# block 1

Fig. 1: block 1, I/O nets highlighted
Bar = 20 µm.
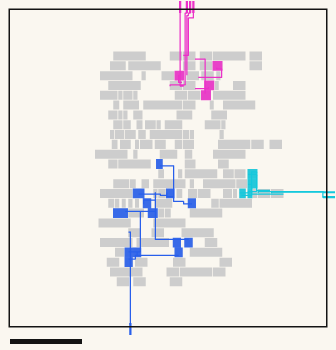

[config.mk]
export PLATFORM = sky130hd
export DESIGN_NAME = img_sub_arb
export DESIGN_NICKNAME = d
export VERILOG_FILES = /design/src/rtl/img_sub_pkg.sv /design/src/rtl/img_sub_arb_rr_arb2.sv /design/src/rtl/img_sub_arb.sv
export SDC_FILE = /design/constraint.sdc
export NUM_CORES = 1
export LEC_CHECK = 0
export CORE_MARGIN = 10
export CORE_UTILIZATION = 28
export CTS_CLUSTER_DIAMETER = 80
export DETAILED_ROUTE_END_ITERATION = 10
export SYNTH_ARGS = -nofsm -noshare
export SYNTH_HDL_FRONTEND = slang
export SYNTH_HIERARCHICAL = 1
export SYNTH_SLANG_ARGS = --single-unit
export TNS_END_PERCENT = 30
[constraint.sdc]
create_clock -name clk -period 3.3 [get_ports clk]
set_clock_uncertainty 0.2 [all_clocks]
set_input_delay 0.66 -clock clk [delete_from_list [all_inputs] [get_ports clk]]
set_output_delay 0.66 -clock clk [all_outputs]
set_load 0.03 [all_outputs]
[src/rtl/img_sub_pkg.sv]
// Shared types and constants for the image-subtraction arbiter.
// The FSM state encoding and the fixed transaction lengths live here.
package img_sub_pkg;

  typedef enum logic [1:0] {
    IDLE     = 2'd0,
    STREAM   = 2'd1,
    WAIT_RES = 2'd2,
    DRAIN    = 2'd3
  } state_e;

  // Pixel beats fed to the engine per transaction.
  localparam int IMG_BEATS  = 18;
  // Result beats returned by the engine per transaction.
  localparam int DIFF_BEATS = 9;

endpackage

[src/rtl/img_sub_arb_rr_arb2.sv]
// Two-way round-robin grant selection.
// ptr = 0 prefers requester A (bit 0), ptr = 1 prefers requester B (bit 1).
// The preferred requester wins if it requests, otherwise the other one does.
module rr_arb2 (
  input  logic [1:0] req,
  input  logic       ptr,
  output logic [1:0] gnt
);

  // One-hot pick of the preferred requester, falling back to the other one.
  always_comb begin
    gnt = 2'b00;
    case ({ptr, req})
      3'b0_01, 3'b0_11: gnt = 2'b01;
      3'b0_10:          gnt = 2'b10;
      3'b1_10, 3'b1_11: gnt = 2'b10;
      3'b1_01:          gnt = 2'b01;
      default:          gnt = 2'b00;
    endcase
  end

endmodule

[src/rtl/img_sub_arb.sv]
// Arbiter sharing one subtraction engine between two pixel requesters.
// A transaction is: grant -> 18 forwarded pixel beats -> wait for the engine
// -> 9 forwarded result beats -> back to idle with the round-robin pointer
// flipped to the requester that was not served.
// Optional feature: define IMG_SUB_ARB_TIMEOUT_EN to abandon a grant whose
// owner sends no beat at all within TIMEOUT_CYC cycles.
import img_sub_pkg::*;

module img_sub_arb #(
  parameter int TIMEOUT_CYC = 8
) (
  input  logic       clk,
  input  logic       rst_n,
  input  logic [1:0] req,
  input  logic       in_valid_a,
  input  logic [3:0] in_image_a,
  input  logic       in_valid_b,
  input  logic [3:0] in_image_b,
  output logic [1:0] grant,
  output logic       sub_in_valid,
  output logic [3:0] sub_in_image,
  input  logic       sub_out_valid,
  input  logic [3:0] sub_out_diff,
  output logic       out_valid,
  output logic [3:0] out_diff,
  output logic       out_id
);

  localparam logic [4:0] LAST_BEAT = 5'(IMG_BEATS - 1);
  localparam logic [3:0] LAST_RES  = 4'(DIFF_BEATS - 1);

  if (TIMEOUT_CYC < 1) begin : g_bad_timeout
    $error("TIMEOUT_CYC must be at least 1");
  end

  state_e     state_r;
  state_e     nxt_state_s;
  logic [1:0] grant_r;
  logic       served_r;      // 0 = A, 1 = B; survives grant drop for out_id
  logic       rr_ptr_r;      // 0 = A preferred
  logic [4:0] beat_cnt_r;
  logic [3:0] res_cnt_r;
  logic       sub_in_valid_r;
  logic [3:0] sub_in_image_r;
  logic       out_valid_r;
  logic [3:0] out_diff_r;
  logic       out_id_r;

  logic [1:0] rr_gnt_s;
  logic       gnt_valid_s;
  logic [3:0] gnt_image_s;
  logic       beat_fire_s;
  logic       res_fire_s;
  logic       release_s;     // transaction ends; flip the pointer

`ifdef IMG_SUB_ARB_TIMEOUT_EN
  localparam int             TO_W    = $clog2(TIMEOUT_CYC + 1);
  localparam logic [TO_W-1:0] TO_LAST = TO_W'(TIMEOUT_CYC - 1);
  logic [TO_W-1:0] to_cnt_r;
`endif

  rr_arb2 u_rr_arb2 (
    .req (req),
    .ptr (rr_ptr_r),
    .gnt (rr_gnt_s)
  );

  // Select the beat of the current grant owner; other requester is ignored.
  always_comb begin
    gnt_valid_s = 1'b0;
    gnt_image_s = 4'h0;
    case (grant_r)
      2'b01: begin
        gnt_valid_s = in_valid_a;
        gnt_image_s = in_image_a;
      end
      2'b10: begin
        gnt_valid_s = in_valid_b;
        gnt_image_s = in_image_b;
      end
      default: begin
        gnt_valid_s = 1'b0;
        gnt_image_s = 4'h0;
      end
    endcase
  end

  // Next-state logic and per-cycle strobes for beats, results and release.
  always_comb begin
    nxt_state_s = state_r;
    beat_fire_s = 1'b0;
    res_fire_s  = 1'b0;
    release_s   = 1'b0;
    case (state_r)
      IDLE: begin
        if (req != 2'b00) begin
          nxt_state_s = STREAM;
        end else begin
          nxt_state_s = IDLE;
        end
      end
      STREAM: begin
        if (gnt_valid_s) begin
          beat_fire_s = 1'b1;
          if (beat_cnt_r == LAST_BEAT) begin
            nxt_state_s = WAIT_RES;
          end else begin
            nxt_state_s = STREAM;
          end
        end else begin
`ifdef IMG_SUB_ARB_TIMEOUT_EN
          if ((beat_cnt_r == 5'd0) && (to_cnt_r == TO_LAST)) begin
            nxt_state_s = IDLE;
            release_s   = 1'b1;
          end else begin
            nxt_state_s = STREAM;
          end
`else
          nxt_state_s = STREAM;
`endif
        end
      end
      WAIT_RES: begin
        // The first result both opens the drain and is forwarded itself.
        if (sub_out_valid) begin
          res_fire_s  = 1'b1;
          nxt_state_s = DRAIN;
        end else begin
          nxt_state_s = WAIT_RES;
        end
      end
      DRAIN: begin
        if (sub_out_valid) begin
          res_fire_s = 1'b1;
          if (res_cnt_r == LAST_RES) begin
            nxt_state_s = IDLE;
            release_s   = 1'b1;
          end else begin
            nxt_state_s = DRAIN;
          end
        end else begin
          nxt_state_s = DRAIN;
        end
      end
      default: begin
        nxt_state_s = IDLE;
      end
    endcase
  end

  // FSM state register.
  always_ff @(posedge clk or negedge rst_n) begin
    if (!rst_n) begin
      state_r <= IDLE;
    end else begin
      state_r <= nxt_state_s;
    end
  end

  // Grant, pointer, counters and registered engine/result outputs.
  always_ff @(posedge clk or negedge rst_n) begin
    if (!rst_n) begin
      grant_r        <= 2'b00;
      served_r       <= 1'b0;
      rr_ptr_r       <= 1'b0;
      beat_cnt_r     <= 5'd0;
      res_cnt_r      <= 4'd0;
      sub_in_valid_r <= 1'b0;
      sub_in_image_r <= 4'h0;
      out_valid_r    <= 1'b0;
      out_diff_r     <= 4'h0;
      out_id_r       <= 1'b0;
    end else begin
      if ((state_r == IDLE) && (nxt_state_s == STREAM)) begin
        grant_r  <= rr_gnt_s;
        served_r <= rr_gnt_s[1];
      end else if ((state_r == STREAM) && (nxt_state_s != STREAM)) begin
        grant_r  <= 2'b00;
      end else begin
        grant_r  <= grant_r;
      end

      if (release_s) begin
        rr_ptr_r <= ~served_r;
      end else begin
        rr_ptr_r <= rr_ptr_r;
      end

      if (state_r == IDLE) begin
        beat_cnt_r <= 5'd0;
      end else if (beat_fire_s) begin
        beat_cnt_r <= beat_cnt_r + 5'd1;
      end else begin
        beat_cnt_r <= beat_cnt_r;
      end

      if (state_r == IDLE) begin
        res_cnt_r <= 4'd0;
      end else if (res_fire_s) begin
        res_cnt_r <= res_cnt_r + 4'd1;
      end else begin
        res_cnt_r <= res_cnt_r;
      end

      sub_in_valid_r <= beat_fire_s;
      sub_in_image_r <= beat_fire_s ? gnt_image_s : 4'h0;
      out_valid_r    <= res_fire_s;
      out_diff_r     <= res_fire_s ? sub_out_diff : 4'h0;
      out_id_r       <= res_fire_s ? served_r : 1'b0;
    end
  end

`ifdef IMG_SUB_ARB_TIMEOUT_EN
  // Count consecutive silent cycles of the grant owner while streaming.
  always_ff @(posedge clk or negedge rst_n) begin
    if (!rst_n) begin
      to_cnt_r <= '0;
    end else begin
      if (state_r != STREAM) begin
        to_cnt_r <= '0;
      end else if (gnt_valid_s) begin
        to_cnt_r <= '0;
      end else begin
        to_cnt_r <= to_cnt_r + TO_W'(1);
      end
    end
  end
`endif

  assign grant        = grant_r;
  assign sub_in_valid = sub_in_valid_r;
  assign sub_in_image = sub_in_image_r;
  assign out_valid    = out_valid_r;
  assign out_diff     = out_diff_r;
  assign out_id       = out_id_r;

endmodule

# block 2

===== config.mk =====
export PLATFORM = sky130hd
export DESIGN_NAME = fetch_queue
export DESIGN_NICKNAME = d
export VERILOG_FILES = /design/src/rtl/fetch_queue.sv
export SDC_FILE = /design/constraint.sdc
export NUM_CORES = 1
export LEC_CHECK = 0
export CAP_MARGIN = 10
export CORE_ASPECT_RATIO = 1.1
export CORE_MARGIN = 10
export CORE_UTILIZATION = 50
export CTS_CLUSTER_SIZE = 14
export DETAILED_ROUTE_END_ITERATION = 6
export PLACE_DENSITY = 0.81
export SYNTH_ARGS = -nofsm -noshare
export SYNTH_HDL_FRONTEND = slang
export SYNTH_SLANG_ARGS = --single-unit
export TNS_END_PERCENT = 30

===== constraint.sdc =====
create_clock -name clk_i -period 3.45 [get_ports clk_i]
set_input_delay 0.5175 -clock clk_i [delete_from_list [all_inputs] [get_ports clk_i]]
set_output_delay 0.5175 -clock clk_i [all_outputs]
set_load 0.05 [all_outputs]

===== src/rtl/fetch_queue.sv =====
`default_nettype none
// ============================================================================
// Module   : fetch_queue
// Purpose  : Instruction fetch stage with a small prefetch queue. Owns the
//            fetch PC, drives the instruction-memory address and buffers up
//            to DEPTH fetched {pc, instruction, pc+4} entries so that decode
//            can stall without throttling fetch. A redirect from execute
//            flushes the queue and reloads the fetch PC.
// Ports    : clk_i        - clock, all state changes on rising edge
//            rst_ni       - asynchronous active-low reset
//            A_o          - instruction-memory address (current fetch PC)
//            RD_i         - instruction-memory read data (combinational of A_o)
//            redirect_i   - taken branch/jump from execute
//            redirectPc_i - redirect target (low two bits ignored)
//            stall_i      - decode not accepting the head entry
//            validD_o     - head entry valid
//            InstrD_o     - head instruction
//            pcD_o        - head PC
//            pcPlus4D_o   - head PC + 4
//            count_o      - current queue occupancy
// Revision : 1.0 - initial release
// ============================================================================
module fetch_queue #(
  parameter int unsigned          PC_WIDTH          = 32,
  parameter int unsigned          INSTRUCTION_WIDTH = 32,
  parameter int unsigned          DEPTH             = 4,
  parameter logic [PC_WIDTH-1:0]  RESET_PC          = '0
) (
  input  logic                          clk_i,
  input  logic                          rst_ni,
  output logic [PC_WIDTH-1:0]           A_o,
  input  logic [INSTRUCTION_WIDTH-1:0]  RD_i,
  input  logic                          redirect_i,
  input  logic [PC_WIDTH-1:0]           redirectPc_i,
  input  logic                          stall_i,
  output logic                          validD_o,
  output logic [INSTRUCTION_WIDTH-1:0]  InstrD_o,
  output logic [PC_WIDTH-1:0]           pcD_o,
  output logic [PC_WIDTH-1:0]           pcPlus4D_o,
  output logic [$clog2(DEPTH+1)-1:0]    count_o
);

  localparam int unsigned PTR_W = $clog2(DEPTH);
  localparam int unsigned CNT_W = $clog2(DEPTH+1);

  localparam logic [CNT_W-1:0]    FULL_COUNT = CNT_W'(DEPTH);
  localparam logic [CNT_W-1:0]    CNT_ONE    = CNT_W'(1);
  localparam logic [PTR_W-1:0]    PTR_ONE    = PTR_W'(1);
  localparam logic [PC_WIDTH-1:0] PC_STEP    = PC_WIDTH'(4);

  // --------------------------------------------------------------------------
  // State
  // --------------------------------------------------------------------------
  logic [PC_WIDTH-1:0]          pc_f;
  logic [PTR_W-1:0]             rd_ptr;
  logic [PTR_W-1:0]             wr_ptr;
  logic [CNT_W-1:0]             count;

  logic [PC_WIDTH-1:0]          pc_mem    [DEPTH];
  logic [INSTRUCTION_WIDTH-1:0] instr_mem [DEPTH];
  logic [PC_WIDTH-1:0]          pc4_mem   [DEPTH];

  // --------------------------------------------------------------------------
  // Handshake decode
  // --------------------------------------------------------------------------
  logic                 not_empty;
  logic                 not_full;
  logic                 pop;
  logic                 push;
  logic [PC_WIDTH-1:0]  pc_f_plus4;
  logic [PC_WIDTH-1:0]  redirect_aligned;

  assign not_empty        = (count != '0);
  assign not_full         = (count < FULL_COUNT);
  // A head presented during a redirect cycle is discarded by the flush, so
  // pop is only meaningful when no redirect is present; the pointer update
  // below gives redirect priority anyway.
  assign pop              = not_empty & ~stall_i;
  // A full queue may still accept when its head leaves in the same cycle.
  assign push             = ~redirect_i & (not_full | pop);
  // Wraps modulo 2^PC_WIDTH naturally by truncation.
  assign pc_f_plus4       = pc_f + PC_STEP;
  assign redirect_aligned = {redirectPc_i[PC_WIDTH-1:2], 2'b00};

  // --------------------------------------------------------------------------
  // Fetch PC, pointers and occupancy
  // --------------------------------------------------------------------------
  always_ff @(posedge clk_i or negedge rst_ni) begin
    if (!rst_ni) begin
      pc_f   <= RESET_PC;
      rd_ptr <= '0;
      wr_ptr <= '0;
      count  <= '0;
    end else if (redirect_i) begin
      pc_f   <= redirect_aligned;
      rd_ptr <= '0;
      wr_ptr <= '0;
      count  <= '0;
    end else begin
      if (push) begin
        pc_f   <= pc_f_plus4;
        wr_ptr <= wr_ptr + PTR_ONE;
      end
      if (pop) begin
        rd_ptr <= rd_ptr + PTR_ONE;
      end
      if (push && !pop) begin
        count <= count + CNT_ONE;
      end else if (pop && !push) begin
        count <= count - CNT_ONE;
      end
    end
  end

  // --------------------------------------------------------------------------
  // Entry storage. Contents are qualified by count, so no reset is needed;
  // push is already gated by redirect.
  // --------------------------------------------------------------------------
  always_ff @(posedge clk_i) begin
    if (push) begin
      pc_mem[wr_ptr]    <= pc_f;
      instr_mem[wr_ptr] <= RD_i;
      pc4_mem[wr_ptr]   <= pc_f_plus4;
    end
  end

  // --------------------------------------------------------------------------
  // Outputs: taken only from registered state, never from redirect/stall.
  // When empty the head fields still show the slot at the read pointer.
  // --------------------------------------------------------------------------
  assign A_o        = pc_f;
  assign validD_o   = not_empty;
  assign count_o    = count;
  assign pcD_o      = pc_mem[rd_ptr];
  assign InstrD_o   = instr_mem[rd_ptr];
  assign pcPlus4D_o = pc4_mem[rd_ptr];

endmodule
`default_nettype wire


Fig. 2: block 2, power grid
Bar = 50 µm. Pins as bars on the die edge. Tap cells in grey.
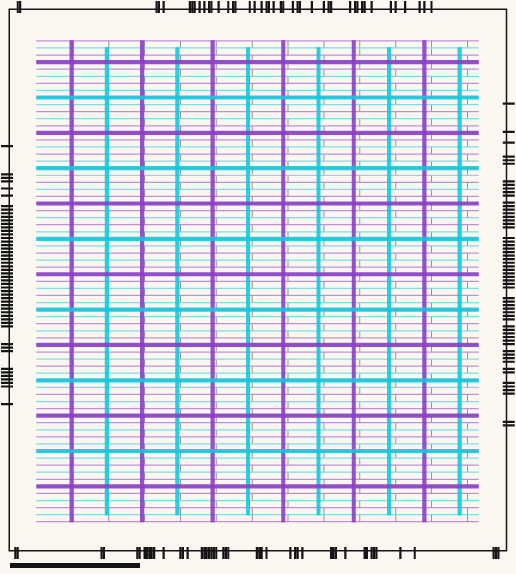
colour	net
cyan	VDD
purple	VSS
met4 straps	12
met5 straps	13

==> results.toml, block 2 <==
# generated from flow reports
[finish]
regMostFlops = "instr_mem"
inverters = 9
comb_share_pct = 19.0
seq_cells = 405
lay_top_count = "edfxtp_1"
nonClkBufAreaFrac_pct = 11.2
largest_reg_flops = 128
clk_share_pct = 6.54
comb_area_um2 = 3770
largest_cell_class = "registers"
lay_top_cells = "edfxtp_1 (368), clkdlybuf4s50_1 (190), mux4_2 (92), clkbuf_16 (43)"

[die]
initCoreUtil_pct = 50.9
ioPinCount = 200
core_um2 = 31500
die_x_um = 191

[final_timing]
worst_pin_slew_ns = 0.909
post-route-period-util_pct = 96.0
fmax_mhz = 302
fin_crit_ns = 3.31
fin_skew_ns = 0.0172
setup-violations-final = 0

[power]
power_frac_clock_pct = 26.8
powerDensity_nw_per_um2 = 806
comb_power_share_pct = 33.2
p_total_mw = 16.0
switching_share_pct = 33.9
power_frac_seq_pct = 40.1

[logic_synthesis]
aoi_share_pct = 2.14
topCellsByArea = "edfxtp_1 (69%), mux4_2 (13%), dfrtp_1 (5.8%)"
yosys.area_share.xor_xnor_pct = 2.30
adder_share_pct = 0.516
syn_inst = 815
synth.area.mux_share_pct = 13.0
yosys-top-cells-count = "edfxtp_1 (368), mux4_2 (92), dfrtp_1 (37)"
synth_area_per_cell_um2 = 19.7
yosysTopAreaCellShare_pct = 69.0
ff_type = "edfxtp_1"
synth_top_cell_by_count = "edfxtp_1"
top_area_cell = "edfxtp_1"

[setup_path]
cp-start-kind = "flop"
rr_endpoint = "A_o[26]$_DFFE_PN0N_"
path_cells = "buf_4, mux4_2, clkdlybuf4s50_1"
cp_data_required_time_ns = 2.93
crit_type = "flop to primary output"
crit_buf_inv = 2

[routing]
top_layer = "met4"
vias_per_cell = 5.71
wl_mm = 35.2
wl_met3_mm = 2.41
wl_per_cell_um = 23.7
drc = 0
vias = 8474

[global_routing]
antenna_found_initial = 0
overflow = 0
grt_pass1_vias = 9004

[place]
gp_congestion = 0.845
dp.cells = 1411
placed_cell_area_um2 = 18500
dp_hpwl_mm = 22.9

[status]
outcome = "complete, no violations"

[clock_network]
htreeDepth = 2
cts_resized = 0
post_cts_buffers = 0
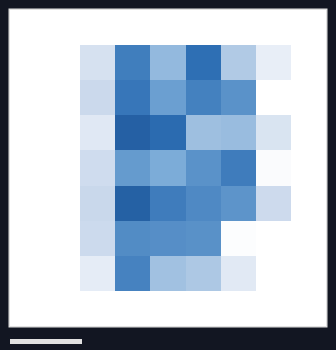
Fig. 3. Local utilization (block 1).
Bar = 20 µm. 9 x 9 tiles, from white (low) to dark blue (high), 0 to 100% covered.
mean over tiles	22%
densest ninth of the die	centre
emptiest ninth of the die	lower right
nearly empty tiles	53%

## Picture notes: Fig. 1
colour	port	direction	edge	end cells	buffers	wire
cyan	req	input	right	4	2	71.0 µm
blue	sub_out_valid	input	bottom	13	1	122 µm
magenta	in_image_a	input	top	4	4	111 µm

==> results.toml, block 1 <==
# generated from flow reports
[logic_synthesis]
topCellsByArea = "dfrtp_1 (51%), ha_1 (5.9%), inv_1 (2.9%)"
yosysTopAreaCellShare_pct = 50.9
yosys-top-cells-count = "dfrtp_1 (26), inv_1 (10), nand2_1 (9)"
logic_family = "simple AND/OR/NAND/NOR gates"
top_area_cell = "dfrtp_1"
syn_area_um2 = 1280

[global_routing]
use_met2_pct = 14.6
overflow = 0

[die]
core.rowCount = 24
initCoreUtil_pct = 29.1

[final_timing]
rsz0062_at_grt = "false"
max_slew_margin_pct = 52.5
setup_slack_ns = 1.08
final_max_slew_viol_count = 0
worst_pin_slew_ns = 0.712

[clock_network]
htreeDepth = 1
cts_resized = 0

[setup_path]
crit_buf_inv = 1
worstSetupStartpoint = "grant[0]$_DFFE_PN0P_"
path_cells = "clkdlybuf4s50_1"
crit_family = "buffers and inverters"
cpPeakStageDelay_ns = 0.69
worst-path-max-fanout = 4

[finish]
nNetsFinal = 179
regArea_um2 = 651
largest_cell_class = "registers"
seq_cells = 26
clk_share_pct = 4.17

[status]
outcome = "complete, no violations"

[power]
comb_power_mw = 0.523

[min_path]
min_to = "rr_ptr_r$_DFFE_PN0P_"
hold_class = "flop to flop"

==> layout pictures side by side <==
Sequential cells coloured by netlist name.
Plate I
Bar = 20 µm. Other sequential cells in the stronger grey, the rest of the logic in the fainter grey.
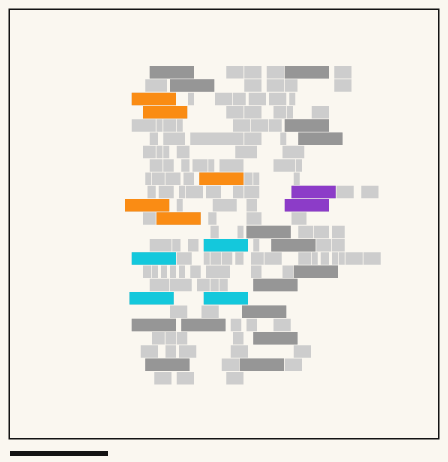
Plate II
Bar = 50 µm. Other sequential cells in the stronger grey, the rest of the logic in the fainter grey.
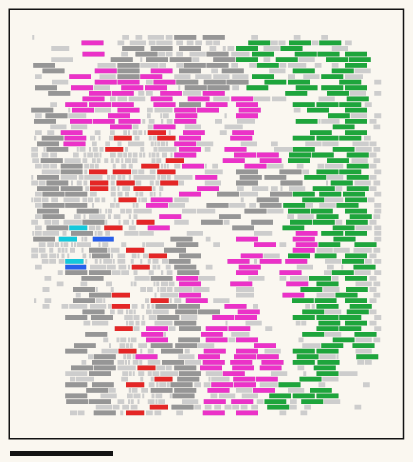
| picture | from |
|---|---|
| Plate I | block 1 |
| Plate II | block 2 |

Key to Plate II:
colour	signal	sequential cells
green	instr_mem	128
cyan	count_o	3
magenta	pc4_mem	120
blue	rd_ptr	2
red	A_o	30
not coloured	122


# block 3

Fig. 4: block 3, power grid
Bar = 50 µm. Pins as bars on the die edge. Tap cells in grey.
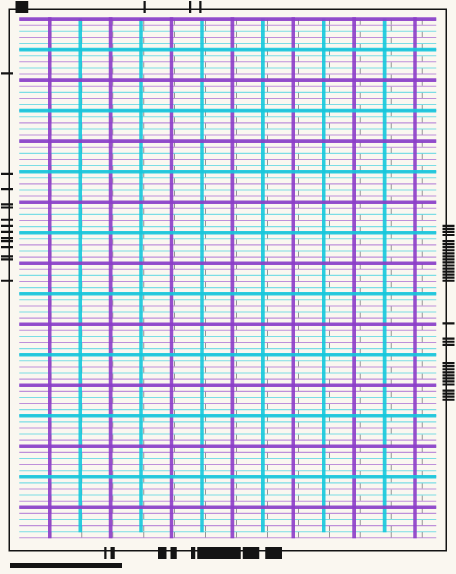

**src/rtl/mul_iter_radix.sv**
```systemverilog
// Iterative radix-2^DIGIT_W multiplier for RV32M MUL/MULH/MULHSU/MULHU.
// Consumes one DIGIT_W slice of B per cycle against sign/zero-extended A.
module mul_iter_radix #(
  parameter int unsigned XLEN    = 32,
  parameter int unsigned DIGIT_W = 8
) (
  input  logic            clk_i,
  input  logic            rst_i,
  input  logic            valid_i,
  output logic            ready_o,
  input  logic [XLEN-1:0] op_a_i,
  input  logic [XLEN-1:0] op_b_i,
  input  logic            signed_a_i,
  input  logic            signed_b_i,
  input  logic            upper_i,
  input  logic            kill_i,
  output logic            valid_o,
  input  logic            ready_i,
  output logic [XLEN-1:0] result_o
);

  localparam int unsigned NDIG  = XLEN / DIGIT_W;
  localparam int unsigned CNT_W = (NDIG > 1) ? $clog2(NDIG) : 1;
  localparam int unsigned PW    = 2 * XLEN;

  typedef enum logic [1:0] {StIdle, StCalc, StDone} state_e;

  state_e            state_q;
  logic [XLEN:0]     a_q;
  logic [XLEN-1:0]   b_q;
  logic              sb_q;
  logic              upper_q;
  logic [PW-1:0]     acc_q;
  logic [CNT_W-1:0]  cnt_q;
  logic              ready_q;
  logic              valid_q;
  logic [XLEN-1:0]   result_q;

  logic [DIGIT_W-1:0] digit;
  logic               is_last;
  logic               d_top;
  logic [PW-1:0]      a_w;
  logic [PW-1:0]      d_w;
  logic [PW-1:0]      pp;
  logic [31:0]        shamt;
  logic [PW-1:0]      acc_nxt;

  // Both factors are extended to the full product width so a plain multiply is exact mod 2^PW.
  always_comb begin
    digit   = b_q[DIGIT_W-1:0];
    is_last = (cnt_q == CNT_W'(NDIG - 1));
    d_top   = is_last & sb_q & digit[DIGIT_W-1];
    a_w     = {{(XLEN - 1){a_q[XLEN]}}, a_q};
    d_w     = {{(PW - DIGIT_W - 1){d_top}}, d_top, digit};
    pp      = a_w * d_w;
    shamt   = 32'(cnt_q) * 32'(DIGIT_W);
    acc_nxt = acc_q + (pp << shamt);
  end

  always_ff @(posedge clk_i or posedge rst_i) begin
    if (rst_i) begin
      state_q  <= StIdle;
      a_q      <= '0;
      b_q      <= '0;
      sb_q     <= 1'b0;
      upper_q  <= 1'b0;
      acc_q    <= '0;
      cnt_q    <= '0;
      ready_q  <= 1'b1;
      valid_q  <= 1'b0;
      result_q <= '0;
    end else if (kill_i) begin
      state_q <= StIdle;
      acc_q   <= '0;
      cnt_q   <= '0;
      ready_q <= 1'b1;
      valid_q <= 1'b0;
    end else begin
      unique case (state_q)
        StIdle: begin
          if (valid_i) begin
            a_q     <= {signed_a_i & op_a_i[XLEN-1], op_a_i};
            b_q     <= op_b_i;
            sb_q    <= signed_b_i;
            upper_q <= upper_i;
            acc_q   <= '0;
            cnt_q   <= '0;
            ready_q <= 1'b0;
            if (op_a_i == '0 || op_b_i == '0) begin
              state_q  <= StDone;
              valid_q  <= 1'b1;
              result_q <= '0;
            end else begin
              state_q <= StCalc;
            end
          end
        end
        StCalc: begin
          acc_q <= acc_nxt;
          b_q   <= b_q >> DIGIT_W;
          if (is_last) begin
            state_q  <= StDone;
            valid_q  <= 1'b1;
            result_q <= upper_q ? acc_nxt[PW-1:XLEN] : acc_nxt[XLEN-1:0];
          end else begin
            cnt_q <= cnt_q + CNT_W'(1);
          end
        end
        StDone: begin
          if (ready_i) begin
            state_q <= StIdle;
            valid_q <= 1'b0;
            ready_q <= 1'b1;
          end
        end
        default: state_q <= StIdle;
      endcase
    end
  end

  assign ready_o  = ready_q;
  assign valid_o  = valid_q;
  assign result_o = result_q;

endmodule

```
**config.mk**
```make
export PLATFORM = sky130hd
export DESIGN_NAME = mul_iter_radix
export DESIGN_NICKNAME = d
export VERILOG_FILES = /design/src/rtl/mul_iter_radix.sv
export SDC_FILE = /design/constraint.sdc
export NUM_CORES = 1
export LEC_CHECK = 0
export ABC_AREA = 1
export CORE_ASPECT_RATIO = 1.25
export CORE_MARGIN = 4
export CORE_UTILIZATION = 54
export DETAILED_ROUTE_END_ITERATION = 6
export GPL_ROUTABILITY_DRIVEN = 0
export PLACE_DENSITY = 0.81
export SLEW_MARGIN = 20
export SYNTH_ARGS = -nofsm -noshare
export SYNTH_HDL_FRONTEND = slang
export SYNTH_SLANG_ARGS = --single-unit
```
**constraint.sdc**
```tcl
create_clock -name clk_i -period 8.7 [get_ports clk_i]
set_input_delay 0.87 -clock clk_i [delete_from_list [all_inputs] [get_ports clk_i]]
set_output_delay 0.87 -clock clk_i [all_outputs]
set_load 0.02 [all_outputs]
```
# block 4

--- src/rtl/pwm_duty_ramp_ctrl.sv ---
// Duty-cycle ramp controller: arbitrates button and host retarget requests and walks
// the live PWM duty one count toward the target, committing changes only on period starts.
module pwm_duty_ramp_ctrl #(
    parameter int DUTY_W     = 4,
    parameter int MAX_DUTY   = 10,
    parameter int RESET_DUTY = 5,
    parameter int DIV_W      = 8
) (
    input  logic              clk,
    input  logic              rst,
    input  logic              inc_pulse,
    input  logic              dec_pulse,
    input  logic              host_valid,
    output logic              host_ready,
    input  logic [DUTY_W-1:0] host_duty,
    input  logic [DIV_W-1:0]  ramp_div,
    input  logic              period_start,
    output logic [DUTY_W-1:0] duty_out,
    output logic [DUTY_W-1:0] target_out,
    output logic              busy
);

    localparam logic [0:0] ST_IDLE = 1'b0;
    localparam logic [0:0] ST_RAMP = 1'b1;

    localparam logic [DUTY_W-1:0] L_MAX   = DUTY_W'(MAX_DUTY);
    localparam logic [DUTY_W-1:0] L_RESET = DUTY_W'(RESET_DUTY);

    logic [0:0]        r_state;
    logic [DUTY_W-1:0] r_duty;
    logic [DUTY_W-1:0] r_target;
    logic [DIV_W-1:0]  r_int_cnt;

    logic              w_host_acc;
    logic              w_inc;
    logic              w_dec;
    logic [DUTY_W-1:0] w_host_sat;
    logic [DUTY_W-1:0] w_target_next;
    logic              w_ramp_tick;
    logic              w_step;
    logic [DUTY_W-1:0] w_duty_next;
    logic [DIV_W-1:0]  w_cnt_next;
    logic [0:0]        w_state_next;

    assign host_ready = (r_state == ST_IDLE) & ~rst;
    assign w_host_acc = host_valid & host_ready;

    // Simultaneous inc and dec cancel each other out.
    assign w_inc      = inc_pulse & ~dec_pulse;
    assign w_dec      = dec_pulse & ~inc_pulse;
    assign w_host_sat = (host_duty > L_MAX) ? L_MAX : host_duty;

    // Host accept outranks buttons; a losing button pulse is simply dropped.
    always_comb begin
        // NOTE: default assignment first so no path leaves the signal unassigned (no latch).
        w_target_next = r_target;
        if (w_host_acc) begin
            w_target_next = w_host_sat;
        end else if (w_inc && (r_target != L_MAX)) begin
            w_target_next = r_target + 1'b1;
        end else if (w_dec && (r_target != '0)) begin
            w_target_next = r_target - 1'b1;
        end
    end

    assign w_ramp_tick = (r_state == ST_RAMP) & period_start;
    assign w_step      = w_ramp_tick & (r_int_cnt >= ramp_div);

    // The step direction uses the target held before this edge's request.
    always_comb begin
        w_duty_next = r_duty;
        if (w_step) begin
            if (r_target > r_duty) begin
                w_duty_next = r_duty + 1'b1;
            end else begin
                w_duty_next = r_duty - 1'b1;
            end
        end
    end

    always_comb begin
        w_cnt_next = r_int_cnt;
        if (r_state == ST_IDLE || w_step) begin
            w_cnt_next = '0;
        end else if (w_ramp_tick) begin
            w_cnt_next = r_int_cnt + 1'b1;
        end
    end

    assign w_state_next = (w_duty_next != w_target_next) ? ST_RAMP : ST_IDLE;

    // NOTE: reset is sampled on the clock edge, and all state uses non-blocking assignment.
    always_ff @(posedge clk) begin
        if (rst) begin
            r_state   <= ST_IDLE;
            r_duty    <= L_RESET;
            r_target  <= L_RESET;
            r_int_cnt <= '0;
        end else begin
            r_state   <= w_state_next;
            r_duty    <= w_duty_next;
            r_target  <= w_target_next;
            r_int_cnt <= w_cnt_next;
        end
    end

    assign duty_out   = r_duty;
    assign target_out = r_target;
    assign busy       = (r_state == ST_RAMP);

endmodule

--- config.mk ---
export PLATFORM = sky130hd
export DESIGN_NAME = pwm_duty_ramp_ctrl
export DESIGN_NICKNAME = d
export VERILOG_FILES = /design/src/rtl/pwm_duty_ramp_ctrl.sv
export SDC_FILE = /design/constraint.sdc
export NUM_CORES = 1
export LEC_CHECK = 0
export CORE_ASPECT_RATIO = 1.1
export CORE_MARGIN = 2
export CORE_UTILIZATION = 50
export CTS_CLUSTER_DIAMETER = 80
export CTS_CLUSTER_SIZE = 24
export DETAILED_ROUTE_END_ITERATION = 10
export GPL_ROUTABILITY_DRIVEN = 1
export HOLD_SLACK_MARGIN = 0.1
export PLACE_DENSITY = 0.81
export REMOVE_ABC_BUFFERS = 1
export SLEW_MARGIN = 40
export SYNTH_ARGS = -nofsm -noshare
export SYNTH_HDL_FRONTEND = slang
export SYNTH_SLANG_ARGS = --single-unit
--- constraint.sdc ---
create_clock -name clk -period 5.95 [get_ports clk]
set_input_delay 1.785 -clock clk [delete_from_list [all_inputs] [get_ports clk]]
set_output_delay 1.785 -clock clk [all_outputs]
set_load 0.005 [all_outputs]
# block 5

File: config.mk
export PLATFORM = sky130hd
export DESIGN_NAME = fp_addsub_seq_flat
export DESIGN_NICKNAME = d
export VERILOG_FILES = /design/src/rtl/fp_pkg.sv /design/src/rtl/fp_addsub_seq_if.sv /design/src/rtl/fp_unpack.sv /design/src/rtl/fp_addsub_seq.sv /design/src/flat_wrapper.sv
export SDC_FILE = /design/constraint.sdc
export NUM_CORES = 1
export LEC_CHECK = 0
export CAP_MARGIN = 20
export CORE_MARGIN = 1.5
export CORE_UTILIZATION = 33
export DETAILED_ROUTE_END_ITERATION = 10
export PLACE_DENSITY = 0.5
export SETUP_SLACK_MARGIN = 0.1
export SLEW_MARGIN = 30
export SYNTH_ARGS = -nofsm -noshare
export SYNTH_HDL_FRONTEND = slang
export SYNTH_SLANG_ARGS = --single-unit
File: constraint.sdc
create_clock -name clk -period 7.4 [get_ports clk]
set_input_delay 1.48 -clock clk [delete_from_list [all_inputs] [get_ports clk]]
set_output_delay 1.48 -clock clk [all_outputs]
set_load 0.005 [all_outputs]
File: src/rtl/fp_pkg.sv
// Shared types and constants for the sequential single-precision adder/subtractor.
package fp_pkg;

  localparam int EXP_BIAS = 127;
  localparam int EXP_W    = 8;
  localparam int MAN_W    = 23;
  localparam int EXP_MAX  = 2 * EXP_BIAS + 1;
  localparam logic [31:0] QNAN = 32'h7FC00000;

  typedef enum logic [2:0] {
    S_IDLE,
    S_UNPACK,
    S_ALIGN,
    S_ADD,
    S_NORM,
    S_ROUND,
    S_DONE
  } state_t;

  typedef struct packed {
    logic             sign;
    logic [EXP_W-1:0] exp;
    logic [MAN_W:0]   man;      // hidden bit included, zero for exp==0
    logic             is_zero;
    logic             is_inf;
    logic             is_nan;
  } fp_unpacked_t;

  function automatic logic [31:0] inf_of(input logic sign);
    return {sign, {EXP_W{1'b1}}, {MAN_W{1'b0}}};
  endfunction

endpackage

File: src/rtl/fp_addsub_seq_if.sv
// Request/response handshake bundle between a producer and fp_addsub_seq.
interface fp_addsub_seq_if;
  logic        in_valid;
  logic        in_ready;
  logic [31:0] A;
  logic [31:0] B;
  logic        checkequation;
  logic        out_valid;
  logic        out_ready;
  logic [31:0] result;
  logic        overflow;
  logic        underflow;

  modport master (
    output in_valid, A, B, checkequation, out_ready,
    input  in_ready, out_valid, result, overflow, underflow
  );

  modport slave (
    input  in_valid, A, B, checkequation, out_ready,
    output in_ready, out_valid, result, overflow, underflow
  );
endinterface

File: src/rtl/fp_unpack.sv
// Field extraction and zero/inf/NaN classification of one IEEE754 single.
module fp_unpack
  import fp_pkg::*;
(
  input  logic [31:0]  value,
  output fp_unpacked_t op
);

  logic [EXP_W-1:0] exp_f;
  logic [MAN_W-1:0] frac_f;

  always_comb begin
    exp_f      = value[30:23];
    frac_f     = value[22:0];
    op.sign    = value[31];
    op.exp     = exp_f;
    op.is_zero = (exp_f == '0);
    op.is_inf  = (exp_f == '1) && (frac_f == '0);
    op.is_nan  = (exp_f == '1) && (frac_f != '0);
    op.man     = op.is_zero ? '0 : {1'b1, frac_f};
  end

endmodule

File: src/rtl/fp_addsub_seq.sv
// Multi-cycle IEEE754 single-precision add/subtract with valid/ready handshake.
// Optional build macro ROUND_NEAREST_EN selects round-to-nearest-even instead of truncation.
module fp_addsub_seq
  import fp_pkg::*;
(
  input  logic          clk,
  input  logic          rst,
  fp_addsub_seq_if.slave bus
);

  localparam int unsigned ALIGN_CAP = 26;

  state_t       state;
  logic [31:0]  a_raw, b_raw;
  logic         sub_r;
  logic         sign_a, sign_b;
  logic [9:0]   exp_r;
  logic [7:0]   exp_b;
  logic [27:0]  man_a, man_b;   // {carry, hidden, frac[22:0], guard, round, sticky}
  logic [4:0]   shift_cnt;

  fp_unpacked_t ua, ub;
  logic         sb_eff, b_bigger, special;
  logic [31:0]  special_res;
  logic [27:0]  sum_c;
  logic [22:0]  rnd_frac;
  logic [9:0]   rnd_exp;

  fp_unpack u_unpack_a (.value(a_raw), .op(ua));
  fp_unpack u_unpack_b (.value(b_raw), .op(ub));

  always_comb begin
    sb_eff      = ub.sign ^ sub_r;
    b_bigger    = {ub.exp, ub.man} > {ua.exp, ua.man};
    special     = 1'b1;
    special_res = '0;
    if (ua.is_nan || ub.is_nan)
      special_res = QNAN;
    else if (ua.is_inf && ub.is_inf)
      special_res = (ua.sign != sb_eff) ? QNAN : inf_of(ua.sign);
    else if (ua.is_inf)
      special_res = inf_of(ua.sign);
    else if (ub.is_inf)
      special_res = inf_of(sb_eff);
    // exact cancellation and 0+0 resolve here so zero results share the special-case latency
    else if (({ua.exp, ua.man} == {ub.exp, ub.man}) &&
             ((ua.sign != sb_eff) || (ua.is_zero && ub.is_zero)))
      special_res = '0;
    else
      special = 1'b0;
  end

  always_comb begin
    sum_c = (sign_a == sign_b) ? (man_a + man_b) : (man_a - man_b);
  end

`ifdef ROUND_NEAREST_EN
  logic        rnd_inc;
  logic [24:0] rnd_sum;
  always_comb begin
    rnd_inc = man_a[2] & (man_a[1] | man_a[0] | man_a[3]);
    rnd_sum = {1'b0, man_a[26:3]} + 25'(rnd_inc);
    if (rnd_sum[24]) begin
      rnd_frac = rnd_sum[23:1];
      rnd_exp  = exp_r + 10'd1;
    end else begin
      rnd_frac = rnd_sum[22:0];
      rnd_exp  = exp_r;
    end
  end
`else
  always_comb begin
    rnd_frac = man_a[25:3];
    rnd_exp  = exp_r;
  end
`endif

  always_ff @(posedge clk or posedge rst) begin
    if (rst) begin
      state         <= S_IDLE;
      bus.in_ready  <= 1'b1;
      bus.out_valid <= 1'b0;
      bus.result    <= '0;
      bus.overflow  <= 1'b0;
      bus.underflow <= 1'b0;
      a_raw         <= '0;
      b_raw         <= '0;
      sub_r         <= 1'b0;
      sign_a        <= 1'b0;
      sign_b        <= 1'b0;
      exp_r         <= '0;
      exp_b         <= '0;
      man_a         <= '0;
      man_b         <= '0;
      shift_cnt     <= '0;
    end else begin
      case (state)
        S_IDLE: begin
          if (bus.in_valid) begin
            a_raw        <= bus.A;
            b_raw        <= bus.B;
            sub_r        <= bus.checkequation;
            bus.in_ready <= 1'b0;
            state        <= S_UNPACK;
          end
        end
        S_UNPACK: begin
          if (special) begin
            bus.result    <= special_res;
            bus.overflow  <= 1'b0;
            bus.underflow <= 1'b0;
            bus.out_valid <= 1'b1;
            state         <= S_DONE;
          end else begin
            sign_a    <= b_bigger ? sb_eff : ua.sign;
            sign_b    <= b_bigger ? ua.sign : sb_eff;
            exp_r     <= {2'b00, (b_bigger ? ub.exp : ua.exp)};
            exp_b     <= b_bigger ? ua.exp : ub.exp;
            man_a     <= {1'b0, (b_bigger ? ub.man : ua.man), 3'b000};
            man_b     <= {1'b0, (b_bigger ? ua.man : ub.man), 3'b000};
            shift_cnt <= '0;
            state     <= S_ALIGN;
          end
        end
        S_ALIGN: begin
          if ((exp_b == exp_r[7:0]) || (shift_cnt == 5'(ALIGN_CAP))) begin
            state <= S_ADD;
          end else begin
            man_b     <= {1'b0, man_b[27:2], man_b[1] | man_b[0]};
            exp_b     <= exp_b + 8'd1;
            shift_cnt <= shift_cnt + 5'd1;
          end
        end
        S_ADD: begin
          if (sum_c == '0) begin
            bus.result    <= '0;
            bus.overflow  <= 1'b0;
            bus.underflow <= 1'b0;
            bus.out_valid <= 1'b1;
            state         <= S_DONE;
          end else begin
            man_a <= sum_c;
            state <= S_NORM;
          end
        end
        S_NORM: begin
          if (man_a[27]) begin
            man_a <= {1'b0, man_a[27:2], man_a[1] | man_a[0]};
            exp_r <= exp_r + 10'd1;
            state <= S_ROUND;
          end else if (man_a[26] || (exp_r == 10'd1)) begin
            state <= S_ROUND;
          end else begin
            man_a <= {man_a[26:0], 1'b0};
            exp_r <= exp_r - 10'd1;
          end
        end
        S_ROUND: begin
          // hidden bit still clear means normalization stopped at exp 1: below normal range
          if (!man_a[26]) begin
            bus.result    <= {sign_a, 31'b0};
            bus.overflow  <= 1'b0;
            bus.underflow <= 1'b1;
          end else if (rnd_exp >= 10'(EXP_MAX)) begin
            bus.result    <= inf_of(sign_a);
            bus.overflow  <= 1'b1;
            bus.underflow <= 1'b0;
          end else begin
            bus.result    <= {sign_a, rnd_exp[7:0], rnd_frac};
            bus.overflow  <= 1'b0;
            bus.underflow <= 1'b0;
          end
          bus.out_valid <= 1'b1;
          state         <= S_DONE;
        end
        S_DONE: begin
          if (bus.out_ready) begin
            bus.out_valid <= 1'b0;
            bus.in_ready  <= 1'b1;
            state         <= S_IDLE;
          end
        end
        default: state <= S_IDLE;
      endcase
    end
  end

endmodule

File: src/flat_wrapper.sv
// flat-port wrapper written by rule: the top's interface ports become plain ports
module fp_addsub_seq_flat import fp_pkg::*;
  (clk, rst, bus_in_valid, bus_A, bus_B, bus_checkequation, bus_out_ready, bus_in_ready, bus_out_valid, bus_result, bus_overflow, bus_underflow);
  fp_addsub_seq_if bus_i ();
  input  logic clk;
  input  logic rst;
  input wire logic [$bits(bus_i.in_valid)-1:0] bus_in_valid;
  input wire logic [$bits(bus_i.A)-1:0] bus_A;
  input wire logic [$bits(bus_i.B)-1:0] bus_B;
  input wire logic [$bits(bus_i.checkequation)-1:0] bus_checkequation;
  input wire logic [$bits(bus_i.out_ready)-1:0] bus_out_ready;
  output wire logic [$bits(bus_i.in_ready)-1:0] bus_in_ready;
  output wire logic [$bits(bus_i.out_valid)-1:0] bus_out_valid;
  output wire logic [$bits(bus_i.result)-1:0] bus_result;
  output wire logic [$bits(bus_i.overflow)-1:0] bus_overflow;
  output wire logic [$bits(bus_i.underflow)-1:0] bus_underflow;
  assign bus_i.in_valid = bus_in_valid;
  assign bus_i.A = bus_A;
  assign bus_i.B = bus_B;
  assign bus_i.checkequation = bus_checkequation;
  assign bus_i.out_ready = bus_out_ready;
  assign bus_in_ready = bus_i.in_ready;
  assign bus_out_valid = bus_i.out_valid;
  assign bus_result = bus_i.result;
  assign bus_overflow = bus_i.overflow;
  assign bus_underflow = bus_i.underflow;
  fp_addsub_seq u_core (.clk(clk), .rst(rst), .bus(bus_i));
endmodule
# block 6

File: src/rtl/control_posicion_rana.sv
// rtl/control_posicion_rana.sv - frog position controller with move hold-off and win/lose pulses
// Moves the frog one cell per accepted button press and flags collision against the occupancy row.
module control_posicion_rana #(
  parameter int DATAWIDTH_COL  = 3,
  parameter int DATAWIDTH_FIL  = 3,
  parameter int COL_INI        = 3,
  parameter int FIL_INI        = 7,
  parameter int FIL_META       = 0,
  parameter int DATAWIDTH_LOCK = 20,
  parameter int LOCKOUT        = 1000000
) (
  input  logic                          PR_CLOCK_50,
  input  logic                          PR_RESET,
  input  logic                          PR_RANA_INI,
  input  logic                          PR_ARRIBA,
  input  logic                          PR_ABAJO,
  input  logic                          PR_IZQ,
  input  logic                          PR_DER,
  input  logic [(2**DATAWIDTH_COL)-1:0] PR_MATRIZ_FILA,
  output logic [DATAWIDTH_COL-1:0]      PR_COL_OUT,
  output logic [DATAWIDTH_FIL-1:0]      PR_FIL_OUT,
  output logic                          PR_ACTIVA_OUT,
  output logic                          PR_GANO_OUT,
  output logic                          PR_PERDIO_OUT
);

  localparam logic [2:0] ESPERA  = 3'd0;
  localparam logic [2:0] JUGANDO = 3'd1;
  localparam logic [2:0] BLOQUEO = 3'd2;
  localparam logic [2:0] GANO    = 3'd3;
  localparam logic [2:0] PERDIO  = 3'd4;

  localparam logic [DATAWIDTH_COL-1:0]  COL_INI_C = DATAWIDTH_COL'(COL_INI);
  localparam logic [DATAWIDTH_COL-1:0]  COL_ONE   = DATAWIDTH_COL'(1);
  localparam logic [DATAWIDTH_COL-1:0]  COL_MIN   = '0;
  localparam logic [DATAWIDTH_COL-1:0]  COL_MAX   = '1;
  localparam logic [DATAWIDTH_FIL-1:0]  FIL_INI_C = DATAWIDTH_FIL'(FIL_INI);
  localparam logic [DATAWIDTH_FIL-1:0]  FIL_META_C = DATAWIDTH_FIL'(FIL_META);
  localparam logic [DATAWIDTH_FIL-1:0]  FIL_ONE   = DATAWIDTH_FIL'(1);
  localparam logic [DATAWIDTH_LOCK-1:0] LOCK_LAST = DATAWIDTH_LOCK'(LOCKOUT - 1);
  localparam logic [DATAWIDTH_LOCK-1:0] CNT_ONE   = DATAWIDTH_LOCK'(1);

  logic [2:0]                state_q, state_d;
  logic [DATAWIDTH_COL-1:0]  col_q, col_d, col_mv;
  logic [DATAWIDTH_FIL-1:0]  fil_q, fil_d, fil_mv;
  logic [DATAWIDTH_LOCK-1:0] cnt_q, cnt_d;
  logic                      move_ok;
  logic                      choque;

  assign choque = PR_MATRIZ_FILA[col_q];

  // Only the highest-priority pressed button is considered; if it is blocked by the edge, nothing moves.
  always_comb begin
    move_ok = 1'b0;
    col_mv  = col_q;
    fil_mv  = fil_q;
    if (PR_ARRIBA) begin
      move_ok = (fil_q != FIL_META_C);
      fil_mv  = fil_q - FIL_ONE;
    end else if (PR_ABAJO) begin
      move_ok = (fil_q != FIL_INI_C);
      fil_mv  = fil_q + FIL_ONE;
    end else if (PR_IZQ) begin
      move_ok = (col_q != COL_MIN);
      col_mv  = col_q - COL_ONE;
    end else if (PR_DER) begin
      move_ok = (col_q != COL_MAX);
      col_mv  = col_q + COL_ONE;
    end
  end

  always_comb begin
    state_d = state_q;
    col_d   = col_q;
    fil_d   = fil_q;
    cnt_d   = cnt_q;
    if (PR_RANA_INI) begin
      state_d = JUGANDO;
      col_d   = COL_INI_C;
      fil_d   = FIL_INI_C;
      cnt_d   = '0;
    end else begin
      case (state_q)
        ESPERA: state_d = ESPERA;
        JUGANDO: begin
          if (choque) begin
            state_d = PERDIO;
          end else if (move_ok) begin
            col_d   = col_mv;
            fil_d   = fil_mv;
            cnt_d   = '0;
            state_d = (fil_mv == FIL_META_C) ? GANO : BLOQUEO;
          end
        end
        BLOQUEO: begin
          if (choque) begin
            state_d = PERDIO;
          end else if (cnt_q == LOCK_LAST) begin
            state_d = JUGANDO;
            cnt_d   = '0;
          end else begin
            cnt_d = cnt_q + CNT_ONE;
          end
        end
        GANO:    state_d = ESPERA;
        PERDIO:  state_d = ESPERA;
        default: state_d = ESPERA;
      endcase
    end
  end

  always_ff @(posedge PR_CLOCK_50) begin
    if (PR_RESET) begin
      state_q <= ESPERA;
      col_q   <= COL_INI_C;
      fil_q   <= FIL_INI_C;
      cnt_q   <= '0;
    end else begin
      state_q <= state_d;
      col_q   <= col_d;
      fil_q   <= fil_d;
      cnt_q   <= cnt_d;
    end
  end

  assign PR_COL_OUT    = col_q;
  assign PR_FIL_OUT    = fil_q;
  assign PR_ACTIVA_OUT = (state_q == JUGANDO) || (state_q == BLOQUEO);
  assign PR_GANO_OUT   = (state_q == GANO);
  assign PR_PERDIO_OUT = (state_q == PERDIO);

endmodule

File: config.mk
export PLATFORM = sky130hd
export DESIGN_NAME = control_posicion_rana
export DESIGN_NICKNAME = d
export VERILOG_FILES = /design/src/rtl/control_posicion_rana.sv
export SDC_FILE = /design/constraint.sdc
export NUM_CORES = 1
export LEC_CHECK = 0
export CAP_MARGIN = 20
export CELL_PAD_IN_SITES_DETAIL_PLACEMENT = 1
export CELL_PAD_IN_SITES_GLOBAL_PLACEMENT = 1
export CORE_AREA = 4 4 70 72
export CTS_CLUSTER_SIZE = 10
export DETAILED_ROUTE_END_ITERATION = 10
export DIE_AREA = 0 0 74 76
export PLACE_DENSITY = 0.93
export SYNTH_ARGS = -nofsm -noshare
export SYNTH_HDL_FRONTEND = slang
export SYNTH_SLANG_ARGS = --single-unit
File: constraint.sdc
create_clock -name PR_CLOCK_50 -period 6.31 [get_ports PR_CLOCK_50]
set_input_delay 1.5775 -clock PR_CLOCK_50 [delete_from_list [all_inputs] [get_ports PR_CLOCK_50]]
set_output_delay 1.5775 -clock PR_CLOCK_50 [all_outputs]
set_load 0.1 [all_outputs]

==> layout pictures side by side <==
I/O nets highlighted.
shot_01.png
Bar = 50 µm.
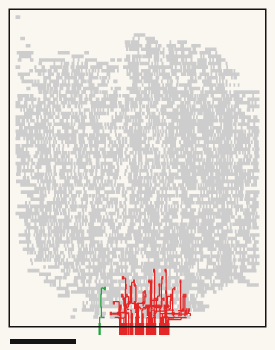
shot_02.png
Bar = 20 µm.
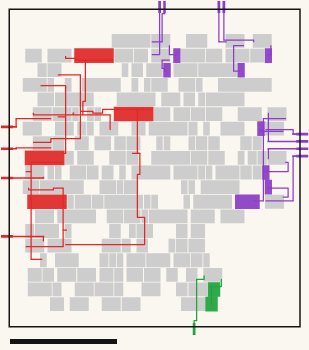
shot_03.png
Bar = 20 µm.
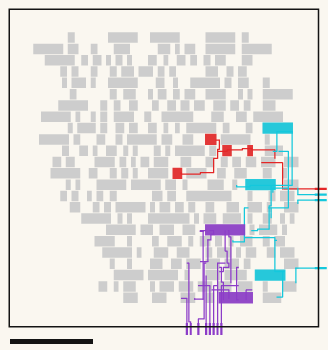
shot_04.png
Bar = 50 µm.
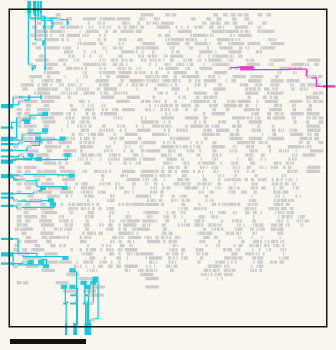
block 4 -> shot_02.png
block 6 -> shot_03.png
block 3 -> shot_01.png
block 5 -> shot_04.png

Fig. 5: block 4, sequential cells coloured by netlist name
Bar = 20 µm. Other sequential cells in the stronger grey, the rest of the logic in the fainter grey.
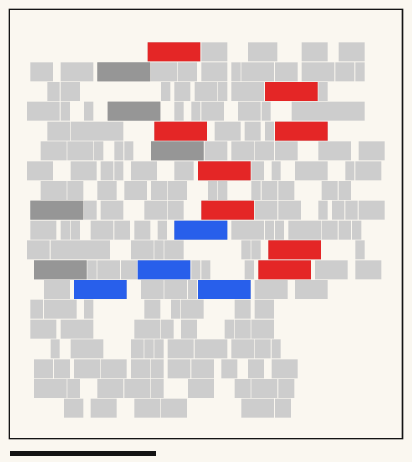
colour	signal	sequential cells
blue	target_out	4
red	r_int_cnt	8
final core utilization: 66.1%
Seq/total area: 20.3%
Flop area: 340 µm²

==> results.toml, block 4 <==
# generated from flow reports
[global_routing]
grt.met3_usage_pct = 3.55
grtUsageTotal_pct = 22.4

[logic_synthesis]
yosysTopAreaCellShare_pct = 24.9
edf_count = 0
yosys.area_share.xor_xnor_pct = 10.6

[final_timing]
setup-violations-final = 0
holdWs_ns = 0.549

[setup_path]
worstSetupStartpoint = "rst"
cpMaxStageDelayCell = "clkdlybuf4s50_1"
crit_type = "primary input to primary output"
cp.depth = 3
path_cells = "clkdlybuf4s50_1, nor2_1, clkdlybuf4s50_1"
end_kind = "primary output"
crit_buf_inv = 2

[status]
outcome = "complete, no violations"

[die]
die_x_um = 53.8
fp.dieH_um = 58.8

[finish]
nNetsFinal = 225
fin_cells = 218

[place]
port_buffers = 27

[routing]
vias_per_cell = 5.68
drt-met1-wl_mm = 1.33

[power]
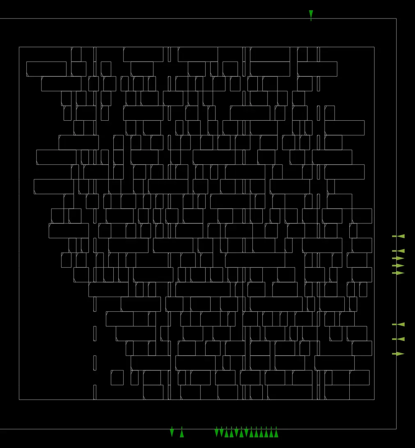
Fig. 6. Cell placement (block 6).
Core Box Area: 4290 µm²
# fillers: 523
final std cells w/o fill: 300
final core utilization: 51.3%

==> results.toml, block 6 <==
# generated from flow reports
[place]
dp.cells = 292
dp_hpwl_mm = 3.88

[setup_path]
worstSetupStartpoint = "state_q[1]$_SDFFE_PP0P_"
path_cells = "nand2b_1, a21oi_1, clkdlybuf4s50_1"

[logic_synthesis]
ff_type = "dfxtp_1"
fp_nets = 245
logic_family = "simple AND/OR/NAND/NOR gates"
synth-async-reset-ratio_pct = 0

[finish]
buffers = 24
comb_cells = 179

[final_timing]
fin_skew_ns = 0.00881

[status]
outcome = "complete, no violations"

[min_path]
min_to = "cnt_q[1]$_SDFFE_PP0P_"

[flow_run]
drv_cap = 0

[routing]
drt-met1-wl_mm = 2.50
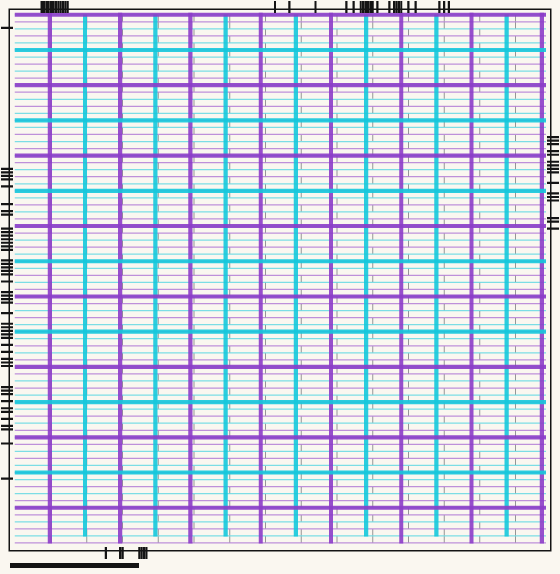
Fig. 7. Power grid (block 5).
Bar = 50 µm. Pins as bars on the die edge. Tap cells in grey.
colour	net
cyan	VDD
purple	VSS
rows	75
signal pins	105

==> results.toml, block 5 <==
# generated from flow reports
[status]
outcome = "complete, no violations"

[routing]
drt_pass1_iterations = 5
vias_per_cell = 5.88
drc = 0
drt-initial-drc-count = 1084
wl_mm = 48.1
wl_met3_mm = 1.86

[logic_synthesis]
top_area_cell = "dfrtp_1"
syn_area_um2 = 13900
topCellsByArea = "dfrtp_1 (33%), ha_1 (6.5%), o21ai_0 (5.6%)"
yosys.area_share.xor_xnor_pct = 3.51
synth_top_cell_by_count = "nand2_1"
synth-async-reset-ratio_pct = 100
yosys-top-cells-count = "nand2_1 (199), dfrtp_1 (183), o21ai_0 (156)"
synth.area.mux_share_pct = 5.50
postSynthSeqShare_pct = 33.0
ys_chip_area_um2 = 13900

[clock_network]
cts_resized = 0
htreeDepth = 4
cts_sinks = 184

[finish]
inverters = 36
area_growth_pct = 14.9
postLayoutCoreUtil_pct = 38.3
sh_seq_area_pct = 28.8
final_area_um2 = 16000
fin_cells = 2263
fill_cells = 4332
comb_area_um2 = 8780
insertedDiodeCount = 0

[global_routing]
grtUsageTotal_pct = 22.3
use_met1_pct = 31.9
overflow = 0
grt.met3_usage_pct = 2.43
antenna_found_initial = 0
use_met2_pct = 35.2

[place]
placed_cell_area_um2 = 15500
dp.cells = 2231
place_ws_ns = 1.28
port_buffers = 104

[setup_path]
crit_buf_inv = 1
worstSetupStartpoint = "u_core.man_b[6]$_DFFE_PP0P_"
crit_top_cell = "or3_1"
cp_data_required_time_ns = 7.71
rr_endpoint = "u_core.bus.result[31]$_DFFE_PP0P_"
cpMaxStageDelayCell = "nor4_4"
end_kind = "flop"

[min_path]
hold_class = "flop to flop"

[final_timing]
holdWs_ns = 0.492
fin_skew_ns = 0.0159
setup_slack_ns = 1.19
max_slew_margin_pct = 34.2

[die]
ioPinCount = 105
core_um2 = 41900
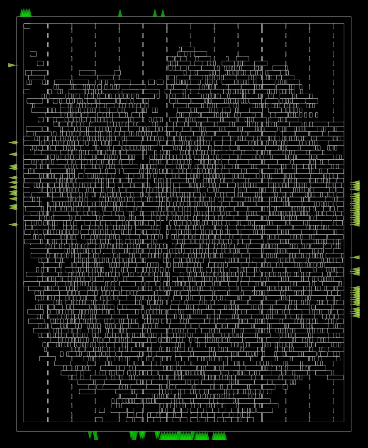
Fig. 8. Cell placement (block 3).
final std cells w/o fill: 3,980
Flops: 169

Notes on Fig. 4 above:
colour	net
cyan	VDD
purple	VSS
met1 rails	86
met5 straps	17
rows	85
signal pins	106
met4 straps	13
die span in y: 241 µm
die width: 194 µm
Core Box Area: 43,000 µm²

==> results.toml, block 3 <==
# generated from flow reports
[finish]
buffers = 135
area_growth_pct = 9.09
sh_seq_area_pct = 16.6
nNetsFinal = 3871
largest_cell_class = "logic gates"
fill_cells = 3981

[routing]
vias_per_cell = 5.60
vias = 22300
final_antenna_net_count = 0
top_layer = "met4"
wl_met3_mm = 5.09
wl_mm = 69.1
drt-initial-drc-count = 2274

[final_timing]
fin_skew_ns = 0.0138
fmax_mhz = 121

[setup_path]
worst-path-max-fanout = 26
worstSetupStartpoint = "b_q[0]$_DFFE_PP0P_"
cp_data_required_time_ns = 9.08
cpPeakStageDelay_ns = 0.66
cp.depth = 34
critPathCapture = "result_o[14]$_DFFE_PP0P_"

[global_routing]
antenna_found_initial = 0
busiest_layer = "met2"
overflow = 0
grt_pass1_wl_mm = 113
grt_max_degree = 99
grtUsageTotal_pct = 29.9
grt.met3_usage_pct = 4.12

[place]
port_buffers = 105

[logic_synthesis]
synth-async-reset-ratio_pct = 100
simple_gate_share_pct = 25.4
synth_top_cell_by_count = "nand2_1"

[clock_network]
cts_sinks = 169
cts_tree = "built"
numCtsBuffers = 17
htreeDepth = 4
path_clk_slew_ns = 0.08
cts_resized = 0

[die]
core.rowCount = 85
nWellTaps = 565
ioPinCount = 106

[min_path]
min_to = "ready_o$_DFFE_PP1P_"
min-delay-start = "ready_o$_DFFE_PP1P_"

[status]
outcome = "complete, no violations"

# block 7

Fig. 9: block 7, cell placement
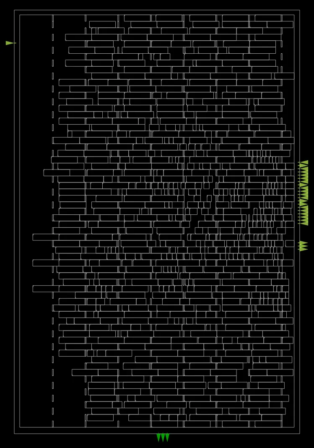

==> src/rtl/mem_responder.sv <==
// mem_responder: memory-side responder for the MDR data path.
// Latches a request in IDLE, waits WAIT_STATES cycles, performs one RAM
// access and then holds mem_ack until the requester drops mem_req.
// Optional build macro: MEM_PARITY_EN (adds a stored even-parity bit,
// par_inject input and parity_err output).
//
// state  | meaning
// IDLE   | waiting for mem_req; request fields latched on acceptance
// WAIT   | counting down programmed wait states
// ACCESS | single-cycle RAM write or read
// ACK    | mem_ack asserted until mem_req is released
module mem_responder #(
    parameter int DATA_WIDTH  = 8,
    parameter int ADDR_WIDTH  = 5,
    parameter int WAIT_STATES = 2
) (
    input  logic                  clk,
    input  logic                  rst_n,
    input  logic                  mem_req,
    input  logic                  mem_we,
    input  logic [ADDR_WIDTH-1:0] bus_addr,
    input  logic [DATA_WIDTH-1:0] bus_data_out,
`ifdef MEM_PARITY_EN
    input  logic                  par_inject,
    output logic                  parity_err,
`endif
    output logic [DATA_WIDTH-1:0] bus_data_in,
    output logic                  mem_ack,
    output logic                  mem_busy
);

`ifdef MEM_PARITY_EN
    localparam int RAM_W = DATA_WIDTH + 1;
`else
    localparam int RAM_W = DATA_WIDTH;
`endif
    localparam logic [3:0] WS_CNT = 4'(WAIT_STATES);

    typedef enum logic [1:0] {
        ST_IDLE,
        ST_WAIT,
        ST_ACCESS,
        ST_ACK
    } state_t;

    state_t                state, state_nxt;
    logic [3:0]            cnt, cnt_nxt;
    logic                  we_q;
    logic [ADDR_WIDTH-1:0] addr_q;
    logic [DATA_WIDTH-1:0] data_q;
    logic                  latch, ack_nxt, busy_nxt, ram_wr, ram_rd;
    logic [RAM_W-1:0]      ram [2**ADDR_WIDTH];
    logic [RAM_W-1:0]      wr_word, rd_word;

`ifdef MEM_PARITY_EN
    logic inj_q;
    assign wr_word = {(^data_q) ^ inj_q, data_q};
`else
    assign wr_word = data_q;
`endif
    assign rd_word = ram[addr_q];

    // Next-state, counter and registered-output next values
    always_comb begin
        state_nxt = state;
        cnt_nxt   = cnt;
        latch     = 1'b0;
        ack_nxt   = 1'b0;
        busy_nxt  = 1'b0;
        ram_wr    = 1'b0;
        ram_rd    = 1'b0;
        case (state)
            ST_IDLE: begin
                if (mem_req) begin
                    latch    = 1'b1;
                    busy_nxt = 1'b1;
                    if (WS_CNT == 4'd0) begin
                        state_nxt = ST_ACCESS;
                        cnt_nxt   = 4'd0;
                    end else begin
                        state_nxt = ST_WAIT;
                        cnt_nxt   = WS_CNT;
                    end
                end
            end
            ST_WAIT: begin
                busy_nxt = 1'b1;
                cnt_nxt  = cnt - 4'd1;
                // Leaving when the count is at 1 gives exactly WAIT_STATES cycles here
                if (cnt <= 4'd1) begin
                    state_nxt = ST_ACCESS;
                end
            end
            ST_ACCESS: begin
                busy_nxt  = 1'b1;
                ram_wr    = we_q;
                ram_rd    = ~we_q;
                state_nxt = ST_ACK;
            end
            ST_ACK: begin
                if (mem_req) begin
                    ack_nxt  = 1'b1;
                    busy_nxt = 1'b1;
                end else begin
                    state_nxt = ST_IDLE;
                end
            end
            default: state_nxt = ST_IDLE;
        endcase
    end

    // State, wait counter and handshake outputs
    always_ff @(posedge clk) begin
        if (!rst_n) begin
            state    <= ST_IDLE;
            cnt      <= 4'd0;
            mem_ack  <= 1'b0;
            mem_busy <= 1'b0;
        end else begin
            state    <= state_nxt;
            cnt      <= cnt_nxt;
            mem_ack  <= ack_nxt;
            mem_busy <= busy_nxt;
        end
    end

    // Request field capture on acceptance
    always_ff @(posedge clk) begin
        if (!rst_n) begin
            we_q   <= 1'b0;
            addr_q <= '0;
            data_q <= '0;
`ifdef MEM_PARITY_EN
            inj_q  <= 1'b0;
`endif
        end else if (latch) begin
            we_q   <= mem_we;
            addr_q <= bus_addr;
            data_q <= bus_data_out;
`ifdef MEM_PARITY_EN
            inj_q  <= par_inject;
`endif
        end
    end

    // RAM write; reset suppresses a write on the same edge, contents are kept
    always_ff @(posedge clk) begin
        if (rst_n && ram_wr) begin
            ram[addr_q] <= wr_word;
        end
    end

    // Read data (and parity check) captured during a read ACCESS only
    always_ff @(posedge clk) begin
        if (!rst_n) begin
            bus_data_in <= '0;
`ifdef MEM_PARITY_EN
            parity_err  <= 1'b0;
`endif
        end else if (ram_rd) begin
            bus_data_in <= rd_word[DATA_WIDTH-1:0];
`ifdef MEM_PARITY_EN
            parity_err  <= rd_word[DATA_WIDTH] ^ (^rd_word[DATA_WIDTH-1:0]);
`endif
        end
    end

endmodule

==> config.mk <==
export PLATFORM = sky130hd
export DESIGN_NAME = mem_responder
export DESIGN_NICKNAME = d
export VERILOG_FILES = /design/src/rtl/mem_responder.sv
export SDC_FILE = /design/constraint.sdc
export NUM_CORES = 1
export LEC_CHECK = 0
export CAP_MARGIN = 20
export CORE_ASPECT_RATIO = 1.5
export CORE_MARGIN = 2
export CORE_UTILIZATION = 55
export CTS_CLUSTER_DIAMETER = 40
export DETAILED_ROUTE_END_ITERATION = 12
export GPL_TIMING_DRIVEN = 0
export HOLD_SLACK_MARGIN = 0.1
export PLACE_DENSITY = 0.75
export SLEW_MARGIN = 30
export SYNTH_ARGS = -nofsm -noshare
export SYNTH_HDL_FRONTEND = slang
export SYNTH_SLANG_ARGS = --single-unit
==> constraint.sdc <==
create_clock -name clk -period 2.2 [get_ports clk]
set_clock_uncertainty 0.2 [all_clocks]
set_input_delay 0.44 -clock clk [delete_from_list [all_inputs] [get_ports clk]]
set_output_delay 0.44 -clock clk [all_outputs]
set_load 0.005 [all_outputs]
# block 8

File: config.mk
export PLATFORM = sky130hd
export DESIGN_NAME = nn_argmax
export DESIGN_NICKNAME = d
export VERILOG_FILES = /design/src/rtl/nn_argmax.sv
export SDC_FILE = /design/constraint.sdc
export NUM_CORES = 1
export LEC_CHECK = 0
export ABC_AREA = 1
export CAP_MARGIN = 20
export CORE_MARGIN = 5
export CORE_UTILIZATION = 30
export CTS_BUF_LIST = sky130_fd_sc_hd__clkbuf_16
export DETAILED_ROUTE_END_ITERATION = 7
export PLACE_DENSITY = 0.61
export SYNTH_ARGS = -nofsm -noshare
export SYNTH_HDL_FRONTEND = slang
export SYNTH_SLANG_ARGS = --single-unit
File: constraint.sdc
create_clock -name nnclk -period 4.56 [get_ports nnclk]
set_input_delay 0.456 -clock nnclk [delete_from_list [all_inputs] [get_ports nnclk]]
set_output_delay 0.456 -clock nnclk [all_outputs]
set_load 0.01 [all_outputs]
File: src/rtl/nn_argmax.sv
// Scans `count` signed 32-bit words from the output BRAM and reports the index
// and value of the largest one (lowest index wins on ties).
module nn_argmax #(
    parameter int ADDR_W = 32,
    parameter int CNT_W  = 8,
    parameter int IDX_W  = 8
) (
    input  logic                     nnclk,
    input  logic                     nnrst,
    input  logic                     start,
    input  logic [ADDR_W-1:0]        base_addr,
    input  logic [CNT_W-1:0]         count,
    output logic                     busy,
    output logic                     done,
    output logic [IDX_W-1:0]         class_idx,
    output logic signed [31:0]       max_val,
    output logic [ADDR_W-1:0]        output_addr,
    output logic                     output_en,
    output logic [3:0]               output_we,
    output logic [31:0]              output_din,
    input  logic [31:0]              output_dout
);

    localparam int DATA_W = 32;
    localparam logic signed [DATA_W-1:0] MIN_VAL  = {1'b1, {(DATA_W-1){1'b0}}};
    localparam logic [ADDR_W-1:0]        ADDR_STEP = ADDR_W'(4);
    localparam logic [CNT_W-1:0]         CNT_ONE   = CNT_W'(1);

    typedef enum logic [1:0] {IDLE, READ, DRAIN, FINISH} state_t;

    state_t                    state, state_nxt;
    logic [CNT_W-1:0]          cnt_q;
    logic [CNT_W-1:0]          issue_cnt;
    logic [CNT_W-1:0]          recv_cnt_p1;
    logic                      vld_p1;
    logic signed [DATA_W-1:0]  word_p1;
    logic signed [DATA_W-1:0]  best_val;
    logic [CNT_W-1:0]          best_idx;

    function automatic logic beats(input logic signed [DATA_W-1:0] cand,
                                   input logic signed [DATA_W-1:0] best);
        return cand > best;
    endfunction

    assign output_we  = '0;
    assign output_din = '0;
    assign word_p1    = output_dout;

    always_ff @(posedge nnclk) begin
        if (nnrst) state <= IDLE;
        else       state <= state_nxt;
    end

    always_comb begin
        state_nxt = state;
        case (state)
            IDLE:    if (start) state_nxt = (count == '0) ? FINISH : READ;
            READ:    if (issue_cnt == cnt_q - CNT_ONE) state_nxt = DRAIN;
            DRAIN:   state_nxt = FINISH;
            FINISH:  state_nxt = IDLE;
            default: state_nxt = IDLE;
        endcase
    end

    always_ff @(posedge nnclk) begin
        if (nnrst) begin
            busy        <= 1'b0;
            done        <= 1'b0;
            class_idx   <= '0;
            max_val     <= '0;
            output_addr <= '0;
            output_en   <= 1'b0;
            vld_p1      <= 1'b0;
        end else begin
            done   <= 1'b0;
            // stage p1: BRAM captured an address at this edge, data usable next edge
            vld_p1 <= output_en;
            case (state)
                IDLE: begin
                    if (start) begin
                        busy        <= 1'b1;
                        cnt_q       <= count;
                        issue_cnt   <= '0;
                        recv_cnt_p1 <= '0;
                        best_val    <= MIN_VAL;
                        best_idx    <= '0;
                        if (count != '0) begin
                            output_addr <= base_addr;
                            output_en   <= 1'b1;
                        end
                    end
                end
                READ: begin
                    if (issue_cnt == cnt_q - CNT_ONE) begin
                        output_en <= 1'b0;
                    end else begin
                        output_addr <= output_addr + ADDR_STEP;
                        issue_cnt   <= issue_cnt + CNT_ONE;
                    end
                end
                FINISH: begin
                    class_idx <= IDX_W'(best_idx);
                    max_val   <= best_val;
                    done      <= 1'b1;
                    busy      <= 1'b0;
                end
                default: ;
            endcase
            // stage p2: compare the returned word against the running best
            if (vld_p1) begin
                if (beats(word_p1, best_val)) begin
                    best_val <= word_p1;
                    best_idx <= recv_cnt_p1;
                end
                recv_cnt_p1 <= recv_cnt_p1 + CNT_ONE;
            end
        end
    end

endmodule


## Gallery

Local utilization.
(a)
Bar = 50 µm. 18 x 18 tiles, from white (low) to dark blue (high), 0 to 100% covered.
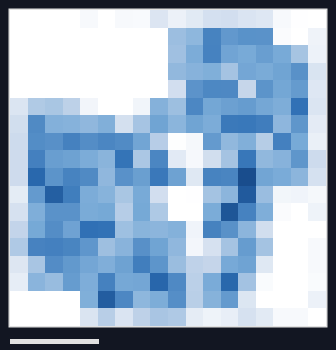
(b)
Bar = 20 µm. 12 x 18 tiles, from white (low) to dark blue (high), 0 to 100% covered.
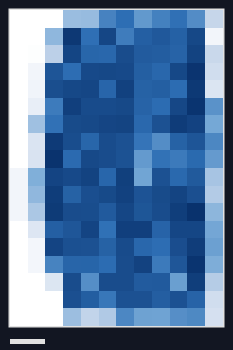
block 8 -> (a)
block 7 -> (b)
- highest utilization: (b)

Fig. 10: block 8, power grid
Bar = 50 µm. Pins as bars on the die edge. Tap cells in grey.
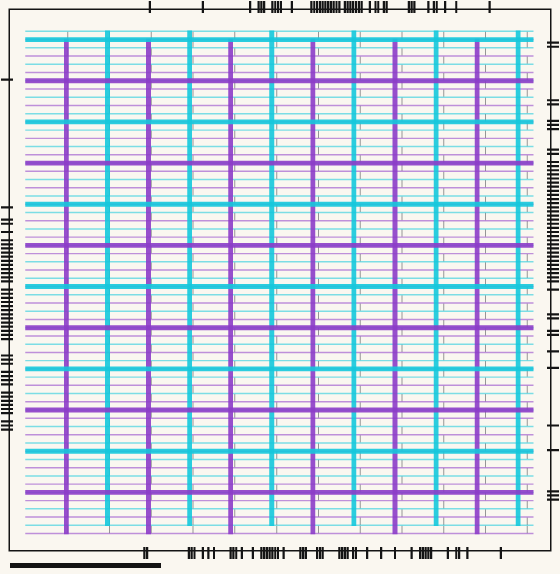
colour	net
purple	VSS
cyan	VDD
signal pins	186
met4 straps	12
met1 rails	62
die width: 178 µm
VDD IR max: 0.197 mV
die span in y: 178 µm
Core Box Area: 27,900 µm²

==> results.toml, block 8 <==
# generated from flow reports
[setup_path]
cp_data_required_time_ns = 4.84
worst-path-max-fanout = 41
crit_buf_inv = 3
cpMaxStageDelayCell = "nand2_1"
r2r-start = "best_val[31]$_DFFE_PN_"
crit_type = "primary input to flop"
cpPeakStageDelay_ns = 0.61

[place]
gp_congestion = 0.846
place_ws_ns = 0.880
port_buffers = 149

[finish]
area_growth_pct = 26.6
regArea_um2 = 3480
comb_share_pct = 38.7
insertedDiodeCount = 0
nNetsFinal = 1444
comb_area_um2 = 4170
sh_seq_area_pct = 32.3
nonClkBufAreaFrac_pct = 14.5
inverters = 135
fin_cells = 1719
clock_buffers = 18

[final_timing]
setup-violations-final = 0
fmax_mhz = 306

[die]
nWellTaps = 378
core.rowCount = 61
ioPinCount = 186
initCoreUtil_pct = 30.5

[global_routing]
grtUsageTotal_pct = 14.4
grt_pass1_wl_mm = 36.9
grt.met3_usage_pct = 3.73
use_met2_pct = 23.9
busiest_layer = "met2"

[logic_synthesis]
ys_chip_area_um2 = 8510
postSynthSeqShare_pct = 40.9
edf_count = 64
logic_family = "simple AND/OR/NAND/NOR gates"
ys.flops = 142
top_area_cell = "edfxtp_1"
topCellsByArea = "edfxtp_1 (23%), dfxtp_1 (18%), nand2_1 (15%)"

[power]
p_sw_mw = 2.30
seq_cell_power_mw = 1.93
leakagePower_nw = 4.84
power_frac_clock_pct = 24.3
power_frac_seq_pct = 33.9
switching_share_pct = 40.4
intPower_mw = 3.40

[routing]
wl_met3_mm = 1.55
top_layer = "met4"
drt_pass1_iterations = 5
met2_length_mm = 10.7
wl_per_cell_um = 13.4

[status]
outcome = "complete, no violations"

[clock_network]
hold_buffers = 0
cts_root_buf = "clkbuf_16"
cts_sinks = 142

[flow_run]
tool_warnings = 30
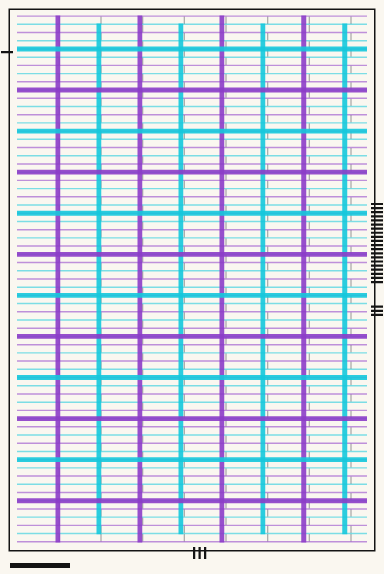
Fig. 11. Power grid (block 7).
Bar = 20 µm. Pins as bars on the die edge. Tap cells in grey.
colour	net
cyan	VDD
purple	VSS
met4 straps	8
met5 straps	12
tap cells	264
met1 rails	65

Notes on Fig. 9 above:
row cnt: 64
Tap Cells: 264
Seq/total area: 59.1%
Flops: 286

==> results.toml, block 7 <==
# generated from flow reports
[place]
placed_cell_area_um2 = 12000
dp.cells = 924

[finish]
fill_cells = 1192
regMostFlops = "ram"
clock_buffers = 27
final_area_um2 = 14100
nonClkBufAreaFrac_pct = 9.89

[die]
die_area_um2 = 21600
ioPinCount = 27

[routing]
vias_per_cell = 6.43
drc = 0
drt-met1-wl_mm = 10.5
drt_pass1_iterations = 5
wl_met3_mm = 1.98
wl_mm = 28.8

[final_timing]
final_max_slew_viol_count = 0
holdWs_ns = 0.278
setup_slack_ns = -0.0427
setup-violations-final = 3

[power]
powerDensity_nw_per_um2 = 969
seq_cell_power_mw = 6.61
p_total_mw = 13.6
leakagePower_nw = 4.53
powerClk_mw = 4.60
power_frac_seq_pct = 48.5
comb_power_mw = 2.41
p_sw_mw = 3.67

[setup_path]
end_kind = "flop"
path_cells = "clkbuf_2, nand3_2, nor3_2, a21oi_1, nand3_1, o221a_1"
r2r_cells = 6
cpMaxStageDelayCell = "dfxtp_1"

[min_path]
hold-path-cell-count = 3
hold_class = "primary input to flop"

[global_routing]
antenna_found_initial = 0
use_met1_pct = 33.5

[logic_synthesis]
simple_gate_share_pct = 5.52
syn_area_um2 = 11200
yosys-top-cells-count = "edfxtp_1 (256), mux4_2 (52), nor2_1 (48)"
synth-async-reset-ratio_pct = 0
fp_nets = 656
synth_top_cell_by_count = "edfxtp_1"

[clock_network]
insertion_delay_ns = 0.53
cts_tree = "built"

[status]
outcome = "complete, but fails checks"
failed_checks = "setup timing"

# block 9

Fig. 12: block 9, cell placement
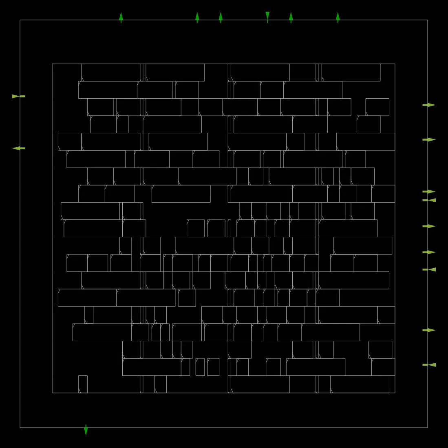

### src/rtl/uart_rx_deframer.sv
// -----------------------------------------------------------------------------
// uart_rx_deframer
//   UART receive deframer. Consumes the filtered serial line and the
//   oversampling enable, finds the start bit, samples every bit at mid-period,
//   checks optional parity and the stop bit, and presents the received word
//   through a valid/acknowledge holding register.
//
// Parameters
//   DATA_BITS   data bits per frame (5..9), LSB first
//   OVERSAMPLE  RXC ticks per bit period (even, >= 4)
//   PARITY_EN   1 = one parity bit follows the data bits
//   PARITY_ODD  1 = odd parity, 0 = even parity
//
// Ports
//   CLK          system clock, rising edge
//   RST_N        asynchronous active-low reset
//   RXC          oversample enable, one CLK wide
//   RXD          filtered serial data, idle high
//   DATA_ACK     host consumed the held word (single-cycle pulse)
//   DATA_OUT     received word
//   DATA_VALID   holding register contains a frame
//   FRAME_ERR    stop bit of the held frame sampled low
//   PARITY_ERR   parity mismatch on the held frame
//   OVERRUN_ERR  sticky: a frame was dropped because the register was full
//   BUSY         receiver FSM is not idle
// -----------------------------------------------------------------------------
module uart_rx_deframer #(
  parameter int unsigned DATA_BITS  = 8,
  parameter int unsigned OVERSAMPLE = 16,
  parameter int unsigned PARITY_EN  = 0,
  parameter int unsigned PARITY_ODD = 0
) (
  input  logic                 CLK,
  input  logic                 RST_N,
  input  logic                 RXC,
  input  logic                 RXD,
  input  logic                 DATA_ACK,
  output logic [DATA_BITS-1:0] DATA_OUT,
  output logic                 DATA_VALID,
  output logic                 FRAME_ERR,
  output logic                 PARITY_ERR,
  output logic                 OVERRUN_ERR,
  output logic                 BUSY
);

  localparam int unsigned TW = $clog2(OVERSAMPLE);
  localparam int unsigned BW = $clog2(DATA_BITS + 1);

  localparam logic [TW-1:0] TICK_HALF = TW'(OVERSAMPLE / 2 - 1);
  localparam logic [TW-1:0] TICK_LAST = TW'(OVERSAMPLE - 1);
  localparam logic [BW-1:0] BIT_LAST  = BW'(DATA_BITS - 1);
  localparam logic          ODD       = (PARITY_ODD != 0);
  localparam logic          HAS_PAR   = (PARITY_EN != 0);

  typedef enum logic [2:0] {
    S_IDLE,
    S_START,
    S_DATA,
    S_PARITY,
    S_STOP
  } state_e;

  // Receiver state
  state_e                 state_q, state_d;
  logic [TW-1:0]          tick_q, tick_d;
  logic [BW-1:0]          bit_q, bit_d;
  logic [DATA_BITS-1:0]   shift_q, shift_d;
  logic                   par_q, par_d;
  logic                   armed_q, armed_d;
  logic                   busy_q, busy_d;

  // Holding register
  logic [DATA_BITS-1:0]   dout_q, dout_d;
  logic                   valid_q, valid_d;
  logic                   ferr_q, ferr_d;
  logic                   perr_q, perr_d;
  logic                   ovr_q, ovr_d;

  logic                   done;
  logic                   bit_end;
  logic                   mid_start;

  assign bit_end   = (tick_q == TICK_LAST);
  assign mid_start = (tick_q == TICK_HALF);

  always_comb begin
    state_d = state_q;
    tick_d  = tick_q;
    bit_d   = bit_q;
    shift_d = shift_q;
    par_d   = par_q;
    armed_d = armed_q;
    done    = 1'b0;

    if (RXC) begin
      unique case (state_q)
        S_IDLE: begin
          // After a framing error (e.g. a break) the line must be seen high
          // once before a falling sample is accepted as a new start bit.
          if (RXD) begin
            armed_d = 1'b1;
          end else if (armed_q) begin
            state_d = S_START;
            tick_d  = '0;
          end
        end
        S_START: begin
          if (mid_start) begin
            tick_d = '0;
            if (RXD) begin
              state_d = S_IDLE;
            end else begin
              state_d = S_DATA;
              bit_d   = '0;
            end
          end else begin
            tick_d = tick_q + TW'(1);
          end
        end
        S_DATA: begin
          if (bit_end) begin
            tick_d  = '0;
            shift_d = {RXD, shift_q[DATA_BITS-1:1]};
            bit_d   = bit_q + BW'(1);
            if (bit_q == BIT_LAST) begin
              state_d = HAS_PAR ? S_PARITY : S_STOP;
            end
          end else begin
            tick_d = tick_q + TW'(1);
          end
        end
        S_PARITY: begin
          if (bit_end) begin
            tick_d  = '0;
            par_d   = (^shift_q) ^ RXD ^ ODD;
            state_d = S_STOP;
          end else begin
            tick_d = tick_q + TW'(1);
          end
        end
        S_STOP: begin
          if (bit_end) begin
            tick_d  = '0;
            bit_d   = '0;
            state_d = S_IDLE;
            armed_d = RXD;
            done    = 1'b1;
          end else begin
            tick_d = tick_q + TW'(1);
          end
        end
        default: begin
          state_d = S_IDLE;
          tick_d  = '0;
          bit_d   = '0;
        end
      endcase
    end

    busy_d = (state_d != S_IDLE);
  end

  // Holding register: a completing frame wins over a plain acknowledge; an
  // acknowledge in the completion cycle frees the slot for the new frame.
  always_comb begin
    dout_d  = dout_q;
    valid_d = valid_q;
    ferr_d  = ferr_q;
    perr_d  = perr_q;
    ovr_d   = ovr_q;

    if (done) begin
      if (!valid_q || DATA_ACK) begin
        dout_d  = shift_q;
        ferr_d  = ~RXD;
        perr_d  = HAS_PAR & par_q;
        valid_d = 1'b1;
        if (DATA_ACK) begin
          ovr_d = 1'b0;
        end
      end else begin
        ovr_d = 1'b1;
      end
    end else if (DATA_ACK && valid_q) begin
      valid_d = 1'b0;
      ferr_d  = 1'b0;
      perr_d  = 1'b0;
      ovr_d   = 1'b0;
    end
  end

  always_ff @(posedge CLK or negedge RST_N) begin
    if (!RST_N) begin
      state_q <= S_IDLE;
      tick_q  <= '0;
      bit_q   <= '0;
      shift_q <= '0;
      par_q   <= 1'b0;
      armed_q <= 1'b1;
      busy_q  <= 1'b0;
      dout_q  <= '0;
      valid_q <= 1'b0;
      ferr_q  <= 1'b0;
      perr_q  <= 1'b0;
      ovr_q   <= 1'b0;
    end else begin
      state_q <= state_d;
      tick_q  <= tick_d;
      bit_q   <= bit_d;
      shift_q <= shift_d;
      par_q   <= par_d;
      armed_q <= armed_d;
      busy_q  <= busy_d;
      dout_q  <= dout_d;
      valid_q <= valid_d;
      ferr_q  <= ferr_d;
      perr_q  <= perr_d;
      ovr_q   <= ovr_d;
    end
  end

  assign DATA_OUT    = dout_q;
  assign DATA_VALID  = valid_q;
  assign FRAME_ERR   = ferr_q;
  assign PARITY_ERR  = perr_q;
  assign OVERRUN_ERR = ovr_q;
  assign BUSY        = busy_q;

endmodule

### config.mk
export PLATFORM = sky130hd
export DESIGN_NAME = uart_rx_deframer
export DESIGN_NICKNAME = d
export VERILOG_FILES = /design/src/rtl/uart_rx_deframer.sv
export SDC_FILE = /design/constraint.sdc
export NUM_CORES = 1
export LEC_CHECK = 0
export CAP_MARGIN = 40
export CORE_MARGIN = 5
export CORE_UTILIZATION = 55
export CTS_CLUSTER_DIAMETER = 200
export CTS_CLUSTER_SIZE = 10
export DETAILED_ROUTE_END_ITERATION = 10
export PLACE_DENSITY_LB_ADDON = 0.08
export SYNTH_ARGS = -nofsm -noshare
export SYNTH_HDL_FRONTEND = slang
export SYNTH_SLANG_ARGS = --single-unit
### constraint.sdc
create_clock -name CLK -period 2.1 [get_ports CLK]
set_input_delay 0.315 -clock CLK [delete_from_list [all_inputs] [get_ports CLK]]
set_output_delay 0.315 -clock CLK [all_outputs]
set_load 0.005 [all_outputs]
# block 10

--- src/rtl/intr_pkg.sv ---
// Shared definitions for the multi-source interrupt controller.
//  - Register map addresses decoded from the 2-bit register select.
//  - MAX_SRC: width of the internal ISR/IMR/IPR vectors (unused bits read 0).
//  - IVR_RESET_DEF: default interrupt vector after reset.
//  - pri_idx(): returns the lowest-numbered set bit (bit 0 = highest priority).
package intr_pkg;

    localparam logic [1:0] A_ISR_IMR = 2'd0;
    localparam logic [1:0] A_IMR     = 2'd1;
    localparam logic [1:0] A_IPR_CLR = 2'd2;
    localparam logic [1:0] A_IVR     = 2'd3;

    localparam int         MAX_SRC       = 8;
    localparam logic [7:0] IVR_RESET_DEF = 8'h0F;

    // Scan from the top down so the lowest set bit is the last one written.
    function automatic logic [2:0] pri_idx(input logic [7:0] vec);
        logic [2:0] idx;
        idx = 3'd0;
        for (int i = 7; i >= 0; i--) begin
            if (vec[i]) begin
                idx = 3'(i);
            end else begin
                idx = idx;
            end
        end
        return idx;
    endfunction

endpackage

--- src/rtl/intr_src_cell.sv ---
// One interrupt source: synchroniser chain, previous-value flop and
// sticky edge latch with write-1-to-clear.
//  clk_i   system clock
//  rst_ni  asynchronous active-low reset
//  src_i   raw asynchronous source, active high
//  clr_i   write-1-to-clear strobe for this bit (edge mode only)
//  isr_o   ISR bit for this source
module intr_src_cell #(
    parameter logic EDGE        = 1'b0,
    parameter int   SYNC_STAGES = 2
) (
    input  logic clk_i,
    input  logic rst_ni,
    input  logic src_i,
    input  logic clr_i,
    output logic isr_o
);

    logic [SYNC_STAGES-1:0] sync_q;
    logic                   prev_q;
    logic                   lat_q;
    logic                   s_s;
    logic                   rise_s;

    assign s_s    = sync_q[SYNC_STAGES-1];
    assign rise_s = s_s & ~prev_q;

    // Level bits are taken from prev_q so both modes share the same
    // SYNC_STAGES+1 edge latency from the raw input to the ISR.
    assign isr_o = EDGE ? lat_q : prev_q;

    // Synchroniser, previous-value flop and edge latch (set beats clear).
    always_ff @(posedge clk_i or negedge rst_ni) begin
        if (!rst_ni) begin
            sync_q <= '0;
            prev_q <= 1'b0;
            lat_q  <= 1'b0;
        end else begin
            sync_q[0] <= src_i;
            for (int k = 1; k < SYNC_STAGES; k++) begin
                sync_q[k] <= sync_q[k-1];
            end
            prev_q <= s_s;
            if (rise_s) begin
                lat_q <= 1'b1;
            end else if (clr_i) begin
                lat_q <= 1'b0;
            end else begin
                lat_q <= lat_q;
            end
        end
    end

endmodule

--- src/rtl/intr_ctrl_multi.sv ---
// Parametrised DUART interrupt controller.
// Collects NUM_SRC event sources into an ISR, masks them with the IMR and
// drives a registered active-low interrupt request plus read/vector data.
//  clk_i    system clock
//  rst_ni   asynchronous active-low reset
//  cs_i     block select, sampled on clk_i
//  r_w_i    1 = read, 0 = write
//  addr_i   register select (ISR/IMR, IMR, IPR/clear, IVR)
//  data_i   write data
//  iack_ni  interrupt acknowledge, active low
//  src_i    raw asynchronous interrupt sources
//  data_o   registered read / vector data, 0 when idle
//  int_no   registered interrupt request, active low
module intr_ctrl_multi
    import intr_pkg::*;
#(
    parameter int         NUM_SRC     = 8,
    parameter logic [7:0] EDGE_MASK   = 8'hF0,
    parameter int         SYNC_STAGES = 2,
    parameter int         VEC_MODE    = 1,
    parameter logic [7:0] IVR_RESET   = IVR_RESET_DEF
) (
    input  logic               clk_i,
    input  logic               rst_ni,
    input  logic               cs_i,
    input  logic               r_w_i,
    input  logic [1:0]         addr_i,
    input  logic [7:0]         data_i,
    input  logic               iack_ni,
    input  logic [NUM_SRC-1:0] src_i,
    output logic [7:0]         data_o,
    output logic               int_no
);

    localparam logic [15:0] MASK_W   = (16'd1 << NUM_SRC) - 16'd1;
    localparam logic [7:0]  SRC_MASK = MASK_W[7:0];

    logic [7:0] isr_s;
    logic [7:0] ipr_s;
    logic       wr_s;
    logic       clr_en_s;

    logic [7:0] imr_q, imr_d;
    logic [7:0] ivr_q, ivr_d;
    logic [7:0] data_q, data_d;
    logic       int_q;

    // IACK owns the bus cycle, so writes are suppressed while it is low.
    assign wr_s     = cs_i & ~r_w_i & iack_ni;
    assign clr_en_s = wr_s & (addr_i == A_IPR_CLR);
    assign ipr_s    = isr_s & imr_q;

    for (genvar i = 0; i < MAX_SRC; i++) begin : g_src
        if (i < NUM_SRC) begin : g_on
            intr_src_cell #(
                .EDGE        (EDGE_MASK[i]),
                .SYNC_STAGES (SYNC_STAGES)
            ) u_cell (
                .clk_i  (clk_i),
                .rst_ni (rst_ni),
                .src_i  (src_i[i]),
                .clr_i  (clr_en_s & data_i[i]),
                .isr_o  (isr_s[i])
            );
        end else begin : g_off
            assign isr_s[i] = 1'b0;
        end
    end

    // Register writes: ADDR 0 and 1 both load the IMR, ADDR 3 the IVR.
    always_comb begin
        imr_d = imr_q;
        ivr_d = ivr_q;
        if (wr_s) begin
            case (addr_i)
                A_ISR_IMR, A_IMR: imr_d = data_i & SRC_MASK;
                A_IVR:            ivr_d = data_i;
                default:          imr_d = imr_q;
            endcase
        end else begin
            imr_d = imr_q;
        end
    end

    // Output data: vector on IACK, register on read, zero when deselected.
    always_comb begin
        data_d = data_q;
        if (!iack_ni) begin
            if ((VEC_MODE != 0) && (|ipr_s)) begin
                data_d = {ivr_q[7:3], pri_idx(ipr_s)};
            end else begin
                data_d = ivr_q;
            end
        end else if (cs_i && r_w_i) begin
            case (addr_i)
                A_ISR_IMR: data_d = isr_s;
                A_IMR:     data_d = imr_q;
                A_IPR_CLR: data_d = ipr_s;
                A_IVR:     data_d = ivr_q;
                default:   data_d = 8'h00;
            endcase
        end else if (!cs_i) begin
            data_d = 8'h00;
        end else begin
            data_d = data_q;
        end
    end

    // Control registers and registered outputs.
    always_ff @(posedge clk_i or negedge rst_ni) begin
        if (!rst_ni) begin
            imr_q  <= 8'h00;
            ivr_q  <= IVR_RESET;
            data_q <= 8'h00;
            int_q  <= 1'b1;
        end else begin
            imr_q  <= imr_d;
            ivr_q  <= ivr_d;
            data_q <= data_d;
            int_q  <= ~|ipr_s;
        end
    end

    assign data_o = data_q;
    assign int_no = int_q;

endmodule

--- config.mk ---
export PLATFORM = sky130hd
export DESIGN_NAME = intr_ctrl_multi
export DESIGN_NICKNAME = d
export VERILOG_FILES = /design/src/rtl/intr_pkg.sv /design/src/rtl/intr_src_cell.sv /design/src/rtl/intr_ctrl_multi.sv
export SDC_FILE = /design/constraint.sdc
export NUM_CORES = 1
export LEC_CHECK = 0
export CAP_MARGIN = 0
export CORE_UTILIZATION = 56
export CTS_BUF_LIST = sky130_fd_sc_hd__clkbuf_4
export CTS_CLUSTER_SIZE = 14
export DETAILED_ROUTE_END_ITERATION = 10
export GPL_TIMING_DRIVEN = 1
export MAX_ROUTING_LAYER = met4
export PLACE_DENSITY = 0.92
export SYNTH_ARGS = -nofsm -noshare
export SYNTH_HDL_FRONTEND = slang
export SYNTH_HIERARCHICAL = 1
export SYNTH_SLANG_ARGS = --single-unit
--- constraint.sdc ---
create_clock -name clk_i -period 1.9 [get_ports clk_i]
set_clock_uncertainty 0.2 [all_clocks]
set_input_delay 0.38 -clock clk_i [delete_from_list [all_inputs] [get_ports clk_i]]
set_output_delay 0.38 -clock clk_i [all_outputs]
set_load 0.005 [all_outputs]
# block 11

`src/rtl/gate_bist_pkg.sv`:
```
// gate_bist_pkg
// Shared types and constants for the gate BIST block.
//   state_t  : controller states (IDLE, RUN, DONE)
//   TT_*     : expected truth tables for 2-input gates, bit i = f(pattern i)
//   SETTLE_W : width of the per-pattern settle counter (SETTLE range 0..15)
package gate_bist_pkg;

  typedef enum logic [1:0] {
    IDLE = 2'd0,
    RUN  = 2'd1,
    DONE = 2'd2
  } state_t;

  localparam logic [3:0] TT_AND  = 4'b1000;
  localparam logic [3:0] TT_OR   = 4'b1110;
  localparam logic [3:0] TT_XOR  = 4'b0110;
  localparam logic [3:0] TT_NAND = 4'b0111;
  localparam logic [3:0] TT_NOR  = 4'b0001;

  localparam int SETTLE_W = 4;

endpackage

```
`src/rtl/gate_bist_if.sv`:
```
// gate_bist_if
// Bundles the control, stimulus and result signals of gate_bist.
//   start, abort : run control from the requester
//   f_in         : output of the gate under test
//   x_out        : stimulus pattern to the gate inputs (bit 0 = first input)
//   busy, done, pass, err_cnt, fail_valid, fail_idx : run status / result
// modport slave  : the BIST engine side
// modport master : the requester / gate side
interface gate_bist_if #(
  parameter int N_IN = 2
);

  logic            start;
  logic            abort;
  logic            f_in;
  logic [N_IN-1:0] x_out;
  logic            busy;
  logic            done;
  logic            pass;
  logic [N_IN:0]   err_cnt;
  logic            fail_valid;
  logic [N_IN-1:0] fail_idx;

  modport slave (
    input  start, abort, f_in,
    output x_out, busy, done, pass, err_cnt, fail_valid, fail_idx
  );

  modport master (
    output start, abort, f_in,
    input  x_out, busy, done, pass, err_cnt, fail_valid, fail_idx
  );

endinterface

```
`src/rtl/gate_bist.sv`:
```
// gate_bist
// Exhaustive stimulus generator and response checker for a small
// combinational gate. Walks every input pattern, waits SETTLE extra cycles,
// samples f_in on the last cycle of each window and compares it against
// EXP_TT. Reports error count, first failing pattern and pass/fail.
// Ports:
//   clk   : system clock, rising edge
//   rst_n : asynchronous active-low reset
//   bus   : gate_bist_if slave (start/abort/f_in in, stimulus and results out)
//
// state | meaning
// ------+-----------------------------------------------------------
// IDLE  | waiting for start; x_out = 0
// RUN   | driving x_out = idx, counting settle cycles, comparing f_in
// DONE  | run finished; results held until the next start
module gate_bist
  import gate_bist_pkg::*;
#(
  parameter int                 N_IN   = 2,
  parameter logic [2**N_IN-1:0] EXP_TT = TT_AND,
  parameter int                 SETTLE = 1
) (
  input logic       clk,
  input logic       rst_n,
  gate_bist_if.slave bus
);

  localparam logic [SETTLE_W-1:0] SETTLE_C = SETTLE_W'(SETTLE);

  state_t              r_state, w_state_nxt;
  logic [N_IN-1:0]     r_idx, w_idx_nxt;
  logic [N_IN-1:0]     r_x_out, w_x_out_nxt;
  logic [N_IN-1:0]     r_fail_idx, w_fail_idx_nxt;
  logic [SETTLE_W-1:0] r_settle, w_settle_nxt;
  logic [N_IN:0]       r_err_cnt, w_err_cnt_nxt;
  logic                r_fail_valid, w_fail_valid_nxt;
  logic                r_busy, w_busy_nxt;
  logic                r_done, w_done_nxt;

  logic w_run;
  logic w_go;
  logic w_abort;
  logic w_sample;
  logic w_last;
  logic w_mismatch;

  assign w_run      = (r_state == RUN);
  // start is ignored while running; abort only matters while running
  assign w_go       = bus.start && !w_run;
  assign w_abort    = bus.abort && w_run;
  assign w_sample   = w_run && (r_settle == SETTLE_C);
  assign w_last     = &r_idx;
  assign w_mismatch = (bus.f_in != EXP_TT[r_idx]);

  always_ff @(posedge clk or negedge rst_n) begin
    if (!rst_n) begin
      r_state      <= IDLE;
      r_idx        <= '0;
      r_x_out      <= '0;
      r_fail_idx   <= '0;
      r_settle     <= '0;
      r_err_cnt    <= '0;
      r_fail_valid <= 1'b0;
      r_busy       <= 1'b0;
      r_done       <= 1'b0;
    end else begin
      r_state      <= w_state_nxt;
      r_idx        <= w_idx_nxt;
      r_x_out      <= w_x_out_nxt;
      r_fail_idx   <= w_fail_idx_nxt;
      r_settle     <= w_settle_nxt;
      r_err_cnt    <= w_err_cnt_nxt;
      r_fail_valid <= w_fail_valid_nxt;
      r_busy       <= w_busy_nxt;
      r_done       <= w_done_nxt;
    end
  end

  always_comb begin
    w_state_nxt = r_state;
    unique case (r_state)
      IDLE, DONE: if (bus.start) w_state_nxt = RUN;
      RUN: begin
        if (bus.abort)             w_state_nxt = IDLE;
        else if (w_sample && w_last) w_state_nxt = DONE;
      end
      default: w_state_nxt = IDLE;
    endcase
  end

  // Next values of the registered outputs and counters. x_out is registered
  // alongside idx so that every output except pass comes straight from a flop.
  always_comb begin
    w_idx_nxt        = r_idx;
    w_x_out_nxt      = r_x_out;
    w_fail_idx_nxt   = r_fail_idx;
    w_settle_nxt     = r_settle;
    w_err_cnt_nxt    = r_err_cnt;
    w_fail_valid_nxt = r_fail_valid;
    w_busy_nxt       = r_busy;
    w_done_nxt       = r_done;

    if (w_go) begin
      w_idx_nxt        = '0;
      w_x_out_nxt      = '0;
      w_fail_idx_nxt   = '0;
      w_settle_nxt     = '0;
      w_err_cnt_nxt    = '0;
      w_fail_valid_nxt = 1'b0;
      w_busy_nxt       = 1'b1;
      w_done_nxt       = 1'b0;
    end else if (w_abort) begin
      // partial err_cnt / fail_* stay visible until the next start
      w_x_out_nxt = '0;
      w_busy_nxt  = 1'b0;
      w_done_nxt  = 1'b0;
    end else if (w_run) begin
      if (w_sample) begin
        if (w_mismatch) begin
          w_err_cnt_nxt = r_err_cnt + (N_IN+1)'(1);
          if (!r_fail_valid) begin
            w_fail_idx_nxt   = r_idx;
            w_fail_valid_nxt = 1'b1;
          end
        end
        if (w_last) begin
          w_x_out_nxt = '0;
          w_busy_nxt  = 1'b0;
          w_done_nxt  = 1'b1;
        end else begin
          w_idx_nxt    = r_idx + N_IN'(1);
          w_x_out_nxt  = r_idx + N_IN'(1);
          w_settle_nxt = '0;
        end
      end else begin
        w_settle_nxt = r_settle + SETTLE_W'(1);
      end
    end
  end

  assign bus.x_out      = r_x_out;
  assign bus.busy       = r_busy;
  assign bus.done       = r_done;
  assign bus.err_cnt    = r_err_cnt;
  assign bus.fail_valid = r_fail_valid;
  assign bus.fail_idx   = r_fail_idx;
  assign bus.pass       = r_done && (r_err_cnt == '0);

endmodule

```
`src/flat_wrapper.sv`:
```
// flat-port wrapper written by rule: the top's interface ports become plain ports
module gate_bist_flat import gate_bist_pkg::*;
#(
  parameter int                 N_IN   = 2,
  parameter logic [2**N_IN-1:0] EXP_TT = TT_AND,
  parameter int                 SETTLE = 1
)
  (clk, rst_n, bus_start, bus_abort, bus_f_in, bus_x_out, bus_busy, bus_done, bus_pass, bus_err_cnt, bus_fail_valid, bus_fail_idx);
  gate_bist_if #(.N_IN(N_IN)) bus_i ();
  input logic clk;
  input logic rst_n;
  input wire logic [$bits(bus_i.start)-1:0] bus_start;
  input wire logic [$bits(bus_i.abort)-1:0] bus_abort;
  input wire logic [$bits(bus_i.f_in)-1:0] bus_f_in;
  output wire logic [$bits(bus_i.x_out)-1:0] bus_x_out;
  output wire logic [$bits(bus_i.busy)-1:0] bus_busy;
  output wire logic [$bits(bus_i.done)-1:0] bus_done;
  output wire logic [$bits(bus_i.pass)-1:0] bus_pass;
  output wire logic [$bits(bus_i.err_cnt)-1:0] bus_err_cnt;
  output wire logic [$bits(bus_i.fail_valid)-1:0] bus_fail_valid;
  output wire logic [$bits(bus_i.fail_idx)-1:0] bus_fail_idx;
  assign bus_i.start = bus_start;
  assign bus_i.abort = bus_abort;
  assign bus_i.f_in = bus_f_in;
  assign bus_x_out = bus_i.x_out;
  assign bus_busy = bus_i.busy;
  assign bus_done = bus_i.done;
  assign bus_pass = bus_i.pass;
  assign bus_err_cnt = bus_i.err_cnt;
  assign bus_fail_valid = bus_i.fail_valid;
  assign bus_fail_idx = bus_i.fail_idx;
  gate_bist #(.N_IN(N_IN), .EXP_TT(EXP_TT), .SETTLE(SETTLE)) u_core (.clk(clk), .rst_n(rst_n), .bus(bus_i));
endmodule
```
`config.mk`:
```
export PLATFORM = sky130hd
export DESIGN_NAME = gate_bist_flat
export DESIGN_NICKNAME = d
export VERILOG_FILES = /design/src/rtl/gate_bist_pkg.sv /design/src/rtl/gate_bist_if.sv /design/src/rtl/gate_bist.sv /design/src/flat_wrapper.sv
export SDC_FILE = /design/constraint.sdc
export NUM_CORES = 1
export LEC_CHECK = 0
export ABC_AREA = 1
export ABC_CLOCK_PERIOD_IN_PS = 1400
export CAP_MARGIN = 15
export CORE_UTILIZATION = 52
export DETAILED_ROUTE_END_ITERATION = 6
export MAX_ROUTING_LAYER = met4
export PLACE_DENSITY = 0.78
export SLEW_MARGIN = 20
export SYNTH_ARGS = -nofsm -noshare
export SYNTH_HDL_FRONTEND = slang
export SYNTH_SLANG_ARGS = --single-unit
```
`constraint.sdc`:
```
create_clock -name clk -period 1.4 [get_ports clk]
set_clock_uncertainty 0.05 [all_clocks]
set_input_delay 0.28 -clock clk [delete_from_list [all_inputs] [get_ports clk]]
set_output_delay 0.28 -clock clk [all_outputs]
set_load 0.02 [all_outputs]
```
# block 12

**src/rtl/riscv_pkg.sv**
```systemverilog
// Shared RV32I encoding definitions: opcodes, instruction formats, the field
// bundle carried down the encoder pipeline, and the immediate range check.
package riscv_pkg;

  localparam logic [6:0] OP_R      = 7'b0110011;
  localparam logic [6:0] OP_IMM    = 7'b0010011;
  localparam logic [6:0] OP_LOAD   = 7'b0000011;
  localparam logic [6:0] OP_JALR   = 7'b1100111;
  localparam logic [6:0] OP_STORE  = 7'b0100011;
  localparam logic [6:0] OP_BRANCH = 7'b1100011;
  localparam logic [6:0] OP_LUI    = 7'b0110111;
  localparam logic [6:0] OP_AUIPC  = 7'b0010111;
  localparam logic [6:0] OP_JAL    = 7'b1101111;

  localparam logic [31:0] NOP = 32'h0000_0013;

  typedef enum logic [2:0] {
    FMT_R, FMT_I, FMT_S, FMT_B, FMT_U, FMT_J, FMT_ILLEGAL
  } fmt_e;

  typedef struct packed {
    fmt_e        fmt;
    logic [6:0]  opcode;
    logic [4:0]  rs1;
    logic [4:0]  rs2;
    logic [4:0]  rd;
    logic [2:0]  func3;
    logic [6:0]  func7;
    logic [31:0] imm;
  } fields_t;

  function automatic fmt_e classify(input logic [6:0] op);
    case (op)
      OP_R:                       return FMT_R;
      OP_IMM, OP_LOAD, OP_JALR:   return FMT_I;
      OP_STORE:                   return FMT_S;
      OP_BRANCH:                  return FMT_B;
      OP_LUI, OP_AUIPC:           return FMT_U;
      OP_JAL:                     return FMT_J;
      default:                    return FMT_ILLEGAL;
    endcase
  endfunction

  // High bits above the field must be a plain zero-extension or a sign-extension.
  function automatic logic imm_out_of_range(input fmt_e fmt, input logic [31:0] imm);
    case (fmt)
      FMT_I, FMT_S: return !(imm[31:12] == '0 || imm[31:12] == {20{imm[11]}});
      FMT_B:        return imm[0] || !(imm[31:13] == '0 || imm[31:13] == {19{imm[12]}});
      FMT_J:        return imm[0] || !(imm[31:21] == '0 || imm[31:21] == {11{imm[20]}});
      FMT_U:        return imm[11:0] != '0;
      default:      return 1'b0;
    endcase
  endfunction

endpackage

```
**src/rtl/instr_pack.sv**
```systemverilog
// Combinational packer: classified field bundle -> 32-bit RV32I instruction word.
module instr_pack
  import riscv_pkg::*;
(
  input  fields_t     f,
  output logic [31:0] word
);

  always_comb begin
    // NOTE: a default assignment first guarantees no latch for any format value.
    word = NOP;
    case (f.fmt)
      FMT_R: word = {f.func7, f.rs2, f.rs1, f.func3, f.rd, f.opcode};
      FMT_I: word = {f.imm[11:0], f.rs1, f.func3, f.rd, f.opcode};
      FMT_S: word = {f.imm[11:5], f.rs2, f.rs1, f.func3, f.imm[4:0], f.opcode};
      FMT_B: word = {f.imm[12], f.imm[10:5], f.rs2, f.rs1, f.func3,
                     f.imm[4:1], f.imm[11], f.opcode};
      FMT_U: word = {f.imm[31:12], f.rd, f.opcode};
      FMT_J: word = {f.imm[20], f.imm[10:1], f.imm[11], f.imm[19:12], f.rd, f.opcode};
      default: word = NOP;
    endcase
  end

endmodule

```
**src/rtl/instruction_encode.sv**
```systemverilog
// Two-stage streaming RV32I encoder with valid/ready on both sides and a byte
// address counter. Define ENCODE_RANGE_CHECK_EN to build the immediate range check.
module instruction_encode
  import riscv_pkg::*;
#(
  parameter int                ADDR_W     = 32,
  parameter logic [ADDR_W-1:0] RESET_ADDR = '0
) (
  input  logic              clock,
  input  logic              reset,
  input  logic              in_valid,
  output logic              in_ready,
  input  logic [6:0]        opcode,
  input  logic [4:0]        rs1,
  input  logic [4:0]        rs2,
  input  logic [4:0]        rd,
  input  logic [2:0]        func3,
  input  logic [6:0]        func7,
  input  logic [31:0]       imm,
  input  logic              addr_load,
  input  logic [ADDR_W-1:0] addr_value,
  output logic              out_valid,
  input  logic              out_ready,
  output logic [31:0]       instr,
  output logic [ADDR_W-1:0] addr,
  output logic              out_illegal,
  output logic              out_imm_err
);

  logic        s1_valid, s2_valid;
  fields_t     s1_fields;
  logic [31:0] packed_word;
  logic        s2_advance, out_fire;

  assign out_fire   = s2_valid && out_ready;
  assign s2_advance = !s2_valid || out_ready;
  assign in_ready   = !s1_valid || s2_advance;
  assign out_valid  = s2_valid;

  // NOTE: datapath fields carry no reset; only valid bits and visible outputs need one.
  always_ff @(posedge clock) begin
    if (in_valid && in_ready)
      s1_fields <= '{fmt: classify(opcode), opcode: opcode, rs1: rs1, rs2: rs2,
                     rd: rd, func3: func3, func7: func7, imm: imm};
  end

  instr_pack u_pack (
    .f    (s1_fields),
    .word (packed_word)
  );

  // NOTE: every sequential assignment is non-blocking so stages update in lockstep.
  always_ff @(posedge clock) begin
    if (reset) begin
      s1_valid    <= 1'b0;
      s2_valid    <= 1'b0;
      instr       <= '0;
      out_illegal <= 1'b0;
      addr        <= RESET_ADDR;
    end else begin
      if (in_ready)
        s1_valid <= in_valid;
      if (s2_advance) begin
        s2_valid <= s1_valid;
        if (s1_valid) begin
          instr       <= packed_word;
          out_illegal <= (s1_fields.fmt == FMT_ILLEGAL);
        end
      end
      // The load takes priority; the departing word already saw the old address.
      if (addr_load)
        addr <= addr_value;
      else if (out_fire)
        addr <= addr + ADDR_W'(4);
    end
  end

`ifdef ENCODE_RANGE_CHECK_EN
  logic s1_imm_err, s2_imm_err;

  always_ff @(posedge clock) begin
    if (reset) begin
      s1_imm_err <= 1'b0;
      s2_imm_err <= 1'b0;
    end else begin
      if (in_valid && in_ready)
        s1_imm_err <= imm_out_of_range(classify(opcode), imm);
      if (s2_advance && s1_valid)
        s2_imm_err <= s1_imm_err;
    end
  end

  assign out_imm_err = s2_imm_err;
`else
  assign out_imm_err = 1'b0;
`endif

endmodule

```
**config.mk**
```make
export PLATFORM = sky130hd
export DESIGN_NAME = instruction_encode
export DESIGN_NICKNAME = d
export VERILOG_FILES = /design/src/rtl/riscv_pkg.sv /design/src/rtl/instr_pack.sv /design/src/rtl/instruction_encode.sv
export SDC_FILE = /design/constraint.sdc
export NUM_CORES = 1
export LEC_CHECK = 0
export CAP_MARGIN = 30
export CORE_UTILIZATION = 40
export CTS_BUF_LIST = sky130_fd_sc_hd__clkbuf_16
export CTS_CLUSTER_SIZE = 30
export DETAILED_ROUTE_END_ITERATION = 10
export GPL_TIMING_DRIVEN = 0
export PLACE_DENSITY = 0.7
export SYNTH_ARGS = -nofsm -noshare
export SYNTH_HDL_FRONTEND = slang
export SYNTH_HIERARCHICAL = 1
export SYNTH_SLANG_ARGS = --single-unit
```
**constraint.sdc**
```tcl
create_clock -name clock -period 7.8 [get_ports clock]
set_clock_uncertainty 0.05 [all_clocks]
set_input_delay 1.56 -clock clock [delete_from_list [all_inputs] [get_ports clock]]
set_output_delay 1.56 -clock clock [all_outputs]
set_load 0.05 [all_outputs]
```
Fig. 13: block 10, local utilization
Bar = 20 µm. 6 x 6 tiles, from white (low) to dark blue (high), 0 to 100% covered.
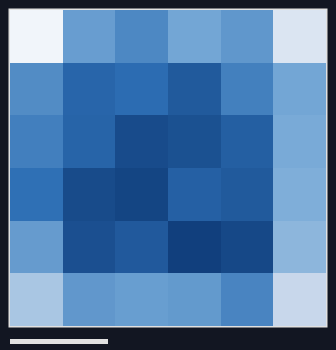
fullest tile	94%
mean over tiles	65%
densest ninth of the die	centre
tiles over 75% full	42%
final core utilization: 74.5%
fp_density: 58.9%
Core Box Area: 3690 µm²

==> results.toml, block 10 <==
# generated from flow reports
[status]
outcome = "complete, no violations"

[setup_path]
cpMaxStageDelayCell = "clkdlybuf4s50_1"
worst-path-max-fanout = 2
worst_ep_arrival_time_ns = 1.26
r2r-start = "g_src[3].g_on.u_cell/isr_o$_DFF_PN0_"
cp_data_required_time_ns = 1.32
end_kind = "primary output"
rr_endpoint = "data_o[0]$_DFFE_PN0P_"

[final_timing]
rsz0062_at_grt = "false"
worst_pin_slew_ns = 0.459
final_max_slew_viol_count = 0
setup-violations-final = 0
fmax_mhz = 543
fin_crit_ns = 1.84

[finish]
regMostFlops = "g_src.g_on.u_cell/sync_q"
insertedDiodeCount = 0
nonClkBufAreaFrac_pct = 16.6
lay_top_count = "dfrtp_1"
clk_share_pct = 3.00
comb_cells = 110
final_area_um2 = 2750
largest_reg_flops = 16
comb_share_pct = 28.4
lay_top_cells = "dfrtp_1 (48), clkdlybuf4s50_1 (28), a21oi_1 (20), mux2_2 (16), buf_4 (16)"
comb_area_um2 = 779
drive_gt1_share_pct = 25.2

[logic_synthesis]
syn_area_um2 = 2170
ys_warn_count = 6
syn_inst = 176

[die]
core.rowCount = 22
ioPinCount = 32
nWellTaps = 48

[place]
dp_hpwl_mm = 3.02
port_buffers = 31
dp.cells = 269
gp_congestion = 0.905

[global_routing]
grt_pass1_vias = 1425
overflow = 0
busiest_layer = "met1"
grt.met3_usage_pct = 5.18
grt_pass1_wl_mm = 6.87
use_met2_pct = 32.4
antenna_found_initial = 0
grt_max_degree = 37

[power]
p_total_mw = 2.50
comb_power_share_pct = 18.8
leakagePower_nw = 1.24
seq_cell_power_mw = 1.38
power_frac_seq_pct = 55.4
power_frac_clock_pct = 25.8
intPower_mw = 1.83

[min_path]
min-delay-start = "g_src[0].g_on.u_cell/sync_q[1]$_DFF_PN0_"
hold-path-cell-count = 0

[clock_network]
cts_resized = 1
insertion_delay_ns = 0.38
path_clk_slew_ns = 0.16
post_cts_buffers = 0

[routing]
final_antenna_net_count = 0
drc = 0
wl_mm = 4.09

[flow_run]
tool_warnings = 26
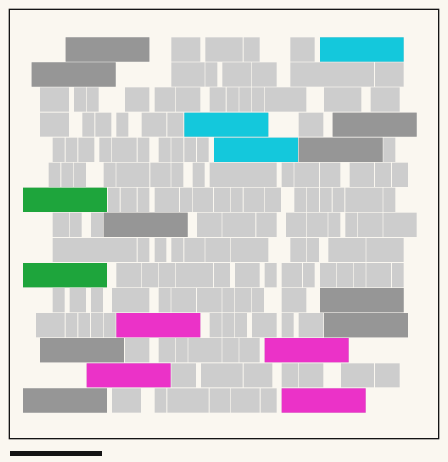
Fig. 14. Sequential cells coloured by netlist name (block 11).
Bar = 10 µm. Other sequential cells in the stronger grey, the rest of the logic in the fainter grey.
colour	signal	sequential cells
magenta	u_core.r_settle	4
cyan	u_core.bus.err_cnt	3
green	u_core.r_idx	2

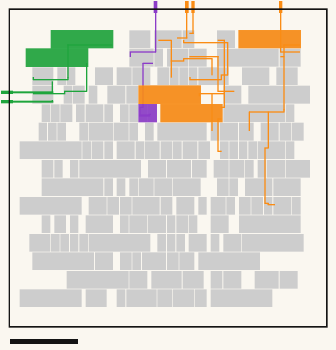
Fig. 15. I/O nets highlighted (block 11).
Bar = 10 µm.
colour	port	direction	edge	end cells	buffers	wire
green	bus_fail_idx	output	left	2	2	42.4 µm
orange	bus_err_cnt	output	top	3	6	125 µm
purple	bus_f_in	input	top	2	1	21.5 µm
number of port buffers: 15
# IOs: 16

==> results.toml, block 11 <==
# generated from flow reports
[clock_network]
post_cts_buffers = 3
numCtsBuffers = 3
cts_root_buf = "clkbuf_4"
path_clk_slew_ns = 0.10
cts_sinks = 18
cts_buffer_depth = 2

[power]
comb_power_share_pct = 54.4
maxPowerGroup = "combinational cells"
powerDensity_nw_per_um2 = 1570
seq_cell_power_mw = 0.762
p_total_mw = 2.24
ir_drop_mv = 1.13
p_sw_mw = 0.956

[logic_synthesis]
adder_share_pct = 6.09
synth_top_cell_by_count = "nand2_1"
ff_type = "dfrtp_1"
ys_cells = 128
simple_gate_share_pct = 38.7
top_area_cell = "dfrtp_1"
ys_chip_area_um2 = 1030
logic_family = "simple AND/OR/NAND/NOR gates"
fp_nets = 138
synth-async-reset-ratio_pct = 100
yosys.area_share.xor_xnor_pct = 2.56

[place]
gp_congestion = 0.782
dp_hpwl_mm = 1.69

[finish]
nonClkBufAreaFrac_pct = 20.9
largest_cell_class = "logic gates"
largest_reg_flops = 4
comb_area_um2 = 567
area_growth_pct = 39.2
fill_cells = 114
comb_share_pct = 39.6
seq_cells = 18

[routing]
wl_per_cell_um = 13.4
vias_per_cell = 5.25
drt_pass1_iterations = 4
wl_mm = 2.59
wl_met3_um = 122
met2_length_mm = 1.31
top_layer = "met4"

[final_timing]
fin_crit_ns = 1.54
max_slew_margin_pct = 83.9
worst_pin_slew_ns = 0.241
setup-violations-final = 2
setup_slack_ns = -0.145

[die]
core_um2 = 1780
fp.dieH_um = 46.4
nWellTaps = 25
die_area_um2 = 2160

[setup_path]
crit_type = "flop to primary output"
worst-path-max-fanout = 2
crit_buf_inv = 2
rr_endpoint = "u_core.bus.err_cnt[2]$_DFFE_PN0P_"
path_cells = "inv_2, ha_4, nand2_2, nor2_2, buf_6"
cpMaxStageDelayCell = "dfrtp_1"
cp-start-kind = "flop"
critPathCapture = "bus_pass"
r2r_slack_ns = 0.03

[status]
failed_checks = "setup timing"
outcome = "complete, but fails checks"

[global_routing]
use_met1_pct = 31.9
overflow = 0
grtUsageTotal_pct = 25.3
busiest_layer = "met2"

[flow_run]
drv_cap = 0
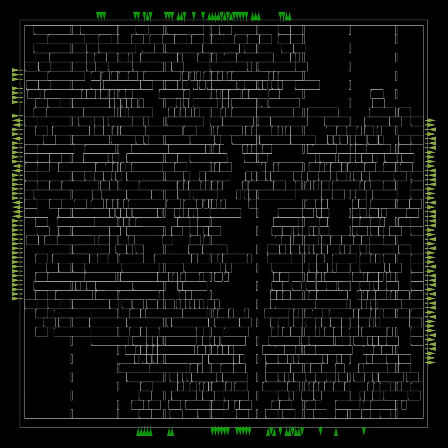
Fig. 16. Cell placement (block 12).
row cnt: 43
# fillers: 1,175
Core Box Area: 13,900 µm²

==> results.toml, block 12 <==
# generated from flow reports
[power]
powerDensity_nw_per_um2 = 224
power_frac_seq_pct = 44.1

[clock_network]
hold_buffers = 0
path_clk_slew_ns = 0.05

[setup_path]
cpMaxStageDelayCell = "clkdlybuf4s50_1"
crit_family = "buffers and inverters"
cpPeakStageDelay_ns = 0.75
critPathCapture = "in_ready"
r2r_slack_ns = 5.38

[final_timing]
final_max_slew_viol_count = 0
hold_viol = 0
fmax_mhz = 205
worst_pin_slew_ns = 0.599

[finish]
fin_cells = 936
postLayoutCoreUtil_pct = 59.0
buffers = 205
nonClkBufAreaFrac_pct = 22.5

[place]
port_buffers = 165

[global_routing]
use_met1_pct = 26.5
grt_pass1_vias = 4805

[routing]
met2_length_mm = 7.80
final_antenna_net_count = 0
drt_pass1_iterations = 5

[status]
outcome = "complete, no violations"

[logic_synthesis]
topCellsByArea = "edfxtp_1 (35%), dfxtp_1 (24%), nand2_1 (6.5%)"
ys_cells = 558
synth-async-reset-ratio_pct = 0

[die]
fp.dieH_um = 121
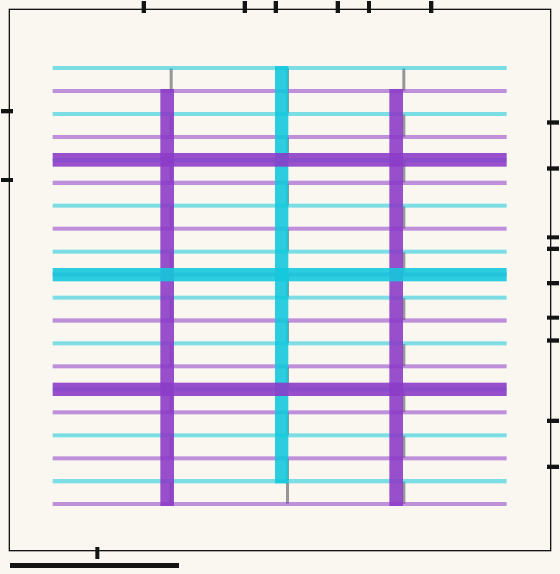
Fig. 17. Power grid (block 9).
Bar = 20 µm. Pins as bars on the die edge. Tap cells in grey.
colour	net
purple	VSS
cyan	VDD
met5 straps	3
rows	19
signal pins	18
met1 rails	20
met4 straps	3
die width: 64.0 µm
die span in y: 64.0 µm
VDD IR max: 0.726 mV
Core Box Area: 2780 µm²

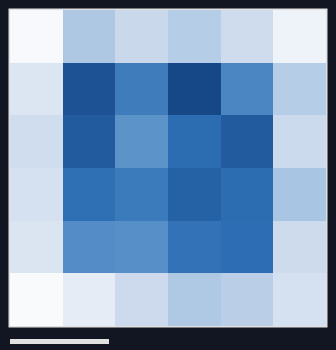
Fig. 18. Local utilization (block 9).
Bar = 20 µm. 6 x 6 tiles, from white (low) to dark blue (high), 0 to 100% covered.
fullest tile	91%
densest ninth of the die	centre
tiles over 75% full	22%
emptiest ninth of the die	lower left
mean over tiles	45%

## Picture notes: Fig. 12
final core utilization: 67.2%
Tap Cells: 31
Seq/total area: 42.9%
# fillers: 219
final std cells w/o fill: 188

==> results.toml, block 9 <==
# generated from flow reports
[final_timing]
final_max_slew_viol_count = 0
fin_setup_tns_ns = 0
holdWs_ns = 0.364
post-route-period-util_pct = 90.1
fmax_mhz = 528

[die]
ioPinCount = 18
core.rowCount = 19

[power]
p_total_mw = 1.57
comb_power_mw = 0.307
p_sw_mw = 0.464
comb_power_share_pct = 19.5
maxPowerGroup = "registers"

[clock_network]
cts_tree = "built"
cts_sinks = 32
post_cts_buffers = 0
hold_buffers = 0
htreeDepth = 2

[finish]
comb_area_um2 = 738
drive_gt1_share_pct = 22.9
lay_top_cells = "dfrtp_1 (31), clkdlybuf4s50_1 (16), o21ai_0 (9), mux2_2 (8), mux2_4 (8)"
nNetsFinal = 163
buffers = 20

[min_path]
hold_class = "primary input to async pin"

[logic_synthesis]
topCellsByArea = "dfrtp_1 (48%), mux2_4 (7.5%), mux2_2 (5.6%)"
ff_type = "dfrtp_1"
logic_family = "simple AND/OR/NAND/NOR gates"
syn_area_um2 = 1600
synth_area_per_cell_um2 = 11.8
aoi_share_pct = 14.4
ys_types = 46
synth_top_cell_by_count = "dfrtp_1"
synth-async-reset-ratio_pct = 100

[flow_run]
drv_cap = 0

[setup_path]
r2r_slack_ns = 0.21
cpPeakStageDelay_ns = 0.40
cp.depth = 5
cp-start-kind = "flop"

[status]
outcome = "complete, no violations"

[place]
dp.cells = 180

[routing]
vias_per_cell = 6.05
met2_length_mm = 1.43

[global_routing]
grt_pass1_wl_mm = 5.22
busiest_layer = "met2"
use_met2_pct = 25.3

# block 13

--- config.mk ---
export PLATFORM = sky130hd
export DESIGN_NAME = mult_accum
export DESIGN_NICKNAME = d
export VERILOG_FILES = /design/src/rtl/mult_pkg.sv /design/src/rtl/mult_accum_add.sv /design/src/rtl/mult_accum.sv
export SDC_FILE = /design/constraint.sdc
export NUM_CORES = 1
export LEC_CHECK = 0
export ABC_AREA = 0
export CAP_MARGIN = 25
export CORE_MARGIN = 2
export CORE_UTILIZATION = 44
export CTS_BUF_LIST = sky130_fd_sc_hd__clkbuf_4
export CTS_CLUSTER_SIZE = 16
export DETAILED_ROUTE_END_ITERATION = 10
export PLACE_DENSITY = 0.72
export SYNTH_ARGS = -nofsm -noshare
export SYNTH_HDL_FRONTEND = slang
export SYNTH_SLANG_ARGS = --single-unit
export TNS_END_PERCENT = 100
--- constraint.sdc ---
create_clock -name clk -period 3.41 [get_ports clk]
set_clock_uncertainty 0.1 [all_clocks]
set_input_delay 0.682 -clock clk [delete_from_list [all_inputs] [get_ports clk]]
set_output_delay 0.682 -clock clk [all_outputs]
set_load 0.01 [all_outputs]
--- src/rtl/mult_pkg.sv ---
// rtl/mult_pkg.sv - shared types and widths for the multiply-accumulate datapath
package mult_pkg;

  typedef enum logic [1:0] {
    IDLE  = 2'd0,
    ACCUM = 2'd1,
    HOLD  = 2'd2
  } state_t;

  localparam int ACC_W_DEF = 48;
  localparam int CNT_W_DEF = 16;
  localparam int PROD_W    = 32;

endpackage

--- src/rtl/mult_accum_add.sv ---
// rtl/mult_accum_add.sv - accumulator adder; saturating carry path when MULT_ACCUM_SAT_EN is defined
module mult_accum_add
  import mult_pkg::*;
#(
  parameter int ACC_W = ACC_W_DEF
) (
  input  logic [ACC_W-1:0]  acc,
  input  logic [PROD_W-1:0] prod,
`ifdef MULT_ACCUM_SAT_EN
  output logic              carry,
`endif
  output logic [ACC_W-1:0]  sum
);

`ifdef MULT_ACCUM_SAT_EN
  // One extra bit catches the carry-out; on carry the sum pins to all-ones,
  // and an all-ones accumulator plus any non-zero product carries again.
  logic [ACC_W:0] wide;

  assign wide  = {1'b0, acc} + (ACC_W+1)'(prod);
  assign carry = wide[ACC_W];
  assign sum   = carry ? {ACC_W{1'b1}} : wide[ACC_W-1:0];
`else
  // Plain modulo-2^ACC_W add of the zero-extended product.
  assign sum = acc + ACC_W'(prod);
`endif

endmodule

--- src/rtl/mult_accum.sv ---
// rtl/mult_accum.sv - product accumulator with last-marked result handshake; MULT_ACCUM_SAT_EN enables saturation
module mult_accum
  import mult_pkg::*;
#(
  parameter int ACC_W = ACC_W_DEF,
  parameter int CNT_W = CNT_W_DEF
) (
  input  logic              clk,
  input  logic              rst,
  input  logic              in_valid,
  output logic              in_ready,
  input  logic [PROD_W-1:0] prod,
  input  logic              in_last,
  output logic              out_valid,
  input  logic              out_ready,
  output logic [ACC_W-1:0]  out_sum,
  output logic [CNT_W-1:0]  out_cnt,
  output logic              ovf
);

  state_t              state;
  state_t              state_nxt;
  logic [ACC_W-1:0]    acc;
  logic [CNT_W-1:0]    cnt;
  logic [ACC_W-1:0]    add_sum;
  logic [PROD_W-1:0]   prod_g;
  logic                accept;

  // Result is held in the accumulator itself, so HOLD blocks new input.
  assign out_valid = (state == HOLD);
  assign in_ready  = ~rst & ~out_valid;
  assign accept    = in_valid & in_ready;
  assign out_sum   = acc;
  assign out_cnt   = cnt;

  // Gate the product so an undriven bus between terms cannot reach the adder.
  assign prod_g = accept ? prod : '0;

`ifdef MULT_ACCUM_SAT_EN
  logic add_carry;
  logic ovf_q;

  mult_accum_add #(.ACC_W(ACC_W)) u_add (
    .acc   (acc),
    .prod  (prod_g),
    .carry (add_carry),
    .sum   (add_sum)
  );

  // Sticky saturation flag, presented with the result and cleared on handoff.
  always_ff @(posedge clk or posedge rst) begin
    if (rst) begin
      ovf_q <= 1'b0;
    end else if (state == HOLD) begin
      if (out_ready) ovf_q <= 1'b0;
    end else if (accept && add_carry) begin
      ovf_q <= 1'b1;
    end
  end

  assign ovf = ovf_q;
`else
  mult_accum_add #(.ACC_W(ACC_W)) u_add (
    .acc  (acc),
    .prod (prod_g),
    .sum  (add_sum)
  );

  assign ovf = 1'b0;
`endif

  // State register.
  always_ff @(posedge clk or posedge rst) begin
    if (rst) state <= IDLE;
    else     state <= state_nxt;
  end

  // Next state: a last-marked accept closes the sum, a taken result reopens.
  always_comb begin
    state_nxt = state;
    case (state)
      IDLE, ACCUM: begin
        if (accept) state_nxt = in_last ? HOLD : ACCUM;
      end
      HOLD: begin
        if (out_ready) state_nxt = IDLE;
      end
      default: state_nxt = IDLE;
    endcase
  end

  // Running sum and saturating term count; both clear when the result is taken.
  always_ff @(posedge clk or posedge rst) begin
    if (rst) begin
      acc <= '0;
      cnt <= '0;
    end else if (state == HOLD) begin
      if (out_ready) begin
        acc <= '0;
        cnt <= '0;
      end
    end else if (accept) begin
      acc <= add_sum;
      if (cnt != {CNT_W{1'b1}}) cnt <= cnt + 1'b1;
    end
  end

endmodule

# block 14

File: config.mk
export PLATFORM = sky130hd
export DESIGN_NAME = kim_if_stage_p
export DESIGN_NICKNAME = d
export VERILOG_FILES = /design/src/rtl/kim_if_stage_p.sv
export SDC_FILE = /design/constraint.sdc
export NUM_CORES = 1
export LEC_CHECK = 0
export CORE_MARGIN = 4
export CORE_UTILIZATION = 35
export DETAILED_ROUTE_END_ITERATION = 10
export SETUP_SLACK_MARGIN = 0.1
export SLEW_MARGIN = 15
export SYNTH_ARGS = -nofsm -noshare
export SYNTH_HDL_FRONTEND = slang
export SYNTH_SLANG_ARGS = --single-unit
File: constraint.sdc
create_clock -name clk -period 3.4 [get_ports clk]
set_clock_uncertainty 0.15 [all_clocks]
set_input_delay 0.51 -clock clk [delete_from_list [all_inputs] [get_ports clk]]
set_output_delay 0.51 -clock clk [all_outputs]
set_load 0.005 [all_outputs]
File: src/rtl/kim_if_stage_p.sv
// Instruction-fetch stage: one imem request per PC, one-entry hold buffer, IF/ID register.
// Optional build macro IF_PERF_CNT_EN adds perf_fetch_cnt / perf_wait_cnt outputs.
module kim_if_stage_p #(
   parameter int                     PC_ADDR_WIDTH = 32,
   parameter int                     INSTR_WIDTH   = 32,
   parameter logic [INSTR_WIDTH-1:0] RESET_INSTR   = {INSTR_WIDTH{1'b0}}
) (
   input  logic                     clk,
   input  logic                     rstn,
   input  logic [PC_ADDR_WIDTH-1:0] pc,
   output logic                     pc_stall,
   output logic [PC_ADDR_WIDTH-1:0] pc_plus4,
   output logic                     imem_req,
   output logic [PC_ADDR_WIDTH-1:0] imem_addr,
   input  logic                     imem_gnt,
   input  logic                     imem_rvalid,
   input  logic [INSTR_WIDTH-1:0]   imem_rdata,
   input  logic                     id_stall,
   input  logic                     flush,
   output logic                     id_valid,
   output logic [PC_ADDR_WIDTH-1:0] id_pc,
   output logic [PC_ADDR_WIDTH-1:0] id_pc_plus4,
   output logic [INSTR_WIDTH-1:0]   id_instr
`ifdef IF_PERF_CNT_EN
   ,
   output logic [31:0]              perf_fetch_cnt,
   output logic [31:0]              perf_wait_cnt
`endif
);

   typedef enum logic [1:0] {
      ST_REQ  = 2'd0,
      ST_WAIT = 2'd1,
      ST_HOLD = 2'd2,
      ST_DROP = 2'd3
   } state_t;

   localparam logic [PC_ADDR_WIDTH-1:0] PC_INC = PC_ADDR_WIDTH'(3'd4);

   state_t                     state_r;
   state_t                     state_s;
   logic [PC_ADDR_WIDTH-1:0]   req_pc_r;
   logic [PC_ADDR_WIDTH-1:0]   hold_pc_r;
   logic [INSTR_WIDTH-1:0]     hold_instr_r;
   logic                       id_valid_r;
   logic [PC_ADDR_WIDTH-1:0]   id_pc_r;
   logic [PC_ADDR_WIDTH-1:0]   id_pc_plus4_r;
   logic [INSTR_WIDTH-1:0]     id_instr_r;

   logic                       id_can_load_s;
   logic                       latch_req_s;
   logic                       store_hold_s;
   logic                       clear_hold_s;
   logic                       load_s;
   logic [PC_ADDR_WIDTH-1:0]   load_pc_s;
   logic [INSTR_WIDTH-1:0]     load_instr_s;

   // Combinational handshake towards the PC register and imem; flush always frees the PC.
   always_comb begin
      imem_req      = (state_r == ST_REQ) && !flush;
      imem_addr     = {pc[PC_ADDR_WIDTH-1:2], 2'b00};
      pc_stall      = !flush && !((state_r == ST_REQ) && imem_gnt);
      pc_plus4      = pc + PC_INC;
      id_can_load_s = !id_stall || !id_valid_r;
   end

   // Next-state and datapath steering for the fetch FSM.
   always_comb begin
      state_s      = state_r;
      latch_req_s  = 1'b0;
      store_hold_s = 1'b0;
      clear_hold_s = 1'b0;
      load_s       = 1'b0;
      load_pc_s    = {PC_ADDR_WIDTH{1'b0}};
      load_instr_s = {INSTR_WIDTH{1'b0}};
      case (state_r)
         ST_REQ: begin
            if (imem_gnt && !flush) begin
               latch_req_s = 1'b1;
               state_s     = ST_WAIT;
            end else begin
               state_s = ST_REQ;
            end
         end
         ST_WAIT: begin
            if (imem_rvalid && flush) begin
               state_s = ST_REQ;
            end else if (flush) begin
               state_s = ST_DROP;
            end else if (imem_rvalid) begin
               if (id_can_load_s) begin
                  load_s       = 1'b1;
                  load_pc_s    = req_pc_r;
                  load_instr_s = imem_rdata;
                  state_s      = ST_REQ;
               end else begin
                  store_hold_s = 1'b1;
                  state_s      = ST_HOLD;
               end
            end else begin
               state_s = ST_WAIT;
            end
         end
         ST_HOLD: begin
            if (flush) begin
               clear_hold_s = 1'b1;
               state_s      = ST_REQ;
            end else if (!id_stall) begin
               load_s       = 1'b1;
               load_pc_s    = hold_pc_r;
               load_instr_s = hold_instr_r;
               clear_hold_s = 1'b1;
               state_s      = ST_REQ;
            end else begin
               state_s = ST_HOLD;
            end
         end
         ST_DROP: begin
            if (imem_rvalid) begin
               state_s = ST_REQ;
            end else begin
               state_s = ST_DROP;
            end
         end
         default: begin
            state_s = ST_REQ;
         end
      endcase
   end

   // FSM state, request PC and hold buffer registers.
   always_ff @(posedge clk or negedge rstn) begin
      if (!rstn) begin
         state_r      <= ST_REQ;
         req_pc_r     <= {PC_ADDR_WIDTH{1'b0}};
         hold_pc_r    <= {PC_ADDR_WIDTH{1'b0}};
         hold_instr_r <= {INSTR_WIDTH{1'b0}};
      end else begin
         state_r <= state_s;
         if (latch_req_s) begin
            req_pc_r <= pc;
         end
         if (store_hold_s) begin
            hold_pc_r    <= req_pc_r;
            hold_instr_r <= imem_rdata;
         end else if (clear_hold_s) begin
            hold_pc_r    <= {PC_ADDR_WIDTH{1'b0}};
            hold_instr_r <= {INSTR_WIDTH{1'b0}};
         end
      end
   end

   // IF/ID register: flush beats stall, a stalled valid entry holds, otherwise load or go empty.
   always_ff @(posedge clk or negedge rstn) begin
      if (!rstn) begin
         id_valid_r    <= 1'b0;
         id_pc_r       <= {PC_ADDR_WIDTH{1'b0}};
         id_pc_plus4_r <= {PC_ADDR_WIDTH{1'b0}};
         id_instr_r    <= RESET_INSTR;
      end else if (flush) begin
         id_valid_r <= 1'b0;
         id_instr_r <= RESET_INSTR;
      end else if (id_stall && id_valid_r) begin
         id_valid_r <= id_valid_r;
      end else if (load_s) begin
         id_valid_r    <= 1'b1;
         id_pc_r       <= load_pc_s;
         id_pc_plus4_r <= load_pc_s + PC_INC;
         id_instr_r    <= load_instr_s;
      end else begin
         id_valid_r <= 1'b0;
      end
   end

   assign id_valid    = id_valid_r;
   assign id_pc       = id_pc_r;
   assign id_pc_plus4 = id_pc_plus4_r;
   assign id_instr    = id_instr_r;

`ifdef IF_PERF_CNT_EN
   logic [31:0] perf_fetch_cnt_r;
   logic [31:0] perf_wait_cnt_r;

   // load_s already excludes flushed and stalled cases, so it marks a real IF/ID entry.
   always_ff @(posedge clk or negedge rstn) begin
      if (!rstn) begin
         perf_fetch_cnt_r <= 32'd0;
         perf_wait_cnt_r  <= 32'd0;
      end else begin
         if (load_s) begin
            perf_fetch_cnt_r <= perf_fetch_cnt_r + 32'd1;
         end
         if ((state_r == ST_WAIT) || (state_r == ST_DROP)) begin
            perf_wait_cnt_r <= perf_wait_cnt_r + 32'd1;
         end
      end
   end

   assign perf_fetch_cnt = perf_fetch_cnt_r;
   assign perf_wait_cnt  = perf_wait_cnt_r;
`else
   // Counters are absent in this build.
`endif

endmodule

Fig. 19: block 14, local utilization
Bar = 50 µm. 17 x 17 tiles, from white (low) to dark blue (high), 0 to 100% covered.
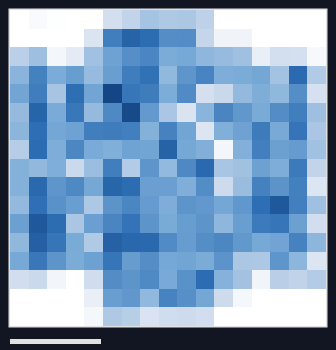
fullest tile	92%
tiles over 75% full	7.3%
nearly empty tiles	13%
mean over tiles	43%
fp_density: 35.6%
final core utilization: 49.7%
Core Box Area: 27,000 µm²

==> results.toml, block 14 <==
# generated from flow reports
[status]
outcome = "complete, no violations"

[routing]
wl_mm = 28.5
wl_per_cell_um = 18.8
final_antenna_net_count = 0
drt-initial-drc-count = 728
drc = 0
drt_pass1_iterations = 5
vias = 8212
top_layer = "met4"

[logic_synthesis]
syn_area_um2 = 9580
top_area_cell = "dfrtp_1"
ff_type = "dfrtp_1"
synth-async-reset-ratio_pct = 100
simple_gate_share_pct = 14.6
postSynthSeqShare_pct = 50.4
logic_family = "AND-OR/OR-AND gates"
ys_cells = 906
yosys.area_share.xor_xnor_pct = 3.38

[finish]
drive_gt1_share_pct = 17.3
nNetsFinal = 1237
fin_cells = 1514
largest_cell_class = "registers"
sh_seq_area_pct = 36.1
fill_cells = 2465
lay_top_count = "clkdlybuf4s50_1"
comb_area_um2 = 4330
seq_cells = 193

[place]
place_ws_ns = -0.276
gp_congestion = 0.891
dp.cells = 1475

[final_timing]
hold_viol = 0
final_max_slew_viol_count = 0
fmax_mhz = 318
holdWs_ns = 0.323
post-route-period-util_pct = 92.6
rsz0062_at_grt = "true"
fin_setup_tns_ns = 0
setup-violations-final = 0

[power]
switching_share_pct = 27.3
powerClk_mw = 2.06
p_total_mw = 6.23
comb_power_mw = 1.29
ir_drop_mv = 0.366
intPower_mw = 4.53

[clock_network]
cts_sinks = 193
cts_resized = 32
cts_tree = "built"
hold_buffers = 1
cts_root_buf = "clkbuf_16"
path_clk_slew_ns = 0.07

[setup_path]
worstSetupStartpoint = "state_r[1]$_DFF_PN0_"
cpPeakStageDelay_ns = 0.61
cpMaxStageDelayCell = "or4_1"
crit_family = "simple AND/OR/NAND/NOR gates"
r2r_cells = 10
end_kind = "flop"
worst-path-max-fanout = 11
r2r_slack_ns = 0.25

[global_routing]
grt_pass1_vias = 8180
overflow = 0
grtUsageTotal_pct = 18.6

[die]
die_x_um = 173

[min_path]
hold-path-cell-count = 2
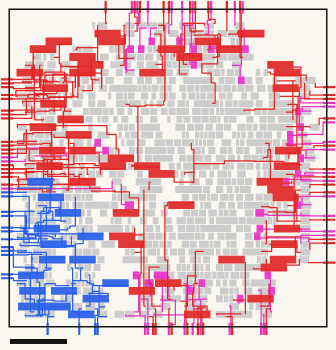
Fig. 20. I/O nets highlighted (block 13).
Bar = 20 µm.
colour	port	direction	edge	end cells	buffers	wire
red	out_sum	output	17 left, 13 right, 10 top, 8 bottom	48	48	2,050 µm
blue	out_cnt	output	12 left, 4 bottom	16	16	649 µm
magenta	prod	input	11 right, 9 bottom, 9 top, 3 left	32	32	692 µm

==> results.toml, block 13 <==
# generated from flow reports
[logic_synthesis]
ys_cells = 575
syn_area_um2 = 4970
logic_family = "simple AND/OR/NAND/NOR gates"
ys_warn_count = 0
topCellsByArea = "dfrtp_1 (33%), ha_1 (8.3%), o21ai_0 (5.2%)"
fp_nets = 646
postSynthSeqShare_pct = 33.3

[global_routing]
use_met1_pct = 33.1
use_met2_pct = 42.9
overflow = 0
busiest_layer = "met2"

[finish]
area_growth_pct = 51.5
seq_cells = 66
clk_share_pct = 1.98
largest_reg_flops = 48
comb_share_pct = 47.7
inverters = 13
drive_gt1_share_pct = 26.1
sh_seq_area_pct = 21.9
insertedDiodeCount = 0

[status]
outcome = "complete, no violations"

[power]
switching_share_pct = 38.5
p_total_mw = 4.11

[setup_path]
crit_type = "flop to flop"
worst-path-max-fanout = 7
crit_buf_inv = 1
crit_family = "simple AND/OR/NAND/NOR gates"
r2r-start = "state[0]$_DFFE_PP0P_"
cp_data_required_time_ns = 3.66
end_kind = "flop"

[clock_network]
cts_root_buf = "clkbuf_4"
cts_tree = "built"

[routing]
drc = 0
drt-met1-wl_mm = 6.78
drt_pass1_iterations = 4
drt-initial-drc-count = 226

[final_timing]
fin_crit_ns = 3.32
hold_viol = 0

[min_path]
hold_class = "flop to flop"

[place]
gp_congestion = 0.897

[flow_run]
drv_cap = 0

[die]
initCoreUtil_pct = 45.4

# block 15

Fig. 21: block 15, power grid
Bar = 20 µm. Pins as bars on the die edge. Tap cells in grey.
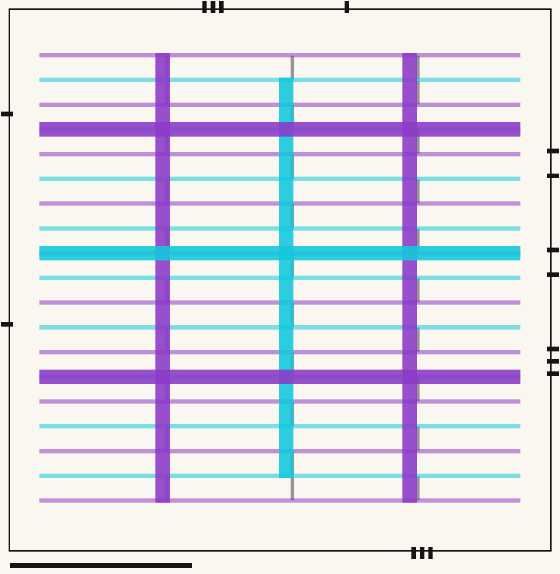

[src/rtl/vlc_uart_rx.sv]
// VLC link serial receiver: start, 8 data bits LSB-first, parity, stop, one-entry valid/ack output.
// Define VLC_RX_MAJORITY_EN to decide each bit by a 2-of-3 vote around the sample point.
module vlc_uart_rx #(
   parameter int CLKS_PER_BIT = 16,
   parameter int PARITY_ODD   = 1
) (
   input  logic       clk,
   input  logic       rst,
   input  logic       rx_in,
   output logic [7:0] rx_data,
   output logic       rx_valid,
   input  logic       rx_ack,
   output logic       parity_err,
   output logic       frame_err,
   output logic       overrun_err
);

   localparam int CW   = $clog2(CLKS_PER_BIT);
   localparam int HALF = CLKS_PER_BIT / 2;
   localparam logic [CW-1:0] LAST = CW'(CLKS_PER_BIT - 1);

`ifdef VLC_RX_MAJORITY_EN
   // The vote needs the sample after the mid-point, so every decision lands one clk later.
   localparam logic [CW-1:0] START_PT = CW'(HALF);
`else
   localparam logic [CW-1:0] START_PT = CW'(HALF - 1);
`endif

   typedef enum logic [2:0] {
      IDLE,
      START,
      DATA,
      PARITY,
      STOP,
      BRK
   } state_t;

   state_t        state;
   logic [1:0]    sync;
   logic          rx_s;
   logic          bit_val;
   logic [CW-1:0] cnt;
   logic [2:0]    idx;
   logic [7:0]    shreg;
   logic          perr_q;
   logic          ferr_q;
   logic          pub;

   always_ff @(posedge clk or posedge rst) begin
      if (rst) begin
         sync <= 2'b11;
      end else begin
         sync <= {sync[0], rx_in};
      end
   end

   assign rx_s = sync[1];

`ifdef VLC_RX_MAJORITY_EN
   logic [1:0] hist;

   always_ff @(posedge clk or posedge rst) begin
      if (rst) begin
         hist <= 2'b11;
      end else begin
         hist <= {hist[0], rx_s};
      end
   end

   assign bit_val = (rx_s & hist[0]) | (rx_s & hist[1]) | (hist[0] & hist[1]);
`else
   assign bit_val = rx_s;
`endif

   // Frame sequencer; pub pulses for one clk after the stop sample.
   always_ff @(posedge clk or posedge rst) begin
      if (rst) begin
         state  <= IDLE;
         cnt    <= '0;
         idx    <= 3'd0;
         shreg  <= 8'h00;
         perr_q <= 1'b0;
         ferr_q <= 1'b0;
         pub    <= 1'b0;
      end else begin
         pub <= 1'b0;
         case (state)
            IDLE: begin
               cnt <= '0;
               idx <= 3'd0;
               if (!rx_s) begin
                  state <= START;
               end
            end
            START: begin
               if (cnt == START_PT) begin
                  cnt   <= '0;
                  state <= bit_val ? IDLE : DATA;
               end else begin
                  cnt <= cnt + 1'b1;
               end
            end
            DATA: begin
               if (cnt == LAST) begin
                  cnt   <= '0;
                  shreg <= {bit_val, shreg[7:1]};
                  idx   <= idx + 3'd1;
                  if (idx == 3'd7) begin
                     state <= PARITY;
                  end
               end else begin
                  cnt <= cnt + 1'b1;
               end
            end
            PARITY: begin
               if (cnt == LAST) begin
                  cnt    <= '0;
                  perr_q <= (PARITY_ODD != 0) ? ~^{shreg, bit_val} : ^{shreg, bit_val};
                  state  <= STOP;
               end else begin
                  cnt <= cnt + 1'b1;
               end
            end
            STOP: begin
               if (cnt == LAST) begin
                  cnt    <= '0;
                  ferr_q <= ~bit_val;
                  pub    <= 1'b1;
                  state  <= bit_val ? IDLE : BRK;
               end else begin
                  cnt <= cnt + 1'b1;
               end
            end
            BRK: begin
               cnt <= '0;
               if (rx_s) begin
                  state <= IDLE;
               end
            end
            default: begin
               state <= IDLE;
               cnt   <= '0;
            end
         endcase
      end
   end

   // Holding register: a publish always wins over an ack in the same cycle.
   always_ff @(posedge clk or posedge rst) begin
      if (rst) begin
         rx_data     <= 8'h00;
         rx_valid    <= 1'b0;
         parity_err  <= 1'b0;
         frame_err   <= 1'b0;
         overrun_err <= 1'b0;
      end else if (pub) begin
         rx_data     <= shreg;
         parity_err  <= perr_q;
         frame_err   <= ferr_q;
         rx_valid    <= 1'b1;
         overrun_err <= rx_valid & ~rx_ack;
      end else if (rx_ack && rx_valid) begin
         rx_valid    <= 1'b0;
         parity_err  <= 1'b0;
         frame_err   <= 1'b0;
         overrun_err <= 1'b0;
      end
   end

endmodule

[config.mk]
export PLATFORM = sky130hd
export DESIGN_NAME = vlc_uart_rx
export DESIGN_NICKNAME = d
export VERILOG_FILES = /design/src/rtl/vlc_uart_rx.sv
export SDC_FILE = /design/constraint.sdc
export NUM_CORES = 1
export LEC_CHECK = 0
export ABC_CLOCK_PERIOD_IN_PS = 2000
export CAP_MARGIN = 20
export CORE_MARGIN = 3
export CORE_UTILIZATION = 55
export DETAILED_ROUTE_END_ITERATION = 16
export GPL_TIMING_DRIVEN = 1
export PLACE_DENSITY = 0.76
export SLEW_MARGIN = 20
export SYNTH_ARGS = -nofsm -noshare
export SYNTH_HDL_FRONTEND = slang
export SYNTH_SLANG_ARGS = --single-unit
[constraint.sdc]
create_clock -name clk -period 2 [get_ports clk]
set_input_delay 0.4 -clock clk [delete_from_list [all_inputs] [get_ports clk]]
set_output_delay 0.4 -clock clk [all_outputs]
set_load 0.1 [all_outputs]
# block 16

File: src/rtl/topk_result_tx.sv
// Top-k result transmitter: buffers search-core results and sends them as a framed 32-bit stream.
// Optional trailer with query cycle count is built when TX_CYCLE_COUNT_EN is defined.
module topk_result_tx #(
    parameter int unsigned K_MAX     = 8,
    parameter logic [31:0] SYNC_WORD = 32'hFFFFFFFF
) (
    input  logic        clk_in,
    input  logic        rst_in,
    input  logic [31:0] result_in,
    input  logic        result_valid_in,
    input  logic        result_last_in,
    input  logic [15:0] k_in,
    input  logic        start_in,
    output logic [31:0] data_out,
    output logic        data_valid_out,
    input  logic        data_ready_in,
    output logic        busy_out,
    output logic        overflow_out
);
    localparam int unsigned DW = 32;
    localparam int unsigned CW = $clog2(K_MAX + 1);
    localparam int unsigned AW = (K_MAX > 1) ? $clog2(K_MAX) : 1;
    localparam logic [DW-1:0] ESC_WORD = DW'(SYNC_WORD - 32'd1);

    typedef enum logic [2:0] {
        S_IDLE,
        S_COLLECT,
        S_SEND_SYNC,
        S_SEND_COUNT,
        S_SEND_DATA,
        S_SEND_CYC
    } state_t;

    state_t          r_state, w_state_nx;
    logic [CW-1:0]   r_count, w_count_nx;
    logic [CW-1:0]   r_idx, w_idx_nx;
    logic [15:0]     r_k, w_k_nx;
    logic            r_esc, w_esc_nx;
    logic            r_fovf, w_fovf_nx;
    logic            r_ovf, w_ovf_nx;
    logic [DW-1:0]   r_data, w_data_nx;
    logic            r_valid, w_valid_nx;
    logic            r_busy;
    logic            w_busy;
    logic            w_close;
    logic            w_done;
    logic            w_fire;
    logic            w_wr_en;
    logic [AW-1:0]   w_wr_idx;
    logic [DW-1:0]   w_wr_word;
    logic [DW-1:0]   r_buf [K_MAX];

    assign w_busy = (r_state != S_IDLE) && (r_state != S_COLLECT);
    assign w_fire = r_valid && data_ready_in;
    // Escaping happens on capture so the count word already knows about it.
    assign w_wr_word = (result_in == SYNC_WORD) ? ESC_WORD : result_in;

`ifdef TX_CYCLE_COUNT_EN
    logic [DW-1:0] r_cyc;
    logic          r_cyc_run;

    // Query cycle counter; saturates one below the sync word.
    always_ff @(posedge clk_in) begin
        if (rst_in) begin
            r_cyc     <= '0;
            r_cyc_run <= 1'b0;
        end else if (start_in && !w_busy) begin
            r_cyc     <= '0;
            r_cyc_run <= !w_close;
        end else if (r_cyc_run) begin
            if (r_cyc != 32'hFFFFFFFE) begin
                r_cyc <= r_cyc + 32'd1;
            end
            if (w_close) begin
                r_cyc_run <= 1'b0;
            end
        end
    end
`else
    logic w_unused_start;
    assign w_unused_start = start_in;
`endif

    always_comb begin
        w_state_nx = r_state;
        w_count_nx = r_count;
        w_idx_nx   = r_idx;
        w_k_nx     = r_k;
        w_esc_nx   = r_esc;
        w_fovf_nx  = r_fovf;
        w_ovf_nx   = r_ovf;
        w_data_nx  = r_data;
        w_valid_nx = r_valid;
        w_close    = 1'b0;
        w_done     = 1'b0;
        w_wr_en    = 1'b0;
        w_wr_idx   = AW'(r_count);

        case (r_state)
            S_IDLE: begin
                if (result_valid_in) begin
                    w_ovf_nx   = 1'b0;
                    w_fovf_nx  = 1'b0;
                    w_esc_nx   = (result_in == SYNC_WORD);
                    w_wr_en    = 1'b1;
                    w_wr_idx   = '0;
                    w_count_nx = CW'(1);
                    w_k_nx     = k_in;
                    w_close    = result_last_in || (k_in == 16'd1);
                    w_state_nx = S_COLLECT;
                end else if (result_last_in) begin
                    w_ovf_nx   = 1'b0;
                    w_fovf_nx  = 1'b0;
                    w_esc_nx   = 1'b0;
                    w_count_nx = '0;
                    w_close    = 1'b1;
                end
            end
            S_COLLECT: begin
                if (result_valid_in) begin
                    if (r_count == CW'(K_MAX)) begin
                        w_ovf_nx  = 1'b1;
                        w_fovf_nx = 1'b1;
                    end else begin
                        w_wr_en    = 1'b1;
                        w_count_nx = CW'(r_count + 1'b1);
                        if (result_in == SYNC_WORD) begin
                            w_esc_nx = 1'b1;
                        end
                    end
                end
                w_close = result_last_in || ((r_k != 16'd0) && (16'(w_count_nx) == r_k));
            end
            S_SEND_SYNC: begin
                if (w_fire) begin
                    w_data_nx  = {r_esc, r_fovf, 14'd0, 16'(r_count)};
                    w_state_nx = S_SEND_COUNT;
                end
            end
            S_SEND_COUNT: begin
                if (w_fire) begin
                    if (r_count != '0) begin
                        w_data_nx  = r_buf[0];
                        w_idx_nx   = CW'(1);
                        w_state_nx = S_SEND_DATA;
                    end else begin
                        w_done = 1'b1;
                    end
                end
            end
            S_SEND_DATA: begin
                if (w_fire) begin
                    if (r_idx == r_count) begin
                        w_done = 1'b1;
                    end else begin
                        w_data_nx = r_buf[AW'(r_idx)];
                        w_idx_nx  = CW'(r_idx + 1'b1);
                    end
                end
            end
            S_SEND_CYC: begin
                if (w_fire) begin
                    w_state_nx = S_IDLE;
                    w_valid_nx = 1'b0;
                    w_count_nx = '0;
                    w_idx_nx   = '0;
                end
            end
            default: begin
                w_state_nx = S_IDLE;
            end
        endcase

        // Anything offered while transmitting is lost.
        if (w_busy && (result_valid_in || result_last_in)) begin
            w_ovf_nx = 1'b1;
        end

        if (w_close) begin
            w_state_nx = S_SEND_SYNC;
            w_data_nx  = SYNC_WORD;
            w_valid_nx = 1'b1;
        end

        if (w_done) begin
`ifdef TX_CYCLE_COUNT_EN
            w_state_nx = S_SEND_CYC;
            w_data_nx  = r_cyc;
`else
            w_state_nx = S_IDLE;
            w_valid_nx = 1'b0;
            w_count_nx = '0;
            w_idx_nx   = '0;
`endif
        end
    end

    always_ff @(posedge clk_in) begin
        if (rst_in) begin
            r_state <= S_IDLE;
            r_count <= '0;
            r_idx   <= '0;
            r_k     <= '0;
            r_esc   <= 1'b0;
            r_fovf  <= 1'b0;
            r_ovf   <= 1'b0;
            r_data  <= '0;
            r_valid <= 1'b0;
            r_busy  <= 1'b0;
        end else begin
            r_state <= w_state_nx;
            r_count <= w_count_nx;
            r_idx   <= w_idx_nx;
            r_k     <= w_k_nx;
            r_esc   <= w_esc_nx;
            r_fovf  <= w_fovf_nx;
            r_ovf   <= w_ovf_nx;
            r_data  <= w_data_nx;
            r_valid <= w_valid_nx;
            r_busy  <= (w_state_nx != S_IDLE) && (w_state_nx != S_COLLECT);
        end
    end

    // Result storage needs no reset; the count qualifies its contents.
    always_ff @(posedge clk_in) begin
        if (w_wr_en) begin
            r_buf[w_wr_idx] <= w_wr_word;
        end
    end

    assign data_out       = r_data;
    assign data_valid_out = r_valid;
    assign busy_out       = r_busy;
    assign overflow_out   = r_ovf;

endmodule
File: config.mk
export PLATFORM = sky130hd
export DESIGN_NAME = topk_result_tx
export DESIGN_NICKNAME = d
export VERILOG_FILES = /design/src/rtl/topk_result_tx.sv
export SDC_FILE = /design/constraint.sdc
export NUM_CORES = 1
export LEC_CHECK = 0
export CORE_ASPECT_RATIO = 1.4
export CORE_UTILIZATION = 59
export DETAILED_ROUTE_END_ITERATION = 7
export PLACE_DENSITY = 0.83
export SLEW_MARGIN = 20
export SYNTH_ARGS = -nofsm -noshare
export SYNTH_HDL_FRONTEND = slang
export SYNTH_SLANG_ARGS = --single-unit
File: constraint.sdc
create_clock -name clk_in -period 5.6 [get_ports clk_in]
set_input_delay 1.4 -clock clk_in [delete_from_list [all_inputs] [get_ports clk_in]]
set_output_delay 1.4 -clock clk_in [all_outputs]
set_load 0.005 [all_outputs]
# block 17

`config.mk`:
```
export PLATFORM = sky130hd
export DESIGN_NAME = pipe_hazard_ctrl
export DESIGN_NICKNAME = d
export VERILOG_FILES = /design/src/rtl/pipe_hazard_ctrl.sv
export SDC_FILE = /design/constraint.sdc
export NUM_CORES = 1
export LEC_CHECK = 0
export CORE_ASPECT_RATIO = 2
export CORE_UTILIZATION = 33
export CTS_CLUSTER_SIZE = 12
export DETAILED_ROUTE_END_ITERATION = 10
export PLACE_DENSITY_LB_ADDON = 0.12
export SLEW_MARGIN = 20
export SYNTH_ARGS = -nofsm -noshare
export SYNTH_HDL_FRONTEND = slang
export SYNTH_SLANG_ARGS = --single-unit
```
`constraint.sdc`:
```
create_clock -name clk -period 2.2 [get_ports clk]
set_clock_uncertainty 0.15 [all_clocks]
set_input_delay 0.33 -clock clk [delete_from_list [all_inputs] [get_ports clk]]
set_output_delay 0.33 -clock clk [all_outputs]
set_load 0.01 [all_outputs]
```
`src/rtl/pipe_hazard_ctrl.sv`:
```
// ----------------------------------------------------------------------------
// pipe_hazard_ctrl : stall/flush/PC-select scheduler and interrupt sequencer
// Optional perf counters: define PIPE_HAZARD_CTRL_PERF_EN.  Rev 1.0
// ----------------------------------------------------------------------------
`default_nettype none

module pipe_hazard_ctrl #(
  parameter int DRAIN_CYCLES = 3,
  parameter int PERF_W       = 32
) (
  input  logic              clk,
  input  logic              rst,
  input  logic [4:0]        i_id_rs,
  input  logic [4:0]        i_id_rt,
  input  logic              i_id_uses_rs,
  input  logic              i_id_uses_rt,
  input  logic [31:0]       i_id_pc,
  input  logic              i_ex_memread,
  input  logic [4:0]        i_ex_rt,
  input  logic              i_ex_branch_taken,
  input  logic              i_id_jump,
  input  logic              i_mem_busy,
  input  logic              i_irq,
  output logic              o_if_en,
  output logic              o_if2id_en,
  output logic              o_id2ex_en,
  output logic              o_ex2mem_en,
  output logic              o_mem2wb_en,
  output logic              o_if2id_flush,
  output logic              o_id2ex_flush,
  output logic [1:0]        o_pc_sel,
  output logic              o_irq_ack,
  output logic [31:0]       o_epc,
  output logic [PERF_W-1:0] o_perf_stall,
  output logic [PERF_W-1:0] o_perf_flush
);

  typedef enum logic [1:0] {
    S_RUN   = 2'd0,
    S_DRAIN = 2'd1,
    S_ENTER = 2'd2
  } state_t;

  localparam logic [3:0] c_DRAIN_LOAD = 4'(DRAIN_CYCLES - 1);

  state_t      r_state, w_next;
  logic [3:0]  r_cnt, w_cnt_nxt;
  logic [31:0] r_epc, w_epc_nxt;
  logic        w_hazard, w_bubble;
  logic [4:0]  w_en;  // {if, if2id, id2ex, ex2mem, mem2wb}
  logic        w_if2id_flush, w_id2ex_flush, w_irq_ack;
  logic [1:0]  w_pc_sel;

  assign w_hazard = i_ex_memread && (i_ex_rt != 5'd0) &&
                    ((i_id_uses_rs && (i_id_rs == i_ex_rt)) ||
                     (i_id_uses_rt && (i_id_rt == i_ex_rt)));

  always_ff @(posedge clk or posedge rst) begin
    if (rst) begin
      r_state <= S_RUN;
      r_cnt   <= 4'd0;
      r_epc   <= 32'd0;
    end else begin
      r_state <= w_next;
      r_cnt   <= w_cnt_nxt;
      r_epc   <= w_epc_nxt;
    end
  end

  // Outputs are forced to their idle values while rst is held, independent of the clock.
  always_comb begin
    w_next        = r_state;
    w_cnt_nxt     = r_cnt;
    w_epc_nxt     = r_epc;
    w_en          = 5'b11111;
    w_if2id_flush = 1'b0;
    w_id2ex_flush = 1'b0;
    w_pc_sel      = 2'd0;
    w_irq_ack     = 1'b0;
    w_bubble      = 1'b0;
    if (!rst) begin
      if (i_mem_busy) begin
        w_en = 5'b00000;
      end else begin
        case (r_state)
          S_RUN: begin
            if (i_ex_branch_taken) begin
              w_pc_sel      = 2'd2;
              w_if2id_flush = 1'b1;
              w_id2ex_flush = 1'b1;
            end else if (w_hazard) begin
              w_en          = 5'b00111;
              w_id2ex_flush = 1'b1;
              w_bubble      = 1'b1;
            end else if (i_irq && !i_id_pc[31]) begin
              w_en          = 5'b00111;
              w_id2ex_flush = 1'b1;
              w_epc_nxt     = i_id_pc;
              w_cnt_nxt     = c_DRAIN_LOAD;
              w_next        = S_DRAIN;
            end else if (i_id_jump) begin
              w_pc_sel      = 2'd1;
              w_if2id_flush = 1'b1;
            end
          end
          S_DRAIN: begin
            w_en          = 5'b00111;
            w_id2ex_flush = 1'b1;
            if (r_cnt == 4'd0) begin
              w_next = S_ENTER;
            end else begin
              w_cnt_nxt = r_cnt - 4'd1;
            end
          end
          S_ENTER: begin
            w_pc_sel      = 2'd3;
            w_irq_ack     = 1'b1;
            w_if2id_flush = 1'b1;
            w_id2ex_flush = 1'b1;
            w_next        = S_RUN;
          end
          default: w_next = S_RUN;
        endcase
      end
    end
  end

  assign {o_if_en, o_if2id_en, o_id2ex_en, o_ex2mem_en, o_mem2wb_en} = w_en;
  assign o_if2id_flush = w_if2id_flush;
  assign o_id2ex_flush = w_id2ex_flush;
  assign o_pc_sel      = w_pc_sel;
  assign o_irq_ack     = w_irq_ack;
  assign o_epc         = r_epc;

`ifdef PIPE_HAZARD_CTRL_PERF_EN
  logic [PERF_W-1:0] r_perf_stall, r_perf_flush;

  always_ff @(posedge clk or posedge rst) begin
    if (rst) begin
      r_perf_stall <= '0;
      r_perf_flush <= '0;
    end else begin
      if (i_mem_busy || w_bubble || (r_state == S_DRAIN))
        r_perf_stall <= r_perf_stall + 1'b1;
      if (w_if2id_flush || w_id2ex_flush)
        r_perf_flush <= r_perf_flush + 1'b1;
    end
  end

  assign o_perf_stall = r_perf_stall;
  assign o_perf_flush = r_perf_flush;
`else
  assign o_perf_stall = '0;
  assign o_perf_flush = '0;
`endif

endmodule

`default_nettype wire

```
# block 18

===== config.mk =====
export PLATFORM = sky130hd
export DESIGN_NAME = uart_tx_arbiter
export DESIGN_NICKNAME = d
export VERILOG_FILES = /design/src/rtl/uart_tx_arbiter.sv
export SDC_FILE = /design/constraint.sdc
export NUM_CORES = 1
export LEC_CHECK = 0
export ABC_CLOCK_PERIOD_IN_PS = 2100
export CAP_MARGIN = 30
export CORE_UTILIZATION = 35
export CTS_BUF_LIST = sky130_fd_sc_hd__clkbuf_4
export CTS_CLUSTER_SIZE = 30
export DETAILED_ROUTE_END_ITERATION = 8
export GPL_TIMING_DRIVEN = 1
export PLACE_DENSITY = 0.72
export SLEW_MARGIN = 40
export SYNTH_ARGS = -nofsm -noshare
export SYNTH_HDL_FRONTEND = slang
export SYNTH_SLANG_ARGS = --single-unit

===== constraint.sdc =====
create_clock -name clk -period 2.1 [get_ports clk]
set_clock_uncertainty 0.1 [all_clocks]
set_input_delay 0.42 -clock clk [delete_from_list [all_inputs] [get_ports clk]]
set_output_delay 0.42 -clock clk [all_outputs]
set_load 0.02 [all_outputs]

===== src/rtl/uart_tx_arbiter.sv =====
// uart_tx_arbiter: round-robin sharing of one uart_tx among N_REQ requesters.
// Optional packet lock (same owner re-granted) enabled by UART_ARB_LOCK_EN.
module uart_tx_arbiter #(
  parameter int N_REQ = 4
) (
  input  logic               clk,
  input  logic               rst_l,
  input  logic [N_REQ-1:0]   req,
  input  logic [8*N_REQ-1:0] req_data,
  input  logic [N_REQ-1:0]   req_lock,
  output logic [N_REQ-1:0]   gnt,
  output logic [N_REQ-1:0]   ack,
  output logic               busy,
  output logic               uart_start,
  output logic [7:0]         uart_d_out,
  input  logic               uart_done
);

  localparam int IW = (N_REQ > 1) ? $clog2(N_REQ) : 1;

  localparam logic [1:0] S_IDLE      = 2'd0;
  localparam logic [1:0] S_WAIT_DONE = 2'd1;
  localparam logic [1:0] S_WAIT_REL  = 2'd2;

  logic [1:0]       state_q, state_d;
  logic [IW-1:0]    ptr_q, ptr_d;
  logic [IW-1:0]    own_q, own_d;
  logic [N_REQ-1:0] gnt_q, gnt_d;
  logic [N_REQ-1:0] ack_q, ack_d;
  logic             start_q, start_d;
  logic [7:0]       dout_q, dout_d;

  logic [IW-1:0]    win;
  logic [IW-1:0]    cand;
  logic             win_vld;

`ifdef UART_ARB_LOCK_EN
  logic lock_q, lock_d;
`else
  logic unused_lock;
  assign unused_lock = ^req_lock;
`endif

  // search starts one past the last acked owner and wraps
  always_comb begin
    win     = '0;
    cand    = '0;
    win_vld = 1'b0;
    for (int k = 1; k <= N_REQ; k++) begin
      cand = IW'((int'(ptr_q) + k) % N_REQ);
      if (!win_vld && req[cand]) begin
        win     = cand;
        win_vld = 1'b1;
      end
    end
`ifdef UART_ARB_LOCK_EN
    if (lock_q && req[own_q]) begin
      win     = own_q;
      win_vld = 1'b1;
    end
`endif
  end

  always_comb begin
    state_d = state_q;
    ptr_d   = ptr_q;
    own_d   = own_q;
    gnt_d   = gnt_q;
    ack_d   = '0;
    start_d = start_q;
    dout_d  = dout_q;
    unique case (1'b1)
      (state_q == S_IDLE): begin
        if (win_vld && !uart_done) begin
          state_d    = S_WAIT_DONE;
          own_d      = win;
          gnt_d      = '0;
          gnt_d[win] = 1'b1;
          start_d    = 1'b1;
          dout_d     = req_data[{win, 3'b000} +: 8];
        end
      end
      (state_q == S_WAIT_DONE): begin
        if (uart_done) begin
          start_d = 1'b0;
          state_d = S_WAIT_REL;
        end
      end
      (state_q == S_WAIT_REL): begin
        if (!uart_done) begin
          ack_d   = gnt_q;
          ptr_d   = own_q;
          gnt_d   = '0;
          state_d = S_IDLE;
        end
      end
      default: state_d = S_IDLE;
    endcase
  end

`ifdef UART_ARB_LOCK_EN
  always_comb begin
    lock_d = lock_q;
    if (state_q == S_IDLE && win_vld && !uart_done)
      lock_d = 1'b0;
    else if (state_q == S_WAIT_REL && !uart_done)
      lock_d = req_lock[own_q];
  end

  always_ff @(posedge clk) begin
    if (!rst_l) lock_q <= 1'b0;
    else        lock_q <= lock_d;
  end
`endif

  always_ff @(posedge clk) begin
    if (!rst_l) begin
      state_q <= S_IDLE;
      ptr_q   <= IW'(N_REQ - 1);
      own_q   <= '0;
      gnt_q   <= '0;
      ack_q   <= '0;
      start_q <= 1'b0;
      dout_q  <= 8'h00;
    end else begin
      state_q <= state_d;
      ptr_q   <= ptr_d;
      own_q   <= own_d;
      gnt_q   <= gnt_d;
      ack_q   <= ack_d;
      start_q <= start_d;
      dout_q  <= dout_d;
    end
  end

  assign gnt        = gnt_q;
  assign ack        = ack_q;
  assign busy       = (state_q != S_IDLE);
  assign uart_start = start_q;
  assign uart_d_out = dout_q;

endmodule


Fig. 22: block 15, I/O nets highlighted
Bar = 20 µm.
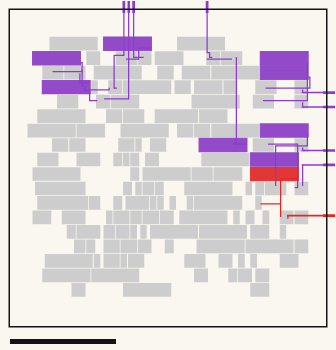
colour	port	direction	edge	end cells	buffers	wire
red	parity_err	output	right	1	1	21.3 µm
purple	rx_data	output	4 right, 4 top	8	8	189 µm

Notes on Fig. 21 above:
colour	net
purple	VSS
cyan	VDD
signal pins	16
tap cells	30
met4 straps	3
met1 rails	19

==> results.toml, block 15 <==
# generated from flow reports
[clock_network]
cts_root_buf = "clkbuf_4"
hold_buffers = 0
path_clk_slew_ns = 0.09
insertion_delay_ns = 0.33

[logic_synthesis]
aoi_share_pct = 7.35
postSynthSeqShare_pct = 56.1
yosys.area_share.xor_xnor_pct = 7.03
ys_warn_count = 0
edf_count = 0
yosys-top-cells-count = "dfrtp_1 (33), mux2_2 (12), nor2_1 (8)"
ys.flops = 35
syn_area_um2 = 1570
fp_nets = 127
ys_types = 30
simple_gate_share_pct = 7.75
synth-async-reset-ratio_pct = 100
syn_inst = 120

[die]
die_area_um2 = 3520

[status]
outcome = "complete, no violations"

[finish]
sh_seq_area_pct = 50.4
drive_gt1_share_pct = 30.4
lay_top_count = "dfrtp_1"
nNetsFinal = 144
clk_share_pct = 2.87
fill_cells = 184
comb_area_um2 = 634
largest_cell_class = "registers"

[global_routing]
grt_max_degree = 36
antenna_found_initial = 0
busiest_layer = "met2"

[setup_path]
cpMaxStageDelayCell = "dfrtp_1"
worst_ep_arrival_time_ns = 1.94
cpPeakStageDelay_ns = 0.38
crit_family = "simple AND/OR/NAND/NOR gates"
cp_data_required_time_ns = 2.22

[final_timing]
post-route-period-util_pct = 86.3
setup_slack_ns = 0.275
fmax_mhz = 580
holdWs_ns = 0.364
max_slew_margin_pct = 66.1

[power]
leakagePower_nw = 0.879
intPower_mw = 1.08
ir_drop_mv = 0.805

[min_path]
hold-path-cell-count = 0

[flow_run]
tool_warnings = 26
drv_cap = 0

[routing]
drt-initial-drc-count = 31
wl_per_cell_um = 13.9
drt_pass1_iterations = 2
vias = 924
drc = 0

[place]
dp.cells = 160
placed_cell_area_um2 = 1690
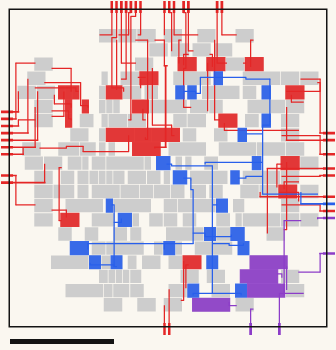
Fig. 23. I/O nets highlighted (block 18).
Bar = 20 µm.
colour	port	direction	edge	end cells	buffers	wire
purple	ack	output	2 right, 2 bottom	4	4	49.2 µm
blue	rst_l	input	right	23	2	197 µm
red	req_data	input	14 top, 9 left, 7 right, 2 bottom	22	32	623 µm

==> results.toml, block 18 <==
# generated from flow reports
[setup_path]
r2r_slack_ns = 0.26
cp_data_required_time_ns = 2.18
cp.depth = 6
cp-start-kind = "primary input"
crit_type = "primary input to flop"
cpMaxStageDelayCell = "clkdlybuf4s50_1"
crit_family = "AND-OR/OR-AND gates"

[final_timing]
setup_slack_ns = 0.0555
hold_viol = 0
fin_crit_ns = 2.04
post-route-period-util_pct = 97.4

[logic_synthesis]
ff_type = "dfxtp_1"
aoi_share_pct = 24.5
synth.area.mux_share_pct = 9.96
edf_count = 0
simple_gate_share_pct = 20.4
ys_types = 37
postSynthSeqShare_pct = 38.2

[power]
intPower_mw = 0.716
p_total_mw = 0.994
p_sw_mw = 0.277

[routing]
final_antenna_net_count = 0
wl_per_cell_um = 13.1
vias_per_cell = 5.03
wl_met3_um = 134
drt-met1-wl_mm = 1.48

[finish]
largest_cell_class = "logic gates"
lay_top_cells = "clkdlybuf4s50_1 (56), dfxtp_1 (23), nand2_1 (13), buf_4 (13)"
area_growth_pct = 58.4
fin_cells = 243
clk_share_pct = 1.57
final_area_um2 = 1910
nNetsFinal = 243
comb_cells = 99
inverters = 4

[clock_network]
path_clk_slew_ns = 0.13
htreeDepth = 1
cts_buffer_depth = 2

[die]
ioPinCount = 61

[global_routing]
use_met1_pct = 22.2
busiest_layer = "met2"
antenna_found_initial = 0
grt_pass1_vias = 1138

[place]
placed_cell_area_um2 = 1860
dp_hpwl_mm = 2.48

[min_path]
min_to = "gnt[0]$_SDFFE_PN0P_"
hold_class = "flop to flop"

[flow_run]
drv_cap = 0

[status]
outcome = "complete, no violations"
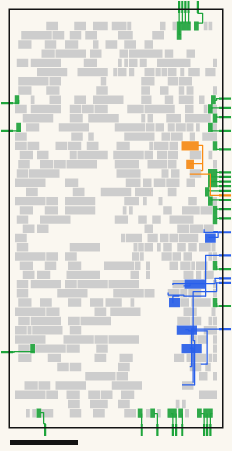
Fig. 24. I/O nets highlighted (block 17).
Bar = 20 µm.
colour	port	direction	edge	end cells	buffers	wire
green	o_perf_stall	output	15 right, 9 bottom, 5 top, 3 left	32	0	106 µm
orange	i_irq	input	right	2	1	28.4 µm
blue	i_id_rs	input	right	5	5	154 µm

==> results.toml, block 17 <==
# generated from flow reports
[logic_synthesis]
adder_share_pct = 3.11
simple_gate_share_pct = 6.88
ys_chip_area_um2 = 2420
yosys-top-cells-count = "buf_4 (67), dfrtp_1 (38), mux2_2 (31)"
edf_count = 0
syn_area_um2 = 2420

[setup_path]
r2r-start = "r_state[0]$_DFFE_PP0P_"
crit_buf_inv = 2
cpMaxStageDelayCell = "or4_4"
crit_type = "primary input to primary output"
cp.depth = 6

[routing]
drt-met1-wl_mm = 1.97
met2_length_mm = 3.66
final_antenna_net_count = 0

[status]
outcome = "complete, but fails checks"
failed_checks = "setup timing"

[final_timing]
setup_slack_ns = -0.170
fmax_mhz = 422
setup-violations-final = 20

[die]
core_um2 = 6990

[power]
ir_drop_mv = 0.901

[finish]
inverters = 8
largest_cell_class = "logic gates"
comb_area_um2 = 1330
postLayoutCoreUtil_pct = 55.7

[global_routing]
antenna_found_initial = 0
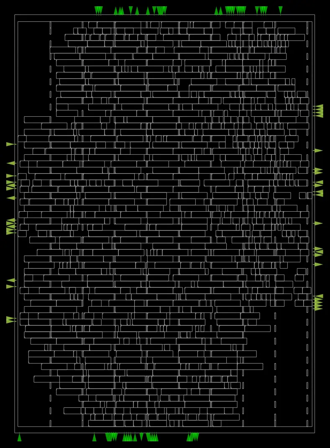
Fig. 25. Cell placement (block 16).
Flops: 323
final core utilization: 69.4%
# fillers: 1,419
Core Box Area: 22,000 µm²
Seq/total area: 59.1%

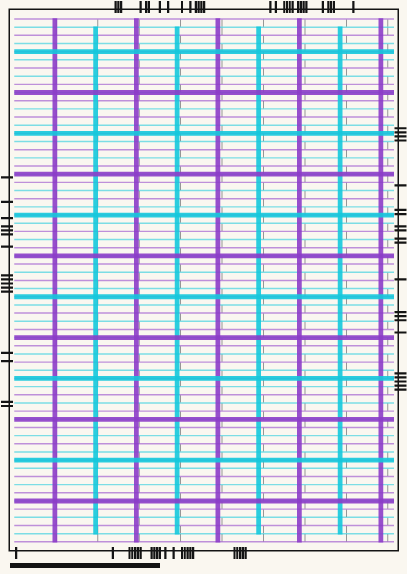
Fig. 26. Power grid (block 16).
Bar = 50 µm. Pins as bars on the die edge. Tap cells in grey.
colour	net
purple	VSS
cyan	VDD
rows	64
met5 straps	12

==> results.toml, block 16 <==
# generated from flow reports
[finish]
insertedDiodeCount = 1
regArea_um2 = 9030

[place]
dp.cells = 1216
place_ws_ns = 1.21

[final_timing]
max_slew_margin_pct = 33.0
fmax_mhz = 257

[setup_path]
cp_data_required_time_ns = 5.99
crit_top_cell = "buf_4"
cp-start-kind = "primary input"

[status]
outcome = "complete, no violations"

[power]
ir_drop_mv = 0.323
powerClk_mw = 1.86

[clock_network]
cts_tree = "built"

[global_routing]
grt_pass1_wl_mm = 44.4

[routing]
met2_length_mm = 15.2

# block 19

Fig. 27: block 19, I/O nets highlighted
Bar = 20 µm.
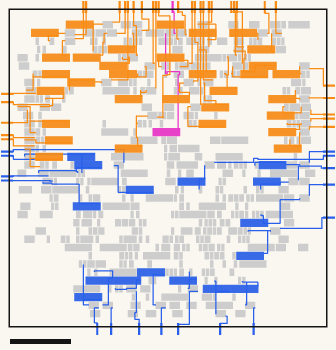

[src/rtl/fetch_stage_pkg.sv]
// Shared processor parameters for the fetch stage: widths, opcodes, the NOP word and FSM encodings.
// Optional build macro used by the importing files: FETCH_PREFETCH_EN.
package fetch_stage_pkg;

  localparam int PC_WIDTH     = 16;
  localparam int INSTR_WIDTH  = 32;
  localparam int OPCODE_WIDTH = 6;

  localparam logic [OPCODE_WIDTH-1:0] NOP  = 6'h00;
  localparam logic [OPCODE_WIDTH-1:0] JR   = 6'h11;
  localparam logic [OPCODE_WIDTH-1:0] JPC  = 6'h12;
  localparam logic [OPCODE_WIDTH-1:0] BRFL = 6'h13;
  localparam logic [OPCODE_WIDTH-1:0] CALL = 6'h14;
  localparam logic [OPCODE_WIDTH-1:0] RET  = 6'h15;

  // Opcode sits in the top bits; every other field of the bubble word is zero.
  localparam logic [INSTR_WIDTH-1:0] NOP_INSTR = {NOP, {(INSTR_WIDTH-OPCODE_WIDTH){1'b0}}};

  localparam logic [0:0] ST_BOOT = 1'b0;
  localparam logic [0:0] ST_RUN  = 1'b1;

  localparam logic [PC_WIDTH-1:0] PC_ONE = {{(PC_WIDTH-1){1'b0}}, 1'b1};

  typedef struct packed {
    logic [INSTR_WIDTH-1:0] instr;
    logic [PC_WIDTH-1:0]    pc;
  } fetch_word_t;

  function automatic logic [PC_WIDTH-1:0] pc_next(input logic [PC_WIDTH-1:0] pc);
    return pc + PC_ONE;
  endfunction

endpackage

[src/rtl/fetch_prefetch_buf.sv]
// Single-entry holding buffer for a word fetched while decode is stalled.
// Only compiled when FETCH_PREFETCH_EN is defined.
`ifdef FETCH_PREFETCH_EN
module fetch_prefetch_buf
  import fetch_stage_pkg::*;
(
  input  logic                   clk_in,
  input  logic                   RST,
  input  logic                   clear_i,
  input  logic                   load_i,
  input  logic                   drain_i,
  input  fetch_word_t            load_word_i,
  output logic [INSTR_WIDTH-1:0] buf_instr_o,
  output logic [PC_WIDTH-1:0]    buf_pc_o,
  output logic                   buf_valid_o
);

  fetch_word_t word_q;
  logic        valid_q;

  // Clear beats load beats drain; load and drain are never requested together.
  always_ff @(posedge clk_in or negedge RST) begin
    if (!RST) begin
      word_q  <= '0;
      valid_q <= 1'b0;
    end else if (clear_i) begin
      valid_q <= 1'b0;
    end else if (load_i) begin
      word_q  <= load_word_i;
      valid_q <= 1'b1;
    end else if (drain_i) begin
      valid_q <= 1'b0;
    end
  end

  assign buf_instr_o = word_q.instr;
  assign buf_pc_o    = word_q.pc;
  assign buf_valid_o = valid_q;

endmodule
`endif

[src/rtl/fetch_stage.sv]
// Instruction-fetch stage: owns the PC, fetches over a req/ack handshake and feeds decode.
// Define FETCH_PREFETCH_EN to add a one-entry buffer that keeps fetching during a stall.
module fetch_stage
  import fetch_stage_pkg::*;
#(
  parameter logic [PC_WIDTH-1:0] RESET_PC = '0
) (
  input  logic                   clk_in,
  input  logic                   RST,
  input  logic                   stall,
  input  logic                   flush_en,
  input  logic [PC_WIDTH-1:0]    flush_pc,
  output logic                   imem_req,
  output logic [PC_WIDTH-1:0]    imem_addr,
  input  logic                   imem_ack,
  input  logic [INSTR_WIDTH-1:0] imem_data,
  output logic [INSTR_WIDTH-1:0] instr,
  output logic [PC_WIDTH-1:0]    pc_out,
  output logic                   valid
);

  logic [0:0]             state_q, state_d;
  logic [PC_WIDTH-1:0]    pc_q, pc_d;
  logic [INSTR_WIDTH-1:0] instr_q, instr_d;
  logic [PC_WIDTH-1:0]    pc_out_q, pc_out_d;
  logic                   valid_q, valid_d;

  logic                   run;
  logic                   accept;
  logic                   xfer;
  logic [PC_WIDTH-1:0]    pc_plus1;

  assign run      = (state_q == ST_RUN);
  assign accept   = !valid_q || !stall;
  assign pc_plus1 = pc_next(pc_q);
  assign xfer     = imem_req && imem_ack;

`ifdef FETCH_PREFETCH_EN
  logic                   buf_valid;
  logic [INSTR_WIDTH-1:0] buf_instr;
  logic [PC_WIDTH-1:0]    buf_pc;
  fetch_word_t            load_word;

  assign load_word = '{instr: imem_data, pc: pc_plus1};
  assign imem_req  = run && !buf_valid;

  fetch_prefetch_buf u_prefetch_buf (
    .clk_in      (clk_in),
    .RST         (RST),
    .clear_i     (flush_en),
    .load_i      (!flush_en && !accept && xfer),
    .drain_i     (!flush_en && accept && buf_valid),
    .load_word_i (load_word),
    .buf_instr_o (buf_instr),
    .buf_pc_o    (buf_pc),
    .buf_valid_o (buf_valid)
  );
`else
  assign imem_req = run && accept;
`endif

  // Flush wins over everything; a buffered word drains ahead of fresh memory data.
  always_comb begin
    state_d  = ST_RUN;
    pc_d     = pc_q;
    instr_d  = instr_q;
    pc_out_d = pc_out_q;
    valid_d  = valid_q;
    if (flush_en) begin
      pc_d    = flush_pc;
      valid_d = 1'b0;
      instr_d = NOP_INSTR;
    end else if (accept) begin
`ifdef FETCH_PREFETCH_EN
      if (buf_valid) begin
        instr_d  = buf_instr;
        pc_out_d = buf_pc;
        valid_d  = 1'b1;
      end else
`endif
      if (xfer) begin
        instr_d  = imem_data;
        pc_out_d = pc_plus1;
        valid_d  = 1'b1;
        pc_d     = pc_plus1;
      end else begin
        instr_d = NOP_INSTR;
        valid_d = 1'b0;
      end
    end else if (xfer) begin
      pc_d = pc_plus1;
    end
  end

  always_ff @(posedge clk_in or negedge RST) begin
    if (!RST) begin
      state_q  <= ST_BOOT;
      pc_q     <= RESET_PC;
      instr_q  <= NOP_INSTR;
      pc_out_q <= '0;
      valid_q  <= 1'b0;
    end else begin
      state_q  <= state_d;
      pc_q     <= pc_d;
      instr_q  <= instr_d;
      pc_out_q <= pc_out_d;
      valid_q  <= valid_d;
    end
  end

  assign imem_addr = pc_q;
  assign instr     = instr_q;
  assign pc_out    = pc_out_q;
  assign valid     = valid_q;

endmodule

[config.mk]
export PLATFORM = sky130hd
export DESIGN_NAME = fetch_stage
export DESIGN_NICKNAME = d
export VERILOG_FILES = /design/src/rtl/fetch_stage_pkg.sv /design/src/rtl/fetch_prefetch_buf.sv /design/src/rtl/fetch_stage.sv
export SDC_FILE = /design/constraint.sdc
export NUM_CORES = 1
export LEC_CHECK = 0
export ABC_AREA = 1
export CAP_MARGIN = 20
export CORE_MARGIN = 2
export CORE_UTILIZATION = 30
export CTS_BUF_LIST = sky130_fd_sc_hd__clkbuf_16
export DETAILED_ROUTE_END_ITERATION = 12
export HOLD_SLACK_MARGIN = 0.12
export SYNTH_ARGS = -nofsm -noshare
export SYNTH_HDL_FRONTEND = slang
export SYNTH_SLANG_ARGS = --single-unit
[constraint.sdc]
create_clock -name clk_in -period 1.9 [get_ports clk_in]
set_input_delay 0.38 -clock clk_in [delete_from_list [all_inputs] [get_ports clk_in]]
set_output_delay 0.38 -clock clk_in [all_outputs]
set_load 0.03 [all_outputs]
# block 20

<file path="src/rtl/elevator_ctrl.sv">
// Single-car collective-SCAN elevator controller. It latches up to seven passenger requests
// and serves them over floors 0..7, reporting door, motion and delivery status.
module elevator_ctrl #(
   parameter int MOVE_CYCLES = 4,
   parameter int DOOR_CYCLES = 3
) (
   input  logic       clk,
   input  logic       rst,
   input  logic       load,
   input  logic [5:0] passenger_1,
   input  logic [5:0] passenger_2,
   input  logic [5:0] passenger_3,
   input  logic [5:0] passenger_4,
   input  logic [5:0] passenger_5,
   input  logic [5:0] passenger_6,
   input  logic [5:0] passenger_7,
   input  logic [6:0] up_passenger,
   input  logic [6:0] down_passenger,
   output logic [2:0] floor,
   output logic       dir_up,
   output logic       moving,
   output logic       door_open,
   output logic       busy,
   output logic [6:0] onboard,
   output logic [6:0] served,
   output logic       done
);

   typedef enum logic [1:0] {IDLE, MOVE, DOOR} state_t;

   localparam logic [15:0] MOVE_LAST = 16'(MOVE_CYCLES - 1);
   localparam logic [15:0] DOOR_LAST = 16'(DOOR_CYCLES - 1);

   state_t            state, state_n;
   logic [15:0]       cnt, cnt_n;
   logic [2:0]        floor_n;
   logic              dir_n;
   logic [6:0]        onboard_n, served_n;
   logic              done_n;
   logic              latch_en;

   logic [6:0][2:0]   src_q, dst_q;
   logic [6:0]        up_q, valid_q;

   logic [6:0][2:0]   in_src, in_dst;
   logic [6:0]        in_valid;

   logic [6:0][2:0]   eff_src, eff_dst;
   logic [6:0]        eff_up, eff_valid, eff_onboard, eff_served;
   logic [6:0]        waiting;

   logic [2:0]        step_floor, entry_floor;
   logic              entry_dir;
   logic [6:0]        src_here, dst_here, go_same, board, board_drop;
   logic              tgt_ahead, dep_dir, stop_here;
   logic [6:0]        entry_onboard, entry_served;
   logic              idle_above, door_ahead, door_wait_here, any_target;

   function automatic logic [6:0] at_floor(input logic [6:0][2:0] codes,
                                           input logic [6:0] mask,
                                           input logic [2:0] f);
      logic [6:0] r;
      r = '0;
      for (int i = 0; i < 7; i++)
         r[i] = mask[i] && (codes[i] == f);
      return r;
   endfunction

   function automatic logic any_ahead(input logic [6:0][2:0] codes,
                                      input logic [6:0] mask,
                                      input logic [2:0] f,
                                      input logic d);
      logic r;
      r = 1'b0;
      for (int i = 0; i < 7; i++)
         if (mask[i] && (d ? (codes[i] > f) : (codes[i] < f)))
            r = 1'b1;
      return r;
   endfunction

   always_comb begin
      in_src[0] = passenger_1[2:0];  in_dst[0] = passenger_1[5:3];
      in_src[1] = passenger_2[2:0];  in_dst[1] = passenger_2[5:3];
      in_src[2] = passenger_3[2:0];  in_dst[2] = passenger_3[5:3];
      in_src[3] = passenger_4[2:0];  in_dst[3] = passenger_4[5:3];
      in_src[4] = passenger_5[2:0];  in_dst[4] = passenger_5[5:3];
      in_src[5] = passenger_6[2:0];  in_dst[5] = passenger_6[5:3];
      in_src[6] = passenger_7[2:0];  in_dst[6] = passenger_7[5:3];
      in_valid  = up_passenger ^ down_passenger;
   end

   // On the accepting load edge the first decision must see the incoming request set.
   always_comb begin
      if (state == IDLE && load) begin
         eff_src     = in_src;
         eff_dst     = in_dst;
         eff_up      = up_passenger;
         eff_valid   = in_valid;
         eff_onboard = '0;
         eff_served  = '0;
      end else begin
         eff_src     = src_q;
         eff_dst     = dst_q;
         eff_up      = up_q;
         eff_valid   = valid_q;
         eff_onboard = onboard;
         eff_served  = served;
      end
      waiting = eff_valid & ~eff_onboard & ~eff_served;
   end

   always_comb begin
      step_floor = floor;
      if (dir_up && floor != 3'd7)
         step_floor = floor + 3'd1;
      else if (!dir_up && floor != 3'd0)
         step_floor = floor - 3'd1;
   end

   // Door-entry evaluation: arrival floor when moving, opposite direction on a DOOR re-entry.
   always_comb begin
      entry_floor   = (state == MOVE) ? step_floor : floor;
      entry_dir     = (state == DOOR) ? ~dir_up : dir_up;
      src_here      = at_floor(eff_src, waiting, entry_floor);
      dst_here      = at_floor(eff_dst, eff_onboard, entry_floor);
      tgt_ahead     = any_ahead(eff_src, waiting, entry_floor, entry_dir) ||
                      any_ahead(eff_dst, eff_onboard, entry_floor, entry_dir);
      go_same       = src_here & (entry_dir ? eff_up : ~eff_up);
      dep_dir       = (tgt_ahead || (|go_same)) ? entry_dir : ~entry_dir;
      board         = src_here & (dep_dir ? eff_up : ~eff_up);
      board_drop    = board & at_floor(eff_dst, board, entry_floor);
      entry_onboard = ((eff_onboard & ~dst_here) | board) & ~board_drop;
      entry_served  = eff_served | dst_here | board_drop;
      stop_here     = (|dst_here) || (|go_same) || ((|src_here) && !tgt_ahead);
   end

   always_comb begin
      idle_above     = any_ahead(eff_src, waiting, floor, 1'b1);
      door_ahead     = any_ahead(eff_src, waiting, floor, dir_up) ||
                       any_ahead(eff_dst, eff_onboard, floor, dir_up);
      door_wait_here = |at_floor(eff_src, waiting, floor);
      any_target     = (|waiting) || (|eff_onboard);
   end

   always_comb begin
      state_n   = state;
      cnt_n     = cnt;
      floor_n   = floor;
      dir_n     = dir_up;
      onboard_n = onboard;
      served_n  = served;
      done_n    = 1'b0;
      latch_en  = 1'b0;
      case (state)
         IDLE: begin
            if (load) begin
               if (|in_valid) begin
                  latch_en  = 1'b1;
                  onboard_n = '0;
                  served_n  = '0;
                  cnt_n     = '0;
                  if (|src_here) begin
                     state_n   = DOOR;
                     dir_n     = dep_dir;
                     onboard_n = entry_onboard;
                     served_n  = entry_served;
                  end else begin
                     state_n = MOVE;
                     dir_n   = idle_above;
                  end
               end else begin
                  done_n = 1'b1;
               end
            end
         end
         MOVE: begin
            if (cnt == MOVE_LAST) begin
               cnt_n   = '0;
               floor_n = step_floor;
               if (stop_here) begin
                  state_n   = DOOR;
                  dir_n     = dep_dir;
                  onboard_n = entry_onboard;
                  served_n  = entry_served;
               end
            end else begin
               cnt_n = cnt + 16'd1;
            end
         end
         DOOR: begin
            if (cnt == DOOR_LAST) begin
               cnt_n = '0;
               if (door_ahead) begin
                  state_n = MOVE;
               end else if (door_wait_here) begin
                  dir_n     = dep_dir;
                  onboard_n = entry_onboard;
                  served_n  = entry_served;
               end else if (any_target) begin
                  dir_n   = ~dir_up;
                  state_n = MOVE;
               end else begin
                  state_n = IDLE;
                  done_n  = 1'b1;
               end
            end else begin
               cnt_n = cnt + 16'd1;
            end
         end
         default: state_n = IDLE;
      endcase
   end

   always_ff @(posedge clk) begin
      if (rst) begin
         state   <= IDLE;
         cnt     <= '0;
         floor   <= 3'd0;
         dir_up  <= 1'b1;
         onboard <= '0;
         served  <= '0;
         done    <= 1'b0;
         src_q   <= '0;
         dst_q   <= '0;
         up_q    <= '0;
         valid_q <= '0;
      end else begin
         state   <= state_n;
         cnt     <= cnt_n;
         floor   <= floor_n;
         dir_up  <= dir_n;
         onboard <= onboard_n;
         served  <= served_n;
         done    <= done_n;
         if (latch_en) begin
            src_q   <= in_src;
            dst_q   <= in_dst;
            up_q    <= up_passenger;
            valid_q <= in_valid;
         end
      end
   end

   assign moving    = (state == MOVE);
   assign door_open = (state == DOOR);
   assign busy      = (state != IDLE);

endmodule

</file>
<file path="config.mk">
export PLATFORM = sky130hd
export DESIGN_NAME = elevator_ctrl
export DESIGN_NICKNAME = d
export VERILOG_FILES = /design/src/rtl/elevator_ctrl.sv
export SDC_FILE = /design/constraint.sdc
export NUM_CORES = 1
export LEC_CHECK = 0
export CAP_MARGIN = 20
export CORE_UTILIZATION = 45
export CTS_CLUSTER_DIAMETER = 150
export CTS_CLUSTER_SIZE = 14
export DETAILED_ROUTE_END_ITERATION = 16
export GPL_ROUTABILITY_DRIVEN = 0
export PLACE_DENSITY_LB_ADDON = 0.25
export SETUP_SLACK_MARGIN = 0.2
export SYNTH_ARGS = -nofsm -noshare
export SYNTH_HDL_FRONTEND = slang
export SYNTH_SLANG_ARGS = --single-unit
</file>
<file path="constraint.sdc">
create_clock -name clk -period 14.52 [get_ports clk]
set_input_delay 4.356 -clock clk [delete_from_list [all_inputs] [get_ports clk]]
set_output_delay 4.356 -clock clk [all_outputs]
set_load 0.05 [all_outputs]
</file>

==> layout pictures side by side <==
Cell placement.
panel A
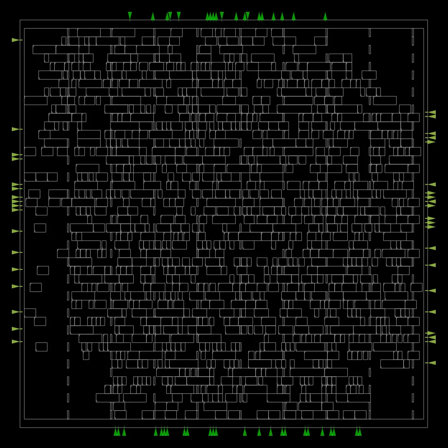
panel B
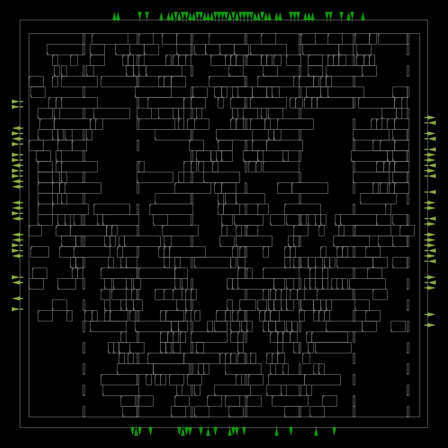
panel A: block 20
panel B: block 19
Of these, most sequential cells: panel A

Fig. 28: block 19, sequential cells coloured by netlist name
Bar = 20 µm. Other sequential cells in the stronger grey, the rest of the logic in the fainter grey.
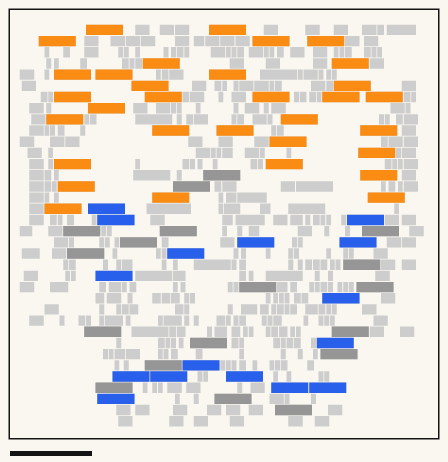
colour	signal	sequential cells
blue	pc_out	16
orange	instr	32
not coloured	18
Flop area: 1650 µm²
seq pwr: 1.64 mW

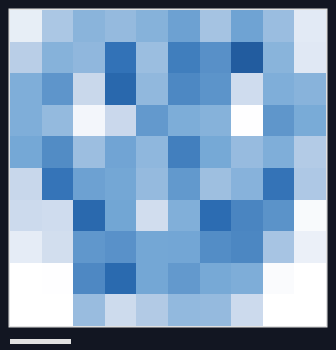
Fig. 29. Local utilization (block 19).
Bar = 20 µm. 10 x 10 tiles, from white (low) to dark blue (high), 0 to 100% covered.
fullest tile	82%
nearly empty tiles	8.0%
tiles over 75% full	5.0%
densest ninth of the die	top centre
mean over tiles	41%
fp_density: 30.8%
Core Box Area: 9770 µm²

## Picture notes: Fig. 27
colour	port	direction	edge	end cells	buffers	wire
blue	pc_out	output	7 bottom, 5 right, 4 left	16	16	514 µm
orange	instr	output	22 top, 5 right, 5 left	32	32	847 µm
magenta	valid	output	top	1	1	46.7 µm
# IOs: 119
number of port buffers: 118

==> results.toml, block 19 <==
# generated from flow reports
[status]
outcome = "complete, no violations"

[min_path]
min_to = "pc_out[13]$_DFFE_PN0P_"
hold-path-cell-count = 2
min-delay-start = "pc_out[13]$_DFFE_PN0P_"

[finish]
comb_area_um2 = 1150
fin_cells = 629
clock_buffers = 9
seq_cells = 66
comb_cells = 256
postLayoutCoreUtil_pct = 47.6
buffers = 128
comb_share_pct = 24.7

[setup_path]
path_cells = "clkdlybuf4s50_1"
cp-start-kind = "flop"
cpMaxStageDelayCell = "clkdlybuf4s50_1"
crit_type = "flop to primary output"
worstSetupStartpoint = "imem_addr[6]$_DFFE_PN0P_"
critPathCapture = "imem_addr[6]"
rr_endpoint = "imem_addr[8]$_DFFE_PN0P_"

[place]
placed_cell_area_um2 = 4360

[power]
intPower_mw = 2.93
power_frac_seq_pct = 39.6
p_total_mw = 4.14
leakagePower_nw = 2.33
comb_power_mw = 0.952

[die]
core.rowCount = 36
fp.dieH_um = 104
nWellTaps = 133

[logic_synthesis]
topCellsByArea = "dfrtp_1 (55%), nand2_1 (19%), nand3_1 (8.8%)"
yosysTopAreaCellShare_pct = 54.9
ys_cells = 368
ff_type = "dfrtp_1"
synth.area.mux_share_pct = 0
yosys.area_share.xor_xnor_pct = 1.16
top_area_cell = "dfrtp_1"
ys_chip_area_um2 = 3010

[final_timing]
fin_setup_tns_ns = 0
final_max_slew_viol_count = 0
holdWs_ns = 0.478
fmax_mhz = 546
hold_viol = 0
setup-violations-final = 0
post-route-period-util_pct = 96.3
fin_skew_ns = 0.00756

[clock_network]
cts_root_buf = "clkbuf_16"
numCtsBuffers = 9
htreeDepth = 3
insertion_delay_ns = 0.32
hold_buffers = 1

[flow_run]
drv_cap = 0

[global_routing]
grt.met3_usage_pct = 3.76
grt_pass1_wl_mm = 14.0
busiest_layer = "met2"
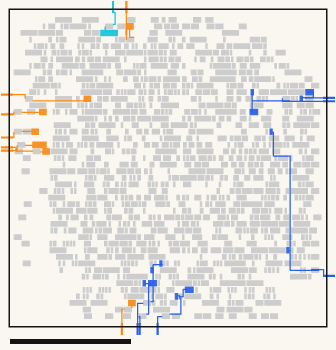
Fig. 30. I/O nets highlighted (block 20).
Bar = 50 µm.
colour	port	direction	edge	end cells	buffers	wire
cyan	done	output	top	1	1	14.2 µm
orange	down_passenger	input	5 left, 1 top, 1 bottom	7	7	96.3 µm
blue	passenger_5	input	3 bottom, 3 right	12	6	224 µm

==> results.toml, block 20 <==
# generated from flow reports
[power]
powerClk_mw = 0.271
p_total_mw = 1.75
maxPowerGroup = "combinational cells"
leakagePower_nw = 3.61
p_sw_mw = 0.890
seq_cell_power_mw = 0.314
intPower_mw = 0.863

[setup_path]
r2r_slack_ns = 8.77
cp.depth = 16
cpPeakStageDelay_ns = 0.61
worst-path-max-fanout = 58
crit_type = "primary input to flop"
cp-start-kind = "primary input"
cpMaxStageDelayCell = "buf_4"

[final_timing]
hold_viol = 0
holdWs_ns = 0.453
fin_crit_ns = 9.14
post-route-period-util_pct = 63.0
worst_pin_slew_ns = 1.10
setup-violations-final = 0
fin_setup_tns_ns = 0
setup_slack_ns = 5.38
fin_skew_ns = 0.00886

[finish]
inverters = 35
clk_share_pct = 3.76
area_growth_pct = 17.3
nonClkBufAreaFrac_pct = 10.2
seq_cells = 93
final_area_um2 = 8720
nNetsFinal = 1184
comb_cells = 813
drive_gt1_share_pct = 4.67

[routing]
wl_mm = 22.1
drt-met1-wl_mm = 9.94
met2_length_mm = 10.4
vias_per_cell = 5.79
wl_per_cell_um = 17.5
drt_pass1_iterations = 5
drc = 0
top_layer = "met4"

[global_routing]
grt_max_degree = 68
antenna_found_initial = 0
grt.met3_usage_pct = 3.01

[clock_network]
htreeDepth = 3
cts_tree = "built"
path_clk_slew_ns = 0.07
cts_resized = 0
cts_sinks = 93
cts_root_buf = "clkbuf_16"
hold_buffers = 0

[die]
die_area_um2 = 17000

[logic_synthesis]
syn_inst = 988
ys_types = 72
synth.area.mux_share_pct = 5.82
logic_family = "simple AND/OR/NAND/NOR gates"
aoi_share_pct = 19.9
ff_type = "dfxtp_1"
topCellsByArea = "dfxtp_1 (25%), ha_1 (13%), nand2_1 (12%)"

[flow_run]
tool_warnings = 33

[place]
port_buffers = 80

[status]
outcome = "complete, no violations"

[min_path]
min_to = "valid_q[1]$_SDFFE_PP0P_"
hold-path-cell-count = 2

# block 21

Fig. 31: block 21, local utilization
Bar = 20 µm. 6 x 9 tiles, from white (low) to dark blue (high), 0 to 100% covered.
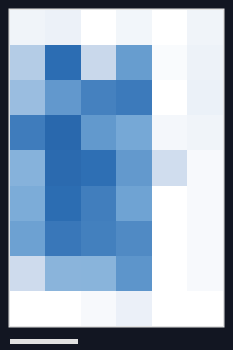

### src/rtl/peripheral_input_debouncer.sv
// rtl/peripheral_input_debouncer.sv - pin synchronizer, debouncer and sticky rising-edge flags
//
// Purpose:
//   Front end between raw asynchronous pins and the peripheral block.
//   Each pin is synchronized with two flops and then debounced. The
//   debounced level is driven out on stable_inputs. A sticky flag is set
//   on every debounced 0 -> 1 transition. The CPU reads the levels and
//   the flags over the data-memory bus and clears flags by writing 1s.
//
// Ports:
//   clock          system clock; all state updates on the rising edge
//   reset_n        asynchronous active-low reset
//   raw_inputs     unsynchronized pin levels
//                  (bit 0 = port 25, 1 = port 26, 2 = button 1, 3 = button 2)
//   address        bus address; only address[2] is decoded
//                  (0 = levels, 1 = flags)
//   input_data     bus write data; [WIDTH-1:0] is the write-1-to-clear mask
//   should_write   bus write strobe
//   output_data    combinational bus read data
//   stable_inputs  debounced levels, to the peripheral block's input_peripherals
//   edge_pending   high while any rising-edge flag is set

module peripheral_input_debouncer #(
  parameter int WIDTH           = 4,
  parameter int DEBOUNCE_CYCLES = 16,
  parameter int COUNTER_WIDTH   = 5
) (
  input  logic              clock,
  input  logic              reset_n,
  input  logic [WIDTH-1:0]  raw_inputs,
  input  logic [31:0]       address,
  input  logic [31:0]       input_data,
  input  logic              should_write,
  output logic [31:0]       output_data,
  output logic [WIDTH-1:0]  stable_inputs,
  output logic              edge_pending
);

  localparam logic [COUNTER_WIDTH-1:0] COUNT_LAST = COUNTER_WIDTH'(DEBOUNCE_CYCLES - 1);

  logic [WIDTH-1:0]         sync1;
  logic [WIDTH-1:0]         sync2;
  logic [WIDTH-1:0]         stable_next;
  logic [WIDTH-1:0]         flags;
  logic [WIDTH-1:0]         flags_next;
  logic [WIDTH-1:0]         clear_mask;
  logic [WIDTH-1:0]         rise;
  logic [COUNTER_WIDTH-1:0] counter      [WIDTH];
  logic [COUNTER_WIDTH-1:0] counter_next [WIDTH];
  logic                     flag_select;
  logic                     unused_bus_bits;

  assign flag_select     = address[2];
  assign unused_bus_bits = ^{address[31:3], address[1:0], input_data[31:WIDTH]};

  // The counter tracks how many consecutive cycles sync2 has disagreed with
  // the accepted level; any agreement restarts it from zero.
  always_comb begin
    for (int i = 0; i < WIDTH; i++) begin
      stable_next[i]  = stable_inputs[i];
      counter_next[i] = '0;
      if (sync2[i] != stable_inputs[i]) begin
        if (counter[i] == COUNT_LAST) begin
          stable_next[i] = sync2[i];
        end else begin
          counter_next[i] = counter[i] + COUNTER_WIDTH'(1);
        end
      end
    end
  end

  // Set is applied after clear so an edge coinciding with a clear of the
  // same bit is never lost.
  always_comb begin
    rise       = stable_next & ~stable_inputs;
    clear_mask = (should_write && flag_select) ? input_data[WIDTH-1:0] : '0;
    flags_next = (flags & ~clear_mask) | rise;
  end

  always_ff @(posedge clock or negedge reset_n) begin
    if (!reset_n) begin
      sync1         <= '0;
      sync2         <= '0;
      stable_inputs <= '0;
      flags         <= '0;
      for (int i = 0; i < WIDTH; i++) begin
        counter[i] <= '0;
      end
    end else begin
      sync1         <= raw_inputs;
      sync2         <= sync1;
      stable_inputs <= stable_next;
      flags         <= flags_next;
      for (int i = 0; i < WIDTH; i++) begin
        counter[i] <= counter_next[i];
      end
    end
  end

  always_comb begin
    output_data = flag_select ? 32'(flags) : 32'(stable_inputs);
  end

  assign edge_pending = |flags;

endmodule
### config.mk
export PLATFORM = sky130hd
export DESIGN_NAME = peripheral_input_debouncer
export DESIGN_NICKNAME = d
export VERILOG_FILES = /design/src/rtl/peripheral_input_debouncer.sv
export SDC_FILE = /design/constraint.sdc
export NUM_CORES = 1
export LEC_CHECK = 0
export CAP_MARGIN = 20
export CORE_ASPECT_RATIO = 1.5
export CORE_UTILIZATION = 30
export CTS_CLUSTER_DIAMETER = 200
export DETAILED_ROUTE_END_ITERATION = 8
export PLACE_DENSITY = 0.72
export SYNTH_ARGS = -nofsm -noshare
export SYNTH_HDL_FRONTEND = slang
export SYNTH_SLANG_ARGS = --single-unit
### constraint.sdc
create_clock -name clock -period 2.1 [get_ports clock]
set_input_delay 0.63 -clock clock [delete_from_list [all_inputs] [get_ports clock]]
set_output_delay 0.63 -clock clock [all_outputs]
set_load 0.01 [all_outputs]
# block 22

<file path="src/rtl/mips_mc_pkg.sv">
// ============================================================================
// mips_mc_pkg : shared constants for the multicycle MIPS control unit
// Rev 1.0
// ============================================================================
`default_nettype none

package mips_mc_pkg;

  localparam logic [3:0] ST_FETCH  = 4'd0;
  localparam logic [3:0] ST_DECODE = 4'd1;
  localparam logic [3:0] ST_MEMADR = 4'd2;
  localparam logic [3:0] ST_MEMRD  = 4'd3;
  localparam logic [3:0] ST_MEMWB  = 4'd4;
  localparam logic [3:0] ST_MEMWR  = 4'd5;
  localparam logic [3:0] ST_EXEC   = 4'd6;
  localparam logic [3:0] ST_ALUWB  = 4'd7;
  localparam logic [3:0] ST_BRANCH = 4'd8;
  localparam logic [3:0] ST_ADDIEX = 4'd9;
  localparam logic [3:0] ST_ADDIWB = 4'd10;
  localparam logic [3:0] ST_JUMP   = 4'd11;

  localparam logic [5:0] OP_RTYPE = 6'b000000;
  localparam logic [5:0] OP_LW    = 6'b100011;
  localparam logic [5:0] OP_SW    = 6'b101011;
  localparam logic [5:0] OP_BEQ   = 6'b000100;
  localparam logic [5:0] OP_ADDI  = 6'b001000;
  localparam logic [5:0] OP_J     = 6'b000010;

  localparam logic [5:0] FN_ADD = 6'b100000;
  localparam logic [5:0] FN_SUB = 6'b100010;
  localparam logic [5:0] FN_AND = 6'b100100;
  localparam logic [5:0] FN_OR  = 6'b100101;
  localparam logic [5:0] FN_SLT = 6'b101010;

  localparam logic [2:0] ALU_ADD  = 3'b010;
  localparam logic [2:0] ALU_SUB  = 3'b110;
  localparam logic [2:0] ALU_AND  = 3'b000;
  localparam logic [2:0] ALU_OR   = 3'b001;
  localparam logic [2:0] ALU_SLT  = 3'b111;
  localparam logic [2:0] ALU_IDLE = 3'b000;

  localparam logic [1:0] SRCB_REG     = 2'b00;
  localparam logic [1:0] SRCB_FOUR    = 2'b01;
  localparam logic [1:0] SRCB_IMM     = 2'b10;
  localparam logic [1:0] SRCB_IMM_SH2 = 2'b11;

  localparam logic [1:0] PCSRC_ALU    = 2'b00;
  localparam logic [1:0] PCSRC_ALUOUT = 2'b01;
  localparam logic [1:0] PCSRC_JUMP   = 2'b10;

  typedef enum logic [1:0] {
    ALUOP_NONE  = 2'd0,
    ALUOP_ADD   = 2'd1,
    ALUOP_SUB   = 2'd2,
    ALUOP_FUNCT = 2'd3
  } alu_op_e;

endpackage

`default_nettype wire

</file>
<file path="src/rtl/mips_mc_alu_dec.sv">
// ============================================================================
// mips_mc_alu_dec : ALU op class + funct -> alu_ctrl, flags unknown funct
// Rev 1.0
// ============================================================================
`default_nettype none

module mips_mc_alu_dec
  import mips_mc_pkg::*;
(
  input  alu_op_e     alu_op,
  input  logic [5:0]  funct,
  output logic [2:0]  alu_ctrl,
  output logic        funct_illegal
);

  always_comb begin
    alu_ctrl      = ALU_IDLE;
    funct_illegal = 1'b0;
    case (alu_op)
      ALUOP_ADD: alu_ctrl = ALU_ADD;
      ALUOP_SUB: alu_ctrl = ALU_SUB;
      ALUOP_FUNCT: begin
        case (funct)
          FN_ADD:  alu_ctrl = ALU_ADD;
          FN_SUB:  alu_ctrl = ALU_SUB;
          FN_AND:  alu_ctrl = ALU_AND;
          FN_OR:   alu_ctrl = ALU_OR;
          FN_SLT:  alu_ctrl = ALU_SLT;
          default: funct_illegal = 1'b1;
        endcase
      end
      default: alu_ctrl = ALU_IDLE;
    endcase
  end

endmodule

`default_nettype wire

</file>
<file path="src/rtl/mips_mc_ctrl.sv">
// ============================================================================
// mips_mc_ctrl : multicycle MIPS control FSM with mem_req/mem_ready handshake
// Rev 1.0
// ============================================================================
`default_nettype none

module mips_mc_ctrl
  import mips_mc_pkg::*;
#(
  parameter int SUPPORT_ADDI = 1,
  parameter int SUPPORT_J    = 1
) (
  input  logic        clk,
  input  logic        rst,
  input  logic [5:0]  opcode,
  input  logic [5:0]  funct,
  input  logic        zero,
  input  logic        mem_ready,
  output logic        mem_req,
  output logic        mem_write,
  output logic        iord,
  output logic        ir_write,
  output logic        pc_en,
  output logic        reg_write,
  output logic        reg_dst,
  output logic        mem_to_reg,
  output logic        alu_src_a,
  output logic [1:0]  alu_src_b,
  output logic [1:0]  pc_src,
  output logic [2:0]  alu_ctrl,
  output logic        illegal,
  output logic [3:0]  state_out
);

  localparam bit ADDI_EN = (SUPPORT_ADDI != 0);
  localparam bit J_EN    = (SUPPORT_J != 0);

  logic [3:0] state_q, state_d;
  logic [3:0] cur_state;
  logic       ready;
  logic       pc_write;
  logic       branch;
  logic       funct_illegal;
  alu_op_e    alu_op;

  // While rst is high the outputs behave as an idle FETCH, so an in-flight
  // access is dropped and no enable can fire before the state register clears.
  assign cur_state = rst ? ST_FETCH : state_q;
  assign ready     = mem_ready & ~rst;

  mips_mc_alu_dec u_alu_dec (
    .alu_op        (alu_op),
    .funct         (funct),
    .alu_ctrl      (alu_ctrl),
    .funct_illegal (funct_illegal)
  );

  always_comb begin
    state_d    = ST_FETCH;
    mem_req    = 1'b0;
    mem_write  = 1'b0;
    iord       = 1'b0;
    ir_write   = 1'b0;
    pc_write   = 1'b0;
    branch     = 1'b0;
    reg_write  = 1'b0;
    reg_dst    = 1'b0;
    mem_to_reg = 1'b0;
    alu_src_a  = 1'b0;
    alu_src_b  = SRCB_REG;
    pc_src     = PCSRC_ALU;
    alu_op     = ALUOP_NONE;
    illegal    = 1'b0;
    case (cur_state)
      ST_FETCH: begin
        mem_req   = 1'b1;
        alu_src_b = SRCB_FOUR;
        alu_op    = ALUOP_ADD;
        ir_write  = ready;
        pc_write  = ready;
        state_d   = ready ? ST_DECODE : ST_FETCH;
      end
      ST_DECODE: begin
        alu_src_b = SRCB_IMM_SH2;
        alu_op    = ALUOP_ADD;
        case (opcode)
          OP_LW, OP_SW: state_d = ST_MEMADR;
          OP_RTYPE:     state_d = ST_EXEC;
          OP_BEQ:       state_d = ST_BRANCH;
          OP_ADDI: begin
            if (ADDI_EN) state_d = ST_ADDIEX;
            else         illegal = 1'b1;
          end
          OP_J: begin
            if (J_EN) state_d = ST_JUMP;
            else      illegal = 1'b1;
          end
          default: illegal = 1'b1;
        endcase
      end
      ST_MEMADR: begin
        alu_src_a = 1'b1;
        alu_src_b = SRCB_IMM;
        alu_op    = ALUOP_ADD;
        state_d   = (opcode == OP_SW) ? ST_MEMWR : ST_MEMRD;
      end
      ST_MEMRD: begin
        mem_req = 1'b1;
        iord    = 1'b1;
        state_d = ready ? ST_MEMWB : ST_MEMRD;
      end
      ST_MEMWR: begin
        mem_req   = 1'b1;
        mem_write = 1'b1;
        iord      = 1'b1;
        state_d   = ready ? ST_FETCH : ST_MEMWR;
      end
      ST_MEMWB: begin
        reg_write  = 1'b1;
        mem_to_reg = 1'b1;
      end
      ST_EXEC: begin
        alu_src_a = 1'b1;
        alu_op    = ALUOP_FUNCT;
        illegal   = funct_illegal;
        state_d   = funct_illegal ? ST_FETCH : ST_ALUWB;
      end
      ST_ALUWB: begin
        reg_write = 1'b1;
        reg_dst   = 1'b1;
      end
      ST_BRANCH: begin
        alu_src_a = 1'b1;
        alu_op    = ALUOP_SUB;
        branch    = 1'b1;
        pc_src    = PCSRC_ALUOUT;
      end
      ST_ADDIEX: begin
        alu_src_a = 1'b1;
        alu_src_b = SRCB_IMM;
        alu_op    = ALUOP_ADD;
        state_d   = ST_ADDIWB;
      end
      ST_ADDIWB: begin
        reg_write = 1'b1;
      end
      ST_JUMP: begin
        pc_src   = PCSRC_JUMP;
        pc_write = 1'b1;
      end
      default: state_d = ST_FETCH;
    endcase
  end

  assign pc_en     = pc_write | (branch & zero);
  assign state_out = cur_state;

  always_ff @(posedge clk) begin
    if (rst) state_q <= ST_FETCH;
    else     state_q <= state_d;
  end

endmodule

`default_nettype wire

</file>
<file path="config.mk">
export PLATFORM = sky130hd
export DESIGN_NAME = mips_mc_ctrl
export DESIGN_NICKNAME = d
export VERILOG_FILES = /design/src/rtl/mips_mc_pkg.sv /design/src/rtl/mips_mc_alu_dec.sv /design/src/rtl/mips_mc_ctrl.sv
export SDC_FILE = /design/constraint.sdc
export NUM_CORES = 1
export LEC_CHECK = 0
export CORE_MARGIN = 4
export CORE_UTILIZATION = 39
export DETAILED_ROUTE_END_ITERATION = 8
export PLACE_DENSITY = 0.83
export SKIP_CTS_REPAIR_TIMING = 1
export SLEW_MARGIN = 15
export SYNTH_ARGS = -nofsm -noshare
export SYNTH_HDL_FRONTEND = slang
export SYNTH_SLANG_ARGS = --single-unit
</file>
<file path="constraint.sdc">
create_clock -name clk -period 1.4 [get_ports clk]
set_input_delay 0.21 -clock clk [delete_from_list [all_inputs] [get_ports clk]]
set_output_delay 0.21 -clock clk [all_outputs]
set_load 0.01 [all_outputs]
</file>
# block 23

### src/rtl/fifo_rd_stream.sv
// Read-side FIFO consumer feeding a valid/ready stream via a 2-entry skid buffer; rinc -> m_valid latency 1 cycle.
// Backpressure: FIFO pops stop when both skid entries are full. Optional counter enabled by FIFO_RD_CNT_EN.
module fifo_rd_stream #(
  parameter int DATA_SIZE = 8,
  parameter int CNT_W     = 16
) (
  input  logic                 rclk,
  input  logic                 rrst,
  input  logic                 rempty,
  input  logic [DATA_SIZE-1:0] rdata,
  output logic                 rinc,
  output logic [DATA_SIZE-1:0] m_data,
  output logic                 m_valid,
  input  logic                 m_ready,
  input  logic                 flush,
  output logic [CNT_W-1:0]     rd_count
);

  typedef enum logic {RUN = 1'b0, DRAIN = 1'b1} state_e;

  state_e               state_q, state_d;
  logic [1:0]           cnt_q, cnt_d;
  logic [DATA_SIZE-1:0] e0_q, e0_d, e1_q, e1_d;
  logic                 valid_q, valid_d;
  logic                 pop, take;

  // pop depends only on FIFO/skid state so rinc has no combinational path from m_ready
  assign pop  = !rempty && (cnt_q != 2'd2) && (state_q == RUN) && !flush;
  assign take = valid_q && m_ready;
  assign rinc = !rrst && ((state_q == DRAIN) ? !rempty : pop);

  assign m_valid = valid_q;
  assign m_data  = e0_q;

  always_comb begin
    state_d = state_q;
    cnt_d   = cnt_q;
    e0_d    = e0_q;
    e1_d    = e1_q;
    case (state_q)
      RUN: begin
        if (flush) begin
          state_d = DRAIN;
          cnt_d   = 2'd0;
        end else begin
          if (take) e0_d = e1_q;
          // after any shift, the first free slot is at index cnt - take
          if (pop) begin
            if ((cnt_q - {1'b0, take}) == 2'd0) e0_d = rdata;
            else                                e1_d = rdata;
          end
          cnt_d = cnt_q + {1'b0, pop} - {1'b0, take};
        end
      end
      DRAIN: begin
        if (!flush && rempty) state_d = RUN;
      end
      default: state_d = RUN;
    endcase
    valid_d = (cnt_d != 2'd0);
  end

  always_ff @(posedge rclk or posedge rrst) begin
    if (rrst) begin
      state_q <= RUN;
      cnt_q   <= 2'd0;
      e0_q    <= '0;
      e1_q    <= '0;
      valid_q <= 1'b0;
    end else begin
      state_q <= state_d;
      cnt_q   <= cnt_d;
      e0_q    <= e0_d;
      e1_q    <= e1_d;
      valid_q <= valid_d;
    end
  end

`ifdef FIFO_RD_CNT_EN
  logic [CNT_W-1:0] rd_count_q, rd_count_d;

  assign rd_count_d = take ? rd_count_q + CNT_W'(1) : rd_count_q;
  assign rd_count   = rd_count_q;

  always_ff @(posedge rclk or posedge rrst) begin
    if (rrst) rd_count_q <= '0;
    else      rd_count_q <= rd_count_d;
  end
`else
  assign rd_count = '0;
`endif

endmodule
### config.mk
export PLATFORM = sky130hd
export DESIGN_NAME = fifo_rd_stream
export DESIGN_NICKNAME = d
export VERILOG_FILES = /design/src/rtl/fifo_rd_stream.sv
export SDC_FILE = /design/constraint.sdc
export NUM_CORES = 1
export LEC_CHECK = 0
export CAP_MARGIN = 15
export CORE_ASPECT_RATIO = 0.75
export CORE_MARGIN = 2
export CORE_UTILIZATION = 30
export DETAILED_ROUTE_END_ITERATION = 12
export PLACE_DENSITY = 0.57
export SKIP_CTS_REPAIR_TIMING = 1
export SLEW_MARGIN = 25
export SYNTH_ARGS = -nofsm -noshare
export SYNTH_HDL_FRONTEND = slang
export SYNTH_SLANG_ARGS = --single-unit
### constraint.sdc
create_clock -name rclk -period 2.08 [get_ports rclk]
set_input_delay 0.208 -clock rclk [delete_from_list [all_inputs] [get_ports rclk]]
set_output_delay 0.208 -clock rclk [all_outputs]
set_load 0.05 [all_outputs]
# block 24

[src/rtl/sixbitkeyin.sv]
// sixbitkeyin: keypad operand-entry stage for the six-bit calculator datapath.
//
// Accumulates key digits into a 6-bit unsigned operand. On ENTER it presents
// the operand downstream over a valid/ready handshake. Any accumulation that
// would exceed 63 is trapped in an error state until CLEAR.
//
// Ports:
//   clk         rising-edge clock
//   rst_n       asynchronous reset, active low
//   key_valid   key_code is valid this cycle
//   key_code    5-bit key code (0x00-0x0F digits, 0x10 CLEAR, 0x11 BACKSPACE,
//               0x12 ENTER, 0x13 RADIX, other codes ignored)
//   key_ready   a key is accepted this cycle (low while an operand is pending)
//   acc         live accumulator value for the display
//   opnd        operand presented to the function unit
//   opnd_valid  opnd is valid
//   opnd_ready  function unit accepts opnd
//   err         accumulation overflowed; only CLEAR is acted on
//   hex_mode    current radix is 16
//
// Build option: define SIXBITKEYIN_HEX_EN to enable the RADIX key and hex
// digits. Without it the radix is fixed at 10 and hex_mode is tied low.
module sixbitkeyin (
   input  logic       clk,
   input  logic       rst_n,
   input  logic       key_valid,
   input  logic [4:0] key_code,
   output logic       key_ready,
   output logic [5:0] acc,
   output logic [5:0] opnd,
   output logic       opnd_valid,
   input  logic       opnd_ready,
   output logic       err,
   output logic       hex_mode
);
   localparam logic [4:0] K_CLEAR = 5'h10;
   localparam logic [4:0] K_BACK  = 5'h11;
   localparam logic [4:0] K_ENTER = 5'h12;
   // One-hot so that opnd_valid and err come straight off a state flop.
   typedef enum logic [2:0] {ENTRY = 3'b001, SEND = 3'b010, ERR = 3'b100} state_t;
   state_t     state, state_nxt;
   logic [5:0] acc_nxt, opnd_nxt;
   logic       take, is_digit;
   logic [9:0] grown;
   logic [5:0] shrunk;
`ifdef SIXBITKEYIN_HEX_EN
   localparam logic [4:0] K_RADIX = 5'h13;
   logic hex_q, hex_nxt;
   assign is_digit = !key_code[4] && (hex_q || key_code[3:0] < 4'd10);
   assign grown    = (hex_q ? {acc, 4'b0000} : 10'(acc) * 10'd10) + 10'(key_code[3:0]);
   assign shrunk   = hex_q ? acc >> 4 : acc / 6'd10;
`else
   assign is_digit = !key_code[4] && key_code[3:0] < 4'd10;
   assign grown    = 10'(acc) * 10'd10 + 10'(key_code[3:0]);
   assign shrunk   = acc / 6'd10;
`endif
   assign take = key_valid && key_ready;
   always_ff @(posedge clk or negedge rst_n) begin
      if (!rst_n) begin
         state <= ENTRY;
         acc   <= '0;
         opnd  <= '0;
`ifdef SIXBITKEYIN_HEX_EN
         hex_q <= 1'b0;
`endif
      end else begin
         state <= state_nxt;
         acc   <= acc_nxt;
         opnd  <= opnd_nxt;
`ifdef SIXBITKEYIN_HEX_EN
         hex_q <= hex_nxt;
`endif
      end
   end
   always_comb begin
      state_nxt = state;
      acc_nxt   = acc;
      opnd_nxt  = opnd;
`ifdef SIXBITKEYIN_HEX_EN
      hex_nxt   = hex_q;
`endif
      case (state)
         ENTRY: if (take) begin
            // An overflowing digit leaves acc at its last valid value.
            if (is_digit) begin
               if (grown > 10'd63) state_nxt = ERR;
               else acc_nxt = grown[5:0];
            end else if (key_code == K_CLEAR) acc_nxt = '0;
            else if (key_code == K_BACK) acc_nxt = shrunk;
            else if (key_code == K_ENTER) begin
               opnd_nxt  = acc;
               state_nxt = SEND;
            end
`ifdef SIXBITKEYIN_HEX_EN
            else if (key_code == K_RADIX) hex_nxt = !hex_q;
`endif
         end
         SEND: if (opnd_ready) begin
            acc_nxt   = '0;
            state_nxt = ENTRY;
         end
         ERR: if (take && key_code == K_CLEAR) begin
            acc_nxt   = '0;
            state_nxt = ENTRY;
         end
         default: state_nxt = ENTRY;
      endcase
   end
   always_comb begin
      key_ready  = state != SEND;
      opnd_valid = state[1];
      err        = state[2];
`ifdef SIXBITKEYIN_HEX_EN
      hex_mode   = hex_q;
`else
      hex_mode   = 1'b0;
`endif
   end
endmodule

[config.mk]
export PLATFORM = sky130hd
export DESIGN_NAME = sixbitkeyin
export DESIGN_NICKNAME = d
export VERILOG_FILES = /design/src/rtl/sixbitkeyin.sv
export SDC_FILE = /design/constraint.sdc
export NUM_CORES = 1
export LEC_CHECK = 0
export ABC_AREA = 1
export CORE_MARGIN = 4
export CORE_UTILIZATION = 25
export CTS_BUF_LIST = sky130_fd_sc_hd__clkbuf_8 sky130_fd_sc_hd__clkbuf_16
export CTS_CLUSTER_SIZE = 30
export DETAILED_ROUTE_END_ITERATION = 10
export GPL_ROUTABILITY_DRIVEN = 1
export HOLD_SLACK_MARGIN = 0.08
export PLACE_DENSITY_LB_ADDON = 0.25
export REMOVE_ABC_BUFFERS = 1
export SYNTH_ARGS = -nofsm -noshare
export SYNTH_HDL_FRONTEND = slang
export SYNTH_SLANG_ARGS = --single-unit
[constraint.sdc]
create_clock -name clk -period 2.48 [get_ports clk]
set_input_delay 0.248 -clock clk [delete_from_list [all_inputs] [get_ports clk]]
set_output_delay 0.248 -clock clk [all_outputs]
set_load 0.01 [all_outputs]

==> notes/layouts.md <==
Pictures saved along the way, in no particular order.

Sequential cells coloured by netlist name.
Bar = 20 µm. Other sequential cells in the stronger grey, the rest of the logic in the fainter grey.
picture 1
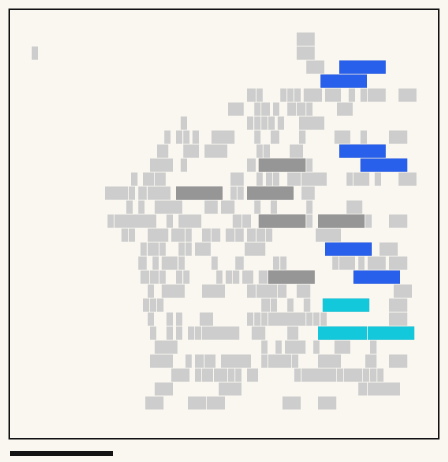
picture 2
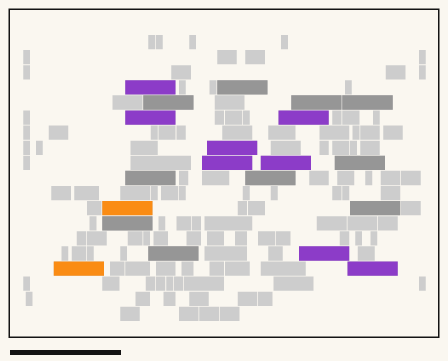
picture 3
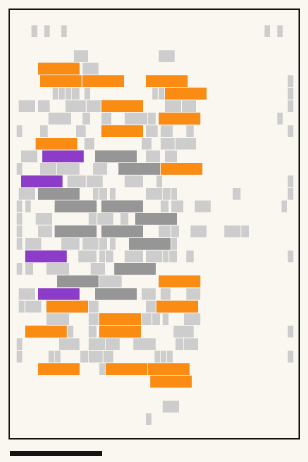
Of these, fewest cells: picture 2
| from | picture |
|---|---|
| block 21 | picture 3 |
| block 23 | picture 2 |
| block 24 | picture 1 |

Fig. 32: block 23, local utilization
Bar = 20 µm. 8 x 6 tiles, from white (low) to dark blue (high), 0 to 100% covered.
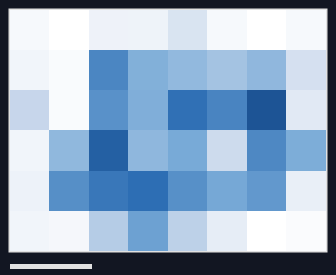
tiles over 75% full	6.2%
emptiest ninth of the die	upper left
nearly empty tiles	6.2%
mean over tiles	33%
Core Box Area: 3760 µm²
fp_density: 32.0%

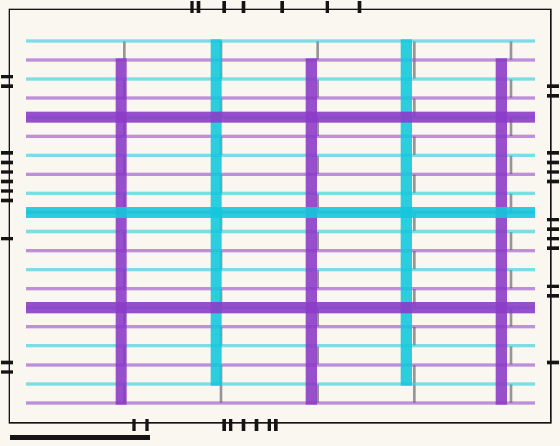
Fig. 33. Power grid (block 23).
Bar = 20 µm. Pins as bars on the die edge. Tap cells in grey.
colour	net
purple	VSS
cyan	VDD
met5 straps	3
signal pins	39
die width: 77.1 µm
VDD IR max: 0.453 mV

==> results.toml, block 23 <==
# generated from flow reports
[global_routing]
busiest_layer = "met2"
grt_pass1_wl_mm = 4.24
grt_max_degree = 17
overflow = 0
grtUsageTotal_pct = 12.1

[routing]
vias = 874
drt_pass1_iterations = 4
wl_met3_um = 163
drc = 0
wl_per_cell_um = 13.8

[logic_synthesis]
synth_area_per_cell_um2 = 10.8
postSynthSeqShare_pct = 41.6
ff_type = "dfrtp_1"
logic_family = "simple AND/OR/NAND/NOR gates"
adder_share_pct = 2.08
ys_chip_area_um2 = 1200
topCellsByArea = "dfrtp_1 (42%), buf_4 (10%), mux2_4 (10%)"

[status]
outcome = "complete, no violations"

[finish]
regArea_um2 = 500
postLayoutCoreUtil_pct = 41.2
clk_share_pct = 4.60
fill_cells = 389
final_area_um2 = 1550
comb_area_um2 = 569
inverters = 12
clock_buffers = 3
comb_share_pct = 36.8

[final_timing]
rsz0062_at_grt = "false"
worst_pin_slew_ns = 0.543
fin_skew_ns = 0.0104
setup_slack_ns = 0.195
setup-violations-final = 0

[power]
p_sw_mw = 0.850
seq_cell_power_mw = 0.656
leakagePower_nw = 0.719

[place]
dp.cells = 189

[flow_run]
tool_warnings = 26

[clock_network]
numCtsBuffers = 3
cts_root_buf = "clkbuf_8"
path_clk_slew_ns = 0.07
htreeDepth = 1

[setup_path]
critPathCapture = "m_valid$_DFF_PP0_"
crit_buf_inv = 1
worstSetupStartpoint = "m_valid$_DFF_PP0_"
r2r_slack_ns = 0.19
path_cells = "and2_1, ha_1, inv_1, ha_1, xor2_1, mux2i_1, o211ai_1"

[die]
nWellTaps = 52
ioPinCount = 39
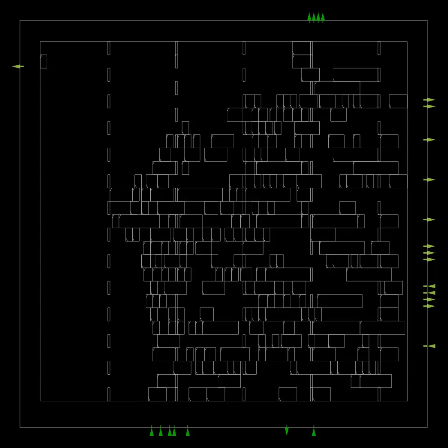
Fig. 34. Cell placement (block 24).
# fillers: 586
Tap Cells: 72
row cnt: 27
Core Box Area: 5510 µm²

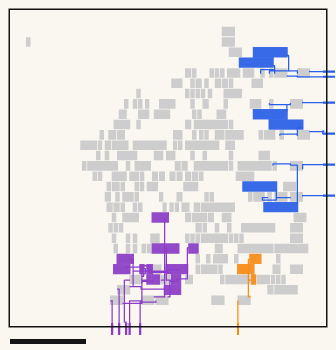
Fig. 35. I/O nets highlighted (block 24).
Bar = 20 µm.
colour	port	direction	edge	end cells	buffers	wire
purple	key_code	input	bottom	13	6	174 µm
blue	opnd	output	right	6	6	105 µm
orange	key_valid	input	bottom	3	1	18.0 µm
number of port buffers: 23
# IOs: 25

==> results.toml, block 24 <==
# generated from flow reports
[setup_path]
cp-start-kind = "flop"
crit_buf_inv = 1
worst_ep_arrival_time_ns = 2.47
cp_data_required_time_ns = 2.61
worst-path-max-fanout = 7
worstSetupStartpoint = "acc[3]$_DFFE_PN0P_"

[power]
leakagePower_nw = 0.948
p_sw_mw = 0.984
power_frac_seq_pct = 19.3
ir_drop_mv = 0.273
power_frac_clock_pct = 9.5

[place]
dp_hpwl_mm = 2.71
place_ws_ns = 0.103

[finish]
seq_cells = 15
regArea_um2 = 377
lay_top_cells = "nand2_1 (62), inv_1 (23), clkdlybuf4s50_1 (23), nand3_1 (18), dfrtp_1 (14)"
comb_area_um2 = 910
clock_buffers = 3
area_growth_pct = 29.8
final_area_um2 = 1840

[final_timing]
fmax_mhz = 429
rsz0062_at_grt = "true"
max_slew_margin_pct = 55.2

[logic_synthesis]
ff_type = "dfrtp_1"
simple_gate_share_pct = 37.9
syn_inst = 192
ys.flops = 15
syn_area_um2 = 1410
top_area_cell = "dfrtp_1"
synth_top_cell_by_count = "nand2_1"
yosysTopAreaCellShare_pct = 24.8

[routing]
met2_length_mm = 1.47
drc = 0
drt_pass1_iterations = 4
wl_mm = 3.15
top_layer = "met4"

[status]
outcome = "complete, no violations"

[clock_network]
numCtsBuffers = 3
cts_tree = "built"
cts_root_buf = "clkbuf_8"

[die]
initCoreUtil_pct = 25.7

[global_routing]
overflow = 0
use_met2_pct = 15.7
use_met1_pct = 12.1
grt_max_degree = 16
grtUsageTotal_pct = 9.46
antenna_found_initial = 0
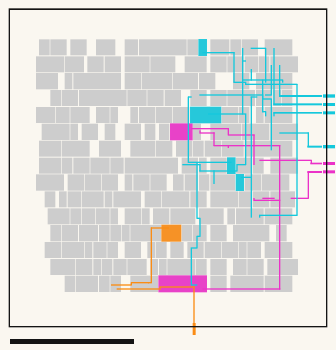
Fig. 36. I/O nets highlighted (block 22).
Bar = 20 µm.
colour	port	direction	edge	end cells	buffers	wire
cyan	state_out	output	right	4	8	243 µm
magenta	pc_src	output	right	2	3	92.8 µm
orange	alu_src_a	output	bottom	1	1	37.1 µm

==> results.toml, block 22 <==
# generated from flow reports
[status]
outcome = "complete, but fails checks"
failed_checks = "setup timing"

[die]
core_um2 = 1730
ioPinCount = 37
nWellTaps = 25
die_area_um2 = 2590
fp.dieH_um = 50.9

[routing]
vias_per_cell = 6.38
drt_pass1_iterations = 6
wl_met3_um = 517
vias = 1340
wl_per_cell_um = 22.2

[global_routing]
grt.met3_usage_pct = 2.92
grtUsageTotal_pct = 24.7
antenna_found_initial = 0
use_met2_pct = 48.1

[finish]
clock_buffers = 3
largest_cell_class = "non-clock buffers"
seq_cells = 4
sh_seq_area_pct = 5.62
final_area_um2 = 1560
lay_top_cells = "buf_4 (41), dlymetal6s2s_1 (16), buf_2 (11), nand2_1 (9), nor2_1 (8)"
area_growth_pct = 117
insertedDiodeCount = 0
largest_reg_flops = 4
comb_cells = 89

[logic_synthesis]
postSynthSeqShare_pct = 11.1
top_area_cell = "dfxtp_1"
fp_nets = 124
ys_cells = 108
ys_chip_area_um2 = 718
ys_types = 41
ff_type = "dfxtp_1"

[clock_network]
path_clk_slew_ns = 0.05
numCtsBuffers = 3

[power]
leakagePower_nw = 0.849
powerDensity_nw_per_um2 = 350
power_frac_clock_pct = 28.3
seq_cell_power_mw = 0.122
comb_power_mw = 0.269
power_frac_seq_pct = 22.4
intPower_mw = 0.349

[setup_path]
r2r_cells = 7
end_kind = "primary output"
critPathCapture = "pc_en"
cp_data_required_time_ns = 1.19
r2r_slack_ns = -0.14
cp-start-kind = "flop"
path_cells = "nand2b_1, buf_4, nor4_4, nand2_1, o21ai_1, buf_2"
worstSetupStartpoint = "state_q[3]$_SDFF_PP0_"
worst_ep_arrival_time_ns = 1.71
worst-path-max-fanout = 4

[final_timing]
setup-violations-final = 20
final_max_slew_viol_count = 0
setup_slack_ns = -0.518

[place]
placed_cell_area_um2 = 1380
dp.cells = 203
port_buffers = 36

[min_path]
min_to = "state_q[3]$_SDFF_PP0_"

[flow_run]
drv_cap = 0
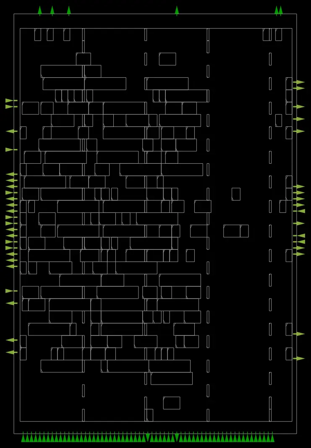
Fig. 37. Cell placement (block 21).
Tap Cells: 68
row cnt: 32

About Fig. 31:
mean over tiles	32%
tiles over 75% full	7.4%
emptiest ninth of the die	lower right
densest ninth of the die	middle left
Core Box Area: 5250 µm²
final core utilization: 36.8%
fp_density: 31.6%

==> results.toml, block 21 <==
# generated from flow reports
[status]
outcome = "complete, no violations"

[final_timing]
setup_slack_ns = 0.109
fin_crit_ns = 1.99
final_max_slew_viol_count = 0
setup-violations-final = 0
post-route-period-util_pct = 94.8
hold_viol = 0
holdWs_ns = 0.352

[finish]
fill_cells = 530
inverters = 7
clock_buffers = 7
sh_seq_area_pct = 46.7
seq_cells = 36
final_area_um2 = 1930
insertedDiodeCount = 0
clk_share_pct = 5.00
drive_gt1_share_pct = 15.4
buffers = 24
comb_area_um2 = 614
largest_cell_class = "registers"
comb_cells = 101
area_growth_pct = 16.5

[routing]
wl_mm = 2.36
drt_pass1_iterations = 4
wl_met3_um = 180

[flow_run]
drv_cap = 0
tool_warnings = 85

[global_routing]
grt_pass1_wl_mm = 3.99
overflow = 0
busiest_layer = "met2"
grt.met3_usage_pct = 2.93

[logic_synthesis]
ys_chip_area_um2 = 1660
yosys.area_share.xor_xnor_pct = 6.35
synth_area_per_cell_um2 = 11.3
yosys-top-cells-count = "dfrtp_1 (36), buf_4 (28), xor2_1 (12)"
ys_warn_count = 0
syn_inst = 146
synth-async-reset-ratio_pct = 100
syn_area_um2 = 1660
aoi_share_pct = 4.84
yosysTopAreaCellShare_pct = 54.4

[power]
powerClk_mw = 0.512
comb_power_mw = 0.106
powerDensity_nw_per_um2 = 704
comb_power_share_pct = 7.8
intPower_mw = 1.06
power_frac_clock_pct = 37.7

[min_path]
min_to = "sync2[2]$_DFF_PN0_"
hold_class = "flop to flop"

[setup_path]
cp-start-kind = "flop"
rr_endpoint = "stable_inputs[3]$_DFF_PN0_"
cpPeakStageDelay_ns = 0.54
end_kind = "primary output"
crit_type = "flop to primary output"
worst-path-max-fanout = 3
crit_family = "simple AND/OR/NAND/NOR gates"
crit_buf_inv = 1
r2r_slack_ns = 0.84

[place]
dp_hpwl_mm = 1.73

[clock_network]
htreeDepth = 2
cts_resized = 23
cts_root_buf = "clkbuf_8"
cts_tree = "built"
cts_sinks = 36


==> gallery <==
Local utilization.
image #1
Bar = 20 µm. 6 x 6 tiles, from white (low) to dark blue (high), 0 to 100% covered.
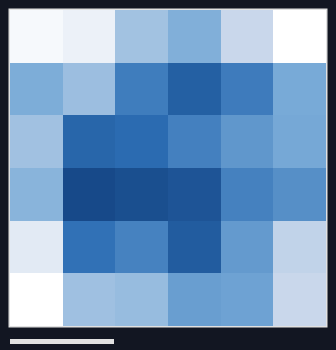
image #2
Bar = 50 µm. 13 x 18 tiles, from white (low) to dark blue (high), 0 to 100% covered.
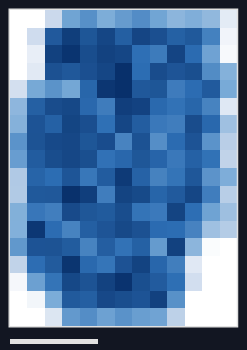
image #3
Bar = 50 µm. 13 x 13 tiles, from white (low) to dark blue (high), 0 to 100% covered.
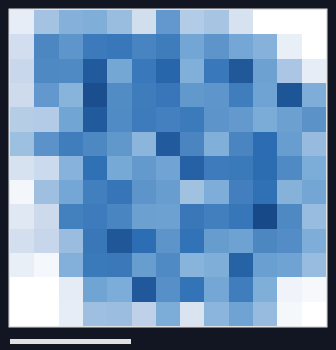
image #4
Bar = 20 µm. 6 x 12 tiles, from white (low) to dark blue (high), 0 to 100% covered.
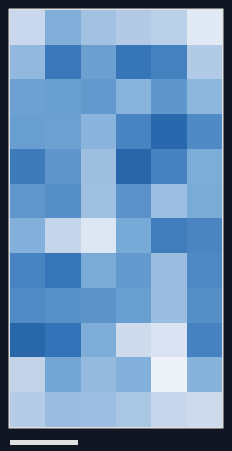
image #5
Bar = 50 µm. 19 x 24 tiles, from white (low) to dark blue (high), 0 to 100% covered.
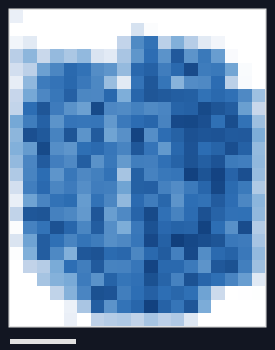
image #6
Bar = 20 µm. 11 x 12 tiles, from white (low) to dark blue (high), 0 to 100% covered.
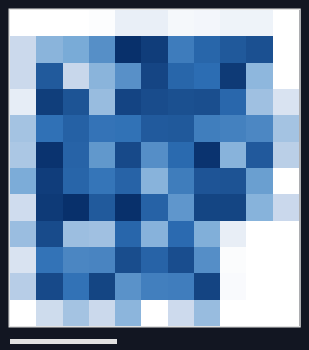
- image #6 = block 4
- image #4 = block 17
- image #5 = block 3
- image #3 = block 20
- image #1 = block 18
- image #2 = block 16
The one with the smallest die is image #6.
The one with the largest die is image #5.


==> notes/layouts.md <==
Pictures saved along the way, in no particular order.

Power grid.
panel A
Bar = 20 µm. Pins as bars on the die edge. Tap cells in grey.
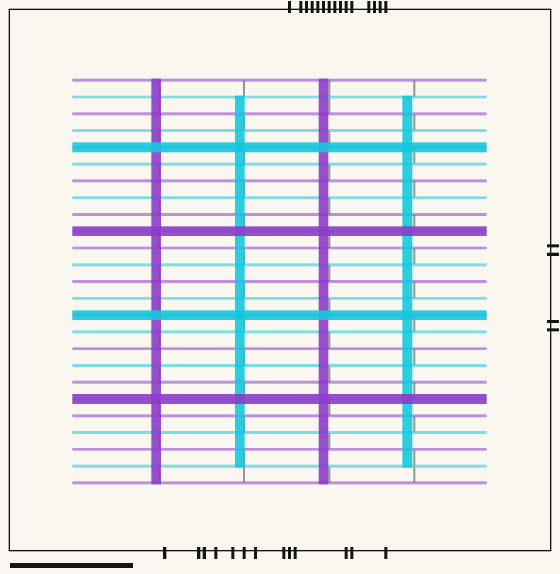
panel B
Bar = 50 µm. Pins as bars on the die edge. Tap cells in grey.
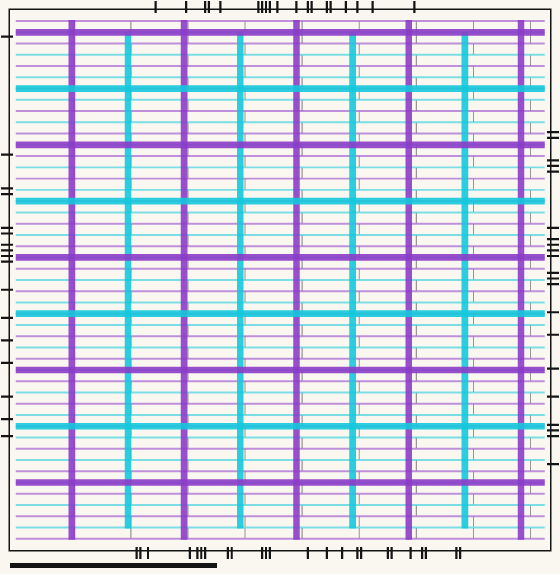
panel C
Bar = 20 µm. Pins as bars on the die edge. Tap cells in grey.
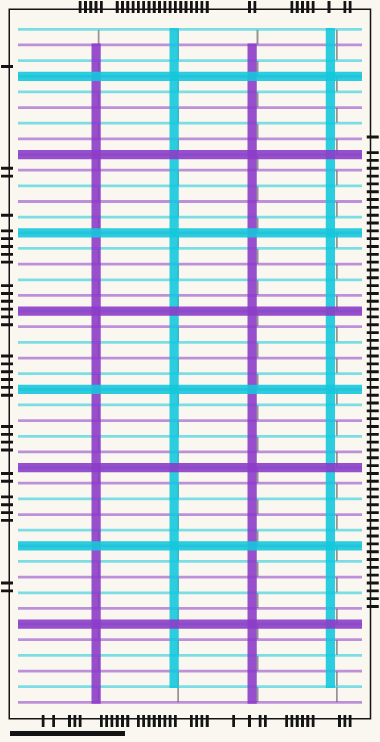
panel D
Bar = 20 µm. Pins as bars on the die edge. Tap cells in grey.
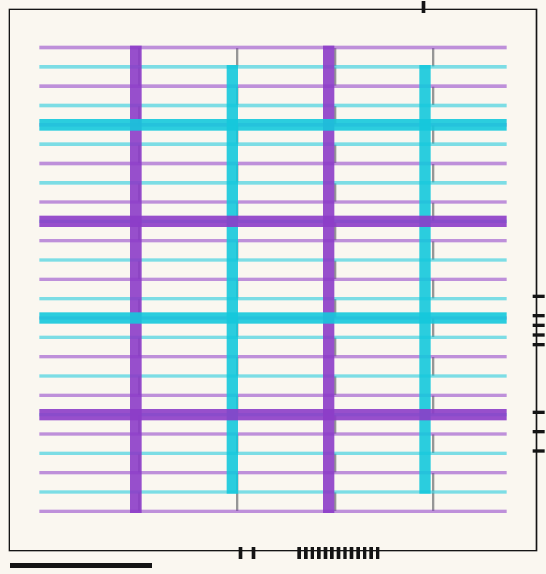
panel E
Bar = 20 µm. Pins as bars on the die edge. Tap cells in grey.
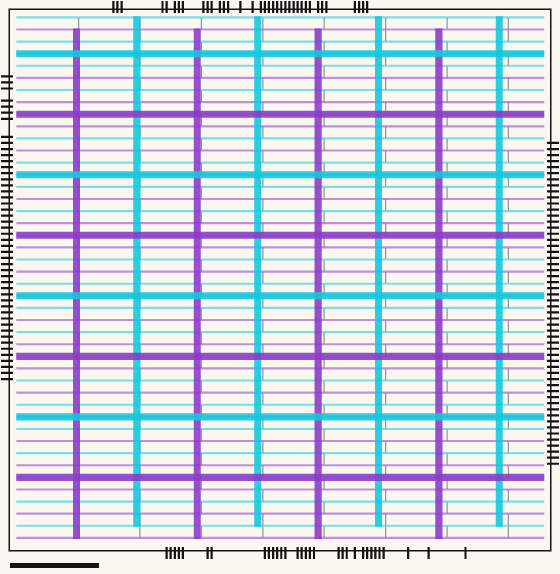
panel F
Bar = 20 µm. Pins as bars on the die edge. Tap cells in grey.
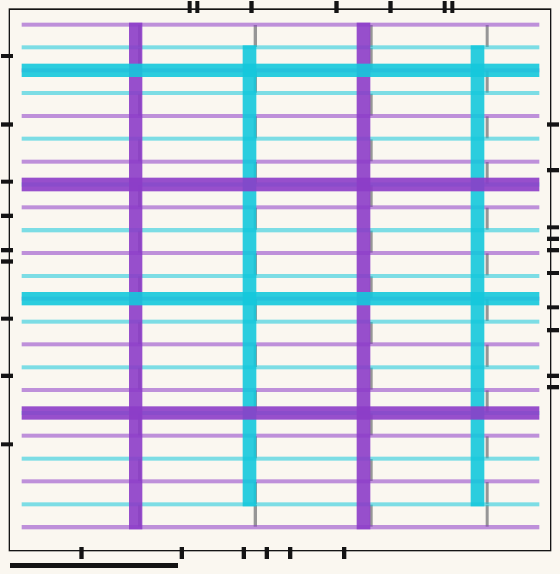
- smallest die: panel F
- fewest pins: panel D
Panel B comes from block 20.
Panel E comes from block 12.
Panel D comes from block 6.
Panel C comes from block 17.
Panel A comes from block 1.
Panel F comes from block 10.

Power figures rest on the tool's default switching activity, not on a simulated workload.
